######## system_bus_ctrl_flat ########
==> config.mk <==
export PLATFORM = sky130hd
export DESIGN_NAME = system_bus_ctrl_flat
export DESIGN_NICKNAME = d
export VERILOG_FILES = /design/src/rtl/system_bus_ctrl_if.sv /design/src/rtl/system_bus_ctrl.sv /design/src/flat_wrapper.sv
export SDC_FILE = /design/constraint.sdc
export NUM_CORES = 1
export LEC_CHECK = 0
export ABC_AREA = 1
export CAP_MARGIN = 20
export CORE_ASPECT_RATIO = 2
export CORE_MARGIN = 8
export CORE_UTILIZATION = 40
export DETAILED_ROUTE_END_ITERATION = 16
export DONT_BUFFER_PORTS = 1
export GPL_TIMING_DRIVEN = 1
export PLACE_DENSITY = 0.66
export REMOVE_ABC_BUFFERS = 1
export SYNTH_ARGS = -nofsm -noshare
export SYNTH_HDL_FRONTEND = slang
export SYNTH_SLANG_ARGS = --single-unit
==> constraint.sdc <==
create_clock -name clk -period 1.9 [get_ports clk]
set_input_delay 0.38 -clock clk [delete_from_list [all_inputs] [get_ports clk]]
set_output_delay 0.38 -clock clk [all_outputs]
set_load 0.005 [all_outputs]
==> src/rtl/system_bus_ctrl_if.sv <==
// rtl/system_bus_ctrl_if.sv - CPU, device and interrupt signal bundle for system_bus_ctrl
interface system_bus_ctrl_if #(
    parameter int NUM_DEV = 4,
    parameter int NUM_IRQ = 8
) ();
    logic [31:0]           cpu_addr;
    logic                  cpu_read_en;
    logic                  cpu_write_en;
    logic [2:0]            cpu_read_type;
    logic [31:0]           cpu_write_data;
    logic [31:0]           cpu_read_data;
    logic                  cpu_ready;
    logic                  cpu_bus_error;
    logic                  cpu_interrupt;
    logic [4:0]            cpu_interrupt_id;
    logic                  cpu_interrupt_ack;
    logic [31:0]           dev_addr;
    logic [2:0]            dev_read_type;
    logic [31:0]           dev_write_data;
    logic [NUM_DEV-1:0]    dev_sel;
    logic [NUM_DEV-1:0]    dev_write_en;
    logic [32*NUM_DEV-1:0] dev_read_data;
    logic [NUM_DEV-1:0]    dev_ready;
    logic [NUM_IRQ-1:0]    irq_in;

    // The controller answers CPU requests, so it takes the slave view
    modport slave (
        input  cpu_addr, cpu_read_en, cpu_write_en, cpu_read_type, cpu_write_data,
        input  cpu_interrupt_ack, dev_read_data, dev_ready, irq_in,
        output cpu_read_data, cpu_ready, cpu_bus_error, cpu_interrupt, cpu_interrupt_id,
        output dev_addr, dev_read_type, dev_write_data, dev_sel, dev_write_en
    );

    modport master (
        output cpu_addr, cpu_read_en, cpu_write_en, cpu_read_type, cpu_write_data,
        output cpu_interrupt_ack, dev_read_data, dev_ready, irq_in,
        input  cpu_read_data, cpu_ready, cpu_bus_error, cpu_interrupt, cpu_interrupt_id,
        input  dev_addr, dev_read_type, dev_write_data, dev_sel, dev_write_en
    );
endinterface

==> src/rtl/system_bus_ctrl.sv <==
// rtl/system_bus_ctrl.sv - address-decoded bus controller with wait states, timeout and interrupt aggregator
module system_bus_ctrl #(
    parameter int NUM_DEV  = 4,
    parameter int SEL_BITS = 2,
    parameter int NUM_IRQ  = 8,
    parameter int TIMEOUT  = 255
) (
    input  logic            clk,
    input  logic            rst_n,
    system_bus_ctrl_if.slave bus
);
    localparam int CW = $clog2(TIMEOUT + 1);
    localparam logic [SEL_BITS:0] NUM_DEV_W = (SEL_BITS + 1)'(NUM_DEV);

    typedef enum logic [1:0] {IDLE, ACCESS, RESP} state_t;

    state_t              state;
    logic                wr_q;
    logic [CW-1:0]       cnt;
    logic [SEL_BITS-1:0] req_idx;
    logic                req_ok;
    logic [NUM_DEV-1:0]  req_sel;
    logic [31:0]         sel_data;
    logic                sel_ready;

    assign req_idx   = bus.cpu_addr[31 -: SEL_BITS];
    assign req_ok    = ({1'b0, req_idx} < NUM_DEV_W) && (bus.cpu_read_en ^ bus.cpu_write_en);
    assign req_sel   = NUM_DEV'(1) << req_idx;
    // Only the selected device may complete the access; others' ready is masked out
    assign sel_ready = |(bus.dev_ready & bus.dev_sel);

    always_comb begin
        sel_data = 32'h0;
        for (int i = 0; i < NUM_DEV; i++) begin
            sel_data = sel_data | (bus.dev_read_data[32*i +: 32] & {32{bus.dev_sel[i]}});
        end
    end

    always_ff @(posedge clk or negedge rst_n) begin
        if (!rst_n) begin
            state              <= IDLE;
            wr_q               <= 1'b0;
            cnt                <= '0;
            bus.dev_addr       <= 32'h0;
            bus.dev_read_type  <= 3'h0;
            bus.dev_write_data <= 32'h0;
            bus.dev_sel        <= '0;
            bus.dev_write_en   <= '0;
            bus.cpu_read_data  <= 32'h0;
            bus.cpu_ready      <= 1'b0;
            bus.cpu_bus_error  <= 1'b0;
        end else begin
            bus.cpu_ready     <= 1'b0;
            bus.cpu_bus_error <= 1'b0;
            case (state)
                IDLE: begin
                    if (bus.cpu_read_en || bus.cpu_write_en) begin
                        bus.dev_addr       <= bus.cpu_addr;
                        bus.dev_write_data <= bus.cpu_write_data;
                        bus.dev_read_type  <= bus.cpu_read_type;
                        wr_q               <= bus.cpu_write_en;
                        if (req_ok) begin
                            state            <= ACCESS;
                            cnt              <= '0;
                            bus.dev_sel      <= req_sel;
                            bus.dev_write_en <= bus.cpu_write_en ? req_sel : '0;
                        end else begin
                            state             <= RESP;
                            bus.cpu_ready     <= 1'b1;
                            bus.cpu_bus_error <= 1'b1;
                            bus.cpu_read_data <= 32'h0;
                        end
                    end
                end
                ACCESS: begin
                    if (sel_ready) begin
                        state             <= RESP;
                        bus.cpu_ready     <= 1'b1;
                        bus.cpu_read_data <= wr_q ? 32'h0 : sel_data;
                        bus.dev_sel       <= '0;
                        bus.dev_write_en  <= '0;
                    end else if (cnt == CW'(TIMEOUT - 1)) begin
                        state             <= RESP;
                        bus.cpu_ready     <= 1'b1;
                        bus.cpu_bus_error <= 1'b1;
                        bus.cpu_read_data <= 32'h0;
                        bus.dev_sel       <= '0;
                        bus.dev_write_en  <= '0;
                    end else begin
                        cnt <= cnt + CW'(1);
                    end
                end
                RESP:    state <= IDLE;
                default: state <= IDLE;
            endcase
        end
    end

    logic [NUM_IRQ-1:0] irq_prev;
    logic [NUM_IRQ-1:0] pending;
    logic [NUM_IRQ-1:0] ack_mask;
    logic [4:0]         irq_id;

    always_comb begin
        irq_id = 5'd0;
        for (int j = NUM_IRQ - 1; j >= 0; j--) begin
            if (pending[j]) irq_id = 5'(j);
        end
    end

    assign ack_mask             = bus.cpu_interrupt_ack ? (NUM_IRQ'(1) << irq_id) : '0;
    assign bus.cpu_interrupt    = |pending;
    assign bus.cpu_interrupt_id = irq_id;

    // A fresh edge is OR-ed in after the clear so it survives a coincident ack
    always_ff @(posedge clk or negedge rst_n) begin
        if (!rst_n) begin
            irq_prev <= '0;
            pending  <= '0;
        end else begin
            irq_prev <= bus.irq_in;
            pending  <= (pending & ~ack_mask) | (bus.irq_in & ~irq_prev);
        end
    end
endmodule

==> src/flat_wrapper.sv <==
// flat-port wrapper written by rule: the top's interface ports become plain ports
module system_bus_ctrl_flat 
#(
    parameter int NUM_DEV  = 4,
    parameter int SEL_BITS = 2,
    parameter int NUM_IRQ  = 8,
    parameter int TIMEOUT  = 255
)
  (clk, rst_n, bus_cpu_addr, bus_cpu_read_en, bus_cpu_write_en, bus_cpu_read_type, bus_cpu_write_data, bus_cpu_interrupt_ack, bus_dev_read_data, bus_dev_ready, bus_irq_in, bus_cpu_read_data, bus_cpu_ready, bus_cpu_bus_error, bus_cpu_interrupt, bus_cpu_interrupt_id, bus_dev_addr, bus_dev_read_type, bus_dev_write_data, bus_dev_sel, bus_dev_write_en);
  system_bus_ctrl_if #(.NUM_DEV(NUM_DEV), .NUM_IRQ(NUM_IRQ)) bus_i ();
  input  logic clk;
  input  logic rst_n;
  input wire logic [$bits(bus_i.cpu_addr)-1:0] bus_cpu_addr;
  input wire logic [$bits(bus_i.cpu_read_en)-1:0] bus_cpu_read_en;
  input wire logic [$bits(bus_i.cpu_write_en)-1:0] bus_cpu_write_en;
  input wire logic [$bits(bus_i.cpu_read_type)-1:0] bus_cpu_read_type;
  input wire logic [$bits(bus_i.cpu_write_data)-1:0] bus_cpu_write_data;
  input wire logic [$bits(bus_i.cpu_interrupt_ack)-1:0] bus_cpu_interrupt_ack;
  input wire logic [$bits(bus_i.dev_read_data)-1:0] bus_dev_read_data;
  input wire logic [$bits(bus_i.dev_ready)-1:0] bus_dev_ready;
  input wire logic [$bits(bus_i.irq_in)-1:0] bus_irq_in;
  output wire logic [$bits(bus_i.cpu_read_data)-1:0] bus_cpu_read_data;
  output wire logic [$bits(bus_i.cpu_ready)-1:0] bus_cpu_ready;
  output wire logic [$bits(bus_i.cpu_bus_error)-1:0] bus_cpu_bus_error;
  output wire logic [$bits(bus_i.cpu_interrupt)-1:0] bus_cpu_interrupt;
  output wire logic [$bits(bus_i.cpu_interrupt_id)-1:0] bus_cpu_interrupt_id;
  output wire logic [$bits(bus_i.dev_addr)-1:0] bus_dev_addr;
  output wire logic [$bits(bus_i.dev_read_type)-1:0] bus_dev_read_type;
  output wire logic [$bits(bus_i.dev_write_data)-1:0] bus_dev_write_data;
  output wire logic [$bits(bus_i.dev_sel)-1:0] bus_dev_sel;
  output wire logic [$bits(bus_i.dev_write_en)-1:0] bus_dev_write_en;
  assign bus_i.cpu_addr = bus_cpu_addr;
  assign bus_i.cpu_read_en = bus_cpu_read_en;
  assign bus_i.cpu_write_en = bus_cpu_write_en;
  assign bus_i.cpu_read_type = bus_cpu_read_type;
  assign bus_i.cpu_write_data = bus_cpu_write_data;
  assign bus_i.cpu_interrupt_ack = bus_cpu_interrupt_ack;
  assign bus_i.dev_read_data = bus_dev_read_data;
  assign bus_i.dev_ready = bus_dev_ready;
  assign bus_i.irq_in = bus_irq_in;
  assign bus_cpu_read_data = bus_i.cpu_read_data;
  assign bus_cpu_ready = bus_i.cpu_ready;
  assign bus_cpu_bus_error = bus_i.cpu_bus_error;
  assign bus_cpu_interrupt = bus_i.cpu_interrupt;
  assign bus_cpu_interrupt_id = bus_i.cpu_interrupt_id;
  assign bus_dev_addr = bus_i.dev_addr;
  assign bus_dev_read_type = bus_i.dev_read_type;
  assign bus_dev_write_data = bus_i.dev_write_data;
  assign bus_dev_sel = bus_i.dev_sel;
  assign bus_dev_write_en = bus_i.dev_write_en;
  system_bus_ctrl #(.NUM_DEV(NUM_DEV), .SEL_BITS(SEL_BITS), .NUM_IRQ(NUM_IRQ), .TIMEOUT(TIMEOUT)) u_core (.clk(clk), .rst_n(rst_n), .bus(bus_i));
endmodule
system_bus_ctrl_flat, logic cells by family:
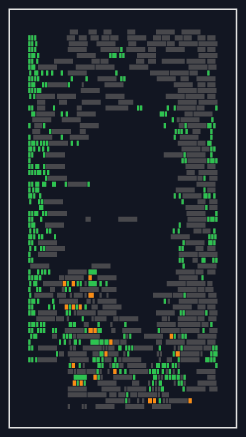
[inverting AOI/OAI gates] orange | cells: 21
[NAND gates] green | cells: 349 | where: spread over the die

==> tab_implementation.tex <==
% Synthesis and place-and-route results
\begin{tabular}{lr}
\hline
Metric & Value \\
\hline
\multicolumn{2}{l}{\textbf{Setup path}} \\
Crit path launch type & register \\
\multicolumn{2}{l}{\textbf{Run}} \\
Max cap viols & 0 \\
\multicolumn{2}{l}{\textbf{Hold path}} \\
Hold Crit Class & input port to async pin \\
\multicolumn{2}{l}{\textbf{Synth}} \\
\# Cells Yosys & 674 \\
Top cell types by occurrence after synthesis & sky130\_fd\_sc\_hd\_\_nand2\_1, sky130\_fd\_sc\_hd\_\_dfrtp\_1, sky130\_fd\_sc\_hd\_\_mux2\_2 \\
Number of flops mapped to enable cells by yosys & 0 \\
Yosys synthesis chip area & 6320 um2 \\
Sequential share of the synthesized area & 53.8\% \\
\multicolumn{2}{l}{\textbf{Global routing}} \\
Met3 track demand over resource in global routing & 9.75\% \\
Largest net degree at the start of global routing & 137 \\
\multicolumn{2}{l}{\textbf{STA}} \\
Final hold viol count & 136 \\
FMAX & 567 MHz \\
Period utilisation layout & 92.9\% \\
RSZ-0062 raised after global routing & no \\
Clock Skew & 0.00939 ns \\
Final Max Tran Viols & 0 \\
Worst Hold Margin & -0.338 ns \\
\multicolumn{2}{l}{\textbf{Status}} \\
Violations in the final reports & hold timing \\
Status & finished, violations left \\
\multicolumn{2}{l}{\textbf{Cells and area}} \\
Area fraction of clock buffers and clock inverters & 8.80\% \\
Footprint of the multi-input gates & 2550 um2 \\
Layout Cells excl Fill & 898 \\
\multicolumn{2}{l}{\textbf{Pwr}} \\
Internal power of the cells & 7900 uW \\
Combinational Power Share & 31.7\% \\
Total power of the final layout & 12500 uW \\
\multicolumn{2}{l}{\textbf{Clocking}} \\
CTS Hold Bufs & 8 \\
Resized cells post-CTS & 0 \\
\hline
\end{tabular}
system_bus_ctrl_flat, placement by cell class:
Bar = 20 um.
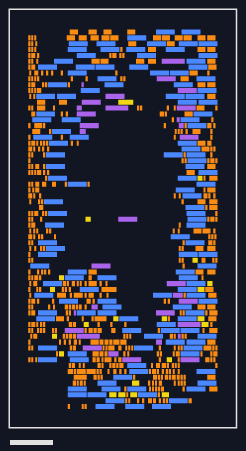
[clock drivers and dummy loads] purple | cells: 32 | share of their area: 9.1%
[other buffers and delay cells] yellow | cells: 21 | share of their area: 2.7%
[combinational and other logic] orange | cells: 508 | share of their area: 39%
[flops] blue | cells: 136 | share of their area: 49%

==> kinds of logic after synthesis <==
logic type / after synthesis / synth area share (%)
buf+inv: 71 / 6.05
fa+ha+maj: 4 / 0.791
simple gates: 371 / 25.3
xor+xnor: 4 / 0.554
compound gates: 22 / 1.88
mux: 65 / 11.6
flops: 136 / 53.8
other cells: 1 / 0.0593
==> final timing paths <==
path	to	cells past startpoint	slack, ns
worst max-delay path	bus_cpu_interrupt_id[0]	9	0.14
worst min register to register	u_core.pending[6]	1	0.42
worst max register to register	u_core.bus.cpu_read_data[8]	9	0.23
worst min-delay path	u_core.irq_prev[6]	0	-0.34
min in group clk	u_core.pending[0]	1	0.08
max in group asynchronous	u_core.bus.dev_write_data[8]	0	2.10
==> flip-flops by register name, indices dropped and copies added (netlist names) <==
register / cells
u_core.bus.cpu_bus_error: 1
u_core.bus.cpu_read_data: 32
u_core.bus.cpu_ready: 1
u_core.bus.dev_addr: 32
u_core.bus.dev_read_type: 3
u_core.bus.dev_sel: 4
u_core.bus.dev_write_data: 32
u_core.bus.dev_write_en: 4
u_core.cnt: 8
u_core.irq_prev: 8
u_core.pending: 8
u_core.state: 2
u_core.wr_q: 1

######## freq_meas_ctrl_flat ########
freq_meas_ctrl_flat, logic cells by family:
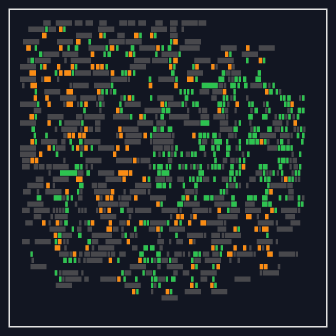
freq_meas_ctrl_flat, placement by cell class:
Bar = 50 um.
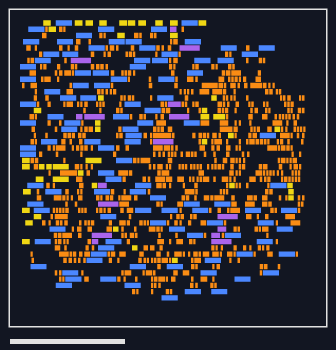
`config.mk`:
```
export PLATFORM = sky130hd
export DESIGN_NAME = freq_meas_ctrl_flat
export DESIGN_NICKNAME = d
export VERILOG_FILES = /design/src/rtl/freq_meas_ctrl_if.sv /design/src/rtl/freq_meas_ctrl.sv /design/src/flat_wrapper.sv
export SDC_FILE = /design/constraint.sdc
export NUM_CORES = 1
export LEC_CHECK = 0
export ABC_AREA = 1
export CAP_MARGIN = 20
export CORE_MARGIN = 4
export CORE_UTILIZATION = 35
export DETAILED_ROUTE_END_ITERATION = 6
export PLACE_DENSITY = 0.5
export SLEW_MARGIN = 40
export SYNTH_ARGS = -nofsm -noshare
export SYNTH_HDL_FRONTEND = slang
export SYNTH_SLANG_ARGS = --single-unit
```
`constraint.sdc`:
```
create_clock -name clk_100kHz -period 2.15 [get_ports clk_100kHz]
set_input_delay 0.43 -clock clk_100kHz [delete_from_list [all_inputs] [get_ports clk_100kHz]]
set_output_delay 0.43 -clock clk_100kHz [all_outputs]
set_load 0.005 [all_outputs]
```
`src/rtl/freq_meas_ctrl_if.sv`:
```
// Handshake and status bundle for freq_meas_ctrl: request/mode inputs, measured input pin,
// busy/result status outputs.
interface freq_meas_ctrl_if #(
    parameter int unsigned RES_W = 14
);
    logic             sig_source;
    logic             start;
    logic             cont;
    logic             busy;
    logic             result_valid;
    logic [RES_W-1:0] sig_Hz;
    logic             timeout;
    logic             saturated;

    modport master (
        output sig_source, start, cont,
        input  busy, result_valid, sig_Hz, timeout, saturated
    );

    modport slave (
        input  sig_source, start, cont,
        output busy, result_valid, sig_Hz, timeout, saturated
    );
endinterface

```
`src/rtl/freq_meas_ctrl.sv`:
```
// Frequency measurement sequencer: synchronises sig_source, times PERIODS input periods,
// and divides CLK_HZ*PERIODS by the tick count with a serial restoring divider.
module freq_meas_ctrl #(
    parameter int unsigned CLK_HZ  = 100000,
    parameter int unsigned PERIODS = 1,
    parameter int unsigned CNT_W   = 17,
    parameter int unsigned NUM_W   = 24,
    parameter int unsigned RES_W   = 14
) (
    input  logic            clk_100kHz,
    input  logic            rst_n,
    freq_meas_ctrl_if.slave bus
);

    typedef enum logic [2:0] {S_IDLE, S_ARM, S_MEAS, S_DIV, S_DONE} state_t;

    localparam logic [NUM_W-1:0] NUM       = NUM_W'(CLK_HZ * PERIODS);
    localparam logic [CNT_W-1:0] CNT_LAST  = {{(CNT_W-1){1'b1}}, 1'b0};
    localparam int unsigned      DIV_W     = $clog2(NUM_W);
    localparam logic [DIV_W-1:0] DIV_LAST  = DIV_W'(NUM_W - 1);
    localparam logic [3:0]       ECNT_LAST = 4'(PERIODS - 1);

    state_t           state_q, state_d;
    logic             s1_q, s1_d, s2_q, s2_d, s3_q, s3_d;
    logic [CNT_W-1:0] cnt_q, cnt_d;
    logic [CNT_W-1:0] ticks_q, ticks_d;
    logic [CNT_W-1:0] rem_q, rem_d;
    logic [3:0]       ecnt_q, ecnt_d;
    logic [DIV_W-1:0] div_cnt_q, div_cnt_d;
    logic [NUM_W-1:0] quo_q, quo_d;
    logic             busy_q, busy_d;
    logic             valid_q, valid_d;
    logic [RES_W-1:0] sig_hz_q, sig_hz_d;
    logic             timeout_q, timeout_d;
    logic             saturated_q, saturated_d;

    logic             sig_edge;
    logic [CNT_W:0]   rem_shift;
    logic             rem_ge;
    logic [NUM_W-1:0] quo_next;

    always_comb begin
        s1_d = bus.sig_source;
        s2_d = s1_q;
        s3_d = s2_q;
        sig_edge = s2_q & ~s3_q;

        // quo_q starts as the numerator and is shifted out MSB-first as quotient bits shift in
        rem_shift = {rem_q, quo_q[NUM_W-1]};
        rem_ge    = rem_shift >= {1'b0, ticks_q};
        quo_next  = {quo_q[NUM_W-2:0], rem_ge};

        state_d     = state_q;
        cnt_d       = cnt_q;
        ticks_d     = ticks_q;
        rem_d       = rem_q;
        ecnt_d      = ecnt_q;
        div_cnt_d   = div_cnt_q;
        quo_d       = quo_q;
        sig_hz_d    = sig_hz_q;
        timeout_d   = timeout_q;
        saturated_d = saturated_q;

        case (state_q)
            S_IDLE: begin
                cnt_d = '0;
                if (bus.start) state_d = S_ARM;
            end
            S_ARM: begin
                cnt_d = cnt_q + 1'b1;
                if (sig_edge) begin
                    state_d = S_MEAS;
                    cnt_d   = '0;
                    ecnt_d  = '0;
                end else if (cnt_q == CNT_LAST) begin
                    state_d     = S_DONE;
                    timeout_d   = 1'b1;
                    sig_hz_d    = '0;
                    saturated_d = 1'b0;
                end
            end
            S_MEAS: begin
                cnt_d = cnt_q + 1'b1;
                if (sig_edge && ecnt_q == ECNT_LAST) begin
                    state_d   = S_DIV;
                    ticks_d   = cnt_q + 1'b1;
                    rem_d     = '0;
                    quo_d     = NUM;
                    div_cnt_d = '0;
                end else begin
                    if (sig_edge) ecnt_d = ecnt_q + 1'b1;
                    if (cnt_q == CNT_LAST) begin
                        state_d     = S_DONE;
                        timeout_d   = 1'b1;
                        sig_hz_d    = '0;
                        saturated_d = 1'b0;
                    end
                end
            end
            S_DIV: begin
                rem_d     = rem_ge ? (rem_shift[CNT_W-1:0] - ticks_q) : rem_shift[CNT_W-1:0];
                quo_d     = quo_next;
                div_cnt_d = div_cnt_q + 1'b1;
                if (div_cnt_q == DIV_LAST) begin
                    state_d   = S_DONE;
                    timeout_d = 1'b0;
                    if (|quo_next[NUM_W-1:RES_W]) begin
                        sig_hz_d    = '1;
                        saturated_d = 1'b1;
                    end else begin
                        sig_hz_d    = quo_next[RES_W-1:0];
                        saturated_d = 1'b0;
                    end
                end
            end
            S_DONE: begin
                cnt_d   = '0;
                state_d = bus.cont ? S_ARM : S_IDLE;
            end
            default: state_d = S_IDLE;
        endcase

        busy_d  = (state_d != S_IDLE);
        valid_d = (state_d == S_DONE);
    end

    always_ff @(posedge clk_100kHz) begin
        if (!rst_n) begin
            state_q     <= S_IDLE;
            s1_q        <= 1'b0;
            s2_q        <= 1'b0;
            s3_q        <= 1'b0;
            cnt_q       <= '0;
            ticks_q     <= '0;
            rem_q       <= '0;
            ecnt_q      <= '0;
            div_cnt_q   <= '0;
            quo_q       <= '0;
            busy_q      <= 1'b0;
            valid_q     <= 1'b0;
            sig_hz_q    <= '0;
            timeout_q   <= 1'b0;
            saturated_q <= 1'b0;
        end else begin
            state_q     <= state_d;
            s1_q        <= s1_d;
            s2_q        <= s2_d;
            s3_q        <= s3_d;
            cnt_q       <= cnt_d;
            ticks_q     <= ticks_d;
            rem_q       <= rem_d;
            ecnt_q      <= ecnt_d;
            div_cnt_q   <= div_cnt_d;
            quo_q       <= quo_d;
            busy_q      <= busy_d;
            valid_q     <= valid_d;
            sig_hz_q    <= sig_hz_d;
            timeout_q   <= timeout_d;
            saturated_q <= saturated_d;
        end
    end

    assign bus.busy         = busy_q;
    assign bus.result_valid = valid_q;
    assign bus.sig_Hz       = sig_hz_q;
    assign bus.timeout      = timeout_q;
    assign bus.saturated    = saturated_q;

endmodule

```
`src/flat_wrapper.sv`:
```
// flat-port wrapper written by rule: the top's interface ports become plain ports
module freq_meas_ctrl_flat 
#(
    parameter int unsigned CLK_HZ  = 100000,
    parameter int unsigned PERIODS = 1,
    parameter int unsigned CNT_W   = 17,
    parameter int unsigned NUM_W   = 24,
    parameter int unsigned RES_W   = 14
)
  (clk_100kHz, rst_n, bus_sig_source, bus_start, bus_cont, bus_busy, bus_result_valid, bus_sig_Hz, bus_timeout, bus_saturated);
  freq_meas_ctrl_if #(.RES_W(RES_W)) bus_i ();
  input  logic clk_100kHz;
  input  logic rst_n;
  input wire logic [$bits(bus_i.sig_source)-1:0] bus_sig_source;
  input wire logic [$bits(bus_i.start)-1:0] bus_start;
  input wire logic [$bits(bus_i.cont)-1:0] bus_cont;
  output wire logic [$bits(bus_i.busy)-1:0] bus_busy;
  output wire logic [$bits(bus_i.result_valid)-1:0] bus_result_valid;
  output wire logic [$bits(bus_i.sig_Hz)-1:0] bus_sig_Hz;
  output wire logic [$bits(bus_i.timeout)-1:0] bus_timeout;
  output wire logic [$bits(bus_i.saturated)-1:0] bus_saturated;
  assign bus_i.sig_source = bus_sig_source;
  assign bus_i.start = bus_start;
  assign bus_i.cont = bus_cont;
  assign bus_busy = bus_i.busy;
  assign bus_result_valid = bus_i.result_valid;
  assign bus_sig_Hz = bus_i.sig_Hz;
  assign bus_timeout = bus_i.timeout;
  assign bus_saturated = bus_i.saturated;
  freq_meas_ctrl #(.CLK_HZ(CLK_HZ), .PERIODS(PERIODS), .CNT_W(CNT_W), .NUM_W(NUM_W), .RES_W(RES_W)) u_core (.clk_100kHz(clk_100kHz), .rst_n(rst_n), .bus(bus_i));
endmodule
```
==> tab_implementation.tex <==
% Synthesis and place-and-route results
\begin{tabular}{lr}
\hline
Metric & Value \\
\hline
\multicolumn{2}{l}{\textbf{STA}} \\
Clock Skew & 0.00726 ns \\
Period utilisation layout & 91.9\% \\
\multicolumn{2}{l}{\textbf{Synth}} \\
Async set-reset flop share out of synthesis & 0\% \\
Synthesized instance count & 842 \\
Fraction of the mapped netlist area in simple logic gates & 31.3\% \\
Number of distinct standard cells referenced by the synthesized netlist & 42 \\
\multicolumn{2}{l}{\textbf{Status}} \\
Status & finished clean \\
\multicolumn{2}{l}{\textbf{Setup path}} \\
Depth of the most critical reg-to-reg path & 14 \\
\multicolumn{2}{l}{\textbf{Cells and area}} \\
Footprint of the multi-input gates & 3120 um2 \\
Flops & 108 \\
Number of nets at the end of the flow & 896 \\
Layout overhead on the synthesized area & 14.7\% \\
\multicolumn{2}{l}{\textbf{Run}} \\
Max cap viols & 0 \\
\multicolumn{2}{l}{\textbf{Floorplanning}} \\
Tapcell Cnt & 220 \\
\multicolumn{2}{l}{\textbf{Hold path}} \\
Hold path cells & 2 \\
\multicolumn{2}{l}{\textbf{Pwr}} \\
Reported leakage power & 0.00286 uW \\
\multicolumn{2}{l}{\textbf{Clocking}} \\
TritonCTS clock tree & built \\
\hline
\end{tabular}
## Picture notes: 'logic cells by family' of freq_meas_ctrl_flat
[NAND gates] green | cells: 326
[inverting AOI/OAI gates] orange | cells: 142 | where: spread over the die

## Picture notes: 'placement by cell class' of freq_meas_ctrl_flat
[combinational and other logic] orange | cells: 703 | share of their area: 55%
[other buffers and delay cells] yellow | cells: 46 | share of their area: 6.9%
[clock drivers and dummy loads] purple | cells: 16 | share of their area: 4.7%
[flops] blue | cells: 108 | share of their area: 33%

## timing repair
action,4_1_cts,5_1_grt
endpoints found under the setup margin,0,19
hold endpoints to repair,0,0
gates resized,0,9
## logic make-up after synthesis
kind of cell,after synthesis
fa+ha+maj,23
xor+xnor,22
buf+inv,146
simple gates,401
compound gates,142
flops,108
## power by group
group	internal [uW]	switching (uW)	total, uW
registers	2020	14.0	2030
clock network	833	855	1690
logic	85.7	173	259
total	2930	1040	3980
## critical path: stages (launching register included)
cell	delay (ns)
sky130_fd_sc_hd__dfxtp_1	0.33
sky130_fd_sc_hd__inv_1	0.05
sky130_fd_sc_hd__ha_1	0.22
sky130_fd_sc_hd__fa_2	0.37
sky130_fd_sc_hd__inv_2	0.08
sky130_fd_sc_hd__nand2_1	0.05
sky130_fd_sc_hd__nand2_1	0.12
sky130_fd_sc_hd__nand3_1	0.09
sky130_fd_sc_hd__nand2_1	0.13
sky130_fd_sc_hd__nand2_1	0.09
sky130_fd_sc_hd__nand2_1	0.07
sky130_fd_sc_hd__nand2_1	0.05
sky130_fd_sc_hd__nand3_1	0.08
sky130_fd_sc_hd__nand3_1	0.07
sky130_fd_sc_hd__a21oi_1	0.12

######## hazard_ctrl_flat ########
hazard_ctrl_flat, placement view:
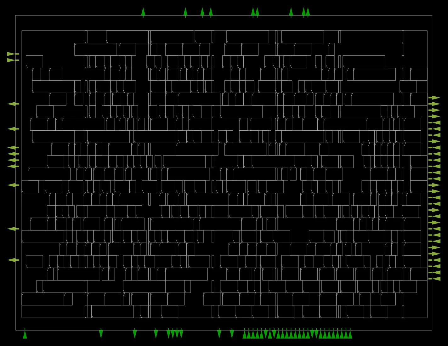
**config.mk**
```make
export PLATFORM = sky130hd
export DESIGN_NAME = hazard_ctrl_flat
export DESIGN_NICKNAME = d
export VERILOG_FILES = /design/src/rtl/legv8_pkg.sv /design/src/rtl/hazard_ctrl_if.sv /design/src/rtl/hazard_ctrl_forward_sel.sv /design/src/rtl/hazard_ctrl.sv /design/src/flat_wrapper.sv
export SDC_FILE = /design/constraint.sdc
export NUM_CORES = 1
export LEC_CHECK = 0
export ABC_AREA = 1
export CAP_MARGIN = 20
export CORE_ASPECT_RATIO = 0.75
export CORE_UTILIZATION = 45
export CTS_CLUSTER_SIZE = 30
export DETAILED_ROUTE_END_ITERATION = 10
export PLACE_DENSITY = 0.78
export SETUP_SLACK_MARGIN = 0.4
export SKIP_CTS_REPAIR_TIMING = 1
export SLEW_MARGIN = 15
export SYNTH_ARGS = -nofsm -noshare
export SYNTH_HDL_FRONTEND = slang
export SYNTH_SLANG_ARGS = --single-unit
```
**constraint.sdc**
```tcl
create_clock -name clk -period 3.9 [get_ports clk]
set_input_delay 0.39 -clock clk [delete_from_list [all_inputs] [get_ports clk]]
set_output_delay 0.39 -clock clk [all_outputs]
set_load 0.01 [all_outputs]
```
**src/rtl/legv8_pkg.sv**
```systemverilog
// Shared LEGv8 pipeline constants: forwarding mux codes, the zero register
// and the hazard FSM state encoding.
package legv8_pkg;

   localparam logic [1:0] FWD_REG = 2'b00;  // operand from register file
   localparam logic [1:0] FWD_WB  = 2'b01;  // operand from Result_W
   localparam logic [1:0] FWD_MEM = 2'b10;  // operand from ALUResult_M

   localparam logic [4:0] XZR = 5'd31;      // hard-wired zero register

   typedef enum logic [1:0] {
      RUN     = 2'b00,
      LDSTALL = 2'b01,
      BRFLUSH = 2'b10
   } state_t;

endpackage

```
**src/rtl/hazard_ctrl_if.sv**
```systemverilog
// Pipeline <-> hazard unit signal bundle. The pipeline drives stage
// registers and control, the hazard unit returns mux selects, stall/flush
// controls, event counters and its debug state.
interface hazard_ctrl_if #(
   parameter int CNT_W = 16
);

   logic [4:0]       Rn_D, Rm_D;
   logic [4:0]       Rn_E, Rm_E;
   logic [4:0]       DestinationReg_E;
   logic             MemRead_E, RegWrite_E;
   logic [4:0]       DestinationReg_M;
   logic             RegWrite_M;
   logic [4:0]       DestinationReg_W;
   logic             RegWrite_W;
   logic             PCSrc;
   logic             hold;
   logic             cnt_clr;
   logic [1:0]       ForwardA, ForwardB;
   logic             StallF, StallD;
   logic             FlushD, FlushE;
   logic [CNT_W-1:0] stall_cnt, flush_cnt;
   logic [1:0]       state_o;

   modport master (
      output Rn_D, Rm_D, Rn_E, Rm_E, DestinationReg_E, MemRead_E, RegWrite_E,
             DestinationReg_M, RegWrite_M, DestinationReg_W, RegWrite_W,
             PCSrc, hold, cnt_clr,
      input  ForwardA, ForwardB, StallF, StallD, FlushD, FlushE,
             stall_cnt, flush_cnt, state_o
   );

   modport slave (
      input  Rn_D, Rm_D, Rn_E, Rm_E, DestinationReg_E, MemRead_E, RegWrite_E,
             DestinationReg_M, RegWrite_M, DestinationReg_W, RegWrite_W,
             PCSrc, hold, cnt_clr,
      output ForwardA, ForwardB, StallF, StallD, FlushD, FlushE,
             stall_cnt, flush_cnt, state_o
   );

endinterface

```
**src/rtl/hazard_ctrl_forward_sel.sv**
```systemverilog
// Operand forwarding select for one execute-stage source register.
// Memory stage wins over writeback; XZR is never forwarded.
module forward_sel
   import legv8_pkg::*;
(
   input  logic [4:0] src,
   input  logic [4:0] dst_m,
   input  logic       wr_m,
   input  logic [4:0] dst_w,
   input  logic       wr_w,
   output logic [1:0] fwd
);

   // priority match: memory stage, then writeback, else register file
   always_comb begin
      fwd = FWD_REG;
      if (wr_m && (dst_m != XZR) && (dst_m == src)) begin
         fwd = FWD_MEM;
      end else if (wr_w && (dst_w != XZR) && (dst_w == src)) begin
         fwd = FWD_WB;
      end
   end

endmodule

```
**src/rtl/hazard_ctrl.sv**
```systemverilog
// LEGv8 hazard unit: operand forwarding, load-use stall, taken-branch
// flush, external hold, and saturating stall/flush event counters.
module hazard_ctrl
   import legv8_pkg::*;
#(
   parameter int CNT_W = 16
) (
   input  logic          clk,
   input  logic          reset,
   hazard_ctrl_if.slave  pipe
);

   state_t           state, state_nxt;
   logic             load_use;
   logic             stall_f, stall_d, flush_d, flush_e;
   logic             inc_stall, inc_flush;
   logic [1:0]       fwd_a, fwd_b;
   logic [CNT_W-1:0] stall_cnt, flush_cnt;
   logic             unused_regwrite_e;

   assign unused_regwrite_e = pipe.RegWrite_E;

   forward_sel u_fwd_a (
      .src   (pipe.Rn_E),
      .dst_m (pipe.DestinationReg_M),
      .wr_m  (pipe.RegWrite_M),
      .dst_w (pipe.DestinationReg_W),
      .wr_w  (pipe.RegWrite_W),
      .fwd   (fwd_a)
   );

   forward_sel u_fwd_b (
      .src   (pipe.Rm_E),
      .dst_m (pipe.DestinationReg_M),
      .wr_m  (pipe.RegWrite_M),
      .dst_w (pipe.DestinationReg_W),
      .wr_w  (pipe.RegWrite_W),
      .fwd   (fwd_b)
   );

   assign load_use = pipe.MemRead_E && (pipe.DestinationReg_E != XZR) &&
                     ((pipe.DestinationReg_E == pipe.Rn_D) ||
                      (pipe.DestinationReg_E == pipe.Rm_D));

   // state register
   always_ff @(posedge clk or negedge reset) begin
      if (!reset) state <= RUN;
      else        state <= state_nxt;
   end

   // next state and stall/flush controls; the illegal code falls into RUN
   always_comb begin
      state_nxt = RUN;
      stall_f   = 1'b0;
      stall_d   = 1'b0;
      flush_d   = 1'b0;
      flush_e   = 1'b0;
      inc_stall = 1'b0;
      inc_flush = 1'b0;
      if (pipe.hold) begin
         state_nxt = state;
         stall_f   = 1'b1;
         stall_d   = 1'b1;
      end else begin
         case (state)
            LDSTALL, BRFLUSH: begin
               if (pipe.PCSrc) begin
                  flush_d   = 1'b1;
                  flush_e   = 1'b1;
                  inc_flush = 1'b1;
                  state_nxt = BRFLUSH;
               end
            end
            default: begin
               if (pipe.PCSrc) begin
                  flush_d   = 1'b1;
                  flush_e   = 1'b1;
                  inc_flush = 1'b1;
                  state_nxt = BRFLUSH;
               end else if (load_use) begin
                  stall_f   = 1'b1;
                  stall_d   = 1'b1;
                  flush_e   = 1'b1;
                  inc_stall = 1'b1;
                  state_nxt = LDSTALL;
               end
            end
         endcase
      end
   end

   // load-use stall counter: clear beats increment, saturates at all-ones
   always_ff @(posedge clk or negedge reset) begin
      if (!reset) begin
         stall_cnt <= '0;
      end else if (!pipe.hold) begin
         if (pipe.cnt_clr)                        stall_cnt <= '0;
         else if (inc_stall && (stall_cnt != '1)) stall_cnt <= stall_cnt + 1'b1;
      end
   end

   // branch flush counter: clear beats increment, saturates at all-ones
   always_ff @(posedge clk or negedge reset) begin
      if (!reset) begin
         flush_cnt <= '0;
      end else if (!pipe.hold) begin
         if (pipe.cnt_clr)                        flush_cnt <= '0;
         else if (inc_flush && (flush_cnt != '1)) flush_cnt <= flush_cnt + 1'b1;
      end
   end

   // outputs forced quiet while reset is low, even if hold/PCSrc are active
   assign pipe.ForwardA  = reset ? fwd_a : FWD_REG;
   assign pipe.ForwardB  = reset ? fwd_b : FWD_REG;
   assign pipe.StallF    = reset & stall_f;
   assign pipe.StallD    = reset & stall_d;
   assign pipe.FlushD    = reset & flush_d;
   assign pipe.FlushE    = reset & flush_e;
   assign pipe.stall_cnt = stall_cnt;
   assign pipe.flush_cnt = flush_cnt;
   assign pipe.state_o   = state;

endmodule
```
**src/flat_wrapper.sv**
```systemverilog
// flat-port wrapper written by rule: the top's interface ports become plain ports
module hazard_ctrl_flat import legv8_pkg::*;
#(
   parameter int CNT_W = 16
)
  (clk, reset, pipe_Rn_D, pipe_Rm_D, pipe_Rn_E, pipe_Rm_E, pipe_DestinationReg_E, pipe_MemRead_E, pipe_RegWrite_E, pipe_DestinationReg_M, pipe_RegWrite_M, pipe_DestinationReg_W, pipe_RegWrite_W, pipe_PCSrc, pipe_hold, pipe_cnt_clr, pipe_ForwardA, pipe_ForwardB, pipe_StallF, pipe_StallD, pipe_FlushD, pipe_FlushE, pipe_stall_cnt, pipe_flush_cnt, pipe_state_o);
  hazard_ctrl_if #(.CNT_W(CNT_W)) pipe_i ();
  input  logic clk;
  input  logic reset;
  input wire logic [$bits(pipe_i.Rn_D)-1:0] pipe_Rn_D;
  input wire logic [$bits(pipe_i.Rm_D)-1:0] pipe_Rm_D;
  input wire logic [$bits(pipe_i.Rn_E)-1:0] pipe_Rn_E;
  input wire logic [$bits(pipe_i.Rm_E)-1:0] pipe_Rm_E;
  input wire logic [$bits(pipe_i.DestinationReg_E)-1:0] pipe_DestinationReg_E;
  input wire logic [$bits(pipe_i.MemRead_E)-1:0] pipe_MemRead_E;
  input wire logic [$bits(pipe_i.RegWrite_E)-1:0] pipe_RegWrite_E;
  input wire logic [$bits(pipe_i.DestinationReg_M)-1:0] pipe_DestinationReg_M;
  input wire logic [$bits(pipe_i.RegWrite_M)-1:0] pipe_RegWrite_M;
  input wire logic [$bits(pipe_i.DestinationReg_W)-1:0] pipe_DestinationReg_W;
  input wire logic [$bits(pipe_i.RegWrite_W)-1:0] pipe_RegWrite_W;
  input wire logic [$bits(pipe_i.PCSrc)-1:0] pipe_PCSrc;
  input wire logic [$bits(pipe_i.hold)-1:0] pipe_hold;
  input wire logic [$bits(pipe_i.cnt_clr)-1:0] pipe_cnt_clr;
  output wire logic [$bits(pipe_i.ForwardA)-1:0] pipe_ForwardA;
  output wire logic [$bits(pipe_i.ForwardB)-1:0] pipe_ForwardB;
  output wire logic [$bits(pipe_i.StallF)-1:0] pipe_StallF;
  output wire logic [$bits(pipe_i.StallD)-1:0] pipe_StallD;
  output wire logic [$bits(pipe_i.FlushD)-1:0] pipe_FlushD;
  output wire logic [$bits(pipe_i.FlushE)-1:0] pipe_FlushE;
  output wire logic [$bits(pipe_i.stall_cnt)-1:0] pipe_stall_cnt;
  output wire logic [$bits(pipe_i.flush_cnt)-1:0] pipe_flush_cnt;
  output wire logic [$bits(pipe_i.state_o)-1:0] pipe_state_o;
  assign pipe_i.Rn_D = pipe_Rn_D;
  assign pipe_i.Rm_D = pipe_Rm_D;
  assign pipe_i.Rn_E = pipe_Rn_E;
  assign pipe_i.Rm_E = pipe_Rm_E;
  assign pipe_i.DestinationReg_E = pipe_DestinationReg_E;
  assign pipe_i.MemRead_E = pipe_MemRead_E;
  assign pipe_i.RegWrite_E = pipe_RegWrite_E;
  assign pipe_i.DestinationReg_M = pipe_DestinationReg_M;
  assign pipe_i.RegWrite_M = pipe_RegWrite_M;
  assign pipe_i.DestinationReg_W = pipe_DestinationReg_W;
  assign pipe_i.RegWrite_W = pipe_RegWrite_W;
  assign pipe_i.PCSrc = pipe_PCSrc;
  assign pipe_i.hold = pipe_hold;
  assign pipe_i.cnt_clr = pipe_cnt_clr;
  assign pipe_ForwardA = pipe_i.ForwardA;
  assign pipe_ForwardB = pipe_i.ForwardB;
  assign pipe_StallF = pipe_i.StallF;
  assign pipe_StallD = pipe_i.StallD;
  assign pipe_FlushD = pipe_i.FlushD;
  assign pipe_FlushE = pipe_i.FlushE;
  assign pipe_stall_cnt = pipe_i.stall_cnt;
  assign pipe_flush_cnt = pipe_i.flush_cnt;
  assign pipe_state_o = pipe_i.state_o;
  hazard_ctrl #(.CNT_W(CNT_W)) u_core (.clk(clk), .reset(reset), .pipe(pipe_i));
endmodule
```
==> tab_implementation.tex <==
% Synthesis and place-and-route results
\begin{tabular}{lr}
\hline
Metric & Value \\
\hline
\multicolumn{2}{l}{\textbf{Floorplanning}} \\
Starting density of the core & 48.1\% \\
\multicolumn{2}{l}{\textbf{Setup path}} \\
Arrival @ worst endpoint & 2.32 ns \\
Cell repeated most along the worst path & sky130\_fd\_sc\_hd\_\_nand2\_1 \\
WP depth & 10 \\
Startpoint of the worst register-to-register path & u\_core.pipe.flush\_cnt[0] \\
\multicolumn{2}{l}{\textbf{Routing}} \\
Met2 wire len & 3350 um \\
Total Wirelength & 7490 um \\
\multicolumn{2}{l}{\textbf{Synth}} \\
Most common flop cell mapped by yosys & sky130\_fd\_sc\_hd\_\_dfrtp\_1 \\
\multicolumn{2}{l}{\textbf{Hold path}} \\
Hold Crit Class & input port to async pin \\
\multicolumn{2}{l}{\textbf{Global routing}} \\
Aggregate global routing overflow & 0 \\
\multicolumn{2}{l}{\textbf{STA}} \\
Setup violators final & 0 \\
RSZ-0062 raised after global routing & no \\
\multicolumn{2}{l}{\textbf{Cells and area}} \\
Number of nets at the end of the flow & 537 \\
Flops & 34 \\
\multicolumn{2}{l}{\textbf{Run}} \\
Total number of warnings across the stage logs & 27 \\
\multicolumn{2}{l}{\textbf{Status}} \\
Status & finished clean \\
\hline
\end{tabular}
Notes on 'placement view' of hazard_ctrl_flat above:
area of the placeable core: 5530 um2
Tapcell Cnt: 75
Layout Cells excl Fill: 567
number of rows in the core area: 23
share of the final layout cell area in sequential cells: 23.3%

-- registers in the layout (all words and copies together), names as in the netlist --
| signal | flops |
|---|---|
| u_core.pipe.state_o | 2 |
| u_core.pipe.flush_cnt | 16 |
| u_core.pipe.stall_cnt | 16 |
-- power groups by stage --
stage / clock network [uW] / registers, uW / logic (uW)
5_1_grt: 297 / 379 / 209
3_5_place_dp: 0 / 384 / 190
2_1_floorplan: 0 / 387 / 80.5
4_1_cts: 282 / 377 / 191
3_3_place_gp: 0 / 383 / 185
6_report: 270 / 377 / 192
-- stage by stage --
step	cells	hold WS, ns	cell area, um2
2_1_floorplan	408	0.0944	2660
3_3_place_gp	558	0.225	3550
3_5_place_dp	558	0.224	3550
4_1_cts	566	-0.0733	3640
5_1_grt	567	0.473	3650
6_report	567	0.472	3650
-- cell families after synthesis --
family                     count (synthesis)  synth area share (%)
DFF                                       34                  32.0
xor gates and xnor gates                  25                  8.24
AOI/OAI and AO/OA                         40                  8.52
adders and majority gates                  2                 0.941
buffers and inverters                     67                  10.1
and+or+nand+nor                          240                  40.2

######## up_down_counter_controller ########
up_down_counter_controller, clock wires, drivers and flops:
Bar = 20 um.
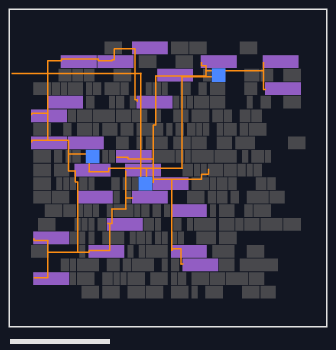
up_down_counter_controller, logic cells by family:
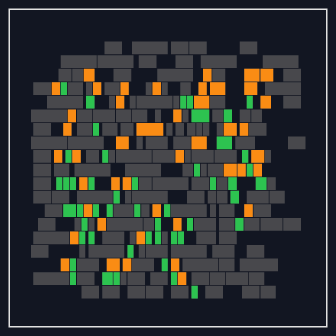
## config.mk

```make
export PLATFORM = sky130hd
export DESIGN_NAME = up_down_counter_controller
export DESIGN_NICKNAME = d
export VERILOG_FILES = /design/src/rtl/up_down_counter_controller.sv
export SDC_FILE = /design/constraint.sdc
export NUM_CORES = 1
export LEC_CHECK = 0
export ABC_CLOCK_PERIOD_IN_PS = 3400
export CAP_MARGIN = 20
export CORE_MARGIN = 4
export CORE_UTILIZATION = 53
export CTS_BUF_LIST = sky130_fd_sc_hd__clkbuf_4 sky130_fd_sc_hd__clkbuf_8
export DETAILED_ROUTE_END_ITERATION = 12
export GPL_ROUTABILITY_DRIVEN = 0
export GPL_TIMING_DRIVEN = 0
export PLACE_DENSITY = 0.92
export SLEW_MARGIN = 20
export SYNTH_ARGS = -nofsm -noshare
export SYNTH_HDL_FRONTEND = slang
export SYNTH_SLANG_ARGS = --single-unit
```

## constraint.sdc

```tcl
create_clock -name Clk_In -period 3.4 [get_ports Clk_In]
set_input_delay 0.51 -clock Clk_In [delete_from_list [all_inputs] [get_ports Clk_In]]
set_output_delay 0.51 -clock Clk_In [all_outputs]
set_load 0.1 [all_outputs]
```

## src/rtl/up_down_counter_controller.sv

```systemverilog
// up_down_counter_controller
//   Sequences an external up/down counter between a latched low and high
//   limit. Control decisions are taken on the rising edge of Clk_In from the
//   sampled Count_In; the counter applies the new enable/direction on the
//   following falling edge, so every turn-around and stop lands exactly on a
//   limit without overshoot.
//
// Ports
//   Clk_In           system clock (controller on rising edge)
//   Reset_In         synchronous active-high reset
//   Start_In         start request, honoured only in IDLE
//   Abort_In         abandon the current run, back to IDLE without Done
//   Pause_In         level; holds counter and controller while high
//   Mode_In          00 up-once, 01 down-once, 10 ping-pong, 11 N round trips
//   Low_Limit_In     lower turn-around value
//   High_Limit_In    upper turn-around value
//   Cycles_In        round-trip count for mode 11
//   Count_In         current counter value
//   Start_Stopb_Out  counter enable (1 count, 0 hold)
//   Up_Downb_Out     counter direction (1 up, 0 down)
//   Busy_Out         high whenever not IDLE
//   Done_Out         one-cycle pulse on normal completion
//   Error_Out        sticky configuration error from the last start
//   Trip_Count_Out   round trips completed in the current run
module up_down_counter_controller #(
    parameter int CNT_W = 4
) (
    input  logic             Clk_In,
    input  logic             Reset_In,
    input  logic             Start_In,
    input  logic             Abort_In,
    input  logic             Pause_In,
    input  logic [1:0]       Mode_In,
    input  logic [CNT_W-1:0] Low_Limit_In,
    input  logic [CNT_W-1:0] High_Limit_In,
    input  logic [CNT_W-1:0] Cycles_In,
    input  logic [CNT_W-1:0] Count_In,
    output logic             Start_Stopb_Out,
    output logic             Up_Downb_Out,
    output logic             Busy_Out,
    output logic             Done_Out,
    output logic             Error_Out,
    output logic [CNT_W-1:0] Trip_Count_Out
);

    typedef enum logic [1:0] {IDLE, SEEK, UP, DOWN} state_t;

    localparam logic [1:0] MODE_UP_ONCE   = 2'b00;
    localparam logic [1:0] MODE_DOWN_ONCE = 2'b01;
    localparam logic [1:0] MODE_PING_PONG = 2'b10;

    state_t           state_q, state_d;
    logic [1:0]       mode_q, mode_d;
    logic [CNT_W-1:0] low_q, low_d;
    logic [CNT_W-1:0] high_q, high_d;
    logic [CNT_W-1:0] cycles_q, cycles_d;
    logic             en_q, en_d;
    logic             dir_q, dir_d;
    logic             busy_q, busy_d;
    logic             done_q, done_d;
    logic             err_q, err_d;
    logic [CNT_W-1:0] trip_q, trip_d;

    logic [CNT_W-1:0] target;
    logic [CNT_W-1:0] trip_inc;
    logic             bad_cfg;

    always_ff @(posedge Clk_In) begin
        if (Reset_In) begin
            state_q  <= IDLE;
            mode_q   <= '0;
            low_q    <= '0;
            high_q   <= '0;
            cycles_q <= '0;
            en_q     <= 1'b0;
            dir_q    <= 1'b1;
            busy_q   <= 1'b0;
            done_q   <= 1'b0;
            err_q    <= 1'b0;
            trip_q   <= '0;
        end else begin
            state_q  <= state_d;
            mode_q   <= mode_d;
            low_q    <= low_d;
            high_q   <= high_d;
            cycles_q <= cycles_d;
            en_q     <= en_d;
            dir_q    <= dir_d;
            busy_q   <= busy_d;
            done_q   <= done_d;
            err_q    <= err_d;
            trip_q   <= trip_d;
        end
    end

    always_comb begin
        state_d  = state_q;
        mode_d   = mode_q;
        low_d    = low_q;
        high_d   = high_q;
        cycles_d = cycles_q;
        en_d     = en_q;
        dir_d    = dir_q;
        done_d   = 1'b0;
        err_d    = err_q;
        trip_d   = trip_q;
        target   = (mode_q == MODE_DOWN_ONCE) ? high_q : low_q;
        trip_inc = trip_q + CNT_W'(1);
        bad_cfg  = (Low_Limit_In >= High_Limit_In) ||
                   ((Mode_In == 2'b11) && (Cycles_In == '0));

        if (state_q == IDLE) begin
            en_d = 1'b0;
            if (Start_In) begin
                mode_d   = Mode_In;
                low_d    = Low_Limit_In;
                high_d   = High_Limit_In;
                cycles_d = Cycles_In;
                trip_d   = '0;
                err_d    = bad_cfg;
                if (!bad_cfg) begin
                    state_d = SEEK;
                end
            end
        end else if (Abort_In) begin
            state_d = IDLE;
            en_d    = 1'b0;
        end else if (Pause_In) begin
            en_d = 1'b0;
        end else begin
            case (state_q)
                SEEK: begin
                    en_d = 1'b1;
                    if (Count_In < target) begin
                        dir_d = 1'b1;
                    end else if (Count_In > target) begin
                        dir_d = 1'b0;
                    end else if (mode_q == MODE_DOWN_ONCE) begin
                        state_d = DOWN;
                        dir_d   = 1'b0;
                    end else begin
                        state_d = UP;
                        dir_d   = 1'b1;
                    end
                end
                UP: begin
                    if (Count_In != high_q) begin
                        en_d  = 1'b1;
                        dir_d = 1'b1;
                    end else if (mode_q == MODE_UP_ONCE) begin
                        en_d    = 1'b0;
                        done_d  = 1'b1;
                        state_d = IDLE;
                    end else begin
                        en_d    = 1'b1;
                        dir_d   = 1'b0;
                        state_d = DOWN;
                    end
                end
                DOWN: begin
                    if (Count_In != low_q) begin
                        en_d  = 1'b1;
                        dir_d = 1'b0;
                    end else if (mode_q[1] == 1'b0) begin
                        // down-once finishes at the low limit
                        en_d    = 1'b0;
                        done_d  = 1'b1;
                        state_d = IDLE;
                    end else begin
                        trip_d = trip_inc;
                        if ((mode_q != MODE_PING_PONG) && (trip_inc == cycles_q)) begin
                            en_d    = 1'b0;
                            done_d  = 1'b1;
                            state_d = IDLE;
                        end else begin
                            en_d    = 1'b1;
                            dir_d   = 1'b1;
                            state_d = UP;
                        end
                    end
                end
                default: begin
                    en_d    = 1'b0;
                    state_d = IDLE;
                end
            endcase
        end

        busy_d = (state_d != IDLE);
    end

    assign Start_Stopb_Out = en_q;
    assign Up_Downb_Out    = dir_q;
    assign Busy_Out        = busy_q;
    assign Done_Out        = done_q;
    assign Error_Out       = err_q;
    assign Trip_Count_Out  = trip_q;

endmodule

```

==> tab_implementation.tex <==
% Synthesis and place-and-route results
\begin{tabular}{lr}
\hline
Metric & Value \\
\hline
\multicolumn{2}{l}{\textbf{Clocking}} \\
Resized cells post-CTS & 0 \\
TritonCTS clock tree & built \\
Number of clock buffers inserted by TritonCTS & 3 \\
Buffers from clock root to sink, at most & 2 \\
\multicolumn{2}{l}{\textbf{Placement}} \\
Number of placed instances with taps included & 264 \\
Post-DP Area & 1970 um2 \\
Pre-CTS setup slack & 0.528 ns \\
\multicolumn{2}{l}{\textbf{Setup path}} \\
Cells traversed along the worst timing path & buf\_2 > nand2b\_1 > buf\_2 > mux2\_2 > ha\_1 > nand4b\_1 > nand3\_1 > or4b\_1 > and3\_1 > a221o\_1 > a21oi\_1 \\
Required time of the critical path & 3.69 ns \\
Startpoint of the worst register-to-register path & mode\_q[1] \\
Crit path launch type & register \\
CP Max Fanout & 9 \\
\multicolumn{2}{l}{\textbf{Routing}} \\
DRC marker count from the first detailed-route iteration & 77 \\
Met2 wire len & 1870 um \\
Highest routing layer actually used & met4 \\
Remaining number of nets flagged by the antenna check after routing & 0 \\
Average vias per placed instance & 5.93 \\
Wire length the detailed router placed on met1 & 1640 um \\
\multicolumn{2}{l}{\textbf{Global routing}} \\
Met3 track demand over resource in global routing & 4.44\% \\
Vias in the first global route & 1517 \\
Met1 track utilization from global routing & 26.7\% \\
\multicolumn{2}{l}{\textbf{STA}} \\
RSZ-0062 raised after global routing & no \\
\multicolumn{2}{l}{\textbf{Status}} \\
Status & finished clean \\
\multicolumn{2}{l}{\textbf{Floorplanning}} \\
Number of rows in the core area & 19 \\
\multicolumn{2}{l}{\textbf{Synth}} \\
Seq cells post-synth & 25 \\
Number of flops mapped to enable cells by yosys & 0 \\
\multicolumn{2}{l}{\textbf{Pwr}} \\
Power attributed to combinational cells & 264 uW \\
Internal power of the cells & 465 uW \\
\hline
\end{tabular}
Notes on 'clock wires, drivers and flops' of up_down_counter_controller above:
[clock drivers] blue | count: 3
[flip-flops] purple | count: 25
[clock wires] orange | length: 329 um
routed clock nets: 4
Clock Skew: 0.00780 ns
total clock network power: 151 uW

Notes on 'logic cells by family' of up_down_counter_controller above:
[inverting AOI/OAI gates] orange | cells: 44
[NAND gates] green | cells: 48
combinational fraction of the cell area: 52.4%
leading cell type in the layout, fill and taps excluded: sky130_fd_sc_hd__nand2_1
Layout Cells excl Fill: 268

[state kept, by name (all words and copies together) (netlist names)]
signal and flops:
high_q 4, state_q 2, mode_q 2, Busy_Out 1, Done_Out 1, Start_Stopb_Out 1
Error_Out 1, Trip_Count_Out 4, low_q 4, cycles_q 4, Up_Downb_Out 1
[cell usage after synthesis, types with 3 or more instances]
master,instances,area [um2]
sky130_fd_sc_hd__nor2_1,9,33.8
sky130_fd_sc_hd__clkbuf_1,6,22.5
sky130_fd_sc_hd__nand3_1,5,25.0
sky130_fd_sc_hd__mux2i_1,3,30.0
sky130_fd_sc_hd__nand2_1,38,143
sky130_fd_sc_hd__ha_1,13,163
sky130_fd_sc_hd__inv_1,11,41.3
sky130_fd_sc_hd__o21ai_0,7,35.0
sky130_fd_sc_hd__and3_1,3,18.8
sky130_fd_sc_hd__xor2_1,10,87.6
sky130_fd_sc_hd__nor3_1,3,15.0
sky130_fd_sc_hd__a21oi_1,23,115
sky130_fd_sc_hd__dfxtp_1,25,500
sky130_fd_sc_hd__xnor2_1,4,35.0

######## eth_fcs_append ########
**config.mk**
```make
export PLATFORM = sky130hd
export DESIGN_NAME = eth_fcs_append
export DESIGN_NICKNAME = d
export VERILOG_FILES = /design/src/rtl/eth_fcs_append_pkg.sv /design/src/rtl/eth_fcs_append_crc_step.sv /design/src/rtl/eth_fcs_append.sv
export SDC_FILE = /design/constraint.sdc
export NUM_CORES = 1
export LEC_CHECK = 0
export ABC_CLOCK_PERIOD_IN_PS = 3700
export CORE_MARGIN = 5
export CORE_UTILIZATION = 60
export CTS_BUF_LIST = sky130_fd_sc_hd__clkbuf_8 sky130_fd_sc_hd__clkbuf_16
export DETAILED_ROUTE_END_ITERATION = 10
export HOLD_SLACK_MARGIN = 0.12
export PLACE_DENSITY = 0.91
export SYNTH_ARGS = -nofsm -noshare
export SYNTH_HDL_FRONTEND = slang
export SYNTH_HIERARCHICAL = 1
export SYNTH_SLANG_ARGS = --single-unit
```
**constraint.sdc**
```tcl
create_clock -name clk -period 3.7 [get_ports clk]
set_clock_uncertainty 0.1 [all_clocks]
set_input_delay 0.74 -clock clk [delete_from_list [all_inputs] [get_ports clk]]
set_output_delay 0.74 -clock clk [all_outputs]
set_load 0.02 [all_outputs]
```
**src/rtl/eth_fcs_append_pkg.sv**
```systemverilog
// Shared constants for the Ethernet FCS appender: FSM encoding, CRC-32 parameters
// and the helper that selects one FCS byte from the running CRC.
package eth_fcs_append_pkg;

    typedef logic [1:0] fcs_state_t;

    localparam fcs_state_t ST_DATA = 2'd0;
    localparam fcs_state_t ST_PAD  = 2'd1;
    localparam fcs_state_t ST_FCS  = 2'd2;

    localparam logic [31:0] CRC_INIT   = 32'hFFFF_FFFF;
    localparam logic [31:0] CRC_XOROUT = 32'hFFFF_FFFF;
    localparam logic [31:0] CRC_POLY   = 32'hEDB8_8320;

    localparam int ETH_MIN_LEN = 60;

    // FCS goes out least-significant byte first.
    function automatic logic [7:0] fcsByte(input logic [31:0] crc, input logic [1:0] idx);
        logic [31:0] fcs;
        fcs = crc ^ CRC_XOROUT;
        case (idx)
            2'd0:    fcsByte = fcs[7:0];
            2'd1:    fcsByte = fcs[15:8];
            2'd2:    fcsByte = fcs[23:16];
            2'd3:    fcsByte = fcs[31:24];
            default: fcsByte = 8'h00;
        endcase
    endfunction

endpackage

```
**src/rtl/eth_fcs_append_crc_step.sv**
```systemverilog
// Combinational byte-wise CRC-32 step (reflected, poly 0xEDB88320).
module eth_fcs_append_crc_step
    import eth_fcs_append_pkg::*;
(
    input  logic [31:0] crcIn,
    input  logic [7:0]  data,
    output logic [31:0] crcOut
);

    // Eight shift/XOR rounds, one per data bit, LSB first.
    always_comb begin
        crcOut = crcIn ^ {24'h00_0000, data};
        for (int i = 0; i < 8; i++) begin
            if (crcOut[0]) begin
                crcOut = (crcOut >> 1) ^ CRC_POLY;
            end else begin
                crcOut = crcOut >> 1;
            end
        end
    end

endmodule

```
**src/rtl/eth_fcs_append.sv**
```systemverilog
// Streams payload bytes through, pads short frames with zeros up to MIN_LEN and
// appends the 4-byte Ethernet FCS, with a registered ready/valid output stage.
module eth_fcs_append
    import eth_fcs_append_pkg::*;
#(
    parameter int MIN_LEN = ETH_MIN_LEN
) (
    input  logic       clk,
    input  logic       rst,
    input  logic [7:0] inData,
    input  logic       inValid,
    input  logic       inLast,
    output logic       inReady,
    output logic [7:0] outData,
    output logic       outValid,
    output logic       outLast,
    input  logic       outReady
);

    // One spare bit on countPlus_s lets the compare against MIN_LEN never wrap.
    localparam int CNT_W = (MIN_LEN < 1) ? 1 : $clog2(MIN_LEN + 1);
    localparam logic [CNT_W:0] MIN_LEN_C = MIN_LEN[CNT_W:0];

    fcs_state_t       state_r;
    logic [31:0]      crc_r;
    logic [CNT_W-1:0] count_r;
    logic [1:0]       fcsIdx_r;
    logic [7:0]       outData_r;
    logic             outValid_r;
    logic             outLast_r;

    logic [31:0]      crcNext_s;
    logic [7:0]       crcByte_s;
    logic [CNT_W:0]   countPlus_s;
    logic [CNT_W-1:0] countSat_s;
    logic             needPad_s;
    logic             outFree_s;
    logic             accept_s;

    eth_fcs_append_crc_step uCrcStep (
        .crcIn  (crc_r),
        .data   (crcByte_s),
        .crcOut (crcNext_s)
    );

    // Byte fed to the CRC, counter arithmetic and handshake qualifiers.
    always_comb begin
        if (state_r == ST_PAD) begin
            crcByte_s = 8'h00;
        end else begin
            crcByte_s = inData;
        end
        countPlus_s = {1'b0, count_r} + {{CNT_W{1'b0}}, 1'b1};
        if (countPlus_s >= MIN_LEN_C) begin
            countSat_s = MIN_LEN_C[CNT_W-1:0];
        end else begin
            countSat_s = countPlus_s[CNT_W-1:0];
        end
        needPad_s = (countPlus_s < MIN_LEN_C);
        outFree_s = !outValid_r || outReady;
        inReady   = !rst && (state_r == ST_DATA) && outFree_s;
        accept_s  = inValid && inReady;
    end

    // FSM, CRC register, byte counter, FCS index and output register.
    always_ff @(posedge clk or posedge rst) begin
        if (rst) begin
            state_r    <= ST_DATA;
            crc_r      <= CRC_INIT;
            count_r    <= {CNT_W{1'b0}};
            fcsIdx_r   <= 2'd0;
            outData_r  <= 8'h00;
            outValid_r <= 1'b0;
            outLast_r  <= 1'b0;
        end else begin
            case (state_r)
                ST_DATA: begin
                    if (accept_s) begin
                        outData_r  <= inData;
                        outValid_r <= 1'b1;
                        outLast_r  <= 1'b0;
                        crc_r      <= crcNext_s;
                        count_r    <= countSat_s;
                        if (inLast) begin
                            state_r <= needPad_s ? ST_PAD : ST_FCS;
                        end
                    end else if (outFree_s) begin
                        outValid_r <= 1'b0;
                        outLast_r  <= 1'b0;
                    end
                end
                ST_PAD: begin
                    if (outFree_s) begin
                        outData_r  <= 8'h00;
                        outValid_r <= 1'b1;
                        outLast_r  <= 1'b0;
                        crc_r      <= crcNext_s;
                        count_r    <= countSat_s;
                        if (!needPad_s) begin
                            state_r <= ST_FCS;
                        end
                    end
                end
                ST_FCS: begin
                    if (outFree_s) begin
                        outData_r  <= fcsByte(crc_r, fcsIdx_r);
                        outValid_r <= 1'b1;
                        outLast_r  <= (fcsIdx_r == 2'd3);
                        fcsIdx_r   <= fcsIdx_r + 2'd1;
                        if (fcsIdx_r == 2'd3) begin
                            state_r <= ST_DATA;
                            crc_r   <= CRC_INIT;
                            count_r <= {CNT_W{1'b0}};
                        end
                    end
                end
                default: begin
                    state_r    <= ST_DATA;
                    crc_r      <= CRC_INIT;
                    count_r    <= {CNT_W{1'b0}};
                    fcsIdx_r   <= 2'd0;
                    outValid_r <= 1'b0;
                    outLast_r  <= 1'b0;
                end
            endcase
        end
    end

    assign outData  = outData_r;
    assign outValid = outValid_r;
    assign outLast  = outLast_r;

endmodule
```
eth_fcs_append, the metal 2 layer:
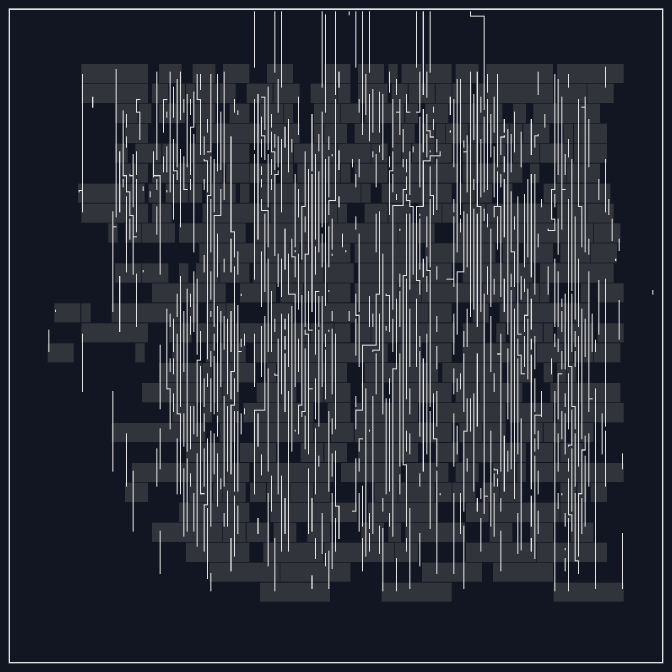
wire length on this layer: 4160 um
main direction: vertical
longest straight run: 33.3 um
share of all routed wire: 51%

## layout make-up
cell class / count / share of cell area [%]
flip-flops and latches: 52 / 32.8
clock buffers: 5 / 1.68
repair buffers: 27 / 6.37
clock inverters: 3 / 0.949
well taps: 75 / 2.30
inverters: 30 / 2.76
multi-input cells: 228 / 53.1
## final timing paths
kind | to | cells past startpoint | startpoint | slack [ns]
max in group asynchronous | count_r[0] | 3 | rst | 2.17
max | inReady | 5 | state_r[0] | 0.65
min in group asynchronous | fcsIdx_r[0] | 3 | rst | 0.89
min reg2reg | outData[3] | 1 | outData[3] | 0.40
max reg2reg | crc_r[17] | 7 | state_r[1] | 0.72
min | outData[3] | 1 | outData[3] | 0.40
## sequential cells by signal (all words and copies together) (netlist names)
name,flops
state_r,2
outData,8
outLast,1
fcsIdx_r,2
crc_r,32
count_r,6
outValid,1
==> tab_implementation.tex <==
% Synthesis and place-and-route results
\begin{tabular}{lr}
\hline
Metric & Value \\
\hline
\multicolumn{2}{l}{\textbf{Synth}} \\
Synthesized instance count & 323 \\
Number of nets at floorplan & 345 \\
Fraction of the mapped netlist area in simple logic gates & 9.01\% \\
Share of the synthesized area in the top cell type & 22.5\% \\
Complex Gates by Area & 17.7\% \\
\multicolumn{2}{l}{\textbf{STA}} \\
Worst Slack Setup Final & 0.653 ns \\
FMAX & 328 MHz \\
RSZ-0062 raised after global routing & no \\
\multicolumn{2}{l}{\textbf{Routing}} \\
Number of remaining DRC errors & 0 \\
\multicolumn{2}{l}{\textbf{Global routing}} \\
Met3 track demand over resource in global routing & 3.26\% \\
Initial antenna violation count & 0 \\
Vias in the first global route & 2761 \\
\multicolumn{2}{l}{\textbf{Clocking}} \\
CTS Hold Bufs & 0 \\
Count of clock tree sinks & 52 \\
Number of buffers added for setup after CTS & 0 \\
Clock latency at the later pin of the worst-skew pair & 0.31 ns \\
\multicolumn{2}{l}{\textbf{Setup path}} \\
Cells traversed along the worst timing path & inv\_1 > ha\_1 > inv\_1 > nor3\_1 > clkdlybuf4s50\_1 \\
Delay contributed by the slowest stage of the critical path & 0.63 ns \\
Critical Path End Type & primary output \\
\multicolumn{2}{l}{\textbf{Placement}} \\
Number of placed instances with taps included & 412 \\
\multicolumn{2}{l}{\textbf{Status}} \\
Status & finished clean \\
\multicolumn{2}{l}{\textbf{Cells and area}} \\
Layout overhead on the synthesized area & 9.45\% \\
Fraction of layout cells with a size suffix above 1 & 20.3\% \\
\multicolumn{2}{l}{\textbf{Floorplanning}} \\
Die Span X & 88.9 um \\
\hline
\end{tabular}

######## multicycle_decoder_flat ########
multicycle_decoder_flat, clock wires, drivers and flops:
Bar = 20 um.
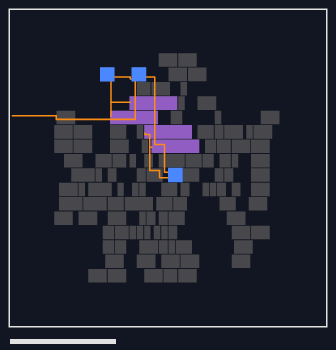
multicycle_decoder_flat, the metal 2 layer:
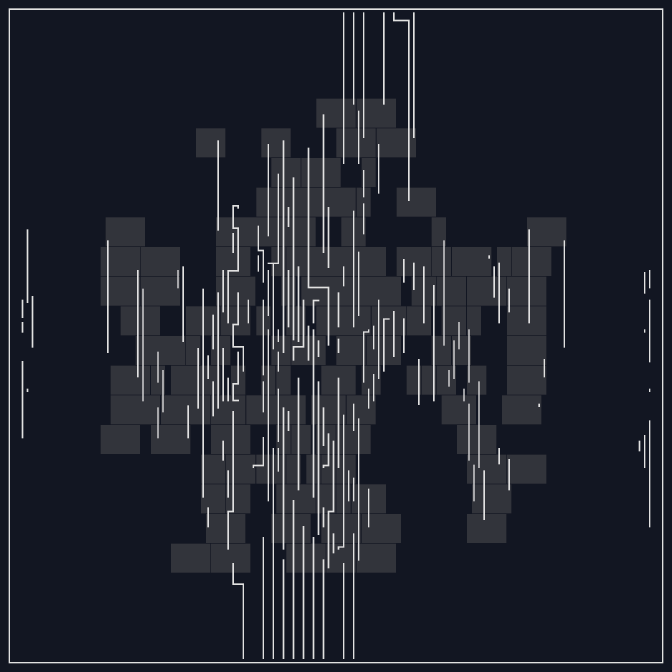
$ cat config.mk
export PLATFORM = sky130hd
export DESIGN_NAME = multicycle_decoder_flat
export DESIGN_NICKNAME = d
export VERILOG_FILES = /design/src/rtl/mc_ctrl_pkg.sv /design/src/rtl/multicycle_decoder_if.sv /design/src/rtl/alu_decoder.sv /design/src/rtl/multicycle_decoder.sv /design/src/flat_wrapper.sv
export SDC_FILE = /design/constraint.sdc
export NUM_CORES = 1
export LEC_CHECK = 0
export CAP_MARGIN = 5
export CORE_MARGIN = 8
export CORE_UTILIZATION = 31
export CTS_CLUSTER_SIZE = 25
export DETAILED_ROUTE_END_ITERATION = 10
export MAX_ROUTING_LAYER = met4
export PLACE_DENSITY = 0.84
export RECOVER_POWER = 50
export SLEW_MARGIN = 5
export SYNTH_ARGS = -nofsm -noshare
export SYNTH_HDL_FRONTEND = slang
export SYNTH_HIERARCHICAL = 1
export SYNTH_SLANG_ARGS = --single-unit
export TNS_END_PERCENT = 100
$ cat constraint.sdc
create_clock -name CLK -period 3.5 [get_ports CLK]
set_input_delay 0.525 -clock CLK [delete_from_list [all_inputs] [get_ports CLK]]
set_output_delay 0.525 -clock CLK [all_outputs]
set_load 0.005 [all_outputs]
$ cat src/rtl/mc_ctrl_pkg.sv
// Shared encodings for the multicycle ARM main controller and ALU decoder.
// Holds the state, ALU control, opcode, data-processing cmd and mux-select codes.
package mc_ctrl_pkg;

  localparam int unsigned STATE_W  = 4;
  localparam int unsigned INSTR_W  = 32;
  localparam int unsigned OP_W     = 2;
  localparam int unsigned FUNCT_W  = 6;
  localparam int unsigned CMD_W    = 4;
  localparam int unsigned RD_W     = 4;
  localparam int unsigned ALUCTL_W = 2;
  localparam int unsigned FLAGW_W  = 2;
  localparam int unsigned SEL_W    = 2;

  // Controller states; codes 10..15 are unreachable and recover to FETCH.
  typedef enum logic [STATE_W-1:0] {
    S_FETCH  = 4'd0,
    S_DECODE = 4'd1,
    S_MEMADR = 4'd2,
    S_MEMRD  = 4'd3,
    S_MEMWB  = 4'd4,
    S_MEMWR  = 4'd5,
    S_EXECR  = 4'd6,
    S_EXECI  = 4'd7,
    S_ALUWB  = 4'd8,
    S_BRANCH = 4'd9
  } state_e;

  typedef enum logic [ALUCTL_W-1:0] {
    ALU_ADD = 2'b00,
    ALU_SUB = 2'b01,
    ALU_AND = 2'b10,
    ALU_ORR = 2'b11
  } alu_ctl_e;

  localparam logic [OP_W-1:0] OP_DP  = 2'b00;
  localparam logic [OP_W-1:0] OP_MEM = 2'b01;
  localparam logic [OP_W-1:0] OP_BR  = 2'b10;

  localparam logic [CMD_W-1:0] CMD_ADD = 4'b0100;
  localparam logic [CMD_W-1:0] CMD_SUB = 4'b0010;
  localparam logic [CMD_W-1:0] CMD_AND = 4'b0000;
  localparam logic [CMD_W-1:0] CMD_ORR = 4'b1100;
  localparam logic [CMD_W-1:0] CMD_CMP = 4'b1010;
  localparam logic [CMD_W-1:0] CMD_CMN = 4'b1011;

  localparam logic [SEL_W-1:0] RES_ALUOUT    = 2'b00;
  localparam logic [SEL_W-1:0] RES_READDATA  = 2'b01;
  localparam logic [SEL_W-1:0] RES_ALURESULT = 2'b10;

  localparam logic [SEL_W-1:0] SRCB_RD2    = 2'b00;
  localparam logic [SEL_W-1:0] SRCB_EXTIMM = 2'b01;
  localparam logic [SEL_W-1:0] SRCB_FOUR   = 2'b10;

  // Compare-style commands only update flags; they never write a register.
  function automatic logic is_compare(input logic [CMD_W-1:0] cmd);
    return (cmd == CMD_CMP) || (cmd == CMD_CMN);
  endfunction

endpackage

$ cat src/rtl/multicycle_decoder_if.sv
// Instruction-in / control-out bundle between the instruction register,
// the main controller and CondLogic/datapath.
//   slave  : controller side (consumes Instr, drives all control outputs)
//   master : datapath side (drives Instr, observes control outputs)
interface multicycle_decoder_if;
  import mc_ctrl_pkg::*;

  logic [INSTR_W-1:0]  Instr;
  logic                PCS;
  logic                RegW;
  logic                MemW;
  logic                NoWrite;
  logic [FLAGW_W-1:0]  FlagW;
  logic                IRWrite;
  logic                NextPC;
  logic                AdrSrc;
  logic [SEL_W-1:0]    ResultSrc;
  logic                ALUSrcA;
  logic [SEL_W-1:0]    ALUSrcB;
  logic [ALUCTL_W-1:0] ALUControl;
  logic [SEL_W-1:0]    ImmSrc;
  logic [SEL_W-1:0]    RegSrc;
  logic                Undef;
  logic [STATE_W-1:0]  State;

  modport slave (
    input  Instr,
    output PCS, RegW, MemW, NoWrite, FlagW, IRWrite, NextPC, AdrSrc,
           ResultSrc, ALUSrcA, ALUSrcB, ALUControl, ImmSrc, RegSrc, Undef, State
  );

  modport master (
    output Instr,
    input  PCS, RegW, MemW, NoWrite, FlagW, IRWrite, NextPC, AdrSrc,
           ResultSrc, ALUSrcA, ALUSrcB, ALUControl, ImmSrc, RegSrc, Undef, State
  );

endinterface

$ cat src/rtl/alu_decoder.sv
// Combinational data-processing decoder.
//   funct          : Instr[25:20] (I bit, cmd[3:0], S)
//   exec           : controller is in EXECR/EXECI
//   alu_control_c  : ALU operation (ADD outside execute)
//   flag_w_c       : {NZ write, CV write}, zero outside execute
//   no_write_c     : compare-type command (ungated, so the caller can hold it)
//   supported_c    : encoding is implemented
module alu_decoder
  import mc_ctrl_pkg::*;
(
  input  logic [FUNCT_W-1:0]  funct,
  input  logic                exec,
  output logic [ALUCTL_W-1:0] alu_control_c,
  output logic [FLAGW_W-1:0]  flag_w_c,
  output logic                no_write_c,
  output logic                supported_c
);

  logic [CMD_W-1:0] cmd;
  logic             s_bit;
  logic             arith;
  logic             unused_ibit;

  assign cmd         = funct[4:1];
  assign s_bit       = funct[0];
  assign unused_ibit = funct[5];

  // Command lookup; compares are only legal with S set.
  always_comb begin
    alu_control_c = ALU_ADD;
    flag_w_c      = '0;
    no_write_c    = 1'b0;
    supported_c   = 1'b1;
    arith         = 1'b0;
    unique case (cmd)
      CMD_ADD: begin alu_control_c = ALU_ADD; arith = 1'b1; end
      CMD_SUB: begin alu_control_c = ALU_SUB; arith = 1'b1; end
      CMD_AND: alu_control_c = ALU_AND;
      CMD_ORR: alu_control_c = ALU_ORR;
      CMD_CMP: begin
        alu_control_c = ALU_SUB;
        arith         = 1'b1;
        no_write_c    = 1'b1;
        supported_c   = s_bit;
      end
      CMD_CMN: begin
        alu_control_c = ALU_ADD;
        arith         = 1'b1;
        no_write_c    = 1'b1;
        supported_c   = s_bit;
      end
      default: supported_c = 1'b0;
    endcase
    flag_w_c = {s_bit, s_bit & arith};
    if (!exec) begin
      alu_control_c = ALU_ADD;
      flag_w_c      = '0;
    end
  end

endmodule

$ cat src/rtl/multicycle_decoder.sv
// Main controller for the multicycle ARM datapath: sequences each instruction
// through fetch/decode/execute/memory/writeback and produces control intent
// for CondLogic plus datapath mux selects. Outputs are combinational from the
// state register and Instr.
//   CLK    : rising-edge clock
//   RESETn : asynchronous active-low reset
//   bus    : Instr in; PCS, RegW, MemW, NoWrite, FlagW, IRWrite, NextPC,
//            AdrSrc, ResultSrc, ALUSrcA, ALUSrcB, ALUControl, ImmSrc,
//            RegSrc, Undef, State out
module multicycle_decoder
  import mc_ctrl_pkg::*;
(
  input  logic                 CLK,
  input  logic                 RESETn,
  multicycle_decoder_if.slave  bus
);

  state_e              state_q;
  state_e              state_d;
  logic [OP_W-1:0]     op;
  logic [FUNCT_W-1:0]  funct;
  logic [RD_W-1:0]     rd;
  logic                exec_c;
  logic                hold_nw_c;
  logic                instr_ok_c;
  logic [ALUCTL_W-1:0] dp_alu_c;
  logic [FLAGW_W-1:0]  dp_flagw_c;
  logic                dp_nowrite_c;
  logic                dp_ok_c;
  logic                unused_instr;

  assign op    = bus.Instr[27:26];
  assign funct = bus.Instr[25:20];
  assign rd    = bus.Instr[15:12];
  assign unused_instr = ^{bus.Instr[31:28], bus.Instr[19:16], bus.Instr[11:0]};

  assign exec_c    = (state_q == S_EXECR) || (state_q == S_EXECI);
  // NoWrite must survive into ALUWB so CondLogic can veto that RegW.
  assign hold_nw_c = exec_c || (state_q == S_ALUWB);

  alu_decoder u_alu_decoder (
    .funct         (funct),
    .exec          (exec_c),
    .alu_control_c (dp_alu_c),
    .flag_w_c      (dp_flagw_c),
    .no_write_c    (dp_nowrite_c),
    .supported_c   (dp_ok_c)
  );

  assign instr_ok_c = (op == OP_MEM) || (op == OP_BR) || ((op == OP_DP) && dp_ok_c);

  // Instruction-format selects follow Op regardless of state.
  assign bus.ImmSrc = op;
  assign bus.RegSrc = {op == OP_MEM, op == OP_BR};
  assign bus.State  = STATE_W'(state_q);

  // State register.
  always_ff @(posedge CLK or negedge RESETn) begin
    if (!RESETn) state_q <= S_FETCH;
    else         state_q <= state_d;
  end

  // Next-state and per-state control outputs.
  always_comb begin
    state_d        = S_FETCH;
    bus.PCS        = 1'b0;
    bus.RegW       = 1'b0;
    bus.MemW       = 1'b0;
    bus.NoWrite    = dp_nowrite_c & hold_nw_c;
    bus.FlagW      = dp_flagw_c;
    bus.IRWrite    = 1'b0;
    bus.NextPC     = 1'b0;
    bus.AdrSrc     = 1'b0;
    bus.ResultSrc  = RES_ALUOUT;
    bus.ALUSrcA    = 1'b0;
    bus.ALUSrcB    = SRCB_RD2;
    bus.ALUControl = dp_alu_c;
    bus.Undef      = 1'b0;
    unique case (state_q)
      S_FETCH: begin
        state_d       = S_DECODE;
        bus.IRWrite   = 1'b1;
        bus.NextPC    = 1'b1;
        bus.ALUSrcA   = 1'b1;
        bus.ALUSrcB   = SRCB_FOUR;
        bus.ResultSrc = RES_ALURESULT;
      end
      S_DECODE: begin
        bus.ALUSrcA   = 1'b1;
        bus.ALUSrcB   = SRCB_FOUR;
        bus.ResultSrc = RES_ALURESULT;
        if (!instr_ok_c) begin
          state_d   = S_FETCH;
          bus.Undef = 1'b1;
        end else begin
          unique case (op)
            OP_MEM:  state_d = S_MEMADR;
            OP_BR:   state_d = S_BRANCH;
            default: state_d = funct[5] ? S_EXECI : S_EXECR;
          endcase
        end
      end
      S_MEMADR: begin
        state_d        = funct[0] ? S_MEMRD : S_MEMWR;
        bus.ALUSrcB    = SRCB_EXTIMM;
        // U bit picks base+offset or base-offset.
        bus.ALUControl = funct[3] ? ALU_ADD : ALU_SUB;
      end
      S_MEMRD: begin
        state_d    = S_MEMWB;
        bus.AdrSrc = 1'b1;
      end
      S_MEMWB: begin
        bus.ResultSrc = RES_READDATA;
        bus.RegW      = 1'b1;
        bus.PCS       = (rd == 4'd15);
      end
      S_MEMWR: begin
        bus.AdrSrc = 1'b1;
        bus.MemW   = 1'b1;
      end
      S_EXECR: begin
        state_d     = S_ALUWB;
        bus.ALUSrcB = SRCB_RD2;
      end
      S_EXECI: begin
        state_d     = S_ALUWB;
        bus.ALUSrcB = SRCB_EXTIMM;
      end
      S_ALUWB: begin
        bus.RegW = 1'b1;
        bus.PCS  = (rd == 4'd15);
      end
      S_BRANCH: begin
        bus.ALUSrcB   = SRCB_EXTIMM;
        bus.ResultSrc = RES_ALURESULT;
        bus.PCS       = 1'b1;
      end
      default: state_d = S_FETCH;
    endcase
    // Strobes are held off for the whole reset window.
    if (!RESETn) begin
      bus.IRWrite = 1'b0;
      bus.NextPC  = 1'b0;
      bus.RegW    = 1'b0;
      bus.MemW    = 1'b0;
      bus.PCS     = 1'b0;
      bus.FlagW   = '0;
      bus.Undef   = 1'b0;
    end
  end

endmodule
$ cat src/flat_wrapper.sv
// flat-port wrapper written by rule: the top's interface ports become plain ports
module multicycle_decoder_flat import mc_ctrl_pkg::*;
  (CLK, RESETn, bus_Instr, bus_PCS, bus_RegW, bus_MemW, bus_NoWrite, bus_FlagW, bus_IRWrite, bus_NextPC, bus_AdrSrc, bus_ResultSrc, bus_ALUSrcA, bus_ALUSrcB, bus_ALUControl, bus_ImmSrc, bus_RegSrc, bus_Undef, bus_State);
  multicycle_decoder_if bus_i ();
  input  logic CLK;
  input  logic RESETn;
  input wire logic [$bits(bus_i.Instr)-1:0] bus_Instr;
  output wire logic [$bits(bus_i.PCS)-1:0] bus_PCS;
  output wire logic [$bits(bus_i.RegW)-1:0] bus_RegW;
  output wire logic [$bits(bus_i.MemW)-1:0] bus_MemW;
  output wire logic [$bits(bus_i.NoWrite)-1:0] bus_NoWrite;
  output wire logic [$bits(bus_i.FlagW)-1:0] bus_FlagW;
  output wire logic [$bits(bus_i.IRWrite)-1:0] bus_IRWrite;
  output wire logic [$bits(bus_i.NextPC)-1:0] bus_NextPC;
  output wire logic [$bits(bus_i.AdrSrc)-1:0] bus_AdrSrc;
  output wire logic [$bits(bus_i.ResultSrc)-1:0] bus_ResultSrc;
  output wire logic [$bits(bus_i.ALUSrcA)-1:0] bus_ALUSrcA;
  output wire logic [$bits(bus_i.ALUSrcB)-1:0] bus_ALUSrcB;
  output wire logic [$bits(bus_i.ALUControl)-1:0] bus_ALUControl;
  output wire logic [$bits(bus_i.ImmSrc)-1:0] bus_ImmSrc;
  output wire logic [$bits(bus_i.RegSrc)-1:0] bus_RegSrc;
  output wire logic [$bits(bus_i.Undef)-1:0] bus_Undef;
  output wire logic [$bits(bus_i.State)-1:0] bus_State;
  assign bus_i.Instr = bus_Instr;
  assign bus_PCS = bus_i.PCS;
  assign bus_RegW = bus_i.RegW;
  assign bus_MemW = bus_i.MemW;
  assign bus_NoWrite = bus_i.NoWrite;
  assign bus_FlagW = bus_i.FlagW;
  assign bus_IRWrite = bus_i.IRWrite;
  assign bus_NextPC = bus_i.NextPC;
  assign bus_AdrSrc = bus_i.AdrSrc;
  assign bus_ResultSrc = bus_i.ResultSrc;
  assign bus_ALUSrcA = bus_i.ALUSrcA;
  assign bus_ALUSrcB = bus_i.ALUSrcB;
  assign bus_ALUControl = bus_i.ALUControl;
  assign bus_ImmSrc = bus_i.ImmSrc;
  assign bus_RegSrc = bus_i.RegSrc;
  assign bus_Undef = bus_i.Undef;
  assign bus_State = bus_i.State;
  multicycle_decoder u_core (.CLK(CLK), .RESETn(RESETn), .bus(bus_i));
endmodule
==> tab_implementation.tex <==
% Synthesis and place-and-route results
\begin{tabular}{lr}
\hline
Metric & Value \\
\hline
\multicolumn{2}{l}{\textbf{Status}} \\
Status & finished clean \\
\multicolumn{2}{l}{\textbf{Synth}} \\
Dominant cells by area after synthesis & sky130\_fd\_sc\_hd\_\_dfrtp\_1, sky130\_fd\_sc\_hd\_\_ha\_1, sky130\_fd\_sc\_hd\_\_buf\_4 \\
Post-synthesis average cell area & 7.52 um2 \\
Library cell with the largest summed area after synthesis & sky130\_fd\_sc\_hd\_\_dfrtp\_1 \\
Share of the synthesized area in the top cell type & 16.8\% \\
Total standard cell area after synthesis & 594 um2 \\
Top cell types by occurrence after synthesis & sky130\_fd\_sc\_hd\_\_nor2\_1, sky130\_fd\_sc\_hd\_\_inv\_1, sky130\_fd\_sc\_hd\_\_nand2\_1 \\
Most common flop cell mapped by yosys & sky130\_fd\_sc\_hd\_\_dfrtp\_1 \\
\multicolumn{2}{l}{\textbf{Cells and area}} \\
Number of flip-flops in the largest register & 4 \\
Layout Cells excl Fill & 140 \\
Layout overhead on the synthesized area & 64.4\% \\
Top cells excl fill/tap & sky130\_fd\_sc\_hd\_\_clkdlybuf4s50\_1, sky130\_fd\_sc\_hd\_\_nor2\_1, sky130\_fd\_sc\_hd\_\_dlygate4sd3\_1, sky130\_fd\_sc\_hd\_\_inv\_1, sky130\_fd\_sc\_hd\_\_nand2\_1 \\
\multicolumn{2}{l}{\textbf{Global routing}} \\
Wire length of the first global-routing pass & 2770 um \\
Largest net degree at the start of global routing & 13 \\
\multicolumn{2}{l}{\textbf{Clocking}} \\
TritonCTS clock tree & built \\
Clock latency at the later pin of the worst-skew pair & 0.23 ns \\
Count of clock tree sinks & 4 \\
\multicolumn{2}{l}{\textbf{Floorplanning}} \\
Number of rows in the core area & 16 \\
\multicolumn{2}{l}{\textbf{Run}} \\
Total number of warnings across the stage logs & 49 \\
\multicolumn{2}{l}{\textbf{STA}} \\
Final hold viol count & 0 \\
Period utilisation layout & 81.0\% \\
Final Critical Period & 2.84 ns \\
\multicolumn{2}{l}{\textbf{Placement}} \\
Post-DP Area & 955 um2 \\
Weighted congestion at the end of routability-driven global placement & 0.774 \\
\multicolumn{2}{l}{\textbf{Routing}} \\
Vias after detailed routing & 652 \\
\multicolumn{2}{l}{\textbf{Hold path}} \\
Hold Crit Class & input port to async pin \\
\hline
\end{tabular}
Notes on 'clock wires, drivers and flops' of multicycle_decoder_flat above:
[clock wires] orange | length: 88.9 um
[flip-flops] purple | count: 4
[clock drivers] blue | count: 3
routed clock nets: 4
Clock power frac: 14.8%
total clock network power: 56.5 uW
Clock Skew: 0.00395 ns

Notes on 'the metal 2 layer' of multicycle_decoder_flat above:
main direction: vertical
nets with wire on the layer: 111
longest straight run: 19.4 um
wire length on this layer: 855 um
share of all routed wire: 48%
global routing usage on met2: 16.5%
Total Wirelength: 1770 um

==> layer usage <==
layer,vias up,part of all wire [%],track usage [%]
li1,340,-,-
met1,287,43,10.7
met2,25,48,16.5
met3,0,8.2,4.73
met4,0,0,3.06
met5,-,0,-
==> per-stage QoR <==
stage	hold WS, ns	setup slack (ns)
after floorplan	0.229	1.76
after global placement	0.707	0.749
after detailed placement	0.707	0.717
after CTS	0.569	0.713
after global routing	0.656	0.586
final	0.634	0.663
==> critical path, stage by stage <==
cell and delay (ns):
sky130_fd_sc_hd__dlygate4sd3_1 0.59, sky130_fd_sc_hd__inv_1 0.08, sky130_fd_sc_hd__ha_1 0.33, sky130_fd_sc_hd__and4b_1 0.28
sky130_fd_sc_hd__clkdlybuf4s50_1 0.51
==> cell families after synthesis <==
| family | synth area share [%] |
|---|---|
| AND-OR/OR-AND | 21.9 |
| flip-flops | 16.8 |
| XOR/XNOR | 4.42 |
| adder cells (fa/ha/maj) | 8.42 |
| AND/OR/NAND/NOR | 35.6 |
| buffers and inverters | 12.8 |
==> final cells by class <==
class,instances,area share (%)
timing repair buffer,38,38.9
sequential,4,10.2
inverter,6,2.30
clock buffer,3,2.30
multi-input combinational,62,42.8
tap,27,3.46

######## piso_serializer ########
`config.mk`:
```
export PLATFORM = sky130hd
export DESIGN_NAME = piso_serializer
export DESIGN_NICKNAME = d
export VERILOG_FILES = /design/src/rtl/piso_serializer.sv
export SDC_FILE = /design/constraint.sdc
export NUM_CORES = 1
export LEC_CHECK = 0
export CORE_AREA = 2 2 39 41
export CTS_CLUSTER_SIZE = 28
export DETAILED_ROUTE_END_ITERATION = 16
export DIE_AREA = 0 0 41 43
export MAX_ROUTING_LAYER = met4
export SYNTH_ARGS = -nofsm -noshare
export SYNTH_HDL_FRONTEND = slang
export SYNTH_SLANG_ARGS = --single-unit
```
`constraint.sdc`:
```
create_clock -name clk -period 2.2 [get_ports clk]
set_input_delay 0.22 -clock clk [delete_from_list [all_inputs] [get_ports clk]]
set_output_delay 0.22 -clock clk [all_outputs]
set_load 0.01 [all_outputs]
```
`src/rtl/piso_serializer.sv`:
```
`default_nettype none
// ============================================================================
// Module   : piso_serializer
// Purpose  : Parallel-in / serial-out word serializer. A word captured on
//            load is presented one bit per consumed cycle, LSB-first or
//            MSB-first, with a hold (en) and a one-cycle completion pulse.
// Ports    : clk   - clock, rising edge
//            rst   - synchronous active-high reset
//            load  - capture din/dir and start a word (IDLE or DONE only)
//            din   - parallel word, WIDTH bits
//            dir   - bit order for the captured word: 0 LSB-first, 1 MSB-first
//            en    - consume the current bit; 0 holds the current bit
//            q     - serial data bit (0 outside SHIFT)
//            busy  - high while a word is being shifted out
//            done  - one-cycle pulse after the last bit is consumed
// Revision : 1.0 - initial release
// ============================================================================
module piso_serializer #(
    parameter int WIDTH = 4
) (
    input  logic             clk,
    input  logic             rst,
    input  logic             load,
    input  logic [WIDTH-1:0] din,
    input  logic             dir,
    input  logic             en,
    output logic             q,
    output logic             busy,
    output logic             done
);

    localparam int c_cnt_w = $clog2(WIDTH);
    localparam logic [c_cnt_w-1:0] c_last = c_cnt_w'(WIDTH - 1);

    localparam logic [1:0] c_idle  = 2'd0;
    localparam logic [1:0] c_shift = 2'd1;
    localparam logic [1:0] c_done  = 2'd2;

    logic [1:0]         r_state;
    logic [c_cnt_w-1:0] r_cnt;
    logic [WIDTH-1:0]   r_data;
    logic               r_dir;
    logic               r_busy;
    logic               r_done;
    logic [c_cnt_w-1:0] w_idx;

    always_ff @(posedge clk) begin
        if (rst) begin
            r_state <= c_idle;
            r_cnt   <= '0;
            r_data  <= '0;
            r_dir   <= 1'b0;
            r_busy  <= 1'b0;
            r_done  <= 1'b0;
        end else begin
            case (r_state)
                // DONE accepts a load exactly like IDLE so words can run
                // back-to-back with a single gap cycle.
                c_idle, c_done: begin
                    r_done <= 1'b0;
                    if (load) begin
                        r_data  <= din;
                        r_dir   <= dir;
                        r_cnt   <= '0;
                        r_state <= c_shift;
                        r_busy  <= 1'b1;
                    end else begin
                        r_state <= c_idle;
                        r_busy  <= 1'b0;
                    end
                end
                // load is deliberately ignored here: the word in flight is
                // owned by the holding register until it completes.
                c_shift: begin
                    if (en) begin
                        if (r_cnt == c_last) begin
                            r_state <= c_done;
                            r_busy  <= 1'b0;
                            r_done  <= 1'b1;
                        end else begin
                            r_cnt <= r_cnt + c_cnt_w'(1);
                        end
                    end
                end
                default: begin
                    r_state <= c_idle;
                    r_busy  <= 1'b0;
                    r_done  <= 1'b0;
                end
            endcase
        end
    end

    // MSB-first walks the register from the top; the index stays in range
    // because the counter never passes WIDTH-1.
    assign w_idx = r_dir ? (c_last - r_cnt) : r_cnt;

    assign q    = r_busy & r_data[w_idx];
    assign busy = r_busy;
    assign done = r_done;

endmodule
`default_nettype wire

```
==> tab_implementation.tex <==
% Synthesis and place-and-route results
\begin{tabular}{lr}
\hline
Metric & Value \\
\hline
\multicolumn{2}{l}{\textbf{Setup path}} \\
Cells traversed along the worst timing path & mux4\_1 > nor2\_1 > a311oi\_1 > clkdlybuf4s50\_1 \\
End of the worst register-to-register path & r\_cnt[0] \\
Crit path launch type & register \\
Crit path buf inv count & 1 \\
Delay contributed by the slowest stage of the critical path & 0.57 ns \\
\multicolumn{2}{l}{\textbf{Clocking}} \\
Number of clock buffers inserted by TritonCTS & 3 \\
Resized cells post-CTS & 0 \\
Number of buffers added for setup after CTS & 0 \\
\multicolumn{2}{l}{\textbf{STA}} \\
Remaining max-slew budget at the tightest pin & 71.9\% \\
Worst Hold Margin & 0.471 ns \\
\multicolumn{2}{l}{\textbf{Run}} \\
Total number of warnings across the stage logs & 26 \\
\multicolumn{2}{l}{\textbf{Cells and area}} \\
Number of antenna cells inserted & 0 \\
Number of nets at the end of the flow & 80 \\
\multicolumn{2}{l}{\textbf{Synth}} \\
Number of flops mapped to enable cells by yosys & 0 \\
Total standard cell area after synthesis & 490 um2 \\
Dominant cells by area after synthesis & sky130\_fd\_sc\_hd\_\_dfxtp\_1, sky130\_fd\_sc\_hd\_\_a21oi\_1, sky130\_fd\_sc\_hd\_\_nand2\_1 \\
\# Cells Yosys & 56 \\
\multicolumn{2}{l}{\textbf{Routing}} \\
Met2 wire len & 393 um \\
Average vias per placed instance & 5.07 \\
\multicolumn{2}{l}{\textbf{Status}} \\
Status & finished clean \\
\multicolumn{2}{l}{\textbf{Pwr}} \\
Clock power frac & 33.1\% \\
\multicolumn{2}{l}{\textbf{Floorplanning}} \\
Die Height & 43 um \\
\hline
\end{tabular}
[power by group through the flow]
stage,combinational [uW],sequential [uW],clock [uW]
after floorplan,30.4,221,0
after global placement,52.6,222,0
after detailed placement,53.4,222,0
after CTS,53.5,218,137
after global routing,59.2,220,147
final,52.9,218,134
[cell type report]
class                      instances  area [um2]  share of cell area [%]
tap                               16        20.0                    3.14
sequential                        11         220                    34.5
timing repair buffer              11         110                    17.3
multi-input combinational         43         262                    41.0
clock buffer                       4        26.3                    4.12
[metrics by stage]
| step | total power (uW) | instances |
|---|---|---|
| after global placement | 275 | 81 |
| after floorplan | 251 | 56 |
| final | 405 | 85 |
| after global routing | 426 | 85 |
| after detailed placement | 276 | 81 |
| after CTS | 408 | 85 |
[kinds of logic (layout without fill, tap and decap cells)]
group                    after synthesis  count (layout)  share of synthesized area, %
AND/OR/NAND/NOR                       27              27                          27.8
flip-flops                            11              11                          44.9
AND-OR/OR-AND                         12              12                          13.3
adder cells (fa/ha/maj)                1               1                          2.55
buffers and inverters                  2              15                          1.78
multiplexers                           3               3                          9.69
[state kept, by name (all words and copies together) (netlist names)]
register / flops
r_dir: 1
r_data: 4
done: 1
r_state: 2
busy: 1
r_cnt: 2
piso_serializer, logic cells by family:
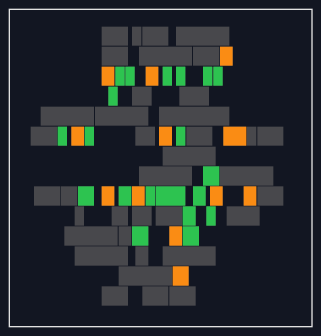
[NAND gates] green | cells: 20
[inverting AOI/OAI gates] orange | cells: 12

piso_serializer, the metal 2 layer:
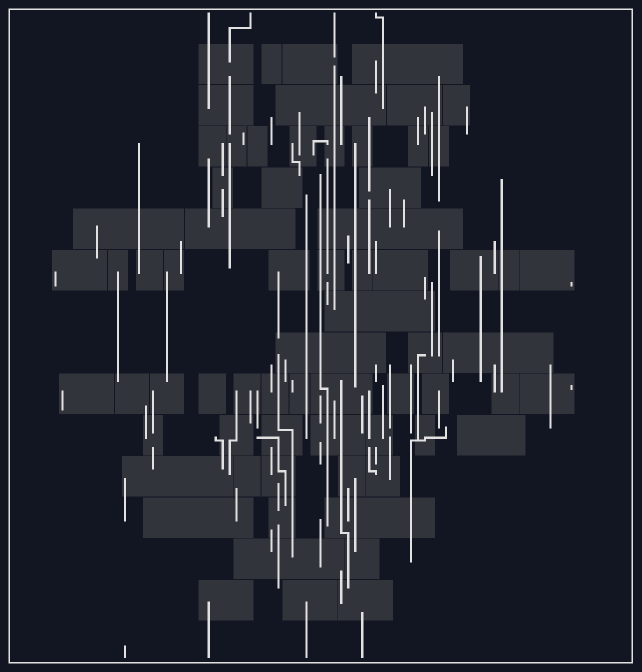
nets with wire on the layer: 63
main direction: vertical
share of all routed wire: 44%
wire length on this layer: 393 um


######## fwd_hazard_ctrl_flat ########
fwd_hazard_ctrl_flat, placement by cell class:
Bar = 20 um.
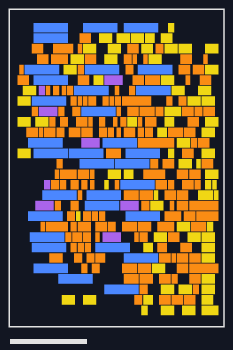
fwd_hazard_ctrl_flat, the metal 2 layer:
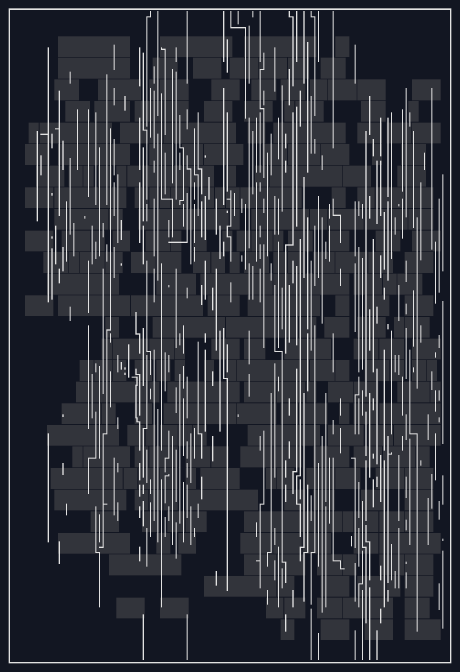
==> config.mk <==
export PLATFORM = sky130hd
export DESIGN_NAME = fwd_hazard_ctrl_flat
export DESIGN_NICKNAME = d
export VERILOG_FILES = /design/src/rtl/fwd_hazard_ctrl_pkg.sv /design/src/rtl/fwd_hazard_ctrl_if.sv /design/src/rtl/fwd_hazard_ctrl_fwd_sel.sv /design/src/rtl/fwd_hazard_ctrl.sv /design/src/flat_wrapper.sv
export SDC_FILE = /design/constraint.sdc
export NUM_CORES = 1
export LEC_CHECK = 0
export ABC_CLOCK_PERIOD_IN_PS = 2500
export CAP_MARGIN = 20
export CORE_ASPECT_RATIO = 1.5
export CORE_UTILIZATION = 47
export CTS_CLUSTER_DIAMETER = 40
export DETAILED_ROUTE_END_ITERATION = 7
export GPL_TIMING_DRIVEN = 0
export PLACE_DENSITY = 0.81
export SLEW_MARGIN = 15
export SYNTH_ARGS = -nofsm -noshare
export SYNTH_HDL_FRONTEND = slang
export SYNTH_SLANG_ARGS = --single-unit
==> constraint.sdc <==
create_clock -name clk_i -period 2.5 [get_ports clk_i]
set_clock_uncertainty 0.2 [all_clocks]
set_input_delay 0.25 -clock clk_i [delete_from_list [all_inputs] [get_ports clk_i]]
set_output_delay 0.25 -clock clk_i [all_outputs]
set_load 0.02 [all_outputs]
==> src/rtl/fwd_hazard_ctrl_pkg.sv <==
// Shared definitions for the EX-stage forwarding / hazard controller.
package fwd_hazard_ctrl_pkg;

   localparam int unsigned REG_AW_DEF = 5;

   // Forward-select encodings seen by the ALU operand muxes.
   localparam logic [1:0] FWD_REG   = 2'b00;
   localparam logic [1:0] FWD_EXMEM = 2'b10;
   localparam logic [1:0] FWD_MEMWB = 2'b01;

   typedef enum logic [1:0] {
      ST_IDLE     = 2'd0,
      ST_LOAD_USE = 2'd1,
      ST_MEM_WAIT = 2'd2
   } state_e;

endpackage

==> src/rtl/fwd_hazard_ctrl_if.sv <==
// Pipeline-side signal bundle of the forwarding / hazard controller.
interface fwd_hazard_ctrl_if
   import fwd_hazard_ctrl_pkg::*;
#(
   parameter int unsigned REG_AW = REG_AW_DEF,
   parameter int unsigned CNT_W  = 16
);
   logic [REG_AW-1:0] ifid_rs_i;
   logic [REG_AW-1:0] ifid_rt_i;
   logic              ifid_uses_rt_i;
   logic [REG_AW-1:0] idex_rs_i;
   logic [REG_AW-1:0] idex_rt_i;
   logic              idex_memread_i;
   logic [REG_AW-1:0] exmem_rd_i;
   logic              exmem_regwrite_i;
   logic [REG_AW-1:0] memwb_rd_i;
   logic              memwb_regwrite_i;
   logic              dmem_stall_i;
   logic [1:0]        fwd_a_o;
   logic [1:0]        fwd_b_o;
   logic              pc_write_o;
   logic              ifid_write_o;
   logic              idex_bubble_o;
   logic              pipe_freeze_o;
   logic [CNT_W-1:0]  stall_cnt_o;
   logic              timeout_o;

   // Pipeline side: supplies register indices and status, consumes controls.
   modport master (
      output ifid_rs_i, ifid_rt_i, ifid_uses_rt_i, idex_rs_i, idex_rt_i,
             idex_memread_i, exmem_rd_i, exmem_regwrite_i, memwb_rd_i,
             memwb_regwrite_i, dmem_stall_i,
      input  fwd_a_o, fwd_b_o, pc_write_o, ifid_write_o, idex_bubble_o,
             pipe_freeze_o, stall_cnt_o, timeout_o
   );

   // Controller side.
   modport slave (
      input  ifid_rs_i, ifid_rt_i, ifid_uses_rt_i, idex_rs_i, idex_rt_i,
             idex_memread_i, exmem_rd_i, exmem_regwrite_i, memwb_rd_i,
             memwb_regwrite_i, dmem_stall_i,
      output fwd_a_o, fwd_b_o, pc_write_o, ifid_write_o, idex_bubble_o,
             pipe_freeze_o, stall_cnt_o, timeout_o
   );
endinterface

==> src/rtl/fwd_hazard_ctrl_fwd_sel.sv <==
// Priority forward-select decision for one ALU operand.
module fwd_hazard_ctrl_fwd_sel
   import fwd_hazard_ctrl_pkg::*;
#(
   parameter int unsigned REG_AW = REG_AW_DEF
) (
   input  logic [REG_AW-1:0] src_i,
   input  logic [REG_AW-1:0] exmem_rd_i,
   input  logic              exmem_regwrite_i,
   input  logic [REG_AW-1:0] memwb_rd_i,
   input  logic              memwb_regwrite_i,
   output logic [1:0]        sel_o
);
   // EX/MEM result is newer than MEM/WB, so it wins; r0 is never forwarded.
   always_comb begin
      sel_o = FWD_REG;
      if (exmem_regwrite_i && (exmem_rd_i != '0) && (exmem_rd_i == src_i))
         sel_o = FWD_EXMEM;
      else if (memwb_regwrite_i && (memwb_rd_i != '0) && (memwb_rd_i == src_i))
         sel_o = FWD_MEMWB;
   end
endmodule

==> src/rtl/fwd_hazard_ctrl.sv <==
// EX-stage forwarding selects plus load-use bubble / memory-freeze sequencing.
module fwd_hazard_ctrl
   import fwd_hazard_ctrl_pkg::*;
#(
   parameter int unsigned REG_AW   = REG_AW_DEF,
   parameter int unsigned CNT_W    = 16,
   parameter int unsigned MAX_WAIT = 255
) (
   input logic             clk_i,
   input logic             rst_i,
   fwd_hazard_ctrl_if.slave bus
);
   localparam int unsigned WAIT_W = (MAX_WAIT < 1) ? 1 : $clog2(MAX_WAIT + 1);
   localparam logic [WAIT_W-1:0] WAIT_MAX = WAIT_W'(MAX_WAIT);

   state_e            state_q, state_d;
   logic [1:0]        hold_a_q, hold_b_q;
   logic [WAIT_W-1:0] wait_q, wait_d;
   logic [CNT_W-1:0]  stall_cnt_q;
   logic              timeout_q;
   logic              run_q;
   logic [1:0]        live_a, live_b, fwd_a, fwd_b;
   logic              load_use, mem_busy, bubble, pc_write;

   fwd_hazard_ctrl_fwd_sel #(.REG_AW(REG_AW)) u_fwd_a (
      .src_i            (bus.idex_rs_i),
      .exmem_rd_i       (bus.exmem_rd_i),
      .exmem_regwrite_i (bus.exmem_regwrite_i),
      .memwb_rd_i       (bus.memwb_rd_i),
      .memwb_regwrite_i (bus.memwb_regwrite_i),
      .sel_o            (live_a)
   );

   fwd_hazard_ctrl_fwd_sel #(.REG_AW(REG_AW)) u_fwd_b (
      .src_i            (bus.idex_rt_i),
      .exmem_rd_i       (bus.exmem_rd_i),
      .exmem_regwrite_i (bus.exmem_regwrite_i),
      .memwb_rd_i       (bus.memwb_rd_i),
      .memwb_regwrite_i (bus.memwb_regwrite_i),
      .sel_o            (live_b)
   );

   assign load_use = bus.idex_memread_i && (bus.idex_rt_i != '0) &&
                     ((bus.idex_rt_i == bus.ifid_rs_i) ||
                      (bus.ifid_uses_rt_i && (bus.idex_rt_i == bus.ifid_rt_i)));

   // Same-cycle stall/freeze decisions and next-state; memory busy beats load-use.
   // Released MEM_WAIT cycle may bubble directly so a persisting hazard never slips through.
   always_comb begin
      mem_busy = run_q & bus.dmem_stall_i;
      bubble   = run_q & ~mem_busy & load_use & (state_q != ST_LOAD_USE);
      pc_write = ~(mem_busy | bubble);
      state_d  = ST_IDLE;
      if (mem_busy)
         state_d = ST_MEM_WAIT;
      else if (bubble)
         state_d = ST_LOAD_USE;
      wait_d = '0;
      if (mem_busy)
         wait_d = (wait_q == WAIT_MAX) ? wait_q : wait_q + WAIT_W'(1);
      if (!run_q) begin
         fwd_a = FWD_REG;
         fwd_b = FWD_REG;
      end else if (state_q == ST_MEM_WAIT) begin
         fwd_a = hold_a_q;
         fwd_b = hold_b_q;
      end else begin
         fwd_a = live_a;
         fwd_b = live_b;
      end
   end

   // State, held selects, wait/stall counters and sticky timeout.
   always_ff @(posedge clk_i or negedge rst_i) begin
      if (!rst_i) begin
         state_q     <= ST_IDLE;
         hold_a_q    <= FWD_REG;
         hold_b_q    <= FWD_REG;
         wait_q      <= '0;
         stall_cnt_q <= '0;
         timeout_q   <= 1'b0;
         run_q       <= 1'b0;
      end else begin
         run_q   <= 1'b1;
         state_q <= state_d;
         wait_q  <= wait_d;
         if (mem_busy && (state_q != ST_MEM_WAIT)) begin
            hold_a_q <= live_a;
            hold_b_q <= live_b;
         end
         if (mem_busy && (wait_d == WAIT_MAX))
            timeout_q <= 1'b1;
         if (!pc_write && (stall_cnt_q != '1))
            stall_cnt_q <= stall_cnt_q + CNT_W'(1);
      end
   end

   assign bus.fwd_a_o       = fwd_a;
   assign bus.fwd_b_o       = fwd_b;
   assign bus.pc_write_o    = pc_write;
   assign bus.ifid_write_o  = pc_write;
   assign bus.idex_bubble_o = bubble;
   assign bus.pipe_freeze_o = mem_busy;
   assign bus.stall_cnt_o   = stall_cnt_q;
   assign bus.timeout_o     = timeout_q;
endmodule

==> src/flat_wrapper.sv <==
// flat-port wrapper written by rule: the top's interface ports become plain ports
module fwd_hazard_ctrl_flat import fwd_hazard_ctrl_pkg::*;
#(
   parameter int unsigned REG_AW   = REG_AW_DEF,
   parameter int unsigned CNT_W    = 16,
   parameter int unsigned MAX_WAIT = 255
)
  (clk_i, rst_i, bus_ifid_rs_i, bus_ifid_rt_i, bus_ifid_uses_rt_i, bus_idex_rs_i, bus_idex_rt_i, bus_idex_memread_i, bus_exmem_rd_i, bus_exmem_regwrite_i, bus_memwb_rd_i, bus_memwb_regwrite_i, bus_dmem_stall_i, bus_fwd_a_o, bus_fwd_b_o, bus_pc_write_o, bus_ifid_write_o, bus_idex_bubble_o, bus_pipe_freeze_o, bus_stall_cnt_o, bus_timeout_o);
  fwd_hazard_ctrl_if #(.REG_AW(REG_AW), .CNT_W(CNT_W)) bus_i ();
  input logic clk_i;
  input logic rst_i;
  input wire logic [$bits(bus_i.ifid_rs_i)-1:0] bus_ifid_rs_i;
  input wire logic [$bits(bus_i.ifid_rt_i)-1:0] bus_ifid_rt_i;
  input wire logic [$bits(bus_i.ifid_uses_rt_i)-1:0] bus_ifid_uses_rt_i;
  input wire logic [$bits(bus_i.idex_rs_i)-1:0] bus_idex_rs_i;
  input wire logic [$bits(bus_i.idex_rt_i)-1:0] bus_idex_rt_i;
  input wire logic [$bits(bus_i.idex_memread_i)-1:0] bus_idex_memread_i;
  input wire logic [$bits(bus_i.exmem_rd_i)-1:0] bus_exmem_rd_i;
  input wire logic [$bits(bus_i.exmem_regwrite_i)-1:0] bus_exmem_regwrite_i;
  input wire logic [$bits(bus_i.memwb_rd_i)-1:0] bus_memwb_rd_i;
  input wire logic [$bits(bus_i.memwb_regwrite_i)-1:0] bus_memwb_regwrite_i;
  input wire logic [$bits(bus_i.dmem_stall_i)-1:0] bus_dmem_stall_i;
  output wire logic [$bits(bus_i.fwd_a_o)-1:0] bus_fwd_a_o;
  output wire logic [$bits(bus_i.fwd_b_o)-1:0] bus_fwd_b_o;
  output wire logic [$bits(bus_i.pc_write_o)-1:0] bus_pc_write_o;
  output wire logic [$bits(bus_i.ifid_write_o)-1:0] bus_ifid_write_o;
  output wire logic [$bits(bus_i.idex_bubble_o)-1:0] bus_idex_bubble_o;
  output wire logic [$bits(bus_i.pipe_freeze_o)-1:0] bus_pipe_freeze_o;
  output wire logic [$bits(bus_i.stall_cnt_o)-1:0] bus_stall_cnt_o;
  output wire logic [$bits(bus_i.timeout_o)-1:0] bus_timeout_o;
  assign bus_i.ifid_rs_i = bus_ifid_rs_i;
  assign bus_i.ifid_rt_i = bus_ifid_rt_i;
  assign bus_i.ifid_uses_rt_i = bus_ifid_uses_rt_i;
  assign bus_i.idex_rs_i = bus_idex_rs_i;
  assign bus_i.idex_rt_i = bus_idex_rt_i;
  assign bus_i.idex_memread_i = bus_idex_memread_i;
  assign bus_i.exmem_rd_i = bus_exmem_rd_i;
  assign bus_i.exmem_regwrite_i = bus_exmem_regwrite_i;
  assign bus_i.memwb_rd_i = bus_memwb_rd_i;
  assign bus_i.memwb_regwrite_i = bus_memwb_regwrite_i;
  assign bus_i.dmem_stall_i = bus_dmem_stall_i;
  assign bus_fwd_a_o = bus_i.fwd_a_o;
  assign bus_fwd_b_o = bus_i.fwd_b_o;
  assign bus_pc_write_o = bus_i.pc_write_o;
  assign bus_ifid_write_o = bus_i.ifid_write_o;
  assign bus_idex_bubble_o = bus_i.idex_bubble_o;
  assign bus_pipe_freeze_o = bus_i.pipe_freeze_o;
  assign bus_stall_cnt_o = bus_i.stall_cnt_o;
  assign bus_timeout_o = bus_i.timeout_o;
  fwd_hazard_ctrl #(.REG_AW(REG_AW), .CNT_W(CNT_W), .MAX_WAIT(MAX_WAIT)) u_core (.clk_i(clk_i), .rst_i(rst_i), .bus(bus_i));
endmodule
==> tab_implementation.tex <==
% Synthesis and place-and-route results
\begin{tabular}{lr}
\hline
Metric & Value \\
\hline
\multicolumn{2}{l}{\textbf{Synth}} \\
Number of nets at floorplan & 246 \\
Fraction of the mapped netlist area in simple logic gates & 21.5\% \\
Main kind of combinational logic by area & simple AND/OR/NAND/NOR gates \\
\multicolumn{2}{l}{\textbf{Clocking}} \\
Resized cells post-CTS & 33 \\
Number of buffers added for setup after CTS & 0 \\
\multicolumn{2}{l}{\textbf{Floorplanning}} \\
Tapcell Cnt & 45 \\
\multicolumn{2}{l}{\textbf{STA}} \\
Remaining max-slew budget at the tightest pin & 53.1\% \\
\multicolumn{2}{l}{\textbf{Routing}} \\
Remaining number of nets flagged by the antenna check after routing & 0 \\
\multicolumn{2}{l}{\textbf{Setup path}} \\
Critical path class & input port to primary output \\
Crit path buf inv count & 2 \\
\multicolumn{2}{l}{\textbf{Placement}} \\
Weighted congestion at the end of routability-driven global placement & 0.862 \\
\multicolumn{2}{l}{\textbf{Cells and area}} \\
Leading cell type in the layout, fill and taps excluded & sky130\_fd\_sc\_hd\_\_clkdlybuf4s50\_1 \\
\multicolumn{2}{l}{\textbf{Status}} \\
Status & finished clean \\
\multicolumn{2}{l}{\textbf{Global routing}} \\
Met3 track demand over resource in global routing & 4.52\% \\
\multicolumn{2}{l}{\textbf{Pwr}} \\
Reported leakage power & 0.00120 uW \\
\multicolumn{2}{l}{\textbf{Hold path}} \\
Hold Crit Class & register to register \\
\hline
\end{tabular}
About 'placement by cell class' of fwd_hazard_ctrl_flat:
[other buffers and delay cells] yellow | cells: 71 | share of their area: 23%
[flops] blue | cells: 32 | share of their area: 29%
[clock drivers and dummy loads] purple | cells: 8 | share of their area: 3.3%
[combinational and other logic] orange | cells: 166 | share of their area: 45%
final design area excluding fillers: 2830 um2
area of the placeable core: 4030 um2
share of the final layout cell area in sequential cells: 28.3%
fraction of the core area covered by cells at the end of the flow: 70.3%
number of rows in the core area: 28

About 'the metal 2 layer' of fwd_hazard_ctrl_flat:
longest straight run: 33.3 um
share of all routed wire: 53%
nets with wire on the layer: 287
main direction: vertical
wire length on this layer: 2710 um
vias after detailed routing: 1803
Total Wirelength: 5070 um
global routing usage on met2: 42.3%

worst reg2reg max path, stage by stage (launching register included):
cell and delay (ns):
sky130_fd_sc_hd__dfrtp_1 0.46, sky130_fd_sc_hd__ha_1 0.24, sky130_fd_sc_hd__and3_1 0.16, sky130_fd_sc_hd__clkbuf_1 0.21
sky130_fd_sc_hd__nand3_2 0.18, sky130_fd_sc_hd__a31oi_1 0.25, sky130_fd_sc_hd__nor4bb_2 0.31, sky130_fd_sc_hd__a41o_1 0.19
path summary, 6_finish.rpt:
kind / from / end / slack, ns / cells after the start
setup / recovery: bus_memwb_rd_i[1] / bus_fwd_b_o[0] / 0.09 / 7
hold / removal: u_core.bus.timeout_o / u_core.bus.timeout_o / 0.28 / 1
setup reg to reg: u_core.wait_q[0] / u_core.bus.timeout_o / 0.23 / 7
hold reg to reg: u_core.bus.timeout_o / u_core.bus.timeout_o / 0.28 / 1
max in group asynchronous: rst_i / u_core.wait_q[0] / 1.29 / 2
min in group asynchronous: rst_i / u_core.bus.stall_cnt_o[15] / 0.35 / 2

######## regfile_scoreboard_flat ########
--- src/rtl/regfile_scoreboard_if.sv ---
// Register-file/scoreboard port bundle: two read ports, one write-back
// port, one issue port and the busy summary outputs.
interface regfile_scoreboard_if #(
    parameter int DATA_W   = 32,
    parameter int NUM_REGS = 32
);
    localparam int AW = $clog2(NUM_REGS);
    localparam int CW = $clog2(NUM_REGS) + 1;

    logic [AW-1:0]     rd_addr_a;
    logic [AW-1:0]     rd_addr_b;
    logic [DATA_W-1:0] rd_data_a;
    logic [DATA_W-1:0] rd_data_b;
    logic              rd_busy_a;
    logic              rd_busy_b;
    logic              wr_en;
    logic [AW-1:0]     wr_addr;
    logic [DATA_W-1:0] wr_data;
    logic              issue_en;
    logic [AW-1:0]     issue_addr;
    logic [CW-1:0]     busy_count;
    logic              all_clear;

    // Pipeline side: drives addresses, write-back and issue; observes results.
    modport master (
        output rd_addr_a, rd_addr_b, wr_en, wr_addr, wr_data, issue_en, issue_addr,
        input  rd_data_a, rd_data_b, rd_busy_a, rd_busy_b, busy_count, all_clear
    );

    // Register file side.
    modport slave (
        input  rd_addr_a, rd_addr_b, wr_en, wr_addr, wr_data, issue_en, issue_addr,
        output rd_data_a, rd_data_b, rd_busy_a, rd_busy_b, busy_count, all_clear
    );
endinterface

--- src/rtl/regfile_scoreboard.sv ---
// Register file with per-register busy scoreboard.
// r0 is hard-wired to zero and never busy. Reads are combinational with
// write-back bypass; a write-back releases its register's busy bit in the
// same cycle for readers, and an issue to the same register wins.
module regfile_scoreboard #(
    parameter int DATA_W   = 32,
    parameter int NUM_REGS = 32
) (
    input  logic                  clk,
    input  logic                  reset_n,
    regfile_scoreboard_if.slave   bus
);
    localparam int CW = $clog2(NUM_REGS) + 1;

    logic [DATA_W-1:0]   regs_q [NUM_REGS];
    logic [DATA_W-1:0]   regs_d [NUM_REGS];
    logic [NUM_REGS-1:0] busy_q, busy_d;
    logic [CW-1:0]       busy_count_q, busy_count_d;

    logic wr_hit, issue_hit, set_new, clr_eff;
    logic byp_a, byp_b;

    // Next-state: data write, busy set/clear, and incremental busy count.
    always_comb begin
        // NOTE: every combinationally assigned signal gets a default first so
        // no path leaves it unassigned (which would infer a latch).
        wr_hit       = bus.wr_en && (bus.wr_addr != '0);
        issue_hit    = bus.issue_en && (bus.issue_addr != '0);
        set_new      = issue_hit && !busy_q[bus.issue_addr];
        clr_eff      = wr_hit && busy_q[bus.wr_addr]
                       && !(issue_hit && (bus.issue_addr == bus.wr_addr));
        regs_d       = regs_q;
        busy_d       = busy_q;
        busy_count_d = busy_count_q;

        if (wr_hit) begin
            regs_d[bus.wr_addr] = bus.wr_data;
            busy_d[bus.wr_addr] = 1'b0;
        end
        // Issue is applied after the clear so a same-register issue wins.
        if (issue_hit) begin
            busy_d[bus.issue_addr] = 1'b1;
        end

        unique case ({set_new, clr_eff})
            2'b10:   busy_count_d = busy_count_q + CW'(1);
            2'b01:   busy_count_d = busy_count_q - CW'(1);
            default: busy_count_d = busy_count_q;
        endcase
    end

    // State registers; reset clears data, busy bits and count asynchronously.
    always_ff @(posedge clk or negedge reset_n) begin
        if (!reset_n) begin
            // NOTE: the register array is reset because r1..r31 must read 0
            // after reset; this forces flops rather than an inferred RAM.
            for (int i = 0; i < NUM_REGS; i++) begin
                regs_q[i] <= '0;
            end
            busy_q       <= '0;
            busy_count_q <= '0;
        end else begin
            // NOTE: sequential state uses non-blocking assignments so every
            // flop samples the pre-edge values.
            regs_q       <= regs_d;
            busy_q       <= busy_d;
            busy_count_q <= busy_count_d;
        end
    end

    // Combinational read ports with write-back bypass, forced quiet in reset.
    always_comb begin
        byp_a         = reset_n && wr_hit && (bus.wr_addr == bus.rd_addr_a);
        byp_b         = reset_n && wr_hit && (bus.wr_addr == bus.rd_addr_b);
        bus.rd_data_a = '0;
        bus.rd_data_b = '0;
        bus.rd_busy_a = 1'b0;
        bus.rd_busy_b = 1'b0;
        if (reset_n) begin
            bus.rd_data_a = byp_a ? bus.wr_data : regs_q[bus.rd_addr_a];
            bus.rd_data_b = byp_b ? bus.wr_data : regs_q[bus.rd_addr_b];
            bus.rd_busy_a = busy_q[bus.rd_addr_a] && !byp_a;
            bus.rd_busy_b = busy_q[bus.rd_addr_b] && !byp_b;
        end
    end

    assign bus.busy_count = busy_count_q;
    assign bus.all_clear  = (busy_count_q == '0);
endmodule

--- src/flat_wrapper.sv ---
// flat-port wrapper written by rule: the top's interface ports become plain ports
module regfile_scoreboard_flat 
#(
    parameter int DATA_W   = 32,
    parameter int NUM_REGS = 32
)
  (clk, reset_n, bus_rd_addr_a, bus_rd_addr_b, bus_wr_en, bus_wr_addr, bus_wr_data, bus_issue_en, bus_issue_addr, bus_rd_data_a, bus_rd_data_b, bus_rd_busy_a, bus_rd_busy_b, bus_busy_count, bus_all_clear);
  regfile_scoreboard_if #(.DATA_W(DATA_W), .NUM_REGS(NUM_REGS)) bus_i ();
  input  logic clk;
  input  logic reset_n;
  input wire logic [$bits(bus_i.rd_addr_a)-1:0] bus_rd_addr_a;
  input wire logic [$bits(bus_i.rd_addr_b)-1:0] bus_rd_addr_b;
  input wire logic [$bits(bus_i.wr_en)-1:0] bus_wr_en;
  input wire logic [$bits(bus_i.wr_addr)-1:0] bus_wr_addr;
  input wire logic [$bits(bus_i.wr_data)-1:0] bus_wr_data;
  input wire logic [$bits(bus_i.issue_en)-1:0] bus_issue_en;
  input wire logic [$bits(bus_i.issue_addr)-1:0] bus_issue_addr;
  output wire logic [$bits(bus_i.rd_data_a)-1:0] bus_rd_data_a;
  output wire logic [$bits(bus_i.rd_data_b)-1:0] bus_rd_data_b;
  output wire logic [$bits(bus_i.rd_busy_a)-1:0] bus_rd_busy_a;
  output wire logic [$bits(bus_i.rd_busy_b)-1:0] bus_rd_busy_b;
  output wire logic [$bits(bus_i.busy_count)-1:0] bus_busy_count;
  output wire logic [$bits(bus_i.all_clear)-1:0] bus_all_clear;
  assign bus_i.rd_addr_a = bus_rd_addr_a;
  assign bus_i.rd_addr_b = bus_rd_addr_b;
  assign bus_i.wr_en = bus_wr_en;
  assign bus_i.wr_addr = bus_wr_addr;
  assign bus_i.wr_data = bus_wr_data;
  assign bus_i.issue_en = bus_issue_en;
  assign bus_i.issue_addr = bus_issue_addr;
  assign bus_rd_data_a = bus_i.rd_data_a;
  assign bus_rd_data_b = bus_i.rd_data_b;
  assign bus_rd_busy_a = bus_i.rd_busy_a;
  assign bus_rd_busy_b = bus_i.rd_busy_b;
  assign bus_busy_count = bus_i.busy_count;
  assign bus_all_clear = bus_i.all_clear;
  regfile_scoreboard #(.DATA_W(DATA_W), .NUM_REGS(NUM_REGS)) u_core (.clk(clk), .reset_n(reset_n), .bus(bus_i));
endmodule
--- config.mk ---
export PLATFORM = sky130hd
export DESIGN_NAME = regfile_scoreboard_flat
export DESIGN_NICKNAME = d
export VERILOG_FILES = /design/src/rtl/regfile_scoreboard_if.sv /design/src/rtl/regfile_scoreboard.sv /design/src/flat_wrapper.sv
export SDC_FILE = /design/constraint.sdc
export NUM_CORES = 2
export LEC_CHECK = 0
export ABC_AREA = 1
export CAP_MARGIN = 10
export CORE_MARGIN = 10
export CORE_UTILIZATION = 35
export DETAILED_ROUTE_END_ITERATION = 8
export GPL_ROUTABILITY_DRIVEN = 0
export SLEW_MARGIN = 20
export SYNTH_ARGS = -nofsm -noshare
export SYNTH_HDL_FRONTEND = slang
export SYNTH_SLANG_ARGS = --single-unit
--- constraint.sdc ---
create_clock -name clk -period 4.2 [get_ports clk]
set_input_delay 0.84 -clock clk [delete_from_list [all_inputs] [get_ports clk]]
set_output_delay 0.84 -clock clk [all_outputs]
set_load 0.05 [all_outputs]
==> tab_implementation.tex <==
% Synthesis and place-and-route results
\begin{tabular}{lr}
\hline
Metric & Value \\
\hline
\multicolumn{2}{l}{\textbf{Status}} \\
Status & finished clean \\
\multicolumn{2}{l}{\textbf{Placement}} \\
Pre-CTS setup slack & 0.228 ns \\
Buffers on Ports & 128 \\
\multicolumn{2}{l}{\textbf{Floorplanning}} \\
Area of the placeable core & 181000 um2 \\
Die Height & 447 um \\
Top-Level Pins & 129 \\
Overall die area & 199000 um2 \\
Number of rows in the core area & 156 \\
\multicolumn{2}{l}{\textbf{STA}} \\
FMAX & 248 MHz \\
Worst Hold Margin & 0.374 ns \\
\multicolumn{2}{l}{\textbf{Synth}} \\
Number of distinct standard cells referenced by the synthesized netlist & 40 \\
Yosys synthesis chip area & 63700 um2 \\
Post-synthesis mux area share & 0\% \\
Number of nets at floorplan & 9567 \\
Most popular library cell in the synthesized design by count & sky130\_fd\_sc\_hd\_\_nand2\_1 \\
Complex Gates by Area & 9.62\% \\
\multicolumn{2}{l}{\textbf{Cells and area}} \\
Final design area excluding fillers & 71800 um2 \\
Top cells excl fill/tap & sky130\_fd\_sc\_hd\_\_nand2\_1, sky130\_fd\_sc\_hd\_\_nand3\_1, sky130\_fd\_sc\_hd\_\_dfrtp\_1, sky130\_fd\_sc\_hd\_\_o21ai\_0, sky130\_fd\_sc\_hd\_\_inv\_1 \\
\multicolumn{2}{l}{\textbf{Global routing}} \\
Met1 track utilization from global routing & 32.1\% \\
Largest net degree at the start of global routing & 153 \\
Aggregate global routing overflow & 0 \\
\multicolumn{2}{l}{\textbf{Setup path}} \\
Critical Path End & bus\_rd\_data\_a[31] \\
Crit path launch type & input port \\
Depth of the most critical reg-to-reg path & 15 \\
\multicolumn{2}{l}{\textbf{Routing}} \\
Vias after detailed routing & 64600 \\
\multicolumn{2}{l}{\textbf{Hold path}} \\
End of the worst hold path & u\_core.regs\_q[992] \\
\multicolumn{2}{l}{\textbf{Run}} \\
Total number of warnings across the stage logs & 41 \\
\multicolumn{2}{l}{\textbf{Pwr}} \\
Internal power of the cells & 21400 uW \\
\multicolumn{2}{l}{\textbf{Clocking}} \\
Clk root buf & sky130\_fd\_sc\_hd\_\_clkbuf\_16 \\
Number of clock buffers inserted by TritonCTS & 116 \\
\hline
\end{tabular}
==> worst max-delay path: stages <==
cell                              delay [ns]
sky130_fd_sc_hd__clkdlybuf4s50_1        0.56
sky130_fd_sc_hd__nor3_4                 0.30
sky130_fd_sc_hd__nand2_1                0.09
sky130_fd_sc_hd__nand2_1                0.11
sky130_fd_sc_hd__nor2_2                 0.08
sky130_fd_sc_hd__nand2_4                0.07
sky130_fd_sc_hd__buf_4                  0.41
sky130_fd_sc_hd__nand3_1                0.34
sky130_fd_sc_hd__nand2_1                0.13
sky130_fd_sc_hd__inv_1                  0.07
sky130_fd_sc_hd__buf_12                 0.15
==> layout make-up <==
class	count	area [um2]
Timing Repair Buffer	412	5100
Tap cell	2370	2970
Clock buffer	176	3420
Sequential cell	1062	26600
Antenna cell	3	7.51
Multi-Input combinational cell	6770	29900
Fill cell	18700	109000
Clock inverter	38	515
Inverter	868	3330
==> timing repair <==
| action | in CTS | in global routing |
|---|---|---|
| gates resized | 0 | 1 |
| buffers inserted | 0 | 0 |
| hold buffers | 1 | 0 |
| setup endpoints to repair | 0 | 3 |
| endpoints found under the hold margin | 5 | 0 |
regfile_scoreboard_flat, clock wires, drivers and flops:
Bar = 100 um.
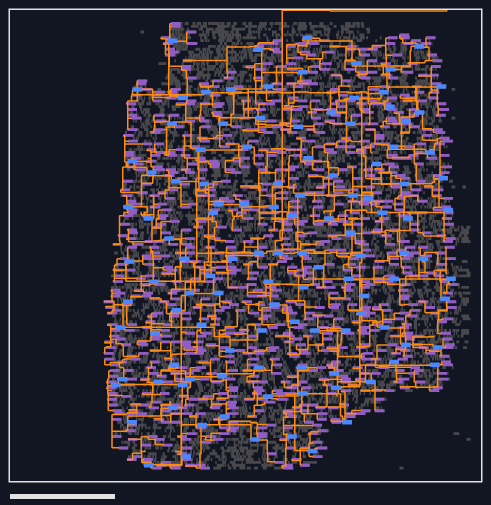
[clock drivers] blue | count: 116
[clock wires] orange | length: 15700 um
[flip-flops] purple | count: 1062
routed clock nets: 117
Clock power frac: 33.3%
total clock network power: 10800 uW
clock latency at the later pin of the worst-skew pair: 0.77 ns

regfile_scoreboard_flat, placement view:
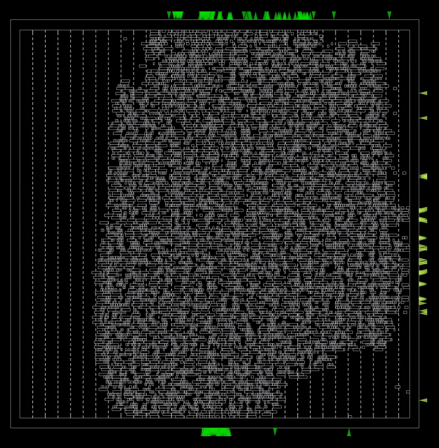
fraction of the core area covered by cells at the end of the flow: 39.7%
Layout Cells excl Fill: 11700
number of fillers in the final layout: 18700


######## md_pad6 ########
===== src/rtl/md_pad_pkg.sv =====
// md_pad_pkg: shared constants and pad-data helper for the Mega Drive pad model.
package md_pad_pkg;

    localparam int unsigned BTN_W             = 12;
    localparam int unsigned PIN_W             = 7;
    localparam int unsigned TH_BIT            = 6;
    localparam int unsigned MD_TIMEOUT_CYCLES = 161061;

    // Button vector bit positions
    localparam int unsigned BTN_UP    = 0;
    localparam int unsigned BTN_DOWN  = 1;
    localparam int unsigned BTN_LEFT  = 2;
    localparam int unsigned BTN_RIGHT = 3;
    localparam int unsigned BTN_A     = 4;
    localparam int unsigned BTN_B     = 5;
    localparam int unsigned BTN_C     = 6;
    localparam int unsigned BTN_START = 7;
    localparam int unsigned BTN_Z     = 8;
    localparam int unsigned BTN_Y     = 9;
    localparam int unsigned BTN_X     = 10;
    localparam int unsigned BTN_MODE  = 11;

    // Active-low pin levels for bits 5..0 given TH, phase and pressed-high buttons.
    // six=0 gives the three-button pattern regardless of phase.
    function automatic logic [5:0] pad_lvl(input logic             th,
                                           input logic [1:0]       ph,
                                           input logic             six,
                                           input logic [BTN_W-1:0] b);
        logic [5:0] lvl;
        if (th) begin
            if (six && (ph == 2'd3))
                lvl = ~{b[BTN_C], b[BTN_B], b[BTN_MODE], b[BTN_X], b[BTN_Y], b[BTN_Z]};
            else
                lvl = ~{b[BTN_C], b[BTN_B], b[BTN_RIGHT], b[BTN_LEFT], b[BTN_DOWN], b[BTN_UP]};
        end else begin
            lvl = {~b[BTN_START], ~b[BTN_A], 2'b00, ~b[BTN_DOWN], ~b[BTN_UP]};
            if (six && (ph == 2'd3))
                lvl[3:0] = 4'b1111;
            else if (six && (ph == 2'd2))
                lvl[3:0] = 4'b0000;
        end
        return lvl;
    endfunction

endpackage


===== src/rtl/md_pad_sync.sv =====
// md_pad_sync: 2-flop synchronizer for asynchronous level inputs.
module md_pad_sync #(
    parameter int unsigned W = 1
) (
    input  logic         clk,
    input  logic         rst_n,
    input  logic [W-1:0] d_i,
    output logic [W-1:0] q_o
);

    logic [W-1:0] s1_q;
    logic [W-1:0] s2_q;

    // Two back-to-back capture stages
    always_ff @(posedge clk or negedge rst_n) begin
        if (!rst_n) begin
            s1_q <= '0;
            s2_q <= '0;
        end else begin
            s1_q <= d_i;
            s2_q <= s1_q;
        end
    end

    assign q_o = s2_q;

endmodule


===== src/rtl/md_pad6.sv =====
// md_pad6: Mega Drive six-button pad emulation on one controller port.
// Build option: define MD_PAD6_EN for six-button behaviour; otherwise a
// three-button pad with phase tied to 0.
module md_pad6
    import md_pad_pkg::*;
#(
    parameter int unsigned TIMEOUT_CYCLES = MD_TIMEOUT_CYCLES,
    parameter int unsigned TMR_W          = 18
) (
    input  logic             MCLK,
    input  logic             RESET,
    input  logic [PIN_W-1:0] P_o,
    input  logic [PIN_W-1:0] P_d,
    input  logic [BTN_W-1:0] btn,
    output logic [PIN_W-1:0] P_i,
    output logic [1:0]       phase
);

    logic [BTN_W-1:0] btn_s;
    logic             th_c;
    logic             th_q;
    logic             rise_c;
    logic [1:0]       phase_sel_c;
    logic             six_c;
    logic [PIN_W-1:0] padlvl_c;
    logic [PIN_W-1:0] p_i_d;
    logic [PIN_W-1:0] p_i_q;

    md_pad_sync #(.W(BTN_W)) u_btn_sync (
        .clk   (MCLK),
        .rst_n (RESET),
        .d_i   (btn),
        .q_o   (btn_s)
    );

    // TH is console-driven only when its direction bit says so; the pad pulls it up
    assign th_c   = P_d[TH_BIT] ? 1'b1 : P_o[TH_BIT];
    assign rise_c = th_c & ~th_q;

`ifdef MD_PAD6_EN
    logic [1:0]       phase_q;
    logic [1:0]       phase_d;
    logic [TMR_W-1:0] tmr_q;
    logic [TMR_W-1:0] tmr_d;
    logic             expire_c;

    // Phase/timeout next state; a rising edge takes priority over expiry
    always_comb begin
        phase_d  = phase_q;
        tmr_d    = tmr_q;
        expire_c = (tmr_q == TMR_W'(TIMEOUT_CYCLES - 1)) && !rise_c;
        if (rise_c) begin
            phase_d = phase_q + 2'd1;
            tmr_d   = '0;
        end else begin
            if (tmr_q < TMR_W'(TIMEOUT_CYCLES))
                tmr_d = tmr_q + TMR_W'(1);
            if (expire_c)
                phase_d = 2'd0;
        end
    end

    // Phase and timeout registers; timer resets saturated (idle)
    always_ff @(posedge MCLK or negedge RESET) begin
        if (!RESET) begin
            phase_q <= 2'd0;
            tmr_q   <= TMR_W'(TIMEOUT_CYCLES);
        end else begin
            phase_q <= phase_d;
            tmr_q   <= tmr_d;
        end
    end

    assign phase_sel_c = phase_q;
    assign six_c       = 1'b1;
`else
    logic unused_cfg_c;

    assign unused_cfg_c = ^TMR_W'(TIMEOUT_CYCLES);
    assign phase_sel_c  = 2'd0;
    assign six_c        = 1'b0;
`endif

    // Pad levels and per-bit direction mux toward the I/O chip
    assign padlvl_c = {th_c, pad_lvl(th_c, phase_sel_c, six_c, btn_s)};
    assign p_i_d    = (P_d & padlvl_c) | (~P_d & P_o);

    // TH history and registered pin levels
    always_ff @(posedge MCLK or negedge RESET) begin
        if (!RESET) begin
            th_q  <= 1'b1;
            p_i_q <= 7'h7f;
        end else begin
            th_q  <= th_c;
            p_i_q <= p_i_d;
        end
    end

    assign P_i   = p_i_q;
    assign phase = phase_sel_c;

endmodule


===== config.mk =====
export PLATFORM = sky130hd
export DESIGN_NAME = md_pad6
export DESIGN_NICKNAME = d
export VERILOG_FILES = /design/src/rtl/md_pad_pkg.sv /design/src/rtl/md_pad_sync.sv /design/src/rtl/md_pad6.sv
export SDC_FILE = /design/constraint.sdc
export NUM_CORES = 1
export LEC_CHECK = 0
export CORE_ASPECT_RATIO = 1.2
export CORE_UTILIZATION = 37
export CTS_CLUSTER_DIAMETER = 60
export CTS_CLUSTER_SIZE = 40
export DETAILED_ROUTE_END_ITERATION = 12
export PLACE_DENSITY_LB_ADDON = 0.25
export SYNTH_ARGS = -nofsm -noshare
export SYNTH_HDL_FRONTEND = slang
export SYNTH_SLANG_ARGS = --single-unit

===== constraint.sdc =====
create_clock -name MCLK -period 1.3 [get_ports MCLK]
set_clock_uncertainty 0.15 [all_clocks]
set_input_delay 0.325 -clock MCLK [delete_from_list [all_inputs] [get_ports MCLK]]
set_output_delay 0.325 -clock MCLK [all_outputs]
set_load 0.01 [all_outputs]

==> tab_implementation.tex <==
% Synthesis and place-and-route results
\begin{tabular}{lr}
\hline
Metric & Value \\
\hline
\multicolumn{2}{l}{\textbf{Synth}} \\
Yosys warning count & 0 \\
Post-synthesis average cell area & 15.8 um2 \\
Total standard cell area after synthesis & 728 um2 \\
\multicolumn{2}{l}{\textbf{Clocking}} \\
Buffers from clock root to sink, at most & 2 \\
Resized cells post-CTS & 35 \\
Register clock-pin slew on the reported worst setup and hold paths & 0.11 ns \\
\multicolumn{2}{l}{\textbf{Run}} \\
Total number of warnings across the stage logs & 32 \\
\multicolumn{2}{l}{\textbf{Routing}} \\
WL/cell & 9.47 um \\
\multicolumn{2}{l}{\textbf{Cells and area}} \\
Share of the final layout cell area in sequential cells & 52.6\% \\
Signal buffers & 33 \\
Final design area excluding fillers & 1110 um2 \\
Layout Cells excl Fill & 101 \\
Sequential cell area & 584 um2 \\
\multicolumn{2}{l}{\textbf{STA}} \\
Worst Slack Setup Final & -0.104 ns \\
RSZ-0062 raised after global routing & yes \\
Setup violators final & 7 \\
Final Critical Period & 1.40 ns \\
Final Max Tran Viols & 0 \\
\multicolumn{2}{l}{\textbf{Status}} \\
Status & finished, violations left \\
Violations in the final reports & setup timing \\
\multicolumn{2}{l}{\textbf{Pwr}} \\
Total power of the final layout & 1250 uW \\
Worst IR drop on VDD & 0.631 mV \\
Sw power & 250 uW \\
\multicolumn{2}{l}{\textbf{Setup path}} \\
Library cell contributing the largest single delay on the critical path & sky130\_fd\_sc\_hd\_\_dfstp\_2 \\
FF-to-FF setup slack & 0.19 ns \\
Crit path buf inv count & 1 \\
\hline
\end{tabular}
## routing by layer
| layer | up-vias | global-route usage, % | wire length (um) |
|---|---|---|---|
| met4 | 0 | 9.38 | 8 |
| li1 | 213 | - | - |
| met5 | - | 0 | 0 |
| met2 | 20 | 17.4 | 508 |
| met3 | 2 | 3.60 | 81 |
| met1 | 209 | 11.0 | 357 |
## logic make-up (layout without fill, tap and decap cells)
kind of cell           count (synthesis)  in the layout  share of synthesized area, %
muxes                                  2              2                          2.75
AOI/OAI and AO/OA                      6              6                          5.50
buffers and inverters                  7             42                          4.64
DFF                                   23             23                          80.2
and+or+nand+nor                        7              7                          6.36
other                                  1              2                         0.515
## final timing paths
path / startpoint / endpoint / cells after the start
max: P_i[4] / P_i[4] / 1
min: RESET / u_btn_sync.s1_q[1] / 2
max reg2reg: u_btn_sync.q_o[7] / P_i[5] / 2
min reg2reg: u_btn_sync.s1_q[7] / u_btn_sync.q_o[7] / 0
max in group asynchronous: RESET / P_i[5] / 2
min in group MCLK: u_btn_sync.s1_q[7] / u_btn_sync.q_o[7] / 0
## sequential cells by signal (all words and copies together) (netlist names)
register / flops
u_btn_sync.s1_q: 8
P_i: 7
u_btn_sync.q_o: 8
md_pad6, placement by cell class:
Bar = 10 um.
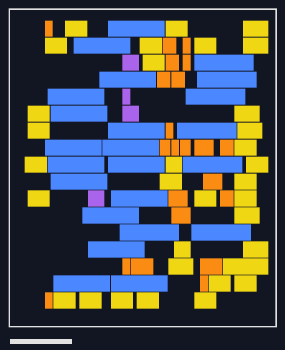
[flops] blue | cells: 23 | share of their area: 54%
[clock drivers and dummy loads] purple | cells: 4 | share of their area: 2.4%
[other buffers and delay cells] yellow | cells: 33 | share of their area: 32%
[combinational and other logic] orange | cells: 22 | share of their area: 12%
number of rows in the core area: 17
fraction of the core area covered by cells at the end of the flow: 60.0%


######## memory_latency_pipe ########
memory_latency_pipe, placement by cell class:
Bar = 50 um.
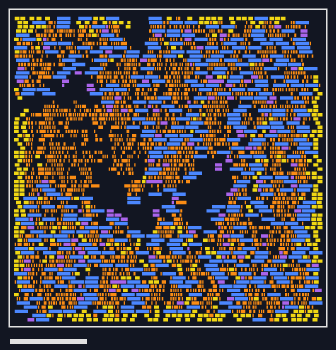
memory_latency_pipe, logic cells by family:
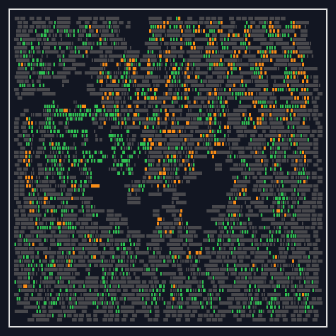
### src/rtl/memory_latency_pkg.sv
// Shared definitions for the memory latency pipe.
// - entry_t   : one in-flight request slot (tag, type, size, remaining countdown)
// - LFSR_TAPS : feedback mask of the 16-bit Galois jitter LFSR
// - sat_add   : unsigned add clamped to a given bit width, used for the
//               latency sum and for the performance counters
// The entry field widths below are the default tag/size/latency widths of
// memory_latency_pipe; a build that overrides those widths must change
// these constants to match.
package memory_latency_pkg;

    localparam int unsigned MLP_TAG_WIDTH  = 4;
    localparam int unsigned MLP_SIZE_WIDTH = 16;
    localparam int unsigned MLP_LAT_WIDTH  = 16;

    localparam logic [15:0] LFSR_TAPS = 16'hB400;

    typedef struct packed {
        logic [MLP_TAG_WIDTH-1:0]  tag;
        logic                      is_dram;
        logic [MLP_SIZE_WIDTH-1:0] size;
        logic [MLP_LAT_WIDTH-1:0]  cnt;
    } entry_t;

    // Adds a and b and clamps the result to 2^width-1 (width <= 64).
    function automatic logic [63:0] sat_add(input logic [63:0] a,
                                            input logic [63:0] b,
                                            input int unsigned width);
        logic [64:0] sum;
        logic [64:0] lim;
        sum = {1'b0, a} + {1'b0, b};
        lim = (65'd1 << width) - 65'd1;
        if (sum > lim) begin
            return lim[63:0];
        end else begin
            return sum[63:0];
        end
    endfunction

endpackage

### src/rtl/memory_latency_lfsr.sv
// 16-bit Galois LFSR used to add pseudo-random jitter to request latencies.
// Ports:
//   clk       - clock
//   reset     - asynchronous active-high reset, loads SEED
//   advance_i - step the LFSR once at the next clock edge
//   value_o   - current LFSR state
// The current value is consumed by the accepting request before it steps,
// so the very first accepted request sees SEED.
module memory_latency_lfsr
    import memory_latency_pkg::*;
#(
    parameter logic [15:0] SEED = 16'hACE1
) (
    input  logic        clk,
    input  logic        reset,
    input  logic        advance_i,
    output logic [15:0] value_o
);

    logic [15:0] lfsr_q;
    logic [15:0] lfsr_d;

    // Next state: right shift, folding the taps in when bit 0 falls out.
    always_comb begin
        if (advance_i) begin
            if (lfsr_q[0]) begin
                lfsr_d = {1'b0, lfsr_q[15:1]} ^ LFSR_TAPS;
            end else begin
                lfsr_d = {1'b0, lfsr_q[15:1]};
            end
        end else begin
            lfsr_d = lfsr_q;
        end
    end

    // State register.
    always_ff @(posedge clk or posedge reset) begin
        if (reset) begin
            lfsr_q <= SEED;
        end else begin
            lfsr_q <= lfsr_d;
        end
    end

    assign value_o = lfsr_q;

endmodule

### src/rtl/memory_latency_pipe.sv
// In-order, multi-outstanding memory latency model.
// Requests are accepted into a circular queue of MAX_OUTSTANDING entries;
// each entry counts down its own latency from the moment it is accepted and
// the head is presented on resp_* once its countdown reaches zero.
// Ports:
//   clk, reset                        - clock, asynchronous active-high reset
//   req_valid/req_ready               - request handshake
//   req_is_dram/req_tag/req_size_bytes- request attributes
//   resp_valid/resp_ready             - response handshake (head of queue)
//   resp_tag/resp_is_dram/resp_size_bytes - head attributes, 0 when not valid
//   cfg_latency_sram/dram, cfg_use_cfg_latencies, cfg_jitter_mask
//                                     - latency configuration, sampled on accept
//   total_reqs..bp_cycles             - saturating performance counters
//   occupancy/max_occupancy/busy      - fill level, high-water mark, non-empty
module memory_latency_pipe
    import memory_latency_pkg::*;
#(
    parameter int unsigned SIZE_WIDTH          = MLP_SIZE_WIDTH,
    parameter int unsigned TAG_WIDTH           = MLP_TAG_WIDTH,
    parameter int unsigned MAX_OUTSTANDING     = 4,
    parameter int unsigned LAT_WIDTH           = MLP_LAT_WIDTH,
    parameter int unsigned LATENCY_SRAM_CYCLES = 2,
    parameter int unsigned LATENCY_DRAM_CYCLES = 30,
    parameter int unsigned CNT_WIDTH           = 32,
    parameter logic [15:0] LFSR_SEED           = 16'hACE1
) (
    input  logic                               clk,
    input  logic                               reset,
    input  logic                               req_valid,
    output logic                               req_ready,
    input  logic                               req_is_dram,
    input  logic [TAG_WIDTH-1:0]               req_tag,
    input  logic [SIZE_WIDTH-1:0]              req_size_bytes,
    output logic                               resp_valid,
    input  logic                               resp_ready,
    output logic [TAG_WIDTH-1:0]               resp_tag,
    output logic                               resp_is_dram,
    output logic [SIZE_WIDTH-1:0]              resp_size_bytes,
    input  logic [LAT_WIDTH-1:0]               cfg_latency_sram,
    input  logic [LAT_WIDTH-1:0]               cfg_latency_dram,
    input  logic                               cfg_use_cfg_latencies,
    input  logic [LAT_WIDTH-1:0]               cfg_jitter_mask,
    output logic [CNT_WIDTH-1:0]               total_reqs,
    output logic [CNT_WIDTH-1:0]               total_resp,
    output logic [CNT_WIDTH-1:0]               sram_reqs,
    output logic [CNT_WIDTH-1:0]               dram_reqs,
    output logic [CNT_WIDTH-1:0]               stall_cycles,
    output logic [CNT_WIDTH-1:0]               busy_cycles,
    output logic [CNT_WIDTH-1:0]               bp_cycles,
    output logic [$clog2(MAX_OUTSTANDING):0]   occupancy,
    output logic [$clog2(MAX_OUTSTANDING):0]   max_occupancy,
    output logic                               busy
);

    localparam int unsigned PTR_W = $clog2(MAX_OUTSTANDING);
    localparam int unsigned OCC_W = PTR_W + 1;

    localparam logic [OCC_W-1:0]         OCC_ZERO   = {OCC_W{1'b0}};
    localparam logic [OCC_W-1:0]         OCC_ONE    = OCC_W'(1'b1);
    localparam logic [OCC_W-1:0]         OCC_FULL   = OCC_W'(MAX_OUTSTANDING);
    localparam logic [PTR_W-1:0]         PTR_ONE    = PTR_W'(1'b1);
    localparam logic [LAT_WIDTH-1:0]     LAT_ZERO   = {LAT_WIDTH{1'b0}};
    localparam logic [LAT_WIDTH-1:0]     LAT_ONE    = LAT_WIDTH'(1'b1);
    localparam logic [LAT_WIDTH-1:0]     LAT_SRAM_P = LAT_WIDTH'(LATENCY_SRAM_CYCLES);
    localparam logic [LAT_WIDTH-1:0]     LAT_DRAM_P = LAT_WIDTH'(LATENCY_DRAM_CYCLES);
    localparam logic [MLP_LAT_WIDTH-1:0] CNT_ZERO   = {MLP_LAT_WIDTH{1'b0}};
    localparam logic [MLP_LAT_WIDTH-1:0] CNT_ONE    = MLP_LAT_WIDTH'(1'b1);

    // Saturating +en on a performance counter.
    function automatic logic [CNT_WIDTH-1:0] cnt_inc(input logic [CNT_WIDTH-1:0] v,
                                                     input logic en);
        return CNT_WIDTH'(sat_add(64'(v), {63'd0, en}, CNT_WIDTH));
    endfunction

    entry_t               mem_q [MAX_OUTSTANDING];
    entry_t               mem_d [MAX_OUTSTANDING];
    logic [PTR_W-1:0]     wr_ptr_q, wr_ptr_d;
    logic [PTR_W-1:0]     rd_ptr_q, rd_ptr_d;
    logic [OCC_W-1:0]     occ_q, occ_d;
    logic [OCC_W-1:0]     max_occ_q, max_occ_d;

    logic [CNT_WIDTH-1:0] total_reqs_q, total_reqs_d;
    logic [CNT_WIDTH-1:0] total_resp_q, total_resp_d;
    logic [CNT_WIDTH-1:0] sram_reqs_q, sram_reqs_d;
    logic [CNT_WIDTH-1:0] dram_reqs_q, dram_reqs_d;
    logic [CNT_WIDTH-1:0] stall_q, stall_d;
    logic [CNT_WIDTH-1:0] busy_cyc_q, busy_cyc_d;
    logic [CNT_WIDTH-1:0] bp_q, bp_d;

    logic [15:0]          lfsr_s;
    logic                 accept_s;
    logic                 retire_s;
    logic                 head_mature_s;
    entry_t               head_s;
    entry_t               new_entry_s;
    logic [LAT_WIDTH-1:0] base_lat_s;
    logic [LAT_WIDTH-1:0] jitter_s;
    logic [LAT_WIDTH-1:0] lat_sum_s;
    logic [LAT_WIDTH-1:0] lat_eff_s;

    memory_latency_lfsr #(
        .SEED      (LFSR_SEED)
    ) u_lfsr (
        .clk       (clk),
        .reset     (reset),
        .advance_i (accept_s),
        .value_o   (lfsr_s)
    );

    // Ready depends only on the registered fill level, so a retire in the
    // same cycle never frees a slot for an accept when full.
    assign req_ready     = (occ_q != OCC_FULL);
    assign accept_s      = req_valid && req_ready;
    assign head_s        = mem_q[rd_ptr_q];
    assign head_mature_s = (occ_q != OCC_ZERO) && (head_s.cnt == CNT_ZERO);
    assign retire_s      = head_mature_s && resp_ready;

    assign resp_valid      = head_mature_s;
    assign resp_tag        = head_mature_s ? TAG_WIDTH'(head_s.tag)   : {TAG_WIDTH{1'b0}};
    assign resp_is_dram    = head_mature_s ? head_s.is_dram           : 1'b0;
    assign resp_size_bytes = head_mature_s ? SIZE_WIDTH'(head_s.size) : {SIZE_WIDTH{1'b0}};

    assign occupancy     = occ_q;
    assign max_occupancy = max_occ_q;
    assign busy          = (occ_q != OCC_ZERO);
    assign total_reqs    = total_reqs_q;
    assign total_resp    = total_resp_q;
    assign sram_reqs     = sram_reqs_q;
    assign dram_reqs     = dram_reqs_q;
    assign stall_cycles  = stall_q;
    assign busy_cycles   = busy_cyc_q;
    assign bp_cycles     = bp_q;

    // Latency of the request on the input: base + masked LFSR, clamped, and
    // stored as L-1 so that a count of zero means "presentable now".
    always_comb begin
        if (cfg_use_cfg_latencies) begin
            if (req_is_dram) begin
                base_lat_s = cfg_latency_dram;
            end else begin
                base_lat_s = cfg_latency_sram;
            end
        end else begin
            if (req_is_dram) begin
                base_lat_s = LAT_DRAM_P;
            end else begin
                base_lat_s = LAT_SRAM_P;
            end
        end
        jitter_s  = LAT_WIDTH'(lfsr_s) & cfg_jitter_mask;
        lat_sum_s = LAT_WIDTH'(sat_add(64'(base_lat_s), 64'(jitter_s), LAT_WIDTH));
        if (lat_sum_s == LAT_ZERO) begin
            lat_eff_s = LAT_ONE;
        end else begin
            lat_eff_s = lat_sum_s;
        end
        new_entry_s.tag     = MLP_TAG_WIDTH'(req_tag);
        new_entry_s.is_dram = req_is_dram;
        new_entry_s.size    = MLP_SIZE_WIDTH'(req_size_bytes);
        new_entry_s.cnt     = MLP_LAT_WIDTH'(lat_eff_s - LAT_ONE);
    end

    // Queue next state: write the accepted slot, count every other slot down
    // regardless of its position, and advance pointers/fill level.
    always_comb begin
        for (int i = 0; i < int'(MAX_OUTSTANDING); i++) begin
            mem_d[i] = mem_q[i];
            if (accept_s && (wr_ptr_q == PTR_W'(i))) begin
                mem_d[i] = new_entry_s;
            end else if (mem_q[i].cnt != CNT_ZERO) begin
                mem_d[i].cnt = mem_q[i].cnt - CNT_ONE;
            end else begin
                mem_d[i].cnt = mem_q[i].cnt;
            end
        end
        wr_ptr_d = accept_s ? (wr_ptr_q + PTR_ONE) : wr_ptr_q;
        rd_ptr_d = retire_s ? (rd_ptr_q + PTR_ONE) : rd_ptr_q;
        case ({accept_s, retire_s})
            2'b10:   occ_d = occ_q + OCC_ONE;
            2'b01:   occ_d = occ_q - OCC_ONE;
            default: occ_d = occ_q;
        endcase
        if (occ_d > max_occ_q) begin
            max_occ_d = occ_d;
        end else begin
            max_occ_d = max_occ_q;
        end
    end

    // Performance counter next state.
    always_comb begin
        total_reqs_d = cnt_inc(total_reqs_q, accept_s);
        total_resp_d = cnt_inc(total_resp_q, retire_s);
        sram_reqs_d  = cnt_inc(sram_reqs_q, accept_s && !req_is_dram);
        dram_reqs_d  = cnt_inc(dram_reqs_q, accept_s && req_is_dram);
        stall_d      = cnt_inc(stall_q, req_valid && !req_ready);
        busy_cyc_d   = cnt_inc(busy_cyc_q, occ_q != OCC_ZERO);
        bp_d         = cnt_inc(bp_q, head_mature_s && !resp_ready);
    end

    // Queue storage, pointers and fill level.
    always_ff @(posedge clk or posedge reset) begin
        if (reset) begin
            for (int i = 0; i < int'(MAX_OUTSTANDING); i++) begin
                mem_q[i] <= '{default: '0};
            end
            wr_ptr_q  <= {PTR_W{1'b0}};
            rd_ptr_q  <= {PTR_W{1'b0}};
            occ_q     <= OCC_ZERO;
            max_occ_q <= OCC_ZERO;
        end else begin
            for (int i = 0; i < int'(MAX_OUTSTANDING); i++) begin
                mem_q[i] <= mem_d[i];
            end
            wr_ptr_q  <= wr_ptr_d;
            rd_ptr_q  <= rd_ptr_d;
            occ_q     <= occ_d;
            max_occ_q <= max_occ_d;
        end
    end

    // Performance counter registers.
    always_ff @(posedge clk or posedge reset) begin
        if (reset) begin
            total_reqs_q <= {CNT_WIDTH{1'b0}};
            total_resp_q <= {CNT_WIDTH{1'b0}};
            sram_reqs_q  <= {CNT_WIDTH{1'b0}};
            dram_reqs_q  <= {CNT_WIDTH{1'b0}};
            stall_q      <= {CNT_WIDTH{1'b0}};
            busy_cyc_q   <= {CNT_WIDTH{1'b0}};
            bp_q         <= {CNT_WIDTH{1'b0}};
        end else begin
            total_reqs_q <= total_reqs_d;
            total_resp_q <= total_resp_d;
            sram_reqs_q  <= sram_reqs_d;
            dram_reqs_q  <= dram_reqs_d;
            stall_q      <= stall_d;
            busy_cyc_q   <= busy_cyc_d;
            bp_q         <= bp_d;
        end
    end

endmodule

### config.mk
export PLATFORM = sky130hd
export DESIGN_NAME = memory_latency_pipe
export DESIGN_NICKNAME = d
export VERILOG_FILES = /design/src/rtl/memory_latency_pkg.sv /design/src/rtl/memory_latency_lfsr.sv /design/src/rtl/memory_latency_pipe.sv
export SDC_FILE = /design/constraint.sdc
export NUM_CORES = 1
export LEC_CHECK = 0
export ABC_AREA = 1
export CAP_MARGIN = 5
export CORE_MARGIN = 2
export CORE_UTILIZATION = 55
export CTS_BUF_LIST = sky130_fd_sc_hd__clkbuf_4 sky130_fd_sc_hd__clkbuf_8
export CTS_CLUSTER_DIAMETER = 100
export DETAILED_ROUTE_END_ITERATION = 6
export PLACE_DENSITY = 0.81
export SYNTH_ARGS = -nofsm -noshare
export SYNTH_HDL_FRONTEND = slang
export SYNTH_HIERARCHICAL = 1
export SYNTH_SLANG_ARGS = --single-unit
### constraint.sdc
create_clock -name clk -period 16.8 [get_ports clk]
set_input_delay 3.36 -clock clk [delete_from_list [all_inputs] [get_ports clk]]
set_output_delay 3.36 -clock clk [all_outputs]
set_load 0.03 [all_outputs]
==> tab_implementation.tex <==
% Synthesis and place-and-route results
\begin{tabular}{lr}
\hline
Metric & Value \\
\hline
\multicolumn{2}{l}{\textbf{Status}} \\
Status & finished clean \\
\multicolumn{2}{l}{\textbf{Synth}} \\
Main kind of combinational logic by area & simple AND/OR/NAND/NOR gates \\
Sequential share of the synthesized area & 44.7\% \\
Top cell types by occurrence after synthesis & sky130\_fd\_sc\_hd\_\_nand2\_1, sky130\_fd\_sc\_hd\_\_inv\_1, sky130\_fd\_sc\_hd\_\_dfrtp\_1 \\
Yosys synthesis chip area & 22300 um2 \\
Most common flop cell mapped by yosys & sky130\_fd\_sc\_hd\_\_dfrtp\_1 \\
Most popular library cell in the synthesized design by count & sky130\_fd\_sc\_hd\_\_nand2\_1 \\
Async set-reset flop share out of synthesis & 100\% \\
\multicolumn{2}{l}{\textbf{STA}} \\
Final-layout setup total negative slack & 0 ns \\
FMAX & 127 MHz \\
Period utilisation layout & 46.7\% \\
Setup violators final & 0 \\
Final Max Tran Viols & 0 \\
\multicolumn{2}{l}{\textbf{Clocking}} \\
Register clock-pin slew on the reported worst setup and hold paths & 0.06 ns \\
H-tree Lvls & 3 \\
Number of buffers added for setup after CTS & 0 \\
\multicolumn{2}{l}{\textbf{Setup path}} \\
Critical Path End Type & register \\
Required time of the critical path & 17.34 ns \\
\multicolumn{2}{l}{\textbf{Placement}} \\
HPWL Detailed & 42800 um \\
\multicolumn{2}{l}{\textbf{Floorplanning}} \\
Die Span X & 205 um \\
Tapcell Cnt & 525 \\
\multicolumn{2}{l}{\textbf{Cells and area}} \\
Footprint of the multi-input gates & 10300 um2 \\
Number of flip-flops in the largest register & 148 \\
\multicolumn{2}{l}{\textbf{Global routing}} \\
Global routing usage on met2 & 47.7\% \\
Largest net degree at the start of global routing & 108 \\
Initial antenna violation count & 0 \\
\multicolumn{2}{l}{\textbf{Routing}} \\
Average vias per placed instance & 5.39 \\
Met2 wire len & 28700 um \\
\hline
\end{tabular}
## Picture notes: 'placement by cell class' of memory_latency_pipe
[clock drivers and dummy loads] purple | cells: 121 | share of their area: 5.7%
[flops] blue | cells: 398 | share of their area: 37%
[other buffers and delay cells] yellow | cells: 339 | share of their area: 13%
[combinational and other logic] orange | cells: 2427 | share of their area: 45%
area of the placeable core: 39900 um2
fraction of the core area covered by cells at the end of the flow: 68.9%
share of the final layout cell area in sequential cells: 36.3%
number of rows in the core area: 73

## Picture notes: 'logic cells by family' of memory_latency_pipe
[NAND gates] green | cells: 999 | where: spread over the die
[inverting AOI/OAI gates] orange | cells: 359
combinational fraction of the cell area: 37.5%
leading cell type in the layout, fill and taps excluded: sky130_fd_sc_hd__nand2_1
Layout Cells excl Fill: 3810

==> where the power goes <==
part	switching, uW	leakage, uW	internal [uW]	total [uW]
clock network	414	0.000820	565	979
registers	178	0.00492	1220	1400
logic	944	0.00797	519	1460
==> placed cells by master (no fill, tap or decap), drive strengths merged, types with 8 or more instances in the layout <==
| cell | instances |
|---|---|
| dfstp | 8 |
| nor4 | 33 |
| xor2 | 136 |
| clkdlybuf4s50 | 327 |
| nor2 | 229 |
| o21bai | 8 |
| nor3 | 100 |
| o211ai | 11 |
| inv | 434 |
| clkinv | 13 |
| nand4 | 50 |
| dfrtp | 390 |
| ha | 43 |
| clkbuf | 105 |
| xnor2 | 70 |
| a31oi | 19 |
| nand3 | 141 |
| o21ai | 202 |
| a21oi | 108 |
| buf | 12 |
| nand2 | 803 |
==> critical path: cells and delay by family <==
family / cells / cell delay, ns
and+or+nand+nor: 19 / 2.14
buffers and inverters: 6 / 1.52
adders and majority gates: 3 / 0.85
xor gates and xnor gates: 1 / 0.40
AOI/OAI and AO/OA: 1 / 0.09
==> through the flow <==
step	total power (uW)	hold slack (ns)
finish	3840	0.472
global route	4100	0.498
CTS	3850	0.475
detailed placement	2850	0.460
global placement	2790	0.455
floorplan	2370	0.444

######## lector_destinos ########
lector_destinos, clock wires, drivers and flops:
Bar = 20 um.
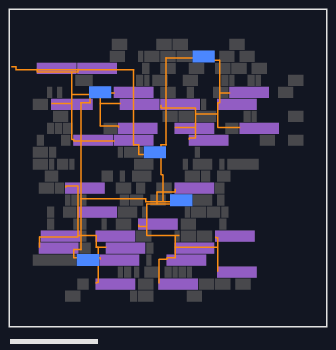
lector_destinos, placement by cell class:
Bar = 20 um.
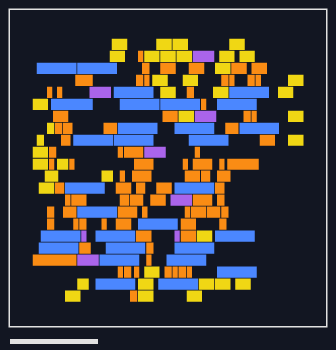
<file path="src/rtl/lector_destinos_pkg.sv">
// Shared definitions for the destination-FIFO reader.
//   - state encoding for the RESET/INIT/ACTIVE sequencer
//   - default data/counter widths
//   - destination ids (D0 = 0, D1 = 1)
package lector_destinos_pkg;

   localparam int BW_DEF    = 6;
   localparam int CNT_W_DEF = 5;

   typedef enum logic [1:0] {
      ST_RESET  = 2'd0,
      ST_INIT   = 2'd1,
      ST_ACTIVE = 2'd2
   } state_e;

   localparam logic DEST_D0 = 1'b0;
   localparam logic DEST_D1 = 1'b1;

endpackage

</file>
<file path="src/rtl/lector_destinos_arbitro_rr2.sv">
// Two-requester round-robin arbiter.
// Ports:
//   clk, reset_L   clock / async active-low reset
//   clr            synchronous pointer clear (pointer returns to 1)
//   en             grant enable; no grant while low
//   req[1:0]       request vector (bit n = destination n non-empty)
//   gnt[1:0]       one-hot grant, combinational from pointer and inputs
module arbitro_rr2 (
   input  logic       clk,
   input  logic       reset_L,
   input  logic       clr,
   input  logic       en,
   input  logic [1:0] req,
   output logic [1:0] gnt
);

   // last_q = id of the requester granted most recently; resets to 1 so
   // requester 0 wins the first tie.
   logic last_q;

   always_comb begin
      gnt = 2'b00;
      if (en) begin
         unique case (req)
            2'b01:   gnt = 2'b01;
            2'b10:   gnt = 2'b10;
            2'b11:   gnt = last_q ? 2'b01 : 2'b10;
            default: gnt = 2'b00;
         endcase
      end
   end

   always_ff @(posedge clk or negedge reset_L) begin
      if (!reset_L) begin
         last_q <= 1'b1;
      end else if (clr) begin
         last_q <= 1'b1;
      end else if (|gnt) begin
         last_q <= gnt[1];
      end
   end

endmodule

</file>
<file path="src/rtl/lector_destinos.sv">
// Egress reader for destination FIFOs D0/D1.
// Pops non-empty FIFOs round-robin while enabled, registers each popped
// word tagged with its source, keeps saturating per-destination counts and
// answers count requests.
//
// state  | meaning
// -------+--------------------------------------------------------------
// RESET  | reset_L low; everything cleared
// INIT   | init seen high; counters/pointer held clear, no pops
// ACTIVE | normal operation; pops allowed when enable high and init low
//
// Ports:
//   clk, reset_L                 clock / async active-low reset
//   init                         sync clear of counters and pointer, blocks pops
//   enable                       permits pops
//   D0_empty, D1_empty           FIFO empty flags
//   D0_data_out, D1_data_out     FIFO read data (valid cycle after pop)
//   D0_rd, D1_rd                 pop strobes
//   data_out, dest_out, valid_out  registered popped word stream
//   req, idx                     count request / selector
//   data_cnt, valid_cnt          count response (one cycle after req)
//   idle_out                     both empty, nothing pending, ACTIVE
module lector_destinos
   import lector_destinos_pkg::*;
#(
   parameter int BW    = BW_DEF,
   parameter int CNT_W = CNT_W_DEF
) (
   input  logic             clk,
   input  logic             reset_L,
   input  logic             init,
   input  logic             enable,
   input  logic             D0_empty,
   input  logic             D1_empty,
   input  logic [BW-1:0]    D0_data_out,
   input  logic [BW-1:0]    D1_data_out,
   output logic             D0_rd,
   output logic             D1_rd,
   output logic [BW-1:0]    data_out,
   output logic             dest_out,
   output logic             valid_out,
   input  logic             req,
   input  logic             idx,
   output logic [CNT_W-1:0] data_cnt,
   output logic             valid_cnt,
   output logic             idle_out
);

   localparam logic [CNT_W-1:0] CNT_MAX = '1;

   state_e           state_q;
   logic             pend_q;
   logic             pend_dest_q;
   logic [BW-1:0]    data_out_q;
   logic             dest_out_q;
   logic             valid_out_q;
   logic [CNT_W-1:0] cnt_d0_q;
   logic [CNT_W-1:0] cnt_d1_q;
   logic [CNT_W-1:0] data_cnt_q;
   logic             valid_cnt_q;

   logic [1:0]       gnt;
   logic             pop_en;
   logic             cnt_clr;
   logic [BW-1:0]    cap_word;

   // init blocks new pops in the same cycle it rises.
   assign pop_en  = (state_q == ST_ACTIVE) & enable & ~init;
   assign cnt_clr = init | (state_q == ST_INIT);

   arbitro_rr2 u_arb (
      .clk     (clk),
      .reset_L (reset_L),
      .clr     (init),
      .en      (pop_en),
      .req     ({~D1_empty, ~D0_empty}),
      .gnt     (gnt)
   );

   assign D0_rd = gnt[0];
   assign D1_rd = gnt[1];

   assign cap_word = (pend_dest_q == DEST_D1) ? D1_data_out : D0_data_out;

   always_ff @(posedge clk or negedge reset_L) begin
      if (!reset_L) begin
         state_q     <= ST_RESET;
         pend_q      <= 1'b0;
         pend_dest_q <= DEST_D0;
         data_out_q  <= '0;
         dest_out_q  <= DEST_D0;
         valid_out_q <= 1'b0;
         cnt_d0_q    <= '0;
         cnt_d1_q    <= '0;
         data_cnt_q  <= '0;
         valid_cnt_q <= 1'b0;
      end else begin
         unique case (state_q)
            ST_RESET:  state_q <= init ? ST_INIT : ST_ACTIVE;
            ST_INIT:   if (!init) state_q <= ST_ACTIVE;
            ST_ACTIVE: if (init)  state_q <= ST_INIT;
            default:   state_q <= ST_RESET;
         endcase

         pend_q      <= |gnt;
         pend_dest_q <= gnt[1];

         // A pop already issued completes capture even if enable/init drop.
         valid_out_q <= pend_q;
         if (pend_q) begin
            data_out_q <= cap_word;
            dest_out_q <= pend_dest_q;
         end

         if (cnt_clr) begin
            cnt_d0_q <= '0;
            cnt_d1_q <= '0;
         end else if (pend_q) begin
            if (pend_dest_q == DEST_D0 && cnt_d0_q != CNT_MAX) cnt_d0_q <= cnt_d0_q + 1'b1;
            if (pend_dest_q == DEST_D1 && cnt_d1_q != CNT_MAX) cnt_d1_q <= cnt_d1_q + 1'b1;
         end

         // Samples the pre-increment value when a capture lands on the same edge.
         valid_cnt_q <= req;
         if (req) data_cnt_q <= idx ? cnt_d1_q : cnt_d0_q;
      end
   end

   assign data_out  = data_out_q;
   assign dest_out  = dest_out_q;
   assign valid_out = valid_out_q;
   assign data_cnt  = data_cnt_q;
   assign valid_cnt = valid_cnt_q;
   assign idle_out  = D0_empty & D1_empty & ~pend_q & (state_q == ST_ACTIVE);

endmodule
</file>
<file path="config.mk">
export PLATFORM = sky130hd
export DESIGN_NAME = lector_destinos
export DESIGN_NICKNAME = d
export VERILOG_FILES = /design/src/rtl/lector_destinos_pkg.sv /design/src/rtl/lector_destinos_arbitro_rr2.sv /design/src/rtl/lector_destinos.sv
export SDC_FILE = /design/constraint.sdc
export NUM_CORES = 1
export LEC_CHECK = 0
export CAP_MARGIN = 15
export CORE_MARGIN = 5
export CORE_UTILIZATION = 35
export CTS_CLUSTER_DIAMETER = 100
export DETAILED_ROUTE_END_ITERATION = 6
export GPL_ROUTABILITY_DRIVEN = 0
export PLACE_DENSITY_LB_ADDON = 0.3
export SLEW_MARGIN = 20
export SYNTH_ARGS = -nofsm -noshare
export SYNTH_HDL_FRONTEND = slang
export SYNTH_SLANG_ARGS = --single-unit
</file>
<file path="constraint.sdc">
create_clock -name clk -period 2.9 [get_ports clk]
set_clock_uncertainty 0.2 [all_clocks]
set_input_delay 0.725 -clock clk [delete_from_list [all_inputs] [get_ports clk]]
set_output_delay 0.725 -clock clk [all_outputs]
set_load 0.02 [all_outputs]
</file>
==> tab_implementation.tex <==
% Synthesis and place-and-route results
\begin{tabular}{lr}
\hline
Metric & Value \\
\hline
\multicolumn{2}{l}{\textbf{Cells and area}} \\
Fraction of layout cells with a size suffix above 1 & 10.6\% \\
Footprint of the multi-input gates & 586 um2 \\
Largest cell class by area & sequential cells \\
\multicolumn{2}{l}{\textbf{Global routing}} \\
Aggregate global routing overflow & 0 \\
Met1 track utilization from global routing & 13.6\% \\
Largest net degree at the start of global routing & 30 \\
Global routing usage on met2 & 22.6\% \\
\multicolumn{2}{l}{\textbf{Synth}} \\
Number of flops mapped to enable cells by yosys & 0 \\
Yosys warning count & 0 \\
Most popular library cell in the synthesized design by count & sky130\_fd\_sc\_hd\_\_dfrtp\_1 \\
\multicolumn{2}{l}{\textbf{Clocking}} \\
CTS Hold Bufs & 0 \\
Resized cells post-CTS & 10 \\
Number of buffers added for setup after CTS & 0 \\
TritonCTS clock tree & built \\
\multicolumn{2}{l}{\textbf{Placement}} \\
Buffers on Ports & 36 \\
Number of placed instances with taps included & 200 \\
\multicolumn{2}{l}{\textbf{Floorplanning}} \\
Tapcell Cnt & 48 \\
Top-Level Pins & 37 \\
\multicolumn{2}{l}{\textbf{Pwr}} \\
Power density over cell area & 523 nW/um2 \\
\multicolumn{2}{l}{\textbf{Setup path}} \\
Arrival @ worst endpoint & 1.89 ns \\
Crit path launch type & input port \\
Critical path class & input port to primary output \\
\multicolumn{2}{l}{\textbf{Status}} \\
Status & finished clean \\
\multicolumn{2}{l}{\textbf{STA}} \\
Final Critical Period & 2.82 ns \\
Remaining max-slew budget at the tightest pin & 57.5\% \\
\multicolumn{2}{l}{\textbf{Routing}} \\
Number of remaining DRC errors & 0 \\
Count of TritonRoute iterations in the first routing pass & 2 \\
\multicolumn{2}{l}{\textbf{Run}} \\
Max cap viols & 0 \\
\hline
\end{tabular}
About 'clock wires, drivers and flops' of lector_destinos:
[clock wires] orange | length: 385 um
[clock drivers] blue | count: 5
[flip-flops] purple | count: 29
routed clock nets: 6

About 'placement by cell class' of lector_destinos:
[flops] blue | cells: 29 | share of their area: 41%
[combinational and other logic] orange | cells: 84 | share of their area: 33%
[other buffers and delay cells] yellow | cells: 39 | share of their area: 21%
[clock drivers and dummy loads] purple | cells: 8 | share of their area: 5.0%
fraction of the core area covered by cells at the end of the flow: 50.0%
number of rows in the core area: 22
final design area excluding fillers: 1850 um2
share of the final layout cell area in sequential cells: 39.4%
area of the placeable core: 3690 um2

-- where the power goes --
part	internal, uW	switching [uW]	total (uW)
Sequential	435	19.4	455
Combinational	90.4	86.0	176
Clock	193	141	334
-- worst max-delay path by stage --
stage | endpoint | slack [ns] | cells after the start
3_5_place_dp | D1_rd | -0.39 | 5
6_report | D1_rd | 0.08 | 5
3_3_place_gp | D1_rd | -0.31 | 5
4_1_cts | D0_rd | 0.08 | 4
2_1_floorplan | D0_rd | 0.50 | 2
5_1_grt | D1_rd | 0.03 | 5
-- placed cells by master (no fill, tap or decap), types with 2 or more instances in the layout --
master	n
sky130_fd_sc_hd__a21oi_1	15
sky130_fd_sc_hd__and3_1	2
sky130_fd_sc_hd__buf_2	2
sky130_fd_sc_hd__buf_4	3
sky130_fd_sc_hd__clkbuf_1	2
sky130_fd_sc_hd__clkbuf_8	6
sky130_fd_sc_hd__clkdlybuf4s50_1	33
sky130_fd_sc_hd__dfrtp_1	28
sky130_fd_sc_hd__ha_1	4
sky130_fd_sc_hd__inv_1	3
sky130_fd_sc_hd__mux2i_1	16
sky130_fd_sc_hd__nor2_1	21
sky130_fd_sc_hd__xnor2_1	2
sky130_fd_sc_hd__xor2_1	2

######## decoder_pipe_wsel ########
decoder_pipe_wsel, placement view:
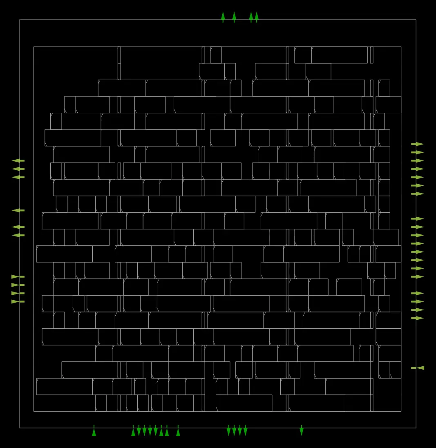
decoder_pipe_wsel, logic cells by family:
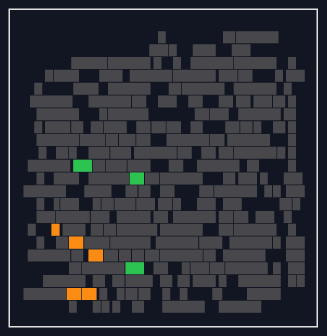
--- src/rtl/decoder_pipe_wsel.sv ---
// rtl/decoder_pipe_wsel.sv - pipelined ADDR_W-to-2**ADDR_W one-hot write-enable decoder with stall/flush.
// Optional sticky one-hot checker on out, enabled by DECODE_ONEHOT_CHK_EN.
module decoder_pipe_wsel #(
  parameter int ADDR_W       = 5,
  parameter int STAGES       = 1,
  parameter int SUPPRESS_TOP = 1
) (
  input  logic                 clk,
  input  logic                 reset_n,
  input  logic [ADDR_W-1:0]    in,
  input  logic                 enable,
  input  logic                 stall,
  input  logic                 flush,
  output logic [2**ADDR_W-1:0] out,
  output logic                 out_valid,
  output logic [ADDR_W-1:0]    addr_q
`ifdef DECODE_ONEHOT_CHK_EN
  ,
  output logic                 err
`endif
);

  localparam int N = 2**ADDR_W;

  logic              src_valid;
  logic [ADDR_W-1:0] src_addr;
  logic              src_en;

  if (ADDR_W < 1 || ADDR_W > 6) begin : g_bad_addr_w
    $fatal(1, "decoder_pipe_wsel: ADDR_W must be 1..6");
  end

  if (STAGES == 2) begin : g_two_stage
    logic              s0_valid_q, s0_valid_d;
    logic [ADDR_W-1:0] s0_addr_q, s0_addr_d;
    logic              s0_en_q, s0_en_d;

    always_comb begin
      s0_valid_d = s0_valid_q;
      s0_addr_d  = s0_addr_q;
      s0_en_d    = s0_en_q;
      if (flush) begin
        s0_valid_d = 1'b0;
      end else if (!stall) begin
        s0_valid_d = 1'b1;
        s0_addr_d  = in;
        s0_en_d    = enable;
      end
    end

    always_ff @(posedge clk or negedge reset_n) begin
      if (!reset_n) begin
        s0_valid_q <= 1'b0;
        s0_addr_q  <= '0;
        s0_en_q    <= 1'b0;
      end else begin
        s0_valid_q <= s0_valid_d;
        s0_addr_q  <= s0_addr_d;
        s0_en_q    <= s0_en_d;
      end
    end

    assign src_valid = s0_valid_q;
    assign src_addr  = s0_addr_q;
    assign src_en    = s0_en_q;
  end else if (STAGES == 1) begin : g_one_stage
    assign src_valid = 1'b1;
    assign src_addr  = in;
    assign src_en    = enable;
  end else begin : g_bad_stages
    $fatal(1, "decoder_pipe_wsel: STAGES must be 1 or 2");
  end

  // Final stage decodes on capture so out is a pure flop output.
  logic [N-1:0]      out_q, out_d;
  logic              out_valid_q, out_valid_d;
  logic [ADDR_W-1:0] addr_d;
  logic              top_hit;

  assign top_hit = (SUPPRESS_TOP != 0) && (src_addr == ADDR_W'(N - 1));

  always_comb begin
    out_d       = out_q;
    out_valid_d = out_valid_q;
    addr_d      = addr_q;
    if (flush) begin
      out_d       = '0;
      out_valid_d = 1'b0;
    end else if (!stall) begin
      out_valid_d = src_valid;
      addr_d      = src_addr;
      out_d       = '0;
      if (src_valid && src_en && !top_hit) begin
        out_d[src_addr] = 1'b1;
      end
    end
  end

  always_ff @(posedge clk or negedge reset_n) begin
    if (!reset_n) begin
      out_q       <= '0;
      out_valid_q <= 1'b0;
      addr_q      <= '0;
    end else begin
      out_q       <= out_d;
      out_valid_q <= out_valid_d;
      addr_q      <= addr_d;
    end
  end

  assign out       = out_q;
  assign out_valid = out_valid_q;

`ifdef DECODE_ONEHOT_CHK_EN
  logic err_q, err_d;

  always_comb begin
    err_d = err_q;
    if (($countones(out_q) > 1) || (!out_valid_q && (out_q != '0))) begin
      err_d = 1'b1;
    end
  end

  always_ff @(posedge clk or negedge reset_n) begin
    if (!reset_n) begin
      err_q <= 1'b0;
    end else begin
      err_q <= err_d;
    end
  end

  assign err = err_q;
`endif

endmodule

--- config.mk ---
export PLATFORM = sky130hd
export DESIGN_NAME = decoder_pipe_wsel
export DESIGN_NICKNAME = d
export VERILOG_FILES = /design/src/rtl/decoder_pipe_wsel.sv
export SDC_FILE = /design/constraint.sdc
export NUM_CORES = 1
export LEC_CHECK = 0
export CAP_MARGIN = 20
export CORE_AREA = 2 2 63 65
export DETAILED_ROUTE_END_ITERATION = 12
export DIE_AREA = 0 0 65 67
export MAX_ROUTING_LAYER = met4
export PLACE_DENSITY = 0.85
export SETUP_SLACK_MARGIN = 0.1
export SYNTH_ARGS = -nofsm -noshare
export SYNTH_HDL_FRONTEND = slang
export SYNTH_SLANG_ARGS = --single-unit
--- constraint.sdc ---
create_clock -name clk -period 1.1 [get_ports clk]
set_clock_uncertainty 0.2 [all_clocks]
set_input_delay 0.165 -clock clk [delete_from_list [all_inputs] [get_ports clk]]
set_output_delay 0.165 -clock clk [all_outputs]
set_load 0.005 [all_outputs]
==> tab_implementation.tex <==
% Synthesis and place-and-route results
\begin{tabular}{lr}
\hline
Metric & Value \\
\hline
\multicolumn{2}{l}{\textbf{Status}} \\
Status & finished, violations left \\
Violations in the final reports & hold timing, setup timing \\
\multicolumn{2}{l}{\textbf{Synth}} \\
Main kind of combinational logic by area & AND-OR/OR-AND gates \\
Yosys warning count & 0 \\
\multicolumn{2}{l}{\textbf{Setup path}} \\
Library cell contributing the largest single delay on the critical path & sky130\_fd\_sc\_hd\_\_dfrtp\_1 \\
Crit path launch type & register \\
\multicolumn{2}{l}{\textbf{STA}} \\
Final hold viol count & 3 \\
Final Critical Period & 1.20 ns \\
Worst Slack Setup Final & -0.103 ns \\
Setup violators final & 40 \\
Worst Hold Margin & -0.0391 ns \\
\multicolumn{2}{l}{\textbf{Floorplanning}} \\
Die Height & 67 um \\
\multicolumn{2}{l}{\textbf{Clocking}} \\
Buffers from clock root to sink, at most & 2 \\
\multicolumn{2}{l}{\textbf{Cells and area}} \\
Footprint of the multi-input gates & 658 um2 \\
Fraction of layout cells with a size suffix above 1 & 62.3\% \\
Area fraction of clock buffers and clock inverters & 3.79\% \\
\multicolumn{2}{l}{\textbf{Routing}} \\
Total Wirelength & 4410 um \\
Count of TritonRoute iterations in the first routing pass & 4 \\
\multicolumn{2}{l}{\textbf{Global routing}} \\
Wire length of the first global-routing pass & 6860 um \\
Met1 track utilization from global routing & 25.9\% \\
Aggregate global routing overflow & 0 \\
\multicolumn{2}{l}{\textbf{Pwr}} \\
Reported leakage power & 0.00132 uW \\
\hline
\end{tabular}
Notes on 'placement view' of decoder_pipe_wsel above:
share of the final layout cell area in sequential cells: 37.9%
fraction of the core area covered by cells at the end of the flow: 69.5%
number of rows in the core area: 22
Tapcell Cnt: 48

Notes on 'logic cells by family' of decoder_pipe_wsel above:
[inverting AOI/OAI gates] orange | cells: 5 | where: lower left
[NAND gates] green | cells: 3

## stage by stage
step / util [%] / instance area (um2)
3_5_place_dp: 67.7 / 2440
4_1_cts: 67.6 / 2440
2_1_floorplan: - / 1670
3_3_place_gp: 67.7 / 2440
6_report: 69.5 / 2510
5_1_grt: 69.5 / 2510
## tightest hold or removal path, delay by kind of cell
family                 cells  cell delay [ns]
AND/OR/NAND/NOR            1             0.12
buffers and inverters      1             0.08
AND-OR/OR-AND              1             0.05
## final timing paths
| check | from | endpoint | cells after the start |
|---|---|---|---|
| worst max-delay path | out[13] | out[13] | 1 |
| worst min-delay path | flush | out[9] | 3 |
| worst max register to register | out[23] | out[23] | 3 |
| worst min register to register | out[31] | out[31] | 1 |
| max in group asynchronous | reset_n | out[18] | 3 |
| min in group asynchronous | reset_n | out[31] | 3 |
## power breakdown
| part | internal (uW) | switching (uW) | total [uW] |
|---|---|---|---|
| combinational | 189 | 176 | 365 |
| clock | 503 | 496 | 999 |
| sequential | 1430 | 18.3 | 1450 |
## state kept, by name (all words and copies together) (netlist names)
| name | count |
|---|---|
| addr_q | 5 |
| out | 32 |
| out_valid | 1 |

######## dataint_crc_byte_sequencer_flat ########
dataint_crc_byte_sequencer_flat, placement view:
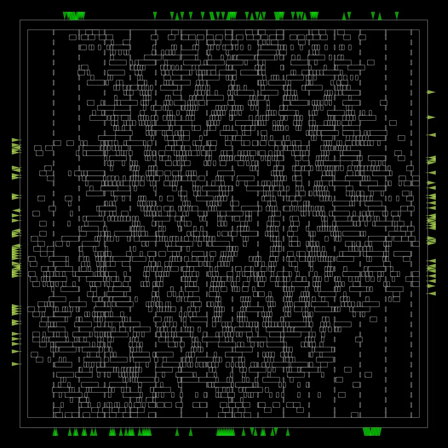
[src/rtl/dataint_crc_seq_pkg.sv]
// Shared types and helpers for the CRC byte sequencer.
// Optional DATAINT_CRC_SEQ_REFLECT_EN build adds byte/result reflection.
package dataint_crc_seq_pkg;

    typedef enum logic [1:0] {
        IDLE,
        BUSY,
        DONE
    } seq_state_t;

    function automatic logic [7:0] reflect_byte(input logic [7:0] b);
        logic [7:0] r;
        for (int i = 0; i < 8; i++) begin
            r[i] = b[7-i];
        end
        return r;
    endfunction

endpackage

[src/rtl/dataint_crc_byte_sequencer_if.sv]
// Word input and CRC result handshakes of the CRC byte sequencer.
// master = word source / result consumer, slave = sequencer.
interface dataint_crc_byte_sequencer_if #(
    parameter int CRC_WIDTH  = 32,
    parameter int DATA_WIDTH = 32
);
    localparam int BYTES = DATA_WIDTH / 8;
    localparam int BV_W  = $clog2(BYTES + 1);

    logic [DATA_WIDTH-1:0] i_data;
    logic                  i_valid;
    logic                  o_ready;
    logic                  i_last;
    logic [BV_W-1:0]       i_bytes_valid;
    logic [CRC_WIDTH-1:0]  o_crc;
    logic                  o_crc_valid;
    logic                  i_crc_ready;

    modport master (
        output i_data, i_valid, i_last, i_bytes_valid, i_crc_ready,
        input  o_ready, o_crc, o_crc_valid
    );

    modport slave (
        input  i_data, i_valid, i_last, i_bytes_valid, i_crc_ready,
        output o_ready, o_crc, o_crc_valid
    );

endinterface

[src/rtl/dataint_crc_xor_shift_cascade.sv]
// One byte of bit-serial CRC update, unrolled; data enters MSB first.
module dataint_crc_xor_shift_cascade #(
    parameter int CRC_WIDTH = 32
) (
    input  logic [CRC_WIDTH-1:0] i_crc,
    input  logic [CRC_WIDTH-1:0] i_poly,
    input  logic [7:0]           i_byte,
    output logic [CRC_WIDTH-1:0] o_crc
);
    logic [CRC_WIDTH-1:0] c;
    logic                 fb;

    always_comb begin
        c  = i_crc;
        fb = 1'b0;
        for (int i = 7; i >= 0; i--) begin
            fb = c[CRC_WIDTH-1] ^ i_byte[i];
            c  = {c[CRC_WIDTH-2:0], 1'b0} ^ (fb ? i_poly : '0);
        end
        o_crc = c;
    end

endmodule

[src/rtl/dataint_crc_byte_sequencer.sv]
// Streaming CRC controller: feeds accepted words one byte per cycle.
// Optional DATAINT_CRC_SEQ_REFLECT_EN adds reflect_in/reflect_out.
module dataint_crc_byte_sequencer
    import dataint_crc_seq_pkg::*;
#(
    parameter int CRC_WIDTH  = 32,
    parameter int DATA_WIDTH = 32
) (
    input  logic                 i_clk,
    input  logic                 i_rst,
    input  logic                 i_clear,
    input  logic [CRC_WIDTH-1:0] i_poly,
    input  logic [CRC_WIDTH-1:0] i_init,
    input  logic [CRC_WIDTH-1:0] i_xor_out,
`ifdef DATAINT_CRC_SEQ_REFLECT_EN
    input  logic                 i_reflect_in,
    input  logic                 i_reflect_out,
`endif
    dataint_crc_byte_sequencer_if.slave seq,
    output logic                 o_busy
);
    localparam int BYTES = DATA_WIDTH / 8;
    localparam int BV_W  = $clog2(BYTES + 1);
    localparam logic [BV_W-1:0] FULL = BV_W'(BYTES);

    seq_state_t            state;
    logic [DATA_WIDTH-1:0] word_reg;
    logic [BV_W-1:0]       byte_cnt;
    logic [BV_W-1:0]       limit;
    logic [BV_W-1:0]       cnt_nxt;
    logic                  last_reg;
    logic                  frame_start;
    logic [CRC_WIDTH-1:0]  poly_reg;
    logic [CRC_WIDTH-1:0]  xor_reg;
    logic [CRC_WIDTH-1:0]  crc_reg;
    logic [CRC_WIDTH-1:0]  crc_next;
    logic [CRC_WIDTH-1:0]  crc_fin;
    logic [CRC_WIDTH-1:0]  crc_q;
    logic                  crc_valid_q;
    logic [7:0]            byte_sel;
    logic [7:0]            byte_in;
    logic [BV_W-1:0]       new_limit;

    assign seq.o_ready     = (state == IDLE);
    assign seq.o_crc       = crc_q;
    assign seq.o_crc_valid = crc_valid_q;
    assign cnt_nxt         = byte_cnt + 1'b1;

    always_comb begin
        byte_sel = word_reg[{byte_cnt, 3'b000} +: 8];
    end

    // Out-of-range byte counts are clamped so the byte index stays in the word.
    always_comb begin
        new_limit = FULL;
        if (seq.i_last && seq.i_bytes_valid != '0 &&
            seq.i_bytes_valid <= FULL) begin
            new_limit = seq.i_bytes_valid;
        end
    end

`ifdef DATAINT_CRC_SEQ_REFLECT_EN
    logic refl_in_reg;
    logic refl_out_reg;
    logic [CRC_WIDTH-1:0] crc_ref;

    assign byte_in = refl_in_reg ? reflect_byte(byte_sel) : byte_sel;

    always_comb begin
        crc_ref = crc_next;
        if (refl_out_reg) begin
            for (int i = 0; i < CRC_WIDTH; i++) begin
                crc_ref[i] = crc_next[CRC_WIDTH-1-i];
            end
        end
        crc_fin = crc_ref ^ xor_reg;
    end
`else
    assign byte_in = byte_sel;

    always_comb begin
        crc_fin = crc_next ^ xor_reg;
    end
`endif

    dataint_crc_xor_shift_cascade #(
        .CRC_WIDTH(CRC_WIDTH)
    ) u_cascade (
        .i_crc (crc_reg),
        .i_poly(poly_reg),
        .i_byte(byte_in),
        .o_crc (crc_next)
    );

    always_ff @(posedge i_clk or posedge i_rst) begin
        if (i_rst) begin
            state       <= IDLE;
            word_reg    <= '0;
            byte_cnt    <= '0;
            limit       <= FULL;
            last_reg    <= 1'b0;
            frame_start <= 1'b1;
            poly_reg    <= '0;
            xor_reg     <= '0;
            crc_reg     <= '0;
            crc_q       <= '0;
            crc_valid_q <= 1'b0;
            o_busy      <= 1'b0;
`ifdef DATAINT_CRC_SEQ_REFLECT_EN
            refl_in_reg  <= 1'b0;
            refl_out_reg <= 1'b0;
`endif
        end else if (i_clear) begin
            state       <= IDLE;
            crc_valid_q <= 1'b0;
            frame_start <= 1'b1;
            o_busy      <= 1'b0;
        end else begin
            unique case (state)
                IDLE: begin
                    if (seq.i_valid) begin
                        word_reg <= seq.i_data;
                        byte_cnt <= '0;
                        limit    <= new_limit;
                        last_reg <= seq.i_last;
                        state    <= BUSY;
                        if (frame_start) begin
                            poly_reg    <= i_poly;
                            xor_reg     <= i_xor_out;
                            crc_reg     <= i_init;
                            frame_start <= 1'b0;
                            o_busy      <= 1'b1;
`ifdef DATAINT_CRC_SEQ_REFLECT_EN
                            refl_in_reg  <= i_reflect_in;
                            refl_out_reg <= i_reflect_out;
`endif
                        end
                    end
                end
                BUSY: begin
                    crc_reg  <= crc_next;
                    byte_cnt <= cnt_nxt;
                    if (cnt_nxt == limit) begin
                        if (last_reg) begin
                            state       <= DONE;
                            crc_q       <= crc_fin;
                            crc_valid_q <= 1'b1;
                        end else begin
                            state <= IDLE;
                        end
                    end
                end
                DONE: begin
                    if (seq.i_crc_ready) begin
                        crc_valid_q <= 1'b0;
                        frame_start <= 1'b1;
                        o_busy      <= 1'b0;
                        state       <= IDLE;
                    end
                end
                default: state <= IDLE;
            endcase
        end
    end

endmodule

[src/flat_wrapper.sv]
// flat-port wrapper written by rule: the top's interface ports become plain ports
module dataint_crc_byte_sequencer_flat import dataint_crc_seq_pkg::*;
#(
    parameter int CRC_WIDTH  = 32,
    parameter int DATA_WIDTH = 32
)
  (i_clk, i_rst, i_clear, i_poly, i_init, i_xor_out, o_busy, seq_i_data, seq_i_valid, seq_i_last, seq_i_bytes_valid, seq_i_crc_ready, seq_o_ready, seq_o_crc, seq_o_crc_valid);
  dataint_crc_byte_sequencer_if #(.CRC_WIDTH(CRC_WIDTH), .DATA_WIDTH(DATA_WIDTH)) seq_i ();
  input  logic i_clk;
  input  logic i_rst;
  input  logic i_clear;
  input  logic [CRC_WIDTH-1:0] i_poly;
  input  logic [CRC_WIDTH-1:0] i_init;
  input  logic [CRC_WIDTH-1:0] i_xor_out;
  output logic o_busy;
  input wire logic [$bits(seq_i.i_data)-1:0] seq_i_data;
  input wire logic [$bits(seq_i.i_valid)-1:0] seq_i_valid;
  input wire logic [$bits(seq_i.i_last)-1:0] seq_i_last;
  input wire logic [$bits(seq_i.i_bytes_valid)-1:0] seq_i_bytes_valid;
  input wire logic [$bits(seq_i.i_crc_ready)-1:0] seq_i_crc_ready;
  output wire logic [$bits(seq_i.o_ready)-1:0] seq_o_ready;
  output wire logic [$bits(seq_i.o_crc)-1:0] seq_o_crc;
  output wire logic [$bits(seq_i.o_crc_valid)-1:0] seq_o_crc_valid;
  assign seq_i.i_data = seq_i_data;
  assign seq_i.i_valid = seq_i_valid;
  assign seq_i.i_last = seq_i_last;
  assign seq_i.i_bytes_valid = seq_i_bytes_valid;
  assign seq_i.i_crc_ready = seq_i_crc_ready;
  assign seq_o_ready = seq_i.o_ready;
  assign seq_o_crc = seq_i.o_crc;
  assign seq_o_crc_valid = seq_i.o_crc_valid;
  dataint_crc_byte_sequencer #(.CRC_WIDTH(CRC_WIDTH), .DATA_WIDTH(DATA_WIDTH)) u_core (.i_clk(i_clk), .i_rst(i_rst), .i_clear(i_clear), .i_poly(i_poly), .i_init(i_init), .i_xor_out(i_xor_out), .seq(seq_i), .o_busy(o_busy));
endmodule
[config.mk]
export PLATFORM = sky130hd
export DESIGN_NAME = dataint_crc_byte_sequencer_flat
export DESIGN_NICKNAME = d
export VERILOG_FILES = /design/src/rtl/dataint_crc_seq_pkg.sv /design/src/rtl/dataint_crc_byte_sequencer_if.sv /design/src/rtl/dataint_crc_xor_shift_cascade.sv /design/src/rtl/dataint_crc_byte_sequencer.sv /design/src/flat_wrapper.sv
export SDC_FILE = /design/constraint.sdc
export NUM_CORES = 1
export LEC_CHECK = 0
export ABC_AREA = 1
export CAP_MARGIN = 0
export CORE_MARGIN = 4
export CORE_UTILIZATION = 30
export CTS_BUF_LIST = sky130_fd_sc_hd__clkbuf_16
export DETAILED_ROUTE_END_ITERATION = 6
export PLACE_DENSITY_LB_ADDON = 0.15
export SYNTH_ARGS = -nofsm -noshare
export SYNTH_HDL_FRONTEND = slang
export SYNTH_SLANG_ARGS = --single-unit
[constraint.sdc]
create_clock -name i_clk -period 10 [get_ports i_clk]
set_input_delay 2 -clock i_clk [delete_from_list [all_inputs] [get_ports i_clk]]
set_output_delay 2 -clock i_clk [all_outputs]
set_load 0.02 [all_outputs]
==> tab_implementation.tex <==
% Synthesis and place-and-route results
\begin{tabular}{lr}
\hline
Metric & Value \\
\hline
\multicolumn{2}{l}{\textbf{STA}} \\
RSZ-0062 raised after global routing & no \\
Clock Skew & 0.0175 ns \\
Final hold viol count & 0 \\
\multicolumn{2}{l}{\textbf{Setup path}} \\
Critical path class & register to register \\
Library cell contributing the largest single delay on the critical path & sky130\_fd\_sc\_hd\_\_dfrtp\_1 \\
Crit path buf inv count & 4 \\
CP Max Fanout & 58 \\
\multicolumn{2}{l}{\textbf{Hold path}} \\
Hold Crit Class & register to register \\
\multicolumn{2}{l}{\textbf{Cells and area}} \\
Fraction of layout cells with a size suffix above 1 & 5.69\% \\
Number of antenna cells inserted & 0 \\
Fraction of the core area covered by cells at the end of the flow & 36.6\% \\
\multicolumn{2}{l}{\textbf{Clocking}} \\
Count of clock tree sinks & 172 \\
CTS Hold Bufs & 0 \\
Clk root buf & sky130\_fd\_sc\_hd\_\_clkbuf\_16 \\
Register clock-pin slew on the reported worst setup and hold paths & 0.08 ns \\
\multicolumn{2}{l}{\textbf{Routing}} \\
Met3 WL & 1810 um \\
Number of remaining DRC errors & 0 \\
Total Wirelength & 43800 um \\
\multicolumn{2}{l}{\textbf{Global routing}} \\
Most congested layer reported by global routing & met2 \\
Vias in the first global route & 13400 \\
\multicolumn{2}{l}{\textbf{Floorplanning}} \\
Starting density of the core & 30.5\% \\
\multicolumn{2}{l}{\textbf{Status}} \\
Status & finished clean \\
\hline
\end{tabular}
Notes on 'placement view' of dataint_crc_byte_sequencer_flat above:
Tapcell Cnt: 592
number of fillers in the final layout: 4832
share of the final layout cell area in sequential cells: 26.5%
Flops: 172

==> cells in the final DEF, fill, tap and decap left out, types with 6 or more instances in the layout <==
cell / netlist / final
sky130_fd_sc_hd__nand2_1: 837 / 835
sky130_fd_sc_hd__nor2_1: 275 / 274
sky130_fd_sc_hd__nand3_1: 253 / 253
sky130_fd_sc_hd__inv_1: 216 / 214
sky130_fd_sc_hd__clkdlybuf4s50_1: 0 / 171
sky130_fd_sc_hd__dfrtp_1: 170 / 170
sky130_fd_sc_hd__xor2_1: 83 / 83
sky130_fd_sc_hd__a21oi_1: 71 / 71
sky130_fd_sc_hd__o21ai_0: 54 / 54
sky130_fd_sc_hd__xnor2_1: 35 / 35
sky130_fd_sc_hd__nand3_2: 25 / 25
sky130_fd_sc_hd__clkbuf_16: 0 / 17
sky130_fd_sc_hd__inv_2: 15 / 15
sky130_fd_sc_hd__nand2_2: 13 / 14
sky130_fd_sc_hd__nor2_2: 13 / 13
sky130_fd_sc_hd__buf_4: 6 / 11
sky130_fd_sc_hd__nand4_1: 8 / 8
sky130_fd_sc_hd__o21ai_1: 7 / 7
sky130_fd_sc_hd__nand2_4: 5 / 6

######## vga_scan_timer_flat ########
===== config.mk =====
export PLATFORM = sky130hd
export DESIGN_NAME = vga_scan_timer_flat
export DESIGN_NICKNAME = d
export VERILOG_FILES = /design/src/rtl/vga_timing_pkg.sv /design/src/rtl/vga_scan_timer_if.sv /design/src/rtl/vga_axis_counter.sv /design/src/rtl/vga_scan_timer.sv /design/src/flat_wrapper.sv
export SDC_FILE = /design/constraint.sdc
export NUM_CORES = 1
export LEC_CHECK = 0
export ABC_AREA = 0
export ABC_CLOCK_PERIOD_IN_PS = 3450
export CAP_MARGIN = 15
export CORE_MARGIN = 2
export CORE_UTILIZATION = 34
export DETAILED_ROUTE_END_ITERATION = 8
export PLACE_DENSITY_LB_ADDON = 0.25
export SLEW_MARGIN = 5
export SYNTH_ARGS = -nofsm -noshare
export SYNTH_HDL_FRONTEND = slang
export SYNTH_SLANG_ARGS = --single-unit

===== constraint.sdc =====
create_clock -name clk25 -period 3.45 [get_ports clk25]
set_input_delay 0.69 -clock clk25 [delete_from_list [all_inputs] [get_ports clk25]]
set_output_delay 0.69 -clock clk25 [all_outputs]
set_load 0.02 [all_outputs]

===== src/rtl/vga_timing_pkg.sv =====
// 640x480@60 raster constants and small shared helpers for the VGA scan timer.
package vga_timing_pkg;

  localparam int WIDTH   = 640;
  localparam int HEIGHT  = 480;
  localparam int H_FP    = 16;
  localparam int H_SYNC  = 96;
  localparam int H_BP    = 48;
  localparam int V_FP    = 10;
  localparam int V_SYNC  = 2;
  localparam int V_BP    = 33;
  localparam int H_TOTAL = WIDTH + H_FP + H_SYNC + H_BP;
  localparam int V_TOTAL = HEIGHT + V_FP + V_SYNC + V_BP;

  localparam logic SYNC_POL = 1'b0;

  localparam int X_W  = 10;
  localparam int Y_W  = 9;
  localparam int FC_W = 8;

  typedef struct packed {
    logic hsync;
    logic vsync;
    logic active;
    logic screen_end;
    logic line_start;
  } vga_flags_t;

  function automatic int cnt_width(input int total);
    return (total <= 2) ? 1 : $clog2(total);
  endfunction

  function automatic vga_flags_t flags_reset(input logic pol);
    vga_flags_t f;
    f       = '0;
    f.hsync = ~pol;
    f.vsync = ~pol;
    return f;
  endfunction

endpackage


===== src/rtl/vga_scan_timer_if.sv =====
// Timing bundle between the scan timer (master) and the VGA controller (slave).
interface vga_scan_timer_if;
  import vga_timing_pkg::*;

  logic            en;
  logic            hSync;
  logic            vSync;
  logic            active;
  logic            screenEnd;
  logic            lineStart;
  logic [X_W-1:0]  x;
  logic [Y_W-1:0]  y;
  logic [FC_W-1:0] frameCount;

  modport master (
    input  en,
    output hSync, vSync, active, screenEnd, lineStart, x, y, frameCount
  );

  modport slave (
    output en,
    input  hSync, vSync, active, screenEnd, lineStart, x, y, frameCount
  );

endinterface


===== src/rtl/vga_axis_counter.sv =====
// Modulo-TOTAL position counter for one raster axis; o_wrap marks the last position.
module vga_axis_counter
  import vga_timing_pkg::*;
#(
  parameter int  TOTAL = 800,
  localparam int W     = cnt_width(TOTAL)
) (
  input  logic         clk25,
  input  logic         reset,
  input  logic         i_en,
  output logic [W-1:0] o_cnt,
  output logic         o_wrap
);

  localparam logic [W-1:0] LAST = W'(TOTAL - 1);

  logic [W-1:0] r_cnt;

  assign o_wrap = (r_cnt == LAST);
  assign o_cnt  = r_cnt;

  // NOTE: clocked state uses non-blocking (<=) so every register samples pre-edge values.
  always_ff @(posedge clk25 or posedge reset) begin
    if (reset) begin
      r_cnt <= '0;
    end else if (i_en) begin
      r_cnt <= o_wrap ? '0 : r_cnt + 1'b1;
    end
  end

endmodule


===== src/rtl/vga_scan_timer.sv =====
// 640x480@60 raster timing source: registered sync, visibility, position and frame pulses.
module vga_scan_timer #(
  parameter int   WIDTH    = vga_timing_pkg::WIDTH,
  parameter int   HEIGHT   = vga_timing_pkg::HEIGHT,
  parameter int   H_FP     = vga_timing_pkg::H_FP,
  parameter int   H_SYNC   = vga_timing_pkg::H_SYNC,
  parameter int   H_BP     = vga_timing_pkg::H_BP,
  parameter int   V_FP     = vga_timing_pkg::V_FP,
  parameter int   V_SYNC   = vga_timing_pkg::V_SYNC,
  parameter int   V_BP     = vga_timing_pkg::V_BP,
  parameter logic SYNC_POL = vga_timing_pkg::SYNC_POL
) (
  input  logic                  clk25,
  input  logic                  reset,
  vga_scan_timer_if.master      vif
);

  localparam int H_TOT = WIDTH + H_FP + H_SYNC + H_BP;
  localparam int V_TOT = HEIGHT + V_FP + V_SYNC + V_BP;
  localparam int HC_W  = vga_timing_pkg::cnt_width(H_TOT);
  localparam int VC_W  = vga_timing_pkg::cnt_width(V_TOT);
  localparam int X_W   = vga_timing_pkg::X_W;
  localparam int Y_W   = vga_timing_pkg::Y_W;
  localparam int FC_W  = vga_timing_pkg::FC_W;

  localparam logic [HC_W-1:0] H_VIS_END  = HC_W'(WIDTH);
  localparam logic [HC_W-1:0] HS_FIRST   = HC_W'(WIDTH + H_FP);
  localparam logic [HC_W-1:0] HS_LAST    = HC_W'(WIDTH + H_FP + H_SYNC - 1);
  localparam logic [VC_W-1:0] V_VIS_END  = VC_W'(HEIGHT);
  localparam logic [VC_W-1:0] VS_FIRST   = VC_W'(HEIGHT + V_FP);
  localparam logic [VC_W-1:0] VS_LAST    = VC_W'(HEIGHT + V_FP + V_SYNC - 1);

  logic [HC_W-1:0] w_h_cnt;
  logic [VC_W-1:0] w_v_cnt;
  logic            w_h_wrap;
  logic            w_v_wrap_unused;
  logic            w_v_en;

  vga_timing_pkg::vga_flags_t w_next;
  logic [X_W-1:0]             w_next_x;
  logic [Y_W-1:0]             w_next_y;

  vga_timing_pkg::vga_flags_t r_flags;
  logic [X_W-1:0]             r_x;
  logic [Y_W-1:0]             r_y;
  logic [FC_W-1:0]            r_frame_count;

  // Rows only advance on the pixel edge that wraps the column counter.
  assign w_v_en = vif.en && w_h_wrap;

  vga_axis_counter #(.TOTAL(H_TOT)) u_h_cnt (
    .clk25  (clk25),
    .reset  (reset),
    .i_en   (vif.en),
    .o_cnt  (w_h_cnt),
    .o_wrap (w_h_wrap)
  );

  vga_axis_counter #(.TOTAL(V_TOT)) u_v_cnt (
    .clk25  (clk25),
    .reset  (reset),
    .i_en   (w_v_en),
    .o_cnt  (w_v_cnt),
    .o_wrap (w_v_wrap_unused)
  );

  // Decode of the current (pre-increment) counter position, registered below.
  always_comb begin
    // NOTE: defaults first so no path through this block can infer a latch.
    w_next   = '0;
    w_next_x = '0;
    w_next_y = '0;

    w_next.active     = (w_h_cnt < H_VIS_END) && (w_v_cnt < V_VIS_END);
    w_next.hsync      = (w_h_cnt >= HS_FIRST && w_h_cnt <= HS_LAST) ? SYNC_POL : ~SYNC_POL;
    w_next.vsync      = (w_v_cnt >= VS_FIRST && w_v_cnt <= VS_LAST) ? SYNC_POL : ~SYNC_POL;
    w_next.line_start = (w_h_cnt == '0);
    w_next.screen_end = (w_h_cnt == '0) && (w_v_cnt == V_VIS_END);

    if (w_h_cnt < H_VIS_END) begin
      w_next_x = X_W'(w_h_cnt);
    end
    if (w_v_cnt < V_VIS_END) begin
      w_next_y = Y_W'(w_v_cnt);
    end
  end

  always_ff @(posedge clk25 or posedge reset) begin
    if (reset) begin
      r_flags       <= vga_timing_pkg::flags_reset(SYNC_POL);
      r_x           <= '0;
      r_y           <= '0;
      r_frame_count <= '0;
    end else if (vif.en) begin
      r_flags <= w_next;
      r_x     <= w_next_x;
      r_y     <= w_next_y;
      if (w_next.screen_end) begin
        r_frame_count <= r_frame_count + 1'b1;
      end
    end else begin
      // Frozen: levels hold, but pulses drop so a stall never repeats them.
      r_flags.line_start <= 1'b0;
      r_flags.screen_end <= 1'b0;
    end
  end

  assign vif.hSync      = r_flags.hsync;
  assign vif.vSync      = r_flags.vsync;
  assign vif.active     = r_flags.active;
  assign vif.screenEnd  = r_flags.screen_end;
  assign vif.lineStart  = r_flags.line_start;
  assign vif.x          = r_x;
  assign vif.y          = r_y;
  assign vif.frameCount = r_frame_count;

endmodule


===== src/flat_wrapper.sv =====
// flat-port wrapper written by rule: the top's interface ports become plain ports
module vga_scan_timer_flat 
#(
  parameter int   WIDTH    = vga_timing_pkg::WIDTH,
  parameter int   HEIGHT   = vga_timing_pkg::HEIGHT,
  parameter int   H_FP     = vga_timing_pkg::H_FP,
  parameter int   H_SYNC   = vga_timing_pkg::H_SYNC,
  parameter int   H_BP     = vga_timing_pkg::H_BP,
  parameter int   V_FP     = vga_timing_pkg::V_FP,
  parameter int   V_SYNC   = vga_timing_pkg::V_SYNC,
  parameter int   V_BP     = vga_timing_pkg::V_BP,
  parameter logic SYNC_POL = vga_timing_pkg::SYNC_POL
)
  (clk25, reset, vif_en, vif_hSync, vif_vSync, vif_active, vif_screenEnd, vif_lineStart, vif_x, vif_y, vif_frameCount);
  vga_scan_timer_if vif_i ();
  input  logic clk25;
  input  logic reset;
  input wire logic [$bits(vif_i.en)-1:0] vif_en;
  output wire logic [$bits(vif_i.hSync)-1:0] vif_hSync;
  output wire logic [$bits(vif_i.vSync)-1:0] vif_vSync;
  output wire logic [$bits(vif_i.active)-1:0] vif_active;
  output wire logic [$bits(vif_i.screenEnd)-1:0] vif_screenEnd;
  output wire logic [$bits(vif_i.lineStart)-1:0] vif_lineStart;
  output wire logic [$bits(vif_i.x)-1:0] vif_x;
  output wire logic [$bits(vif_i.y)-1:0] vif_y;
  output wire logic [$bits(vif_i.frameCount)-1:0] vif_frameCount;
  assign vif_i.en = vif_en;
  assign vif_hSync = vif_i.hSync;
  assign vif_vSync = vif_i.vSync;
  assign vif_active = vif_i.active;
  assign vif_screenEnd = vif_i.screenEnd;
  assign vif_lineStart = vif_i.lineStart;
  assign vif_x = vif_i.x;
  assign vif_y = vif_i.y;
  assign vif_frameCount = vif_i.frameCount;
  vga_scan_timer #(.WIDTH(WIDTH), .HEIGHT(HEIGHT), .H_FP(H_FP), .H_SYNC(H_SYNC), .H_BP(H_BP), .V_FP(V_FP), .V_SYNC(V_SYNC), .V_BP(V_BP), .SYNC_POL(SYNC_POL)) u_core (.clk25(clk25), .reset(reset), .vif(vif_i));
endmodule

vga_scan_timer_flat, the metal 2 layer:
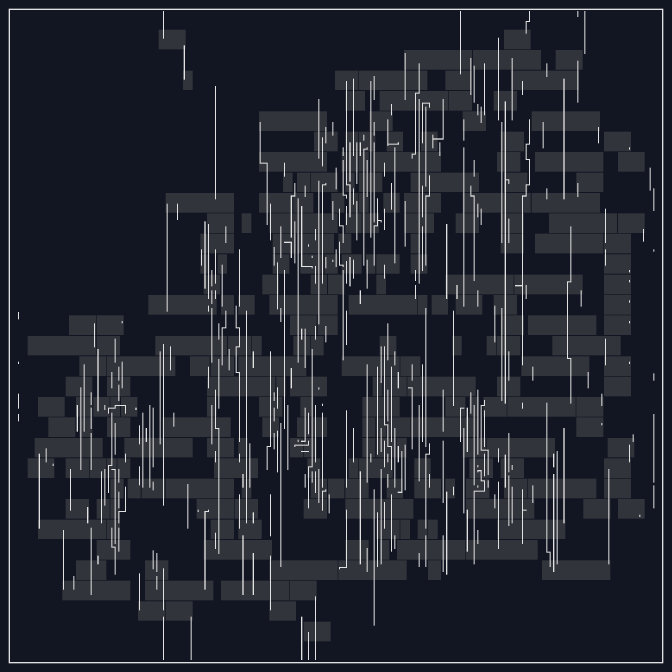
share of all routed wire: 42%
main direction: vertical
nets with wire on the layer: 201
longest straight run: 40.1 um
vias after detailed routing: 1676
global routing usage on met2: 19.3%

==> tab_implementation.tex <==
% Synthesis and place-and-route results
\begin{tabular}{lr}
\hline
Metric & Value \\
\hline
\multicolumn{2}{l}{\textbf{Global routing}} \\
Met3 track demand over resource in global routing & 3.13\% \\
Most congested layer reported by global routing & met1 \\
Global routing usage summed across all routing layers & 13.7\% \\
Vias in the first global route & 1550 \\
\multicolumn{2}{l}{\textbf{Run}} \\
Max cap viols & 0 \\
\multicolumn{2}{l}{\textbf{Routing}} \\
Met2 wire len & 1970 um \\
Number of remaining DRC errors & 0 \\
Count of TritonRoute iterations in the first routing pass & 4 \\
\multicolumn{2}{l}{\textbf{Placement}} \\
HPWL Detailed & 3300 um \\
\multicolumn{2}{l}{\textbf{Synth}} \\
Most popular library cell in the synthesized design by count & sky130\_fd\_sc\_hd\_\_dfrtp\_1 \\
\multicolumn{2}{l}{\textbf{Cells and area}} \\
Number of nets at the end of the flow & 247 \\
Footprint of the multi-input gates & 950 um2 \\
Leading cell type in the layout, fill and taps excluded & sky130\_fd\_sc\_hd\_\_dfrtp\_1 \\
\multicolumn{2}{l}{\textbf{Setup path}} \\
Cells traversed along the worst timing path & clkdlybuf4s50\_1 > nand2\_1 > nor4\_4 > buf\_4 > a41oi\_1 > a31oi\_1 \\
Crit path launch type & input port \\
Critical Path End Type & register \\
\multicolumn{2}{l}{\textbf{Floorplanning}} \\
Top-Level Pins & 35 \\
\multicolumn{2}{l}{\textbf{Pwr}} \\
Worst IR drop on VDD & 0.170 mV \\
Power drawn by the sequential cells & 780 uW \\
Sequential power share & 55.3\% \\
Power density over cell area & 498 nW/um2 \\
\multicolumn{2}{l}{\textbf{STA}} \\
Period utilisation layout & 73.7\% \\
Setup violators final & 0 \\
\multicolumn{2}{l}{\textbf{Clocking}} \\
Count of clock tree sinks & 52 \\
\multicolumn{2}{l}{\textbf{Status}} \\
Status & finished clean \\
\hline
\end{tabular}
-- worst paths after layout --
check                                          from                       end  slack, ns  cells after the start
max                                          vif_en   u_core.u_v_cnt.o_cnt[3]       0.91                      6
min                        u_core.vif.frameCount[7]  u_core.vif.frameCount[7]       0.47                      1
max reg2reg                 u_core.u_h_cnt.o_cnt[9]   u_core.u_v_cnt.o_cnt[3]       1.34                      5
min reg2reg                u_core.vif.frameCount[7]  u_core.vif.frameCount[7]       0.47                      1
max in group asynchronous                     reset          u_core.vif.vSync       1.98                      3
min in group asynchronous                     reset   u_core.u_h_cnt.o_cnt[0]       0.78                      2
-- area by class of cell --
class / instances / share of cell area, %
repair buffers: 37 / 12.8
clock buffers: 6 / 2.56
well taps: 80 / 3.53
multi-input cells: 134 / 33.5
clock inverters: 2 / 0.441
flip-flops and latches: 52 / 46.0
inverters: 9 / 1.19
-- registers in the layout (all words and copies together) (netlist names) --
name                   count
u_core.u_h_cnt.o_cnt      10
u_core.u_v_cnt.o_cnt      10
u_core.vif.x              10
u_core.vif.y               9
u_core.vif.frameCount      8
u_core.vif.active          1
u_core.vif.hSync           1
u_core.vif.lineStart       1
u_core.vif.screenEnd       1
u_core.vif.vSync           1

######## hazard_ctrl ########
hazard_ctrl, clock wires, drivers and flops:
Bar = 20 um.
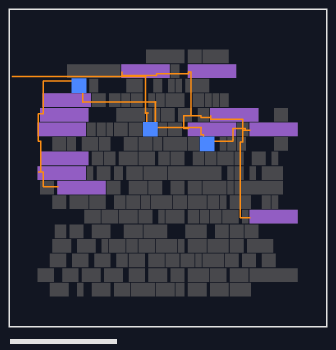
hazard_ctrl, placement by cell class:
Bar = 20 um.
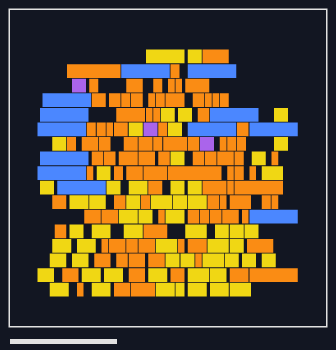
hazard_ctrl, placement view:
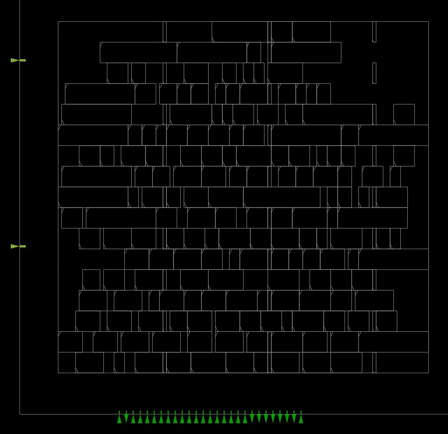
$ cat src/rtl/hazard_ctrl.sv
// hazard_ctrl: stall/flush controller for the 5-stage core (load-use, branch squash, memory wait, halt).
// Define HAZARD_STALL_CNT_EN to add the stall_cycles / bubble_cnt performance counters.
module hazard_ctrl #(
  parameter int unsigned REG_W    = 4,
  parameter int unsigned WAIT_W   = 8,
  parameter int unsigned MAX_WAIT = 200
) (
  input  logic             clk,
  input  logic             rst,
  input  logic [REG_W-1:0] if_id_rs,
  input  logic [REG_W-1:0] if_id_rt,
  input  logic             if_id_rs_use,
  input  logic             if_id_rt_use,
  input  logic [REG_W-1:0] id_ex_rd,
  input  logic             id_ex_rw,
  input  logic             id_ex_memrd,
  input  logic             branch_taken,
  input  logic             mem_busy,
  input  logic             mem_wb_hlt,
  output logic             pc_write,
  output logic             if_id_write,
  output logic             if_id_flush,
  output logic             id_ex_write,
  output logic             id_ex_flush,
  output logic             ex_mem_write,
  output logic             halted,
  output logic             mem_err
`ifdef HAZARD_STALL_CNT_EN
  ,
  output logic [31:0]      stall_cycles,
  output logic [15:0]      bubble_cnt
`endif
);

  localparam logic [1:0] ST_RUN      = 2'd0;
  localparam logic [1:0] ST_MEM_WAIT = 2'd1;
  localparam logic [1:0] ST_HALTED   = 2'd2;

  localparam logic [WAIT_W-1:0] WAIT_SAT = '1;
  localparam logic [WAIT_W-1:0] WAIT_LIM = WAIT_W'(MAX_WAIT);

  logic [1:0]        state_q, state_d;
  logic              pend_q, pend_d;
  logic [WAIT_W-1:0] wait_q, wait_d, wait_inc;
  logic              err_q, err_d;
  logic              lu;
  logic              resolve, take_br, freeze, counting;

  // Load-use hazard: register 0 never stalls
  assign lu = id_ex_memrd & id_ex_rw & (id_ex_rd != '0) &
              ((if_id_rs_use & (id_ex_rd == if_id_rs)) |
               (if_id_rt_use & (id_ex_rd == if_id_rt)));

  assign wait_inc = (wait_q == WAIT_SAT) ? wait_q : wait_q + WAIT_W'(1);

  // Next-state and zero-latency pipeline control
  always_comb begin
    pc_write     = 1'b1;
    if_id_write  = 1'b1;
    id_ex_write  = 1'b1;
    ex_mem_write = 1'b1;
    if_id_flush  = 1'b0;
    id_ex_flush  = 1'b0;
    halted       = 1'b0;
    mem_err      = err_q;
    state_d      = state_q;
    pend_d       = pend_q;
    wait_d       = wait_q;
    err_d        = err_q;
    resolve      = 1'b0;
    take_br      = 1'b0;
    freeze       = 1'b0;
    counting     = 1'b0;

    case (state_q)
      ST_HALTED: begin
        freeze = 1'b1;
        halted = 1'b1;
      end
      ST_MEM_WAIT: begin
        if (mem_busy) begin
          freeze   = 1'b1;
          counting = 1'b1;
          pend_d   = pend_q | branch_taken;
          wait_d   = wait_inc;
        end else begin
          resolve = 1'b1;
          take_br = pend_q | branch_taken;
          pend_d  = 1'b0;
          wait_d  = '0;
          state_d = ST_RUN;
        end
      end
      default: begin
        if (mem_busy && !mem_wb_hlt) begin
          freeze   = 1'b1;
          counting = 1'b1;
          pend_d   = branch_taken;
          wait_d   = WAIT_W'(1);
          state_d  = ST_MEM_WAIT;
        end else begin
          resolve = 1'b1;
          take_br = branch_taken;
        end
      end
    endcase

    // A squashed IF/ID instruction cannot cause a load-use bubble
    if (resolve) begin
      if (mem_wb_hlt) begin
        freeze  = 1'b1;
        state_d = ST_HALTED;
      end else if (take_br) begin
        if_id_flush = 1'b1;
        id_ex_flush = 1'b1;
      end else if (lu) begin
        pc_write    = 1'b0;
        if_id_write = 1'b0;
        id_ex_flush = 1'b1;
      end
    end

    if (counting && (wait_d >= WAIT_LIM)) err_d = 1'b1;

    if (freeze) begin
      pc_write     = 1'b0;
      if_id_write  = 1'b0;
      id_ex_write  = 1'b0;
      ex_mem_write = 1'b0;
    end

    if (rst) begin
      pc_write     = 1'b0;
      if_id_write  = 1'b0;
      id_ex_write  = 1'b0;
      ex_mem_write = 1'b0;
      if_id_flush  = 1'b1;
      id_ex_flush  = 1'b1;
      halted       = 1'b0;
      mem_err      = 1'b0;
    end
  end

  always_ff @(posedge clk or posedge rst) begin
    if (rst) begin
      state_q <= ST_RUN;
      pend_q  <= 1'b0;
      wait_q  <= '0;
      err_q   <= 1'b0;
    end else begin
      state_q <= state_d;
      pend_q  <= pend_d;
      wait_q  <= wait_d;
      err_q   <= err_d;
    end
  end

`ifdef HAZARD_STALL_CNT_EN
  // A load-use bubble is the only case with pc_write low and id_ex_write high
  always_ff @(posedge clk or posedge rst) begin
    if (rst) begin
      stall_cycles <= '0;
      bubble_cnt   <= '0;
    end else begin
      if (!pc_write && (state_q != ST_HALTED) && (stall_cycles != '1))
        stall_cycles <= stall_cycles + 32'd1;
      if (!pc_write && id_ex_write && (bubble_cnt != '1))
        bubble_cnt <= bubble_cnt + 16'd1;
    end
  end
`endif

endmodule

$ cat config.mk
export PLATFORM = sky130hd
export DESIGN_NAME = hazard_ctrl
export DESIGN_NICKNAME = d
export VERILOG_FILES = /design/src/rtl/hazard_ctrl.sv
export SDC_FILE = /design/constraint.sdc
export NUM_CORES = 1
export LEC_CHECK = 0
export CAP_MARGIN = 20
export CORE_MARGIN = 5
export CORE_UTILIZATION = 42
export DETAILED_ROUTE_END_ITERATION = 7
export PLACE_DENSITY = 0.75
export SLEW_MARGIN = 30
export SYNTH_ARGS = -nofsm -noshare
export SYNTH_HDL_FRONTEND = slang
export SYNTH_SLANG_ARGS = --single-unit
$ cat constraint.sdc
create_clock -name clk -period 1.9 [get_ports clk]
set_input_delay 0.285 -clock clk [delete_from_list [all_inputs] [get_ports clk]]
set_output_delay 0.285 -clock clk [all_outputs]
set_load 0.005 [all_outputs]
==> tab_implementation.tex <==
% Synthesis and place-and-route results
\begin{tabular}{lr}
\hline
Metric & Value \\
\hline
\multicolumn{2}{l}{\textbf{Setup path}} \\
Arrival @ worst endpoint & 1.85 ns \\
Critical path class & input port to primary output \\
End of the worst register-to-register path & err\_q \\
Startpoint of the worst register-to-register path & state\_q[0] \\
\multicolumn{2}{l}{\textbf{Floorplanning}} \\
Die Span X & 59 um \\
Overall die area & 3480 um2 \\
\multicolumn{2}{l}{\textbf{Global routing}} \\
Largest net degree at the start of global routing & 13 \\
\multicolumn{2}{l}{\textbf{Routing}} \\
Average vias per placed instance & 5.97 \\
DRC marker count from the first detailed-route iteration & 63 \\
Total Wirelength & 3480 um \\
\multicolumn{2}{l}{\textbf{Cells and area}} \\
Top cells excl fill/tap & sky130\_fd\_sc\_hd\_\_buf\_4, sky130\_fd\_sc\_hd\_\_clkdlybuf4s50\_1, sky130\_fd\_sc\_hd\_\_dfrtp\_1, sky130\_fd\_sc\_hd\_\_a21oi\_1, sky130\_fd\_sc\_hd\_\_nand2\_1 \\
\multicolumn{2}{l}{\textbf{STA}} \\
Setup violators final & 7 \\
Final Critical Period & 2.13 ns \\
Clock Skew & 0.0176 ns \\
Final-layout setup total negative slack & -0.907 ns \\
Period utilisation layout & 112\% \\
Worst Slack Setup Final & -0.234 ns \\
FMAX & 469 MHz \\
Remaining max-slew budget at the tightest pin & 75.9\% \\
\multicolumn{2}{l}{\textbf{Synth}} \\
Complex Gates by Area & 25.7\% \\
Fraction of the mapped netlist area in simple logic gates & 24.4\% \\
Yosys synthesis chip area & 1010 um2 \\
\multicolumn{2}{l}{\textbf{Hold path}} \\
Hold path cells & 1 \\
\multicolumn{2}{l}{\textbf{Clocking}} \\
Number of clock buffers inserted by TritonCTS & 3 \\
\multicolumn{2}{l}{\textbf{Status}} \\
Violations in the final reports & setup timing \\
Status & finished, violations left \\
\multicolumn{2}{l}{\textbf{Pwr}} \\
Reported leakage power & 0.000710 uW \\
Worst IR drop on VDD & 0.862 mV \\
\multicolumn{2}{l}{\textbf{Placement}} \\
Post-DP Area & 1440 um2 \\
\hline
\end{tabular}
About 'clock wires, drivers and flops' of hazard_ctrl:
[clock drivers] blue | count: 3
[flip-flops] purple | count: 12
[clock wires] orange | length: 169 um
routed clock nets: 4

About 'placement by cell class' of hazard_ctrl:
[flops] blue | cells: 12 | share of their area: 18%
[combinational and other logic] orange | cells: 101 | share of their area: 47%
[other buffers and delay cells] yellow | cells: 60 | share of their area: 33%
[clock drivers] purple | cells: 3 | share of their area: 1.4%
final design area excluding fillers: 1660 um2
share of the final layout cell area in sequential cells: 18.1%
fraction of the core area covered by cells at the end of the flow: 73.6%
number of rows in the core area: 17

About 'placement view' of hazard_ctrl:
Tapcell Cnt: 28
number of fillers in the final layout: 159
area of the placeable core: 2250 um2
Layout Cells excl Fill: 204
Flops: 12

## what timing repair did
item	CTS	global route
setup endpoints to repair	11	8
pin swaps	16	6
setup buffers	7	3
gates cloned	0	0
resized	41	11
## per-stage QoR
stage / power [uW] / setup WS, ns / cells
final: 1850 / -0.234 / 204
after global routing: 1970 / -0.313 / 204
after CTS: 1690 / -0.243 / 201
after detailed placement: 1320 / -0.491 / 191
after global placement: 1290 / -0.435 / 191
after floorplan: 889 / 0.0102 / 119
## power by group through the flow
stage          clock, uW  sequential, uW  combinational, uW
2_1_floorplan          0             327                562
3_3_place_gp           0             333                960
3_5_place_dp           0             334                990
4_1_cts              158             341               1190
5_1_grt              174             349               1450
6_report             156             343               1350
## state kept, by name, summed over array words and instances (netlist names)
signal	cells
state_q	2
pend_q	1
err_q	1
wait_q	8
## layer usage
metal	share of wire, %	wire length [um]	track usage, %
met4	2.8	97	4.21
met3	4.1	141	4.58
met1	39	1360	23.0
met5	0	0	0
met2	54	1880	37.5
## cell type report
cell class | count | area, um2
clock buffer | 3 | 22.5
tap | 28 | 35.0
sequential | 12 | 300
multi-input combinational | 93 | 733
timing repair buffer | 60 | 539
fill | 159 | 594
inverter | 8 | 30.0

######## mem_access_unit ########
mem_access_unit, clock wires, drivers and flops:
Bar = 50 um.
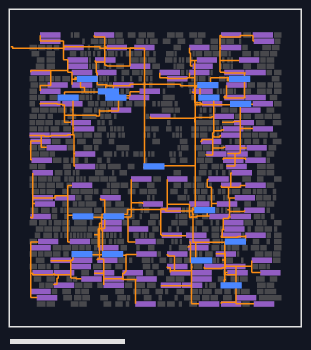
mem_access_unit, placement by cell class:
Bar = 50 um.
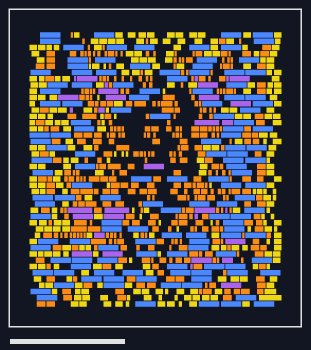
mem_access_unit, the metal 2 layer:
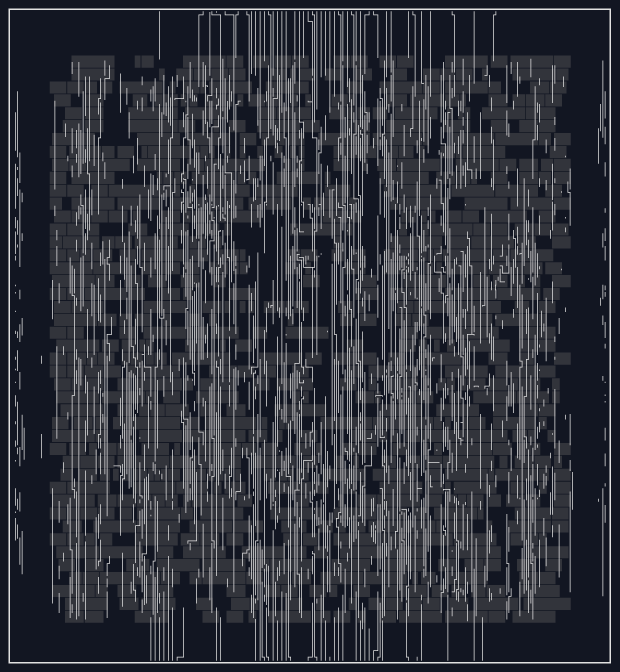
**src/rtl/mem_access_pkg.sv**
```systemverilog
// Shared types, funct3 encodings and request legality check for the load/store unit.
package mem_access_pkg;

  localparam int unsigned DATA_W = 32;

  typedef enum logic [2:0] {
    ST_IDLE,
    ST_LOAD,
    ST_STORE_W,
    ST_RMW_RD,
    ST_RMW_WR,
    ST_DONE
  } state_e;

  localparam logic [2:0] F3_B  = 3'b000;
  localparam logic [2:0] F3_H  = 3'b001;
  localparam logic [2:0] F3_W  = 3'b010;
  localparam logic [2:0] F3_BU = 3'b100;
  localparam logic [2:0] F3_HU = 3'b101;

  // 1 when the size code is legal for the direction and the low address bits are aligned.
  // Range checking depends on the memory depth and is done by the caller.
  function automatic logic legal_access(input logic        is_store,
                                        input logic [2:0]  f3,
                                        input logic [1:0]  addr_lo);
    logic ok;
    ok = 1'b0;
    case (f3)
      F3_B:    ok = 1'b1;
      F3_H:    ok = ~addr_lo[0];
      F3_W:    ok = (addr_lo == 2'b00);
      F3_BU:   ok = ~is_store;
      F3_HU:   ok = ~is_store & ~addr_lo[0];
      default: ok = 1'b0;
    endcase
    return ok;
  endfunction

endpackage

```
**src/rtl/mem_access_unit_load_extend.sv**
```systemverilog
// Lane select with sign/zero extension, plus the byte-lane mask of the same access
// so the store merge path uses exactly the lane the load path would read.
module load_extend
  import mem_access_pkg::*;
(
  input  logic [DATA_W-1:0] word_i,
  input  logic [1:0]        lane_i,
  input  logic [2:0]        funct3_i,
  output logic [DATA_W-1:0] data_o,
  output logic [3:0]        mask_o
);

  logic [7:0]  byte_v;
  logic [15:0] half_v;

  // Pick the addressed byte and halfword out of the word.
  always_comb begin
    byte_v = word_i[7:0];
    case (lane_i)
      2'd0:    byte_v = word_i[7:0];
      2'd1:    byte_v = word_i[15:8];
      2'd2:    byte_v = word_i[23:16];
      default: byte_v = word_i[31:24];
    endcase
    half_v = lane_i[1] ? word_i[31:16] : word_i[15:0];
  end

  // Extend by size; funct3[2] selects zero extension.
  always_comb begin
    data_o = word_i;
    mask_o = 4'b1111;
    case (funct3_i[1:0])
      2'b00: begin
        data_o = funct3_i[2] ? {24'h0, byte_v} : {{24{byte_v[7]}}, byte_v};
        mask_o = 4'(4'b0001 << lane_i);
      end
      2'b01: begin
        data_o = funct3_i[2] ? {16'h0, half_v} : {{16{half_v[15]}}, half_v};
        mask_o = lane_i[1] ? 4'b1100 : 4'b0011;
      end
      default: begin
        data_o = word_i;
        mask_o = 4'b1111;
      end
    endcase
  end

endmodule

```
**src/rtl/mem_access_unit.sv**
```systemverilog
// Load/store unit: turns byte/half/word requests into word-aligned memory cycles,
// with read-modify-write for sub-word stores and up-front legality checking.
module mem_access_unit
  import mem_access_pkg::*;
#(
  parameter int unsigned ADDR_W    = 32,
  parameter int unsigned MEM_WORDS = 2048
) (
  input  logic              clk,
  input  logic              rst_n,
  input  logic              req,
  input  logic              we,
  input  logic [2:0]        funct3,
  input  logic [ADDR_W-1:0] addr,
  input  logic [DATA_W-1:0] wdata,
  output logic [DATA_W-1:0] rdata,
  output logic              done,
  output logic              err,
  output logic              busy,
  output logic              mem_memwrite,
  output logic [ADDR_W-1:0] mem_A,
  output logic [DATA_W-1:0] mem_WD,
  input  logic [DATA_W-1:0] mem_RD
);

  localparam int unsigned        WIDX_W     = ADDR_W - 2;
  localparam logic [WIDX_W-1:0]  WORD_LIMIT = WIDX_W'(MEM_WORDS);

  state_e              state_q, state_d;
  logic [ADDR_W-1:0]   addr_q, addr_d;
  logic [DATA_W-1:0]   wdata_q, wdata_d;
  logic [2:0]          funct3_q, funct3_d;
  logic                we_q, we_d;
  logic                err_q, err_d;
  logic [DATA_W-1:0]   merge_q, merge_d;
  logic [DATA_W-1:0]   rdata_q, rdata_d;

  logic                req_err;
  logic [DATA_W-1:0]   ext_data;
  logic [3:0]          lane_mask;
  logic [DATA_W-1:0]   lane_bits;
  logic [DATA_W-1:0]   store_rep;

  // Shared lane logic: extension for loads, byte mask for sub-word merges.
  load_extend u_load_extend (
    .word_i   (mem_RD),
    .lane_i   (addr_q[1:0]),
    .funct3_i (funct3_q),
    .data_o   (ext_data),
    .mask_o   (lane_mask)
  );

  // Classify an incoming request: bad size code, misalignment or beyond memory depth.
  always_comb begin
    req_err = ~legal_access(we, funct3, addr[1:0]) |
              (addr[ADDR_W-1:2] >= WORD_LIMIT);
  end

  // Expand the lane mask to bits and replicate store data across all lanes of its size.
  always_comb begin
    lane_bits = {{8{lane_mask[3]}}, {8{lane_mask[2]}}, {8{lane_mask[1]}}, {8{lane_mask[0]}}};
    store_rep = funct3_q[0] ? {2{wdata_q[15:0]}} : {4{wdata_q[7:0]}};
  end

  // State register.
  always_ff @(posedge clk or negedge rst_n) begin
    if (!rst_n) begin
      state_q <= ST_IDLE;
    end else begin
      state_q <= state_d;
    end
  end

  // Request and datapath registers.
  always_ff @(posedge clk or negedge rst_n) begin
    if (!rst_n) begin
      addr_q   <= '0;
      wdata_q  <= '0;
      funct3_q <= '0;
      we_q     <= 1'b0;
      err_q    <= 1'b0;
      merge_q  <= '0;
      rdata_q  <= '0;
    end else begin
      addr_q   <= addr_d;
      wdata_q  <= wdata_d;
      funct3_q <= funct3_d;
      we_q     <= we_d;
      err_q    <= err_d;
      merge_q  <= merge_d;
      rdata_q  <= rdata_d;
    end
  end

  // Next-state, datapath updates and state-decoded outputs.
  always_comb begin
    state_d      = state_q;
    addr_d       = addr_q;
    wdata_d      = wdata_q;
    funct3_d     = funct3_q;
    we_d         = we_q;
    err_d        = err_q;
    merge_d      = merge_q;
    rdata_d      = rdata_q;
    done         = 1'b0;
    err          = 1'b0;
    busy         = (state_q != ST_IDLE);
    mem_memwrite = 1'b0;
    mem_WD       = '0;

    case (state_q)
      ST_IDLE: begin
        if (req) begin
          addr_d   = addr;
          wdata_d  = wdata;
          funct3_d = funct3;
          we_d     = we;
          err_d    = req_err;
          if (req_err) begin
            state_d = ST_DONE;
          end else if (!we) begin
            state_d = ST_LOAD;
          end else if (funct3 == F3_W) begin
            state_d = ST_STORE_W;
          end else begin
            state_d = ST_RMW_RD;
          end
        end
      end
      ST_LOAD: begin
        if (!we_q) begin
          rdata_d = ext_data;
        end
        state_d = ST_DONE;
      end
      ST_STORE_W: begin
        mem_memwrite = 1'b1;
        mem_WD       = wdata_q;
        state_d      = ST_DONE;
      end
      ST_RMW_RD: begin
        merge_d = (mem_RD & ~lane_bits) | (store_rep & lane_bits);
        state_d = ST_RMW_WR;
      end
      ST_RMW_WR: begin
        mem_memwrite = 1'b1;
        mem_WD       = merge_q;
        state_d      = ST_DONE;
      end
      ST_DONE: begin
        done    = 1'b1;
        err     = err_q;
        state_d = ST_IDLE;
      end
      default: begin
        state_d = ST_IDLE;
      end
    endcase
  end

  assign mem_A = {addr_q[ADDR_W-1:2], 2'b00};
  assign rdata = rdata_q;

endmodule

```
**config.mk**
```make
export PLATFORM = sky130hd
export DESIGN_NAME = mem_access_unit
export DESIGN_NICKNAME = d
export VERILOG_FILES = /design/src/rtl/mem_access_pkg.sv /design/src/rtl/mem_access_unit_load_extend.sv /design/src/rtl/mem_access_unit.sv
export SDC_FILE = /design/constraint.sdc
export NUM_CORES = 1
export LEC_CHECK = 0
export CAP_MARGIN = 20
export CORE_ASPECT_RATIO = 1.1
export CORE_MARGIN = 8
export CORE_UTILIZATION = 51
export DETAILED_ROUTE_END_ITERATION = 8
export GPL_TIMING_DRIVEN = 0
export MAX_ROUTING_LAYER = met4
export PLACE_DENSITY_LB_ADDON = 0.2
export SLEW_MARGIN = 20
export SYNTH_ARGS = -nofsm -noshare
export SYNTH_HDL_FRONTEND = slang
export SYNTH_SLANG_ARGS = --single-unit
export TNS_END_PERCENT = 100
```
**constraint.sdc**
```tcl
create_clock -name clk -period 2.9 [get_ports clk]
set_clock_uncertainty 0.15 [all_clocks]
set_input_delay 0.58 -clock clk [delete_from_list [all_inputs] [get_ports clk]]
set_output_delay 0.58 -clock clk [all_outputs]
set_load 0.05 [all_outputs]
```
==> tab_implementation.tex <==
% Synthesis and place-and-route results
\begin{tabular}{lr}
\hline
Metric & Value \\
\hline
\multicolumn{2}{l}{\textbf{Setup path}} \\
Required time of the critical path & 2.17 ns \\
Library cell contributing the largest single delay on the critical path & sky130\_fd\_sc\_hd\_\_dfrtp\_1 \\
Critical path origin & state\_q[0] \\
\multicolumn{2}{l}{\textbf{Cells and area}} \\
Signal buffers & 277 \\
Layout overhead on the synthesized area & 41.0\% \\
Top cells excl fill/tap & sky130\_fd\_sc\_hd\_\_clkdlybuf4s50\_1, sky130\_fd\_sc\_hd\_\_dfrtp\_1, sky130\_fd\_sc\_hd\_\_mux2\_2, sky130\_fd\_sc\_hd\_\_nand2\_1, sky130\_fd\_sc\_hd\_\_o21ai\_0 \\
Number of fillers in the final layout & 991 \\
Fraction of layout cells with a size suffix above 1 & 26.5\% \\
Sequential cell area & 3400 um2 \\
\multicolumn{2}{l}{\textbf{Synth}} \\
Yosys synthesis chip area & 6830 um2 \\
Top cell types by occurrence after synthesis & sky130\_fd\_sc\_hd\_\_dfrtp\_1, sky130\_fd\_sc\_hd\_\_mux2\_2, sky130\_fd\_sc\_hd\_\_nand2\_1 \\
Synthesized instance count & 607 \\
Seq cells post-synth & 136 \\
\multicolumn{2}{l}{\textbf{Status}} \\
Status & finished, violations left \\
Violations in the final reports & setup timing \\
\multicolumn{2}{l}{\textbf{Placement}} \\
Buffers on Ports & 200 \\
Weighted congestion at the end of routability-driven global placement & 0.895 \\
Number of placed instances with taps included & 970 \\
\multicolumn{2}{l}{\textbf{Hold path}} \\
Hold path cells & 2 \\
\multicolumn{2}{l}{\textbf{STA}} \\
Period utilisation layout & 100\% \\
Worst Slack Setup Final & -0.0123 ns \\
Setup violators final & 2 \\
\multicolumn{2}{l}{\textbf{Run}} \\
Max cap viols & 0 \\
\hline
\end{tabular}
Notes on 'clock wires, drivers and flops' of mem_access_unit above:
[clock drivers] blue | count: 17
[flip-flops] purple | count: 136
[clock wires] orange | length: 1660 um
flops lie: spread over the die
routed clock nets: 18

Notes on 'placement by cell class' of mem_access_unit above:
[other buffers and delay cells] yellow | cells: 277 | share of their area: 26%
[combinational and other logic] orange | cells: 399 | share of their area: 31%
[flops] blue | cells: 136 | share of their area: 36%
[clock drivers and dummy loads] purple | cells: 32 | share of their area: 6.4%
final design area excluding fillers: 9630 um2
number of rows in the core area: 44
fraction of the core area covered by cells at the end of the flow: 73.2%
area of the placeable core: 13200 um2
share of the final layout cell area in sequential cells: 35.4%

Notes on 'the metal 2 layer' of mem_access_unit above:
main direction: vertical
wire length on this layer: 10700 um
share of all routed wire: 50%
vias after detailed routing: 5647
Total Wirelength: 21300 um
global routing usage on met2: 43.2%

[kinds of logic (layout without fill, tap and decap cells)]
| family | after synthesis | after routing | synth area share (%) |
|---|---|---|---|
| and+or+nand+nor | 131 | 131 | 9.27 |
| AOI/OAI and AO/OA | 142 | 142 | 14.9 |
| muxes | 110 | 110 | 17.5 |
| DFF | 136 | 136 | 49.8 |
| xor gates and xnor gates | 1 | 1 | 0.128 |
| other | 1 | 2 | 0.0549 |
| adders and majority gates | 1 | 1 | 0.147 |
| buffers and inverters | 85 | 321 | 8.15 |
[power by group]
part	internal, uW	switching [uW]	leakage (uW)	total, uW
sequential	2640	499	0.00150	3130
clock	1420	772	0.000298	2190
combinational	2820	4620	0.00248	7440
[per-layer routing]
layer | up-vias | global-route usage [%] | routed length [um]
li1 | 2584 | - | -
met1 | 2759 | 29.0 | 8640
met2 | 257 | 43.2 | 10700
met3 | 47 | 6.43 | 1390
met4 | 0 | 10.7 | 595
met5 | - | - | 0
[registers in the layout, indices dropped and copies added, names as in the netlist]
name / flops
merge_q: 32
rdata: 32
wdata_q: 32
state_q: 3
err_q: 1
addr_q: 32
we_q: 1
funct3_q: 3

######## dcache_ctrl ########
dcache_ctrl, placement view:
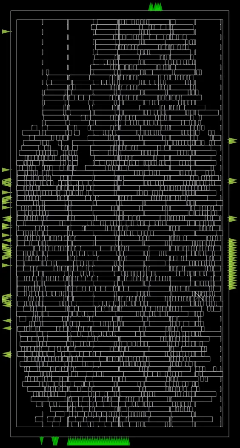
dcache_ctrl, clock wires, drivers and flops:
Bar = 20 um.
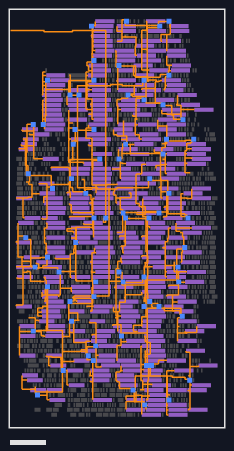
$ cat config.mk
export PLATFORM = sky130hd
export DESIGN_NAME = dcache_ctrl
export DESIGN_NICKNAME = d
export VERILOG_FILES = /design/src/rtl/dcache_pkg.sv /design/src/rtl/dcache_line_array.sv /design/src/rtl/dcache_ctrl.sv
export SDC_FILE = /design/constraint.sdc
export NUM_CORES = 1
export LEC_CHECK = 0
export ABC_AREA = 1
export CAP_MARGIN = 20
export CORE_ASPECT_RATIO = 2
export CORE_MARGIN = 3
export CORE_UTILIZATION = 65
export CTS_BUF_LIST = sky130_fd_sc_hd__clkbuf_4
export CTS_CLUSTER_SIZE = 40
export DETAILED_ROUTE_END_ITERATION = 8
export HOLD_SLACK_MARGIN = 0.05
export PLACE_DENSITY = 0.93
export SLEW_MARGIN = 20
export SYNTH_ARGS = -nofsm -noshare
export SYNTH_HDL_FRONTEND = slang
export SYNTH_HIERARCHICAL = 1
export SYNTH_SLANG_ARGS = --single-unit
$ cat constraint.sdc
create_clock -name Clk -period 13.3 [get_ports Clk]
set_clock_uncertainty 0.05 [all_clocks]
set_input_delay 2.66 -clock Clk [delete_from_list [all_inputs] [get_ports Clk]]
set_output_delay 2.66 -clock Clk [all_outputs]
set_load 0.1 [all_outputs]
$ cat src/rtl/dcache_pkg.sv
// Shared types and width helpers for the direct-mapped data cache.
// Latency: n/a (types and constant functions only).
// Backpressure: n/a.
package dcache_pkg;

  localparam int WORD_SIZE = 16;

  typedef enum logic [1:0] {
    IDLE      = 2'd0,
    WRITEBACK = 2'd1,
    FILL      = 2'd2
  } state_t;

  function automatic int offsetWidth(input int wordsPerLine);
    return $clog2(wordsPerLine);
  endfunction

  function automatic int indexWidth(input int numLines);
    return $clog2(numLines);
  endfunction

  function automatic int tagWidth(input int wordSize, input int numLines, input int wordsPerLine);
    return wordSize - $clog2(numLines) - $clog2(wordsPerLine);
  endfunction

endpackage

$ cat src/rtl/dcache_line_array.sv
// Tag/valid/dirty/data storage for the direct-mapped cache, one read port.
// Latency: combinational read, writes land at the next rising edge.
// Backpressure: none; writes are always accepted, valid/dirty clear asynchronously.
module dcache_line_array #(
  parameter int WORD_SIZE      = dcache_pkg::WORD_SIZE,
  parameter int NUM_LINES      = 4,
  parameter int WORDS_PER_LINE = 4
) (
  input  logic                                                       Clk,
  input  logic                                                       Reset_N,
  input  logic [dcache_pkg::indexWidth(NUM_LINES)-1:0]               rdIdx,
  input  logic [dcache_pkg::offsetWidth(WORDS_PER_LINE)-1:0]         rdOff,
  output logic                                                       rdValid,
  output logic                                                       rdDirty,
  output logic [dcache_pkg::tagWidth(WORD_SIZE, NUM_LINES, WORDS_PER_LINE)-1:0] rdTag,
  output logic [WORD_SIZE-1:0]                                       rdWord,
  input  logic                                                       wordWe,
  input  logic                                                       wordSetDirty,
  input  logic [dcache_pkg::indexWidth(NUM_LINES)-1:0]               wordIdx,
  input  logic [dcache_pkg::offsetWidth(WORDS_PER_LINE)-1:0]         wordOff,
  input  logic [WORD_SIZE-1:0]                                       wordData,
  input  logic                                                       lineWe,
  input  logic [dcache_pkg::indexWidth(NUM_LINES)-1:0]               lineIdx,
  input  logic [dcache_pkg::tagWidth(WORD_SIZE, NUM_LINES, WORDS_PER_LINE)-1:0] lineTag
);
  import dcache_pkg::*;

  localparam int OFF_W = offsetWidth(WORDS_PER_LINE);
  localparam int IDX_W = indexWidth(NUM_LINES);
  localparam int TAG_W = tagWidth(WORD_SIZE, NUM_LINES, WORDS_PER_LINE);

  logic [NUM_LINES-1:0] validQ;
  logic [NUM_LINES-1:0] dirtyQ;
  logic [TAG_W-1:0]     tagQ  [NUM_LINES];
  logic [WORD_SIZE-1:0] dataQ [NUM_LINES*WORDS_PER_LINE];

  assign rdValid = validQ[rdIdx];
  assign rdDirty = dirtyQ[rdIdx];
  assign rdTag   = tagQ[rdIdx];
  assign rdWord  = dataQ[{rdIdx, rdOff}];

  // Line state: a completed fill makes the line valid and clean, a store hit dirties it.
  always_ff @(posedge Clk or negedge Reset_N) begin
    if (!Reset_N) begin
      validQ <= '0;
      dirtyQ <= '0;
    end else begin
      if (lineWe) begin
        validQ[lineIdx] <= 1'b1;
        dirtyQ[lineIdx] <= 1'b0;
      end
      if (wordWe && wordSetDirty) begin
        dirtyQ[wordIdx] <= 1'b1;
      end
    end
  end

  // Tags and data are never reset; valid gates their use.
  always_ff @(posedge Clk) begin
    if (lineWe) begin
      tagQ[lineIdx] <= lineTag;
    end
    if (wordWe) begin
      dataQ[{wordIdx, wordOff}] <= wordData;
    end
  end

endmodule

$ cat src/rtl/dcache_ctrl.sv
// Direct-mapped write-back write-allocate D-cache; optional hit/miss counters under DCACHE_STATS_EN.
// Latency: hits answer in the same cycle; a miss costs one memory handshake per word (evict then fill).
// Backpressure: d_stall rises combinationally on a miss and holds until the refill completes; memory paces via mem_ready.
module dcache_ctrl #(
  parameter int WORD_SIZE      = dcache_pkg::WORD_SIZE,
  parameter int NUM_LINES      = 4,
  parameter int WORDS_PER_LINE = 4
) (
  input  logic                 Clk,
  input  logic                 Reset_N,
  input  logic                 d_readM,
  input  logic                 d_writeM,
  input  logic [WORD_SIZE-1:0] d_address,
  input  logic [WORD_SIZE-1:0] d_wdata,
  output logic [WORD_SIZE-1:0] d_rdata,
  output logic                 d_stall,
  output logic                 mem_req,
  output logic                 mem_we,
  output logic [WORD_SIZE-1:0] mem_address,
  output logic [WORD_SIZE-1:0] mem_wdata,
  input  logic [WORD_SIZE-1:0] mem_rdata,
  input  logic                 mem_ready
`ifdef DCACHE_STATS_EN
  ,
  output logic [15:0]          hit_count,
  output logic [15:0]          miss_count
`endif
);
  import dcache_pkg::*;

  localparam int OFF_W = offsetWidth(WORDS_PER_LINE);
  localparam int IDX_W = indexWidth(NUM_LINES);
  localparam int TAG_W = tagWidth(WORD_SIZE, NUM_LINES, WORDS_PER_LINE);

  state_t           state;
  logic [OFF_W-1:0] cnt;
  logic [TAG_W-1:0] missTag;
  logic [IDX_W-1:0] missIdx;

  logic [TAG_W-1:0] reqTag;
  logic [IDX_W-1:0] reqIdx;
  logic [OFF_W-1:0] reqOff;
  logic             req;
  logic             inIdle;
  logic             hit;
  logic             missStart;
  logic             lastWord;
  logic             fillBeat;

  logic [IDX_W-1:0]     arrIdx;
  logic [OFF_W-1:0]     arrOff;
  logic                 lineValid;
  logic                 lineDirty;
  logic [TAG_W-1:0]     lineTag;
  logic [WORD_SIZE-1:0] lineWord;

  assign reqTag = d_address[WORD_SIZE-1 -: TAG_W];
  assign reqIdx = d_address[OFF_W +: IDX_W];
  assign reqOff = d_address[OFF_W-1:0];
  assign req    = d_readM | d_writeM;
  assign inIdle = (state == IDLE);

  // While idle the array looks at the CPU address; during a miss it walks the latched line.
  assign arrIdx = inIdle ? reqIdx : missIdx;
  assign arrOff = inIdle ? reqOff : cnt;

  assign hit       = inIdle && lineValid && (lineTag == reqTag);
  assign missStart = inIdle && req && !hit;
  assign lastWord  = (cnt == OFF_W'(WORDS_PER_LINE - 1));
  assign fillBeat  = (state == FILL) && mem_req && mem_ready;

  assign d_rdata   = (hit && d_readM && !d_writeM) ? lineWord : '0;
  assign d_stall   = Reset_N && (!inIdle || missStart);
  assign mem_wdata = (state == WRITEBACK) ? lineWord : '0;

  dcache_line_array #(
    .WORD_SIZE      (WORD_SIZE),
    .NUM_LINES      (NUM_LINES),
    .WORDS_PER_LINE (WORDS_PER_LINE)
  ) u_lines (
    .Clk          (Clk),
    .Reset_N      (Reset_N),
    .rdIdx        (arrIdx),
    .rdOff        (arrOff),
    .rdValid      (lineValid),
    .rdDirty      (lineDirty),
    .rdTag        (lineTag),
    .rdWord       (lineWord),
    .wordWe       ((hit && d_writeM) || fillBeat),
    .wordSetDirty (inIdle),
    .wordIdx      (arrIdx),
    .wordOff      (arrOff),
    .wordData     (inIdle ? d_wdata : mem_rdata),
    .lineWe       (fillBeat && lastWord),
    .lineIdx      (missIdx),
    .lineTag      (missTag)
  );

  // Miss sequencer: optional eviction of the dirty victim, then refill, one word per mem_ready.
  always_ff @(posedge Clk or negedge Reset_N) begin
    if (!Reset_N) begin
      state       <= IDLE;
      cnt         <= '0;
      missTag     <= '0;
      missIdx     <= '0;
      mem_req     <= 1'b0;
      mem_we      <= 1'b0;
      mem_address <= '0;
    end else begin
      case (state)
        IDLE: begin
          if (missStart) begin
            missTag <= reqTag;
            missIdx <= reqIdx;
            cnt     <= '0;
            mem_req <= 1'b1;
            if (lineValid && lineDirty) begin
              state       <= WRITEBACK;
              mem_we      <= 1'b1;
              mem_address <= {lineTag, reqIdx, {OFF_W{1'b0}}};
            end else begin
              state       <= FILL;
              mem_we      <= 1'b0;
              mem_address <= {reqTag, reqIdx, {OFF_W{1'b0}}};
            end
          end
        end
        WRITEBACK: begin
          if (mem_ready) begin
            if (lastWord) begin
              state       <= FILL;
              cnt         <= '0;
              mem_we      <= 1'b0;
              mem_address <= {missTag, missIdx, {OFF_W{1'b0}}};
            end else begin
              cnt         <= cnt + OFF_W'(1);
              mem_address <= mem_address + WORD_SIZE'(1);
            end
          end
        end
        FILL: begin
          if (mem_ready) begin
            if (lastWord) begin
              state       <= IDLE;
              cnt         <= '0;
              mem_req     <= 1'b0;
              mem_address <= '0;
            end else begin
              cnt         <= cnt + OFF_W'(1);
              mem_address <= mem_address + WORD_SIZE'(1);
            end
          end
        end
        default: begin
          state   <= IDLE;
          cnt     <= '0;
          mem_req <= 1'b0;
          mem_we  <= 1'b0;
        end
      endcase
    end
  end

`ifdef DCACHE_STATS_EN
  // Saturating counters of accepted hits and of miss launches.
  always_ff @(posedge Clk or negedge Reset_N) begin
    if (!Reset_N) begin
      hit_count  <= '0;
      miss_count <= '0;
    end else begin
      if (req && hit && (hit_count != 16'hFFFF)) begin
        hit_count <= hit_count + 16'd1;
      end
      if (missStart && (miss_count != 16'hFFFF)) begin
        miss_count <= miss_count + 16'd1;
      end
    end
  end
`endif

endmodule
==> tab_implementation.tex <==
% Synthesis and place-and-route results
\begin{tabular}{lr}
\hline
Metric & Value \\
\hline
\multicolumn{2}{l}{\textbf{Floorplanning}} \\
Die Height & 231 um \\
\multicolumn{2}{l}{\textbf{Hold path}} \\
Hold path cells & 1 \\
\multicolumn{2}{l}{\textbf{Global routing}} \\
Wire length of the first global-routing pass & 68900 um \\
Global routing usage on met2 & 58.7\% \\
\multicolumn{2}{l}{\textbf{Routing}} \\
Count of TritonRoute iterations in the first routing pass & 8 \\
DRC marker count from the first detailed-route iteration & 1584 \\
Number of remaining DRC errors & 1 \\
\multicolumn{2}{l}{\textbf{Placement}} \\
Weighted congestion at the end of routability-driven global placement & 0.906 \\
Pre-CTS setup slack & 2.68 ns \\
\multicolumn{2}{l}{\textbf{Clocking}} \\
Clk root buf & sky130\_fd\_sc\_hd\_\_clkbuf\_4 \\
Register clock-pin slew on the reported worst setup and hold paths & 0.07 ns \\
\multicolumn{2}{l}{\textbf{Cells and area}} \\
Mi-comb count & 1037 \\
\multicolumn{2}{l}{\textbf{Status}} \\
Status & finished, violations left \\
Violations in the final reports & DRC \\
\multicolumn{2}{l}{\textbf{Pwr}} \\
Sequential power share & 34.5\% \\
Switching part of the total power & 46.8\% \\
\hline
\end{tabular}
Notes on 'placement view' of dcache_ctrl above:
share of the final layout cell area in sequential cells: 55.2%
number of rows in the core area: 81
number of fillers in the final layout: 1497

Notes on 'clock wires, drivers and flops' of dcache_ctrl above:
[clock drivers] blue | count: 73
[flip-flops] purple | count: 348
[clock wires] orange | length: 3970 um
routed clock nets: 74
clock latency at the later pin of the worst-skew pair: 0.70 ns
total clock network power: 788 uW
Clock power frac: 18.0%

-- state kept, by name, summed over array words and instances, names as in the netlist --
register,count
u_lines/tagQ,48
cnt,2
u_lines/validQ,4
missIdx,2
u_lines/dataQ,256
u_lines/dirtyQ,4
state,2
mem_address,16
missTag,12
mem_we,1
mem_req,1
-- power by group through the flow --
stage               logic (uW)  registers, uW  clock network, uW
finish                    2080           1510                788
global route              2240           1520                845
CTS                       2030           1510                795
detailed placement        2010           1530                  0
global placement          1930           1520                  0
floorplan                 1350           1670                  0
-- worst max-delay path by stage --
stage / endpoint / slack, ns / depth (start not counted) / startpoint
finish: d_rdata[2] / 2.62 / 16 / d_address[2]
CTS: d_rdata[2] / 2.68 / 16 / d_address[2]
detailed placement: d_rdata[2] / 2.68 / 16 / d_address[2]
global route: d_rdata[3] / 2.36 / 16 / d_address[2]
global placement: d_rdata[2] / 2.81 / 15 / d_address[2]
floorplan: d_stall / 4.08 / 14 / d_address[3]
-- through the flow --
step	cells	util, %	total power, uW	hold WS (ns)
after floorplan	1761	-	3020	0.384
after global placement	2139	71.3	3460	0.398
after detailed placement	2141	71.4	3540	0.408
after CTS	2268	75.2	4330	0.424
after global routing	2269	75.2	4610	0.456
final	2269	75.2	4380	0.424

######## mem_store_buffer_flat ########
[src/rtl/mem_store_buffer_if.sv]
// Request/response bundle between the MEM stage and the store buffer.
//   master : MEM stage side (drives requests, receives ready and load responses)
//   slave  : store buffer side
// Signals:
//   req_valid/req_ready  request handshake, transfer when both are high at posedge
//   req_we               1 = store, 0 = load
//   req_addr             memory word address
//   req_wdata            store data (ignored for loads)
//   resp_valid           one-cycle pulse, load data valid
//   resp_data            load result, held until the next load response
interface mem_store_buffer_if #(
  parameter int AW = 32,
  parameter int DW = 32
);
  logic          req_valid;
  logic          req_ready;
  logic          req_we;
  logic [AW-1:0] req_addr;
  logic [DW-1:0] req_wdata;
  logic          resp_valid;
  logic [DW-1:0] resp_data;

  modport master (output req_valid, req_we, req_addr, req_wdata,
                  input  req_ready, resp_valid, resp_data);
  modport slave  (input  req_valid, req_we, req_addr, req_wdata,
                  output req_ready, resp_valid, resp_data);
endinterface

[src/rtl/mem_store_buffer.sv]
// Memory-access front end in front of the data memory. Stores are queued in an
// in-order FIFO and drained one per free memory cycle; loads are issued with a
// fixed two-cycle response latency and take priority over the drain.
//
// Optional feature macro: STORE_FWD_EN
//   defined   : loads search the FIFO; a hit returns the youngest matching data
//               without a memory read, a miss reads memory ahead of queued stores.
//   undefined : a load waits (req_ready=0) until the FIFO is empty.
//
// Ports:
//   clk         system clock
//   rst_n       asynchronous active-low reset
//   bus         request/response interface (slave modport)
//   sb_empty_o  FIFO empty and no load in flight
//   daddr_o     memory word address (registered)
//   data_in_o   memory write data (registered)
//   rd_o        memory read strobe, active low
//   wr_o        memory write strobe, active low (memory samples on negedge)
//   data_out_i  memory read data, combinational from daddr_o
module mem_store_buffer #(
  parameter int DEPTH = 4,
  parameter int AW    = 32,
  parameter int DW    = 32
) (
  input  logic            clk,
  input  logic            rst_n,
  mem_store_buffer_if.slave bus,
  output logic            sb_empty_o,
  output logic [AW-1:0]   daddr_o,
  output logic [DW-1:0]   data_in_o,
  output logic            rd_o,
  output logic            wr_o,
  input  logic [DW-1:0]   data_out_i
);
  localparam int PW = $clog2(DEPTH);
  localparam int CW = PW + 1;

  logic [AW-1:0] addr_mem_q [DEPTH];
  logic [DW-1:0] data_mem_q [DEPTH];
  logic [PW-1:0] head_q, tail_q;
  logic [CW-1:0] count_q, count_d;
  logic          en_q, rd_q, wr_q, resp_valid_q, fwd_v_q;
  logic [AW-1:0] daddr_q;
  logic [DW-1:0] data_in_q, resp_data_q, fwd_data_q;

  logic          full, in_flight, load_ok, hit;
  logic [DW-1:0] hit_data;
  logic          push, load_acc, ld_mem, pop;

  assign full      = (count_q == CW'(DEPTH));
  // A load is in flight from the cycle after acceptance until its response.
  assign in_flight = !rd_q || fwd_v_q;

`ifdef STORE_FWD_EN
  // Scan oldest to youngest so the last match (youngest) wins.
  always_comb begin
    hit      = 1'b0;
    hit_data = '0;
    for (int i = 0; i < DEPTH; i++) begin
      if ((CW'(i) < count_q) && (addr_mem_q[head_q + PW'(i)] == bus.req_addr)) begin
        hit      = 1'b1;
        hit_data = data_mem_q[head_q + PW'(i)];
      end
    end
  end
  assign load_ok = !in_flight;
`else
  assign hit      = 1'b0;
  assign hit_data = '0;
  assign load_ok  = !in_flight && (count_q == '0);
`endif

  assign bus.req_ready = en_q && (bus.req_we ? !full : load_ok);
  assign push          = bus.req_valid && bus.req_ready && bus.req_we;
  assign load_acc      = bus.req_valid && bus.req_ready && !bus.req_we;
  assign ld_mem        = load_acc && !hit;
  // The port cycle after this edge belongs to a memory load if one is issued.
  assign pop           = (count_q != '0) && !ld_mem;

  always_comb begin
    count_d = count_q;
    if (push && !pop)      count_d = count_q + CW'(1);
    else if (pop && !push) count_d = count_q - CW'(1);
  end

  always_ff @(posedge clk or negedge rst_n) begin
    if (!rst_n) begin
      head_q       <= '0;
      tail_q       <= '0;
      count_q      <= '0;
      en_q         <= 1'b0;
      rd_q         <= 1'b1;
      wr_q         <= 1'b1;
      daddr_q      <= '0;
      data_in_q    <= '0;
      resp_valid_q <= 1'b0;
      resp_data_q  <= '0;
      fwd_v_q      <= 1'b0;
      fwd_data_q   <= '0;
    end else begin
      en_q    <= 1'b1;
      count_q <= count_d;
      if (push) tail_q <= tail_q + PW'(1);
      if (pop)  head_q <= head_q + PW'(1);
      rd_q <= !ld_mem;
      wr_q <= !pop;
      if (ld_mem) begin
        daddr_q <= bus.req_addr;
      end else if (pop) begin
        daddr_q   <= addr_mem_q[head_q];
        data_in_q <= data_mem_q[head_q];
      end
      fwd_v_q <= load_acc && hit;
      if (load_acc && hit) fwd_data_q <= hit_data;
      resp_valid_q <= in_flight;
      if (!rd_q)        resp_data_q <= data_out_i;
      else if (fwd_v_q) resp_data_q <= fwd_data_q;
    end
  end

  // Storage needs no reset: entries are only read when covered by count_q.
  always_ff @(posedge clk) begin
    if (push) begin
      addr_mem_q[tail_q] <= bus.req_addr;
      data_mem_q[tail_q] <= bus.req_wdata;
    end
  end

  assign bus.resp_valid = resp_valid_q;
  assign bus.resp_data  = resp_data_q;
  assign sb_empty_o     = (count_q == '0) && !in_flight;
  assign daddr_o        = daddr_q;
  assign data_in_o      = data_in_q;
  assign rd_o           = rd_q;
  assign wr_o           = wr_q;
endmodule

[src/flat_wrapper.sv]
// flat-port wrapper written by rule: the top's interface ports become plain ports
module mem_store_buffer_flat 
#(
  parameter int DEPTH = 4,
  parameter int AW    = 32,
  parameter int DW    = 32
)
  (clk, rst_n, sb_empty_o, daddr_o, data_in_o, rd_o, wr_o, data_out_i, bus_req_valid, bus_req_we, bus_req_addr, bus_req_wdata, bus_req_ready, bus_resp_valid, bus_resp_data);
  mem_store_buffer_if #(.AW(AW), .DW(DW)) bus_i ();
  input  logic clk;
  input  logic rst_n;
  output logic sb_empty_o;
  output logic [AW-1:0] daddr_o;
  output logic [DW-1:0] data_in_o;
  output logic rd_o;
  output logic wr_o;
  input  logic [DW-1:0] data_out_i;
  input wire logic [$bits(bus_i.req_valid)-1:0] bus_req_valid;
  input wire logic [$bits(bus_i.req_we)-1:0] bus_req_we;
  input wire logic [$bits(bus_i.req_addr)-1:0] bus_req_addr;
  input wire logic [$bits(bus_i.req_wdata)-1:0] bus_req_wdata;
  output wire logic [$bits(bus_i.req_ready)-1:0] bus_req_ready;
  output wire logic [$bits(bus_i.resp_valid)-1:0] bus_resp_valid;
  output wire logic [$bits(bus_i.resp_data)-1:0] bus_resp_data;
  assign bus_i.req_valid = bus_req_valid;
  assign bus_i.req_we = bus_req_we;
  assign bus_i.req_addr = bus_req_addr;
  assign bus_i.req_wdata = bus_req_wdata;
  assign bus_req_ready = bus_i.req_ready;
  assign bus_resp_valid = bus_i.resp_valid;
  assign bus_resp_data = bus_i.resp_data;
  mem_store_buffer #(.DEPTH(DEPTH), .AW(AW), .DW(DW)) u_core (.clk(clk), .rst_n(rst_n), .bus(bus_i), .sb_empty_o(sb_empty_o), .daddr_o(daddr_o), .data_in_o(data_in_o), .rd_o(rd_o), .wr_o(wr_o), .data_out_i(data_out_i));
endmodule
[config.mk]
export PLATFORM = sky130hd
export DESIGN_NAME = mem_store_buffer_flat
export DESIGN_NICKNAME = d
export VERILOG_FILES = /design/src/rtl/mem_store_buffer_if.sv /design/src/rtl/mem_store_buffer.sv /design/src/flat_wrapper.sv
export SDC_FILE = /design/constraint.sdc
export NUM_CORES = 1
export LEC_CHECK = 0
export CORE_MARGIN = 2
export CORE_UTILIZATION = 45
export CTS_CLUSTER_DIAMETER = 100
export DETAILED_ROUTE_END_ITERATION = 10
export GPL_ROUTABILITY_DRIVEN = 0
export PLACE_DENSITY = 0.69
export REMOVE_ABC_BUFFERS = 1
export SLEW_MARGIN = 0
export SYNTH_ARGS = -nofsm -noshare
export SYNTH_HDL_FRONTEND = slang
export SYNTH_SLANG_ARGS = --single-unit
[constraint.sdc]
create_clock -name clk -period 3.3 [get_ports clk]
set_input_delay 0.33 -clock clk [delete_from_list [all_inputs] [get_ports clk]]
set_output_delay 0.33 -clock clk [all_outputs]
set_load 0.01 [all_outputs]
mem_store_buffer_flat, the metal 2 layer:
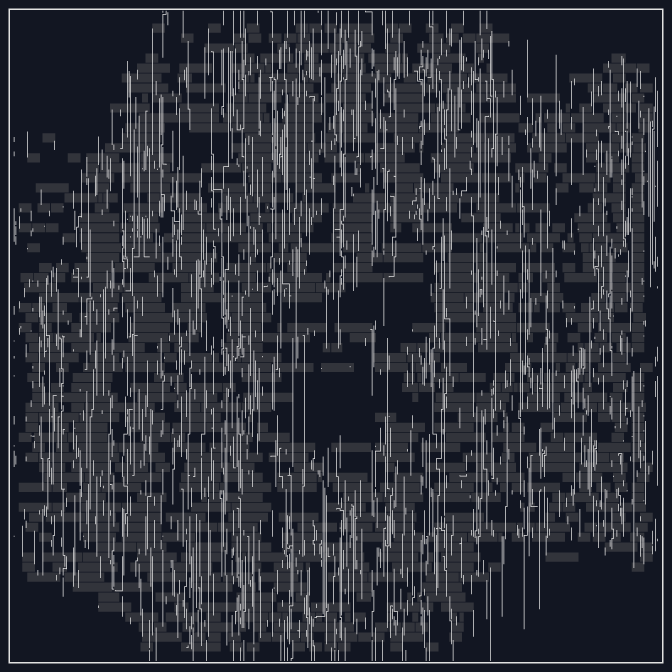
share of all routed wire: 46%
wire length on this layer: 11900 um
main direction: vertical

mem_store_buffer_flat, clock wires, drivers and flops:
Bar = 50 um.
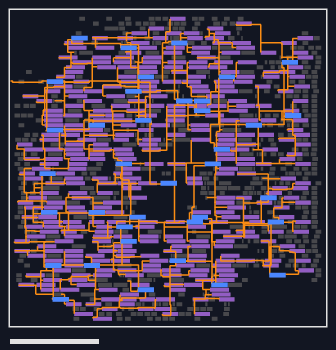
[flip-flops] purple | count: 363
[clock wires] orange | length: 4000 um
[clock drivers] blue | count: 37
routed clock nets: 38
clock latency at the later pin of the worst-skew pair: 0.52 ns
Clock Skew: 0.0142 ns
Clock power frac: 29.2%
total clock network power: 4410 uW

==> tab_implementation.tex <==
% Synthesis and place-and-route results
\begin{tabular}{lr}
\hline
Metric & Value \\
\hline
\multicolumn{2}{l}{\textbf{Status}} \\
Status & finished clean \\
\multicolumn{2}{l}{\textbf{Synth}} \\
Number of distinct standard cells referenced by the synthesized netlist & 25 \\
Most popular library cell in the synthesized design by count & sky130\_fd\_sc\_hd\_\_edfxtp\_1 \\
Post-synthesis mux area share & 18.5\% \\
\multicolumn{2}{l}{\textbf{Cells and area}} \\
Layout Cells excl Fill & 1295 \\
Layout overhead on the synthesized area & 28.4\% \\
Number of antenna cells inserted & 0 \\
\multicolumn{2}{l}{\textbf{Global routing}} \\
Most congested layer reported by global routing & met2 \\
\multicolumn{2}{l}{\textbf{Placement}} \\
Buffers on Ports & 200 \\
Number of placed instances with taps included & 1226 \\
\multicolumn{2}{l}{\textbf{Setup path}} \\
Critical path class & register to primary output \\
\multicolumn{2}{l}{\textbf{Routing}} \\
Number of remaining DRC errors & 0 \\
Vias after detailed routing & 6738 \\
Total Wirelength & 25900 um \\
WL/cell & 20.0 um \\
\multicolumn{2}{l}{\textbf{Pwr}} \\
Sequential power share & 42.8\% \\
\multicolumn{2}{l}{\textbf{Clocking}} \\
H-tree Lvls & 2 \\
\hline
\end{tabular}
power by group through the flow:
stage	Sequential, uW	Combinational, uW	Clock [uW]
6_report	6460	4210	4410
5_1_grt	6600	4590	4700
4_1_cts	6490	4300	4520
3_5_place_dp	6570	4280	0
3_3_place_gp	6560	4240	0
2_1_floorplan	6780	2060	0
worst paths after layout:
check                      slack (ns)                       end                     from
max                              0.62             bus_req_ready              u_core.rd_o
min                              0.43   u_core.bus.resp_data[0]            data_out_i[0]
max reg2reg                      1.02         u_core.count_q[2]        u_core.count_q[0]
min reg2reg                      0.50   u_core.bus.resp_data[8]  u_core.bus.resp_data[8]
max in group asynchronous        1.95               u_core.wr_o                    rst_n
min in group asynchronous        0.50  u_core.bus.resp_data[27]                    rst_n
metrics by stage:
stage               power, uW  hold slack, ns
floorplan                8850          0.0344
global placement        10800           0.486
detailed placement      10900           0.492
CTS                     15300           0.411
global route            15900           0.416
finish                  15100           0.429
final cells by class:
cell class,count,area share (%)
multi-input cells,254,17.4
clock buffers,44,5.58
inverters,5,0.108
flip-flops and latches,363,59.5
repair buffers,215,12.6
clock inverters,24,1.97
well taps,390,2.80


==> notes/layouts.md <==
Pictures saved along the way, in no particular order.

Logic cells by family.
Plate I
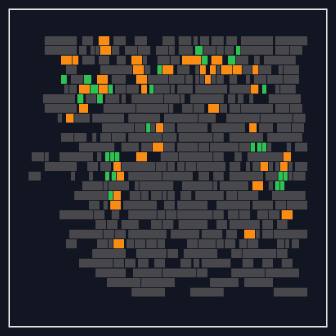
Plate II
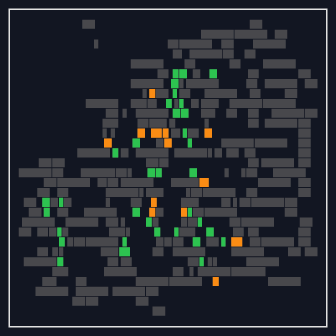
Plate III
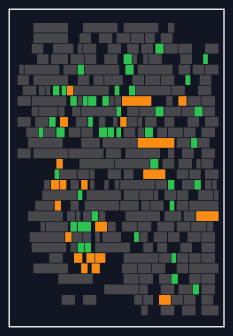
Plate IV
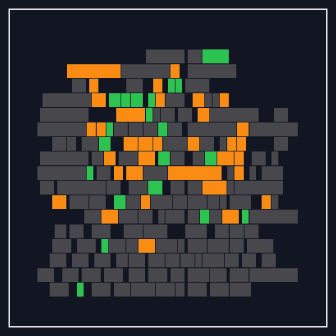
Plate V
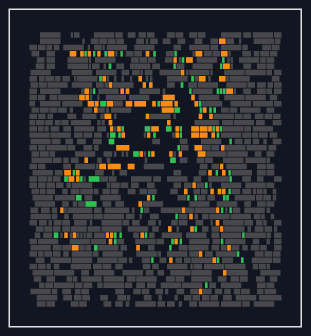
Plate VI
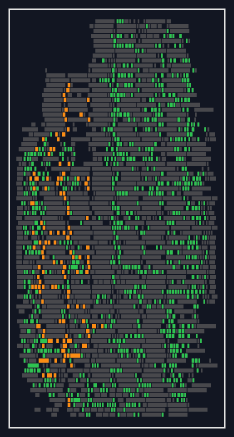
The one with the most cells is Plate VI.
The one with the fewest cells is Plate IV.
Plate III: fwd_hazard_ctrl_flat
Plate VI: dcache_ctrl
Plate I: eth_fcs_append
Plate IV: hazard_ctrl
Plate V: mem_access_unit
Plate II: vga_scan_timer_flat


==> screenshots <==
Logic cells by family.
image #1
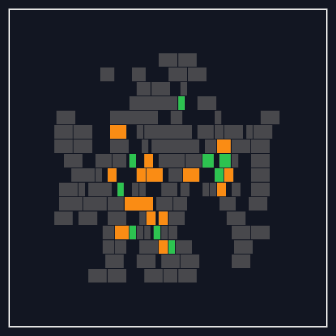
image #2
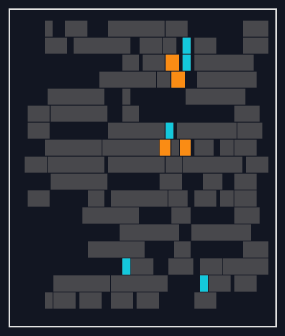
image #3
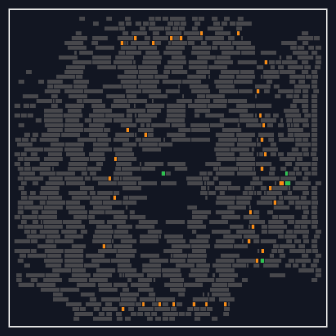
image #4
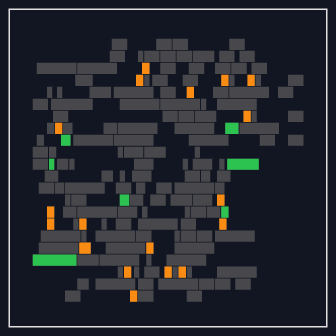
image #5
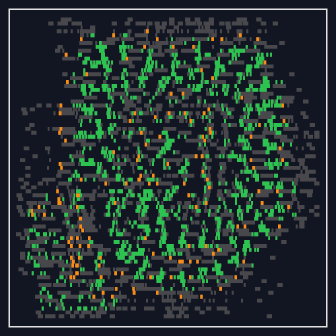
image #6
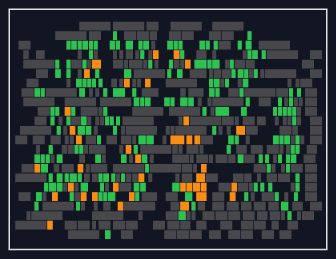
- most cells: image #5
image #2 -> md_pad6
image #6 -> hazard_ctrl_flat
image #3 -> mem_store_buffer_flat
image #1 -> multicycle_decoder_flat
image #4 -> lector_destinos
image #5 -> dataint_crc_byte_sequencer_flat

Key to image #6:
[NAND gates] green | cells: 172
[inverting AOI/OAI gates] orange | cells: 38

Power figures rest on the tool's default switching activity, not on a simulated workload.
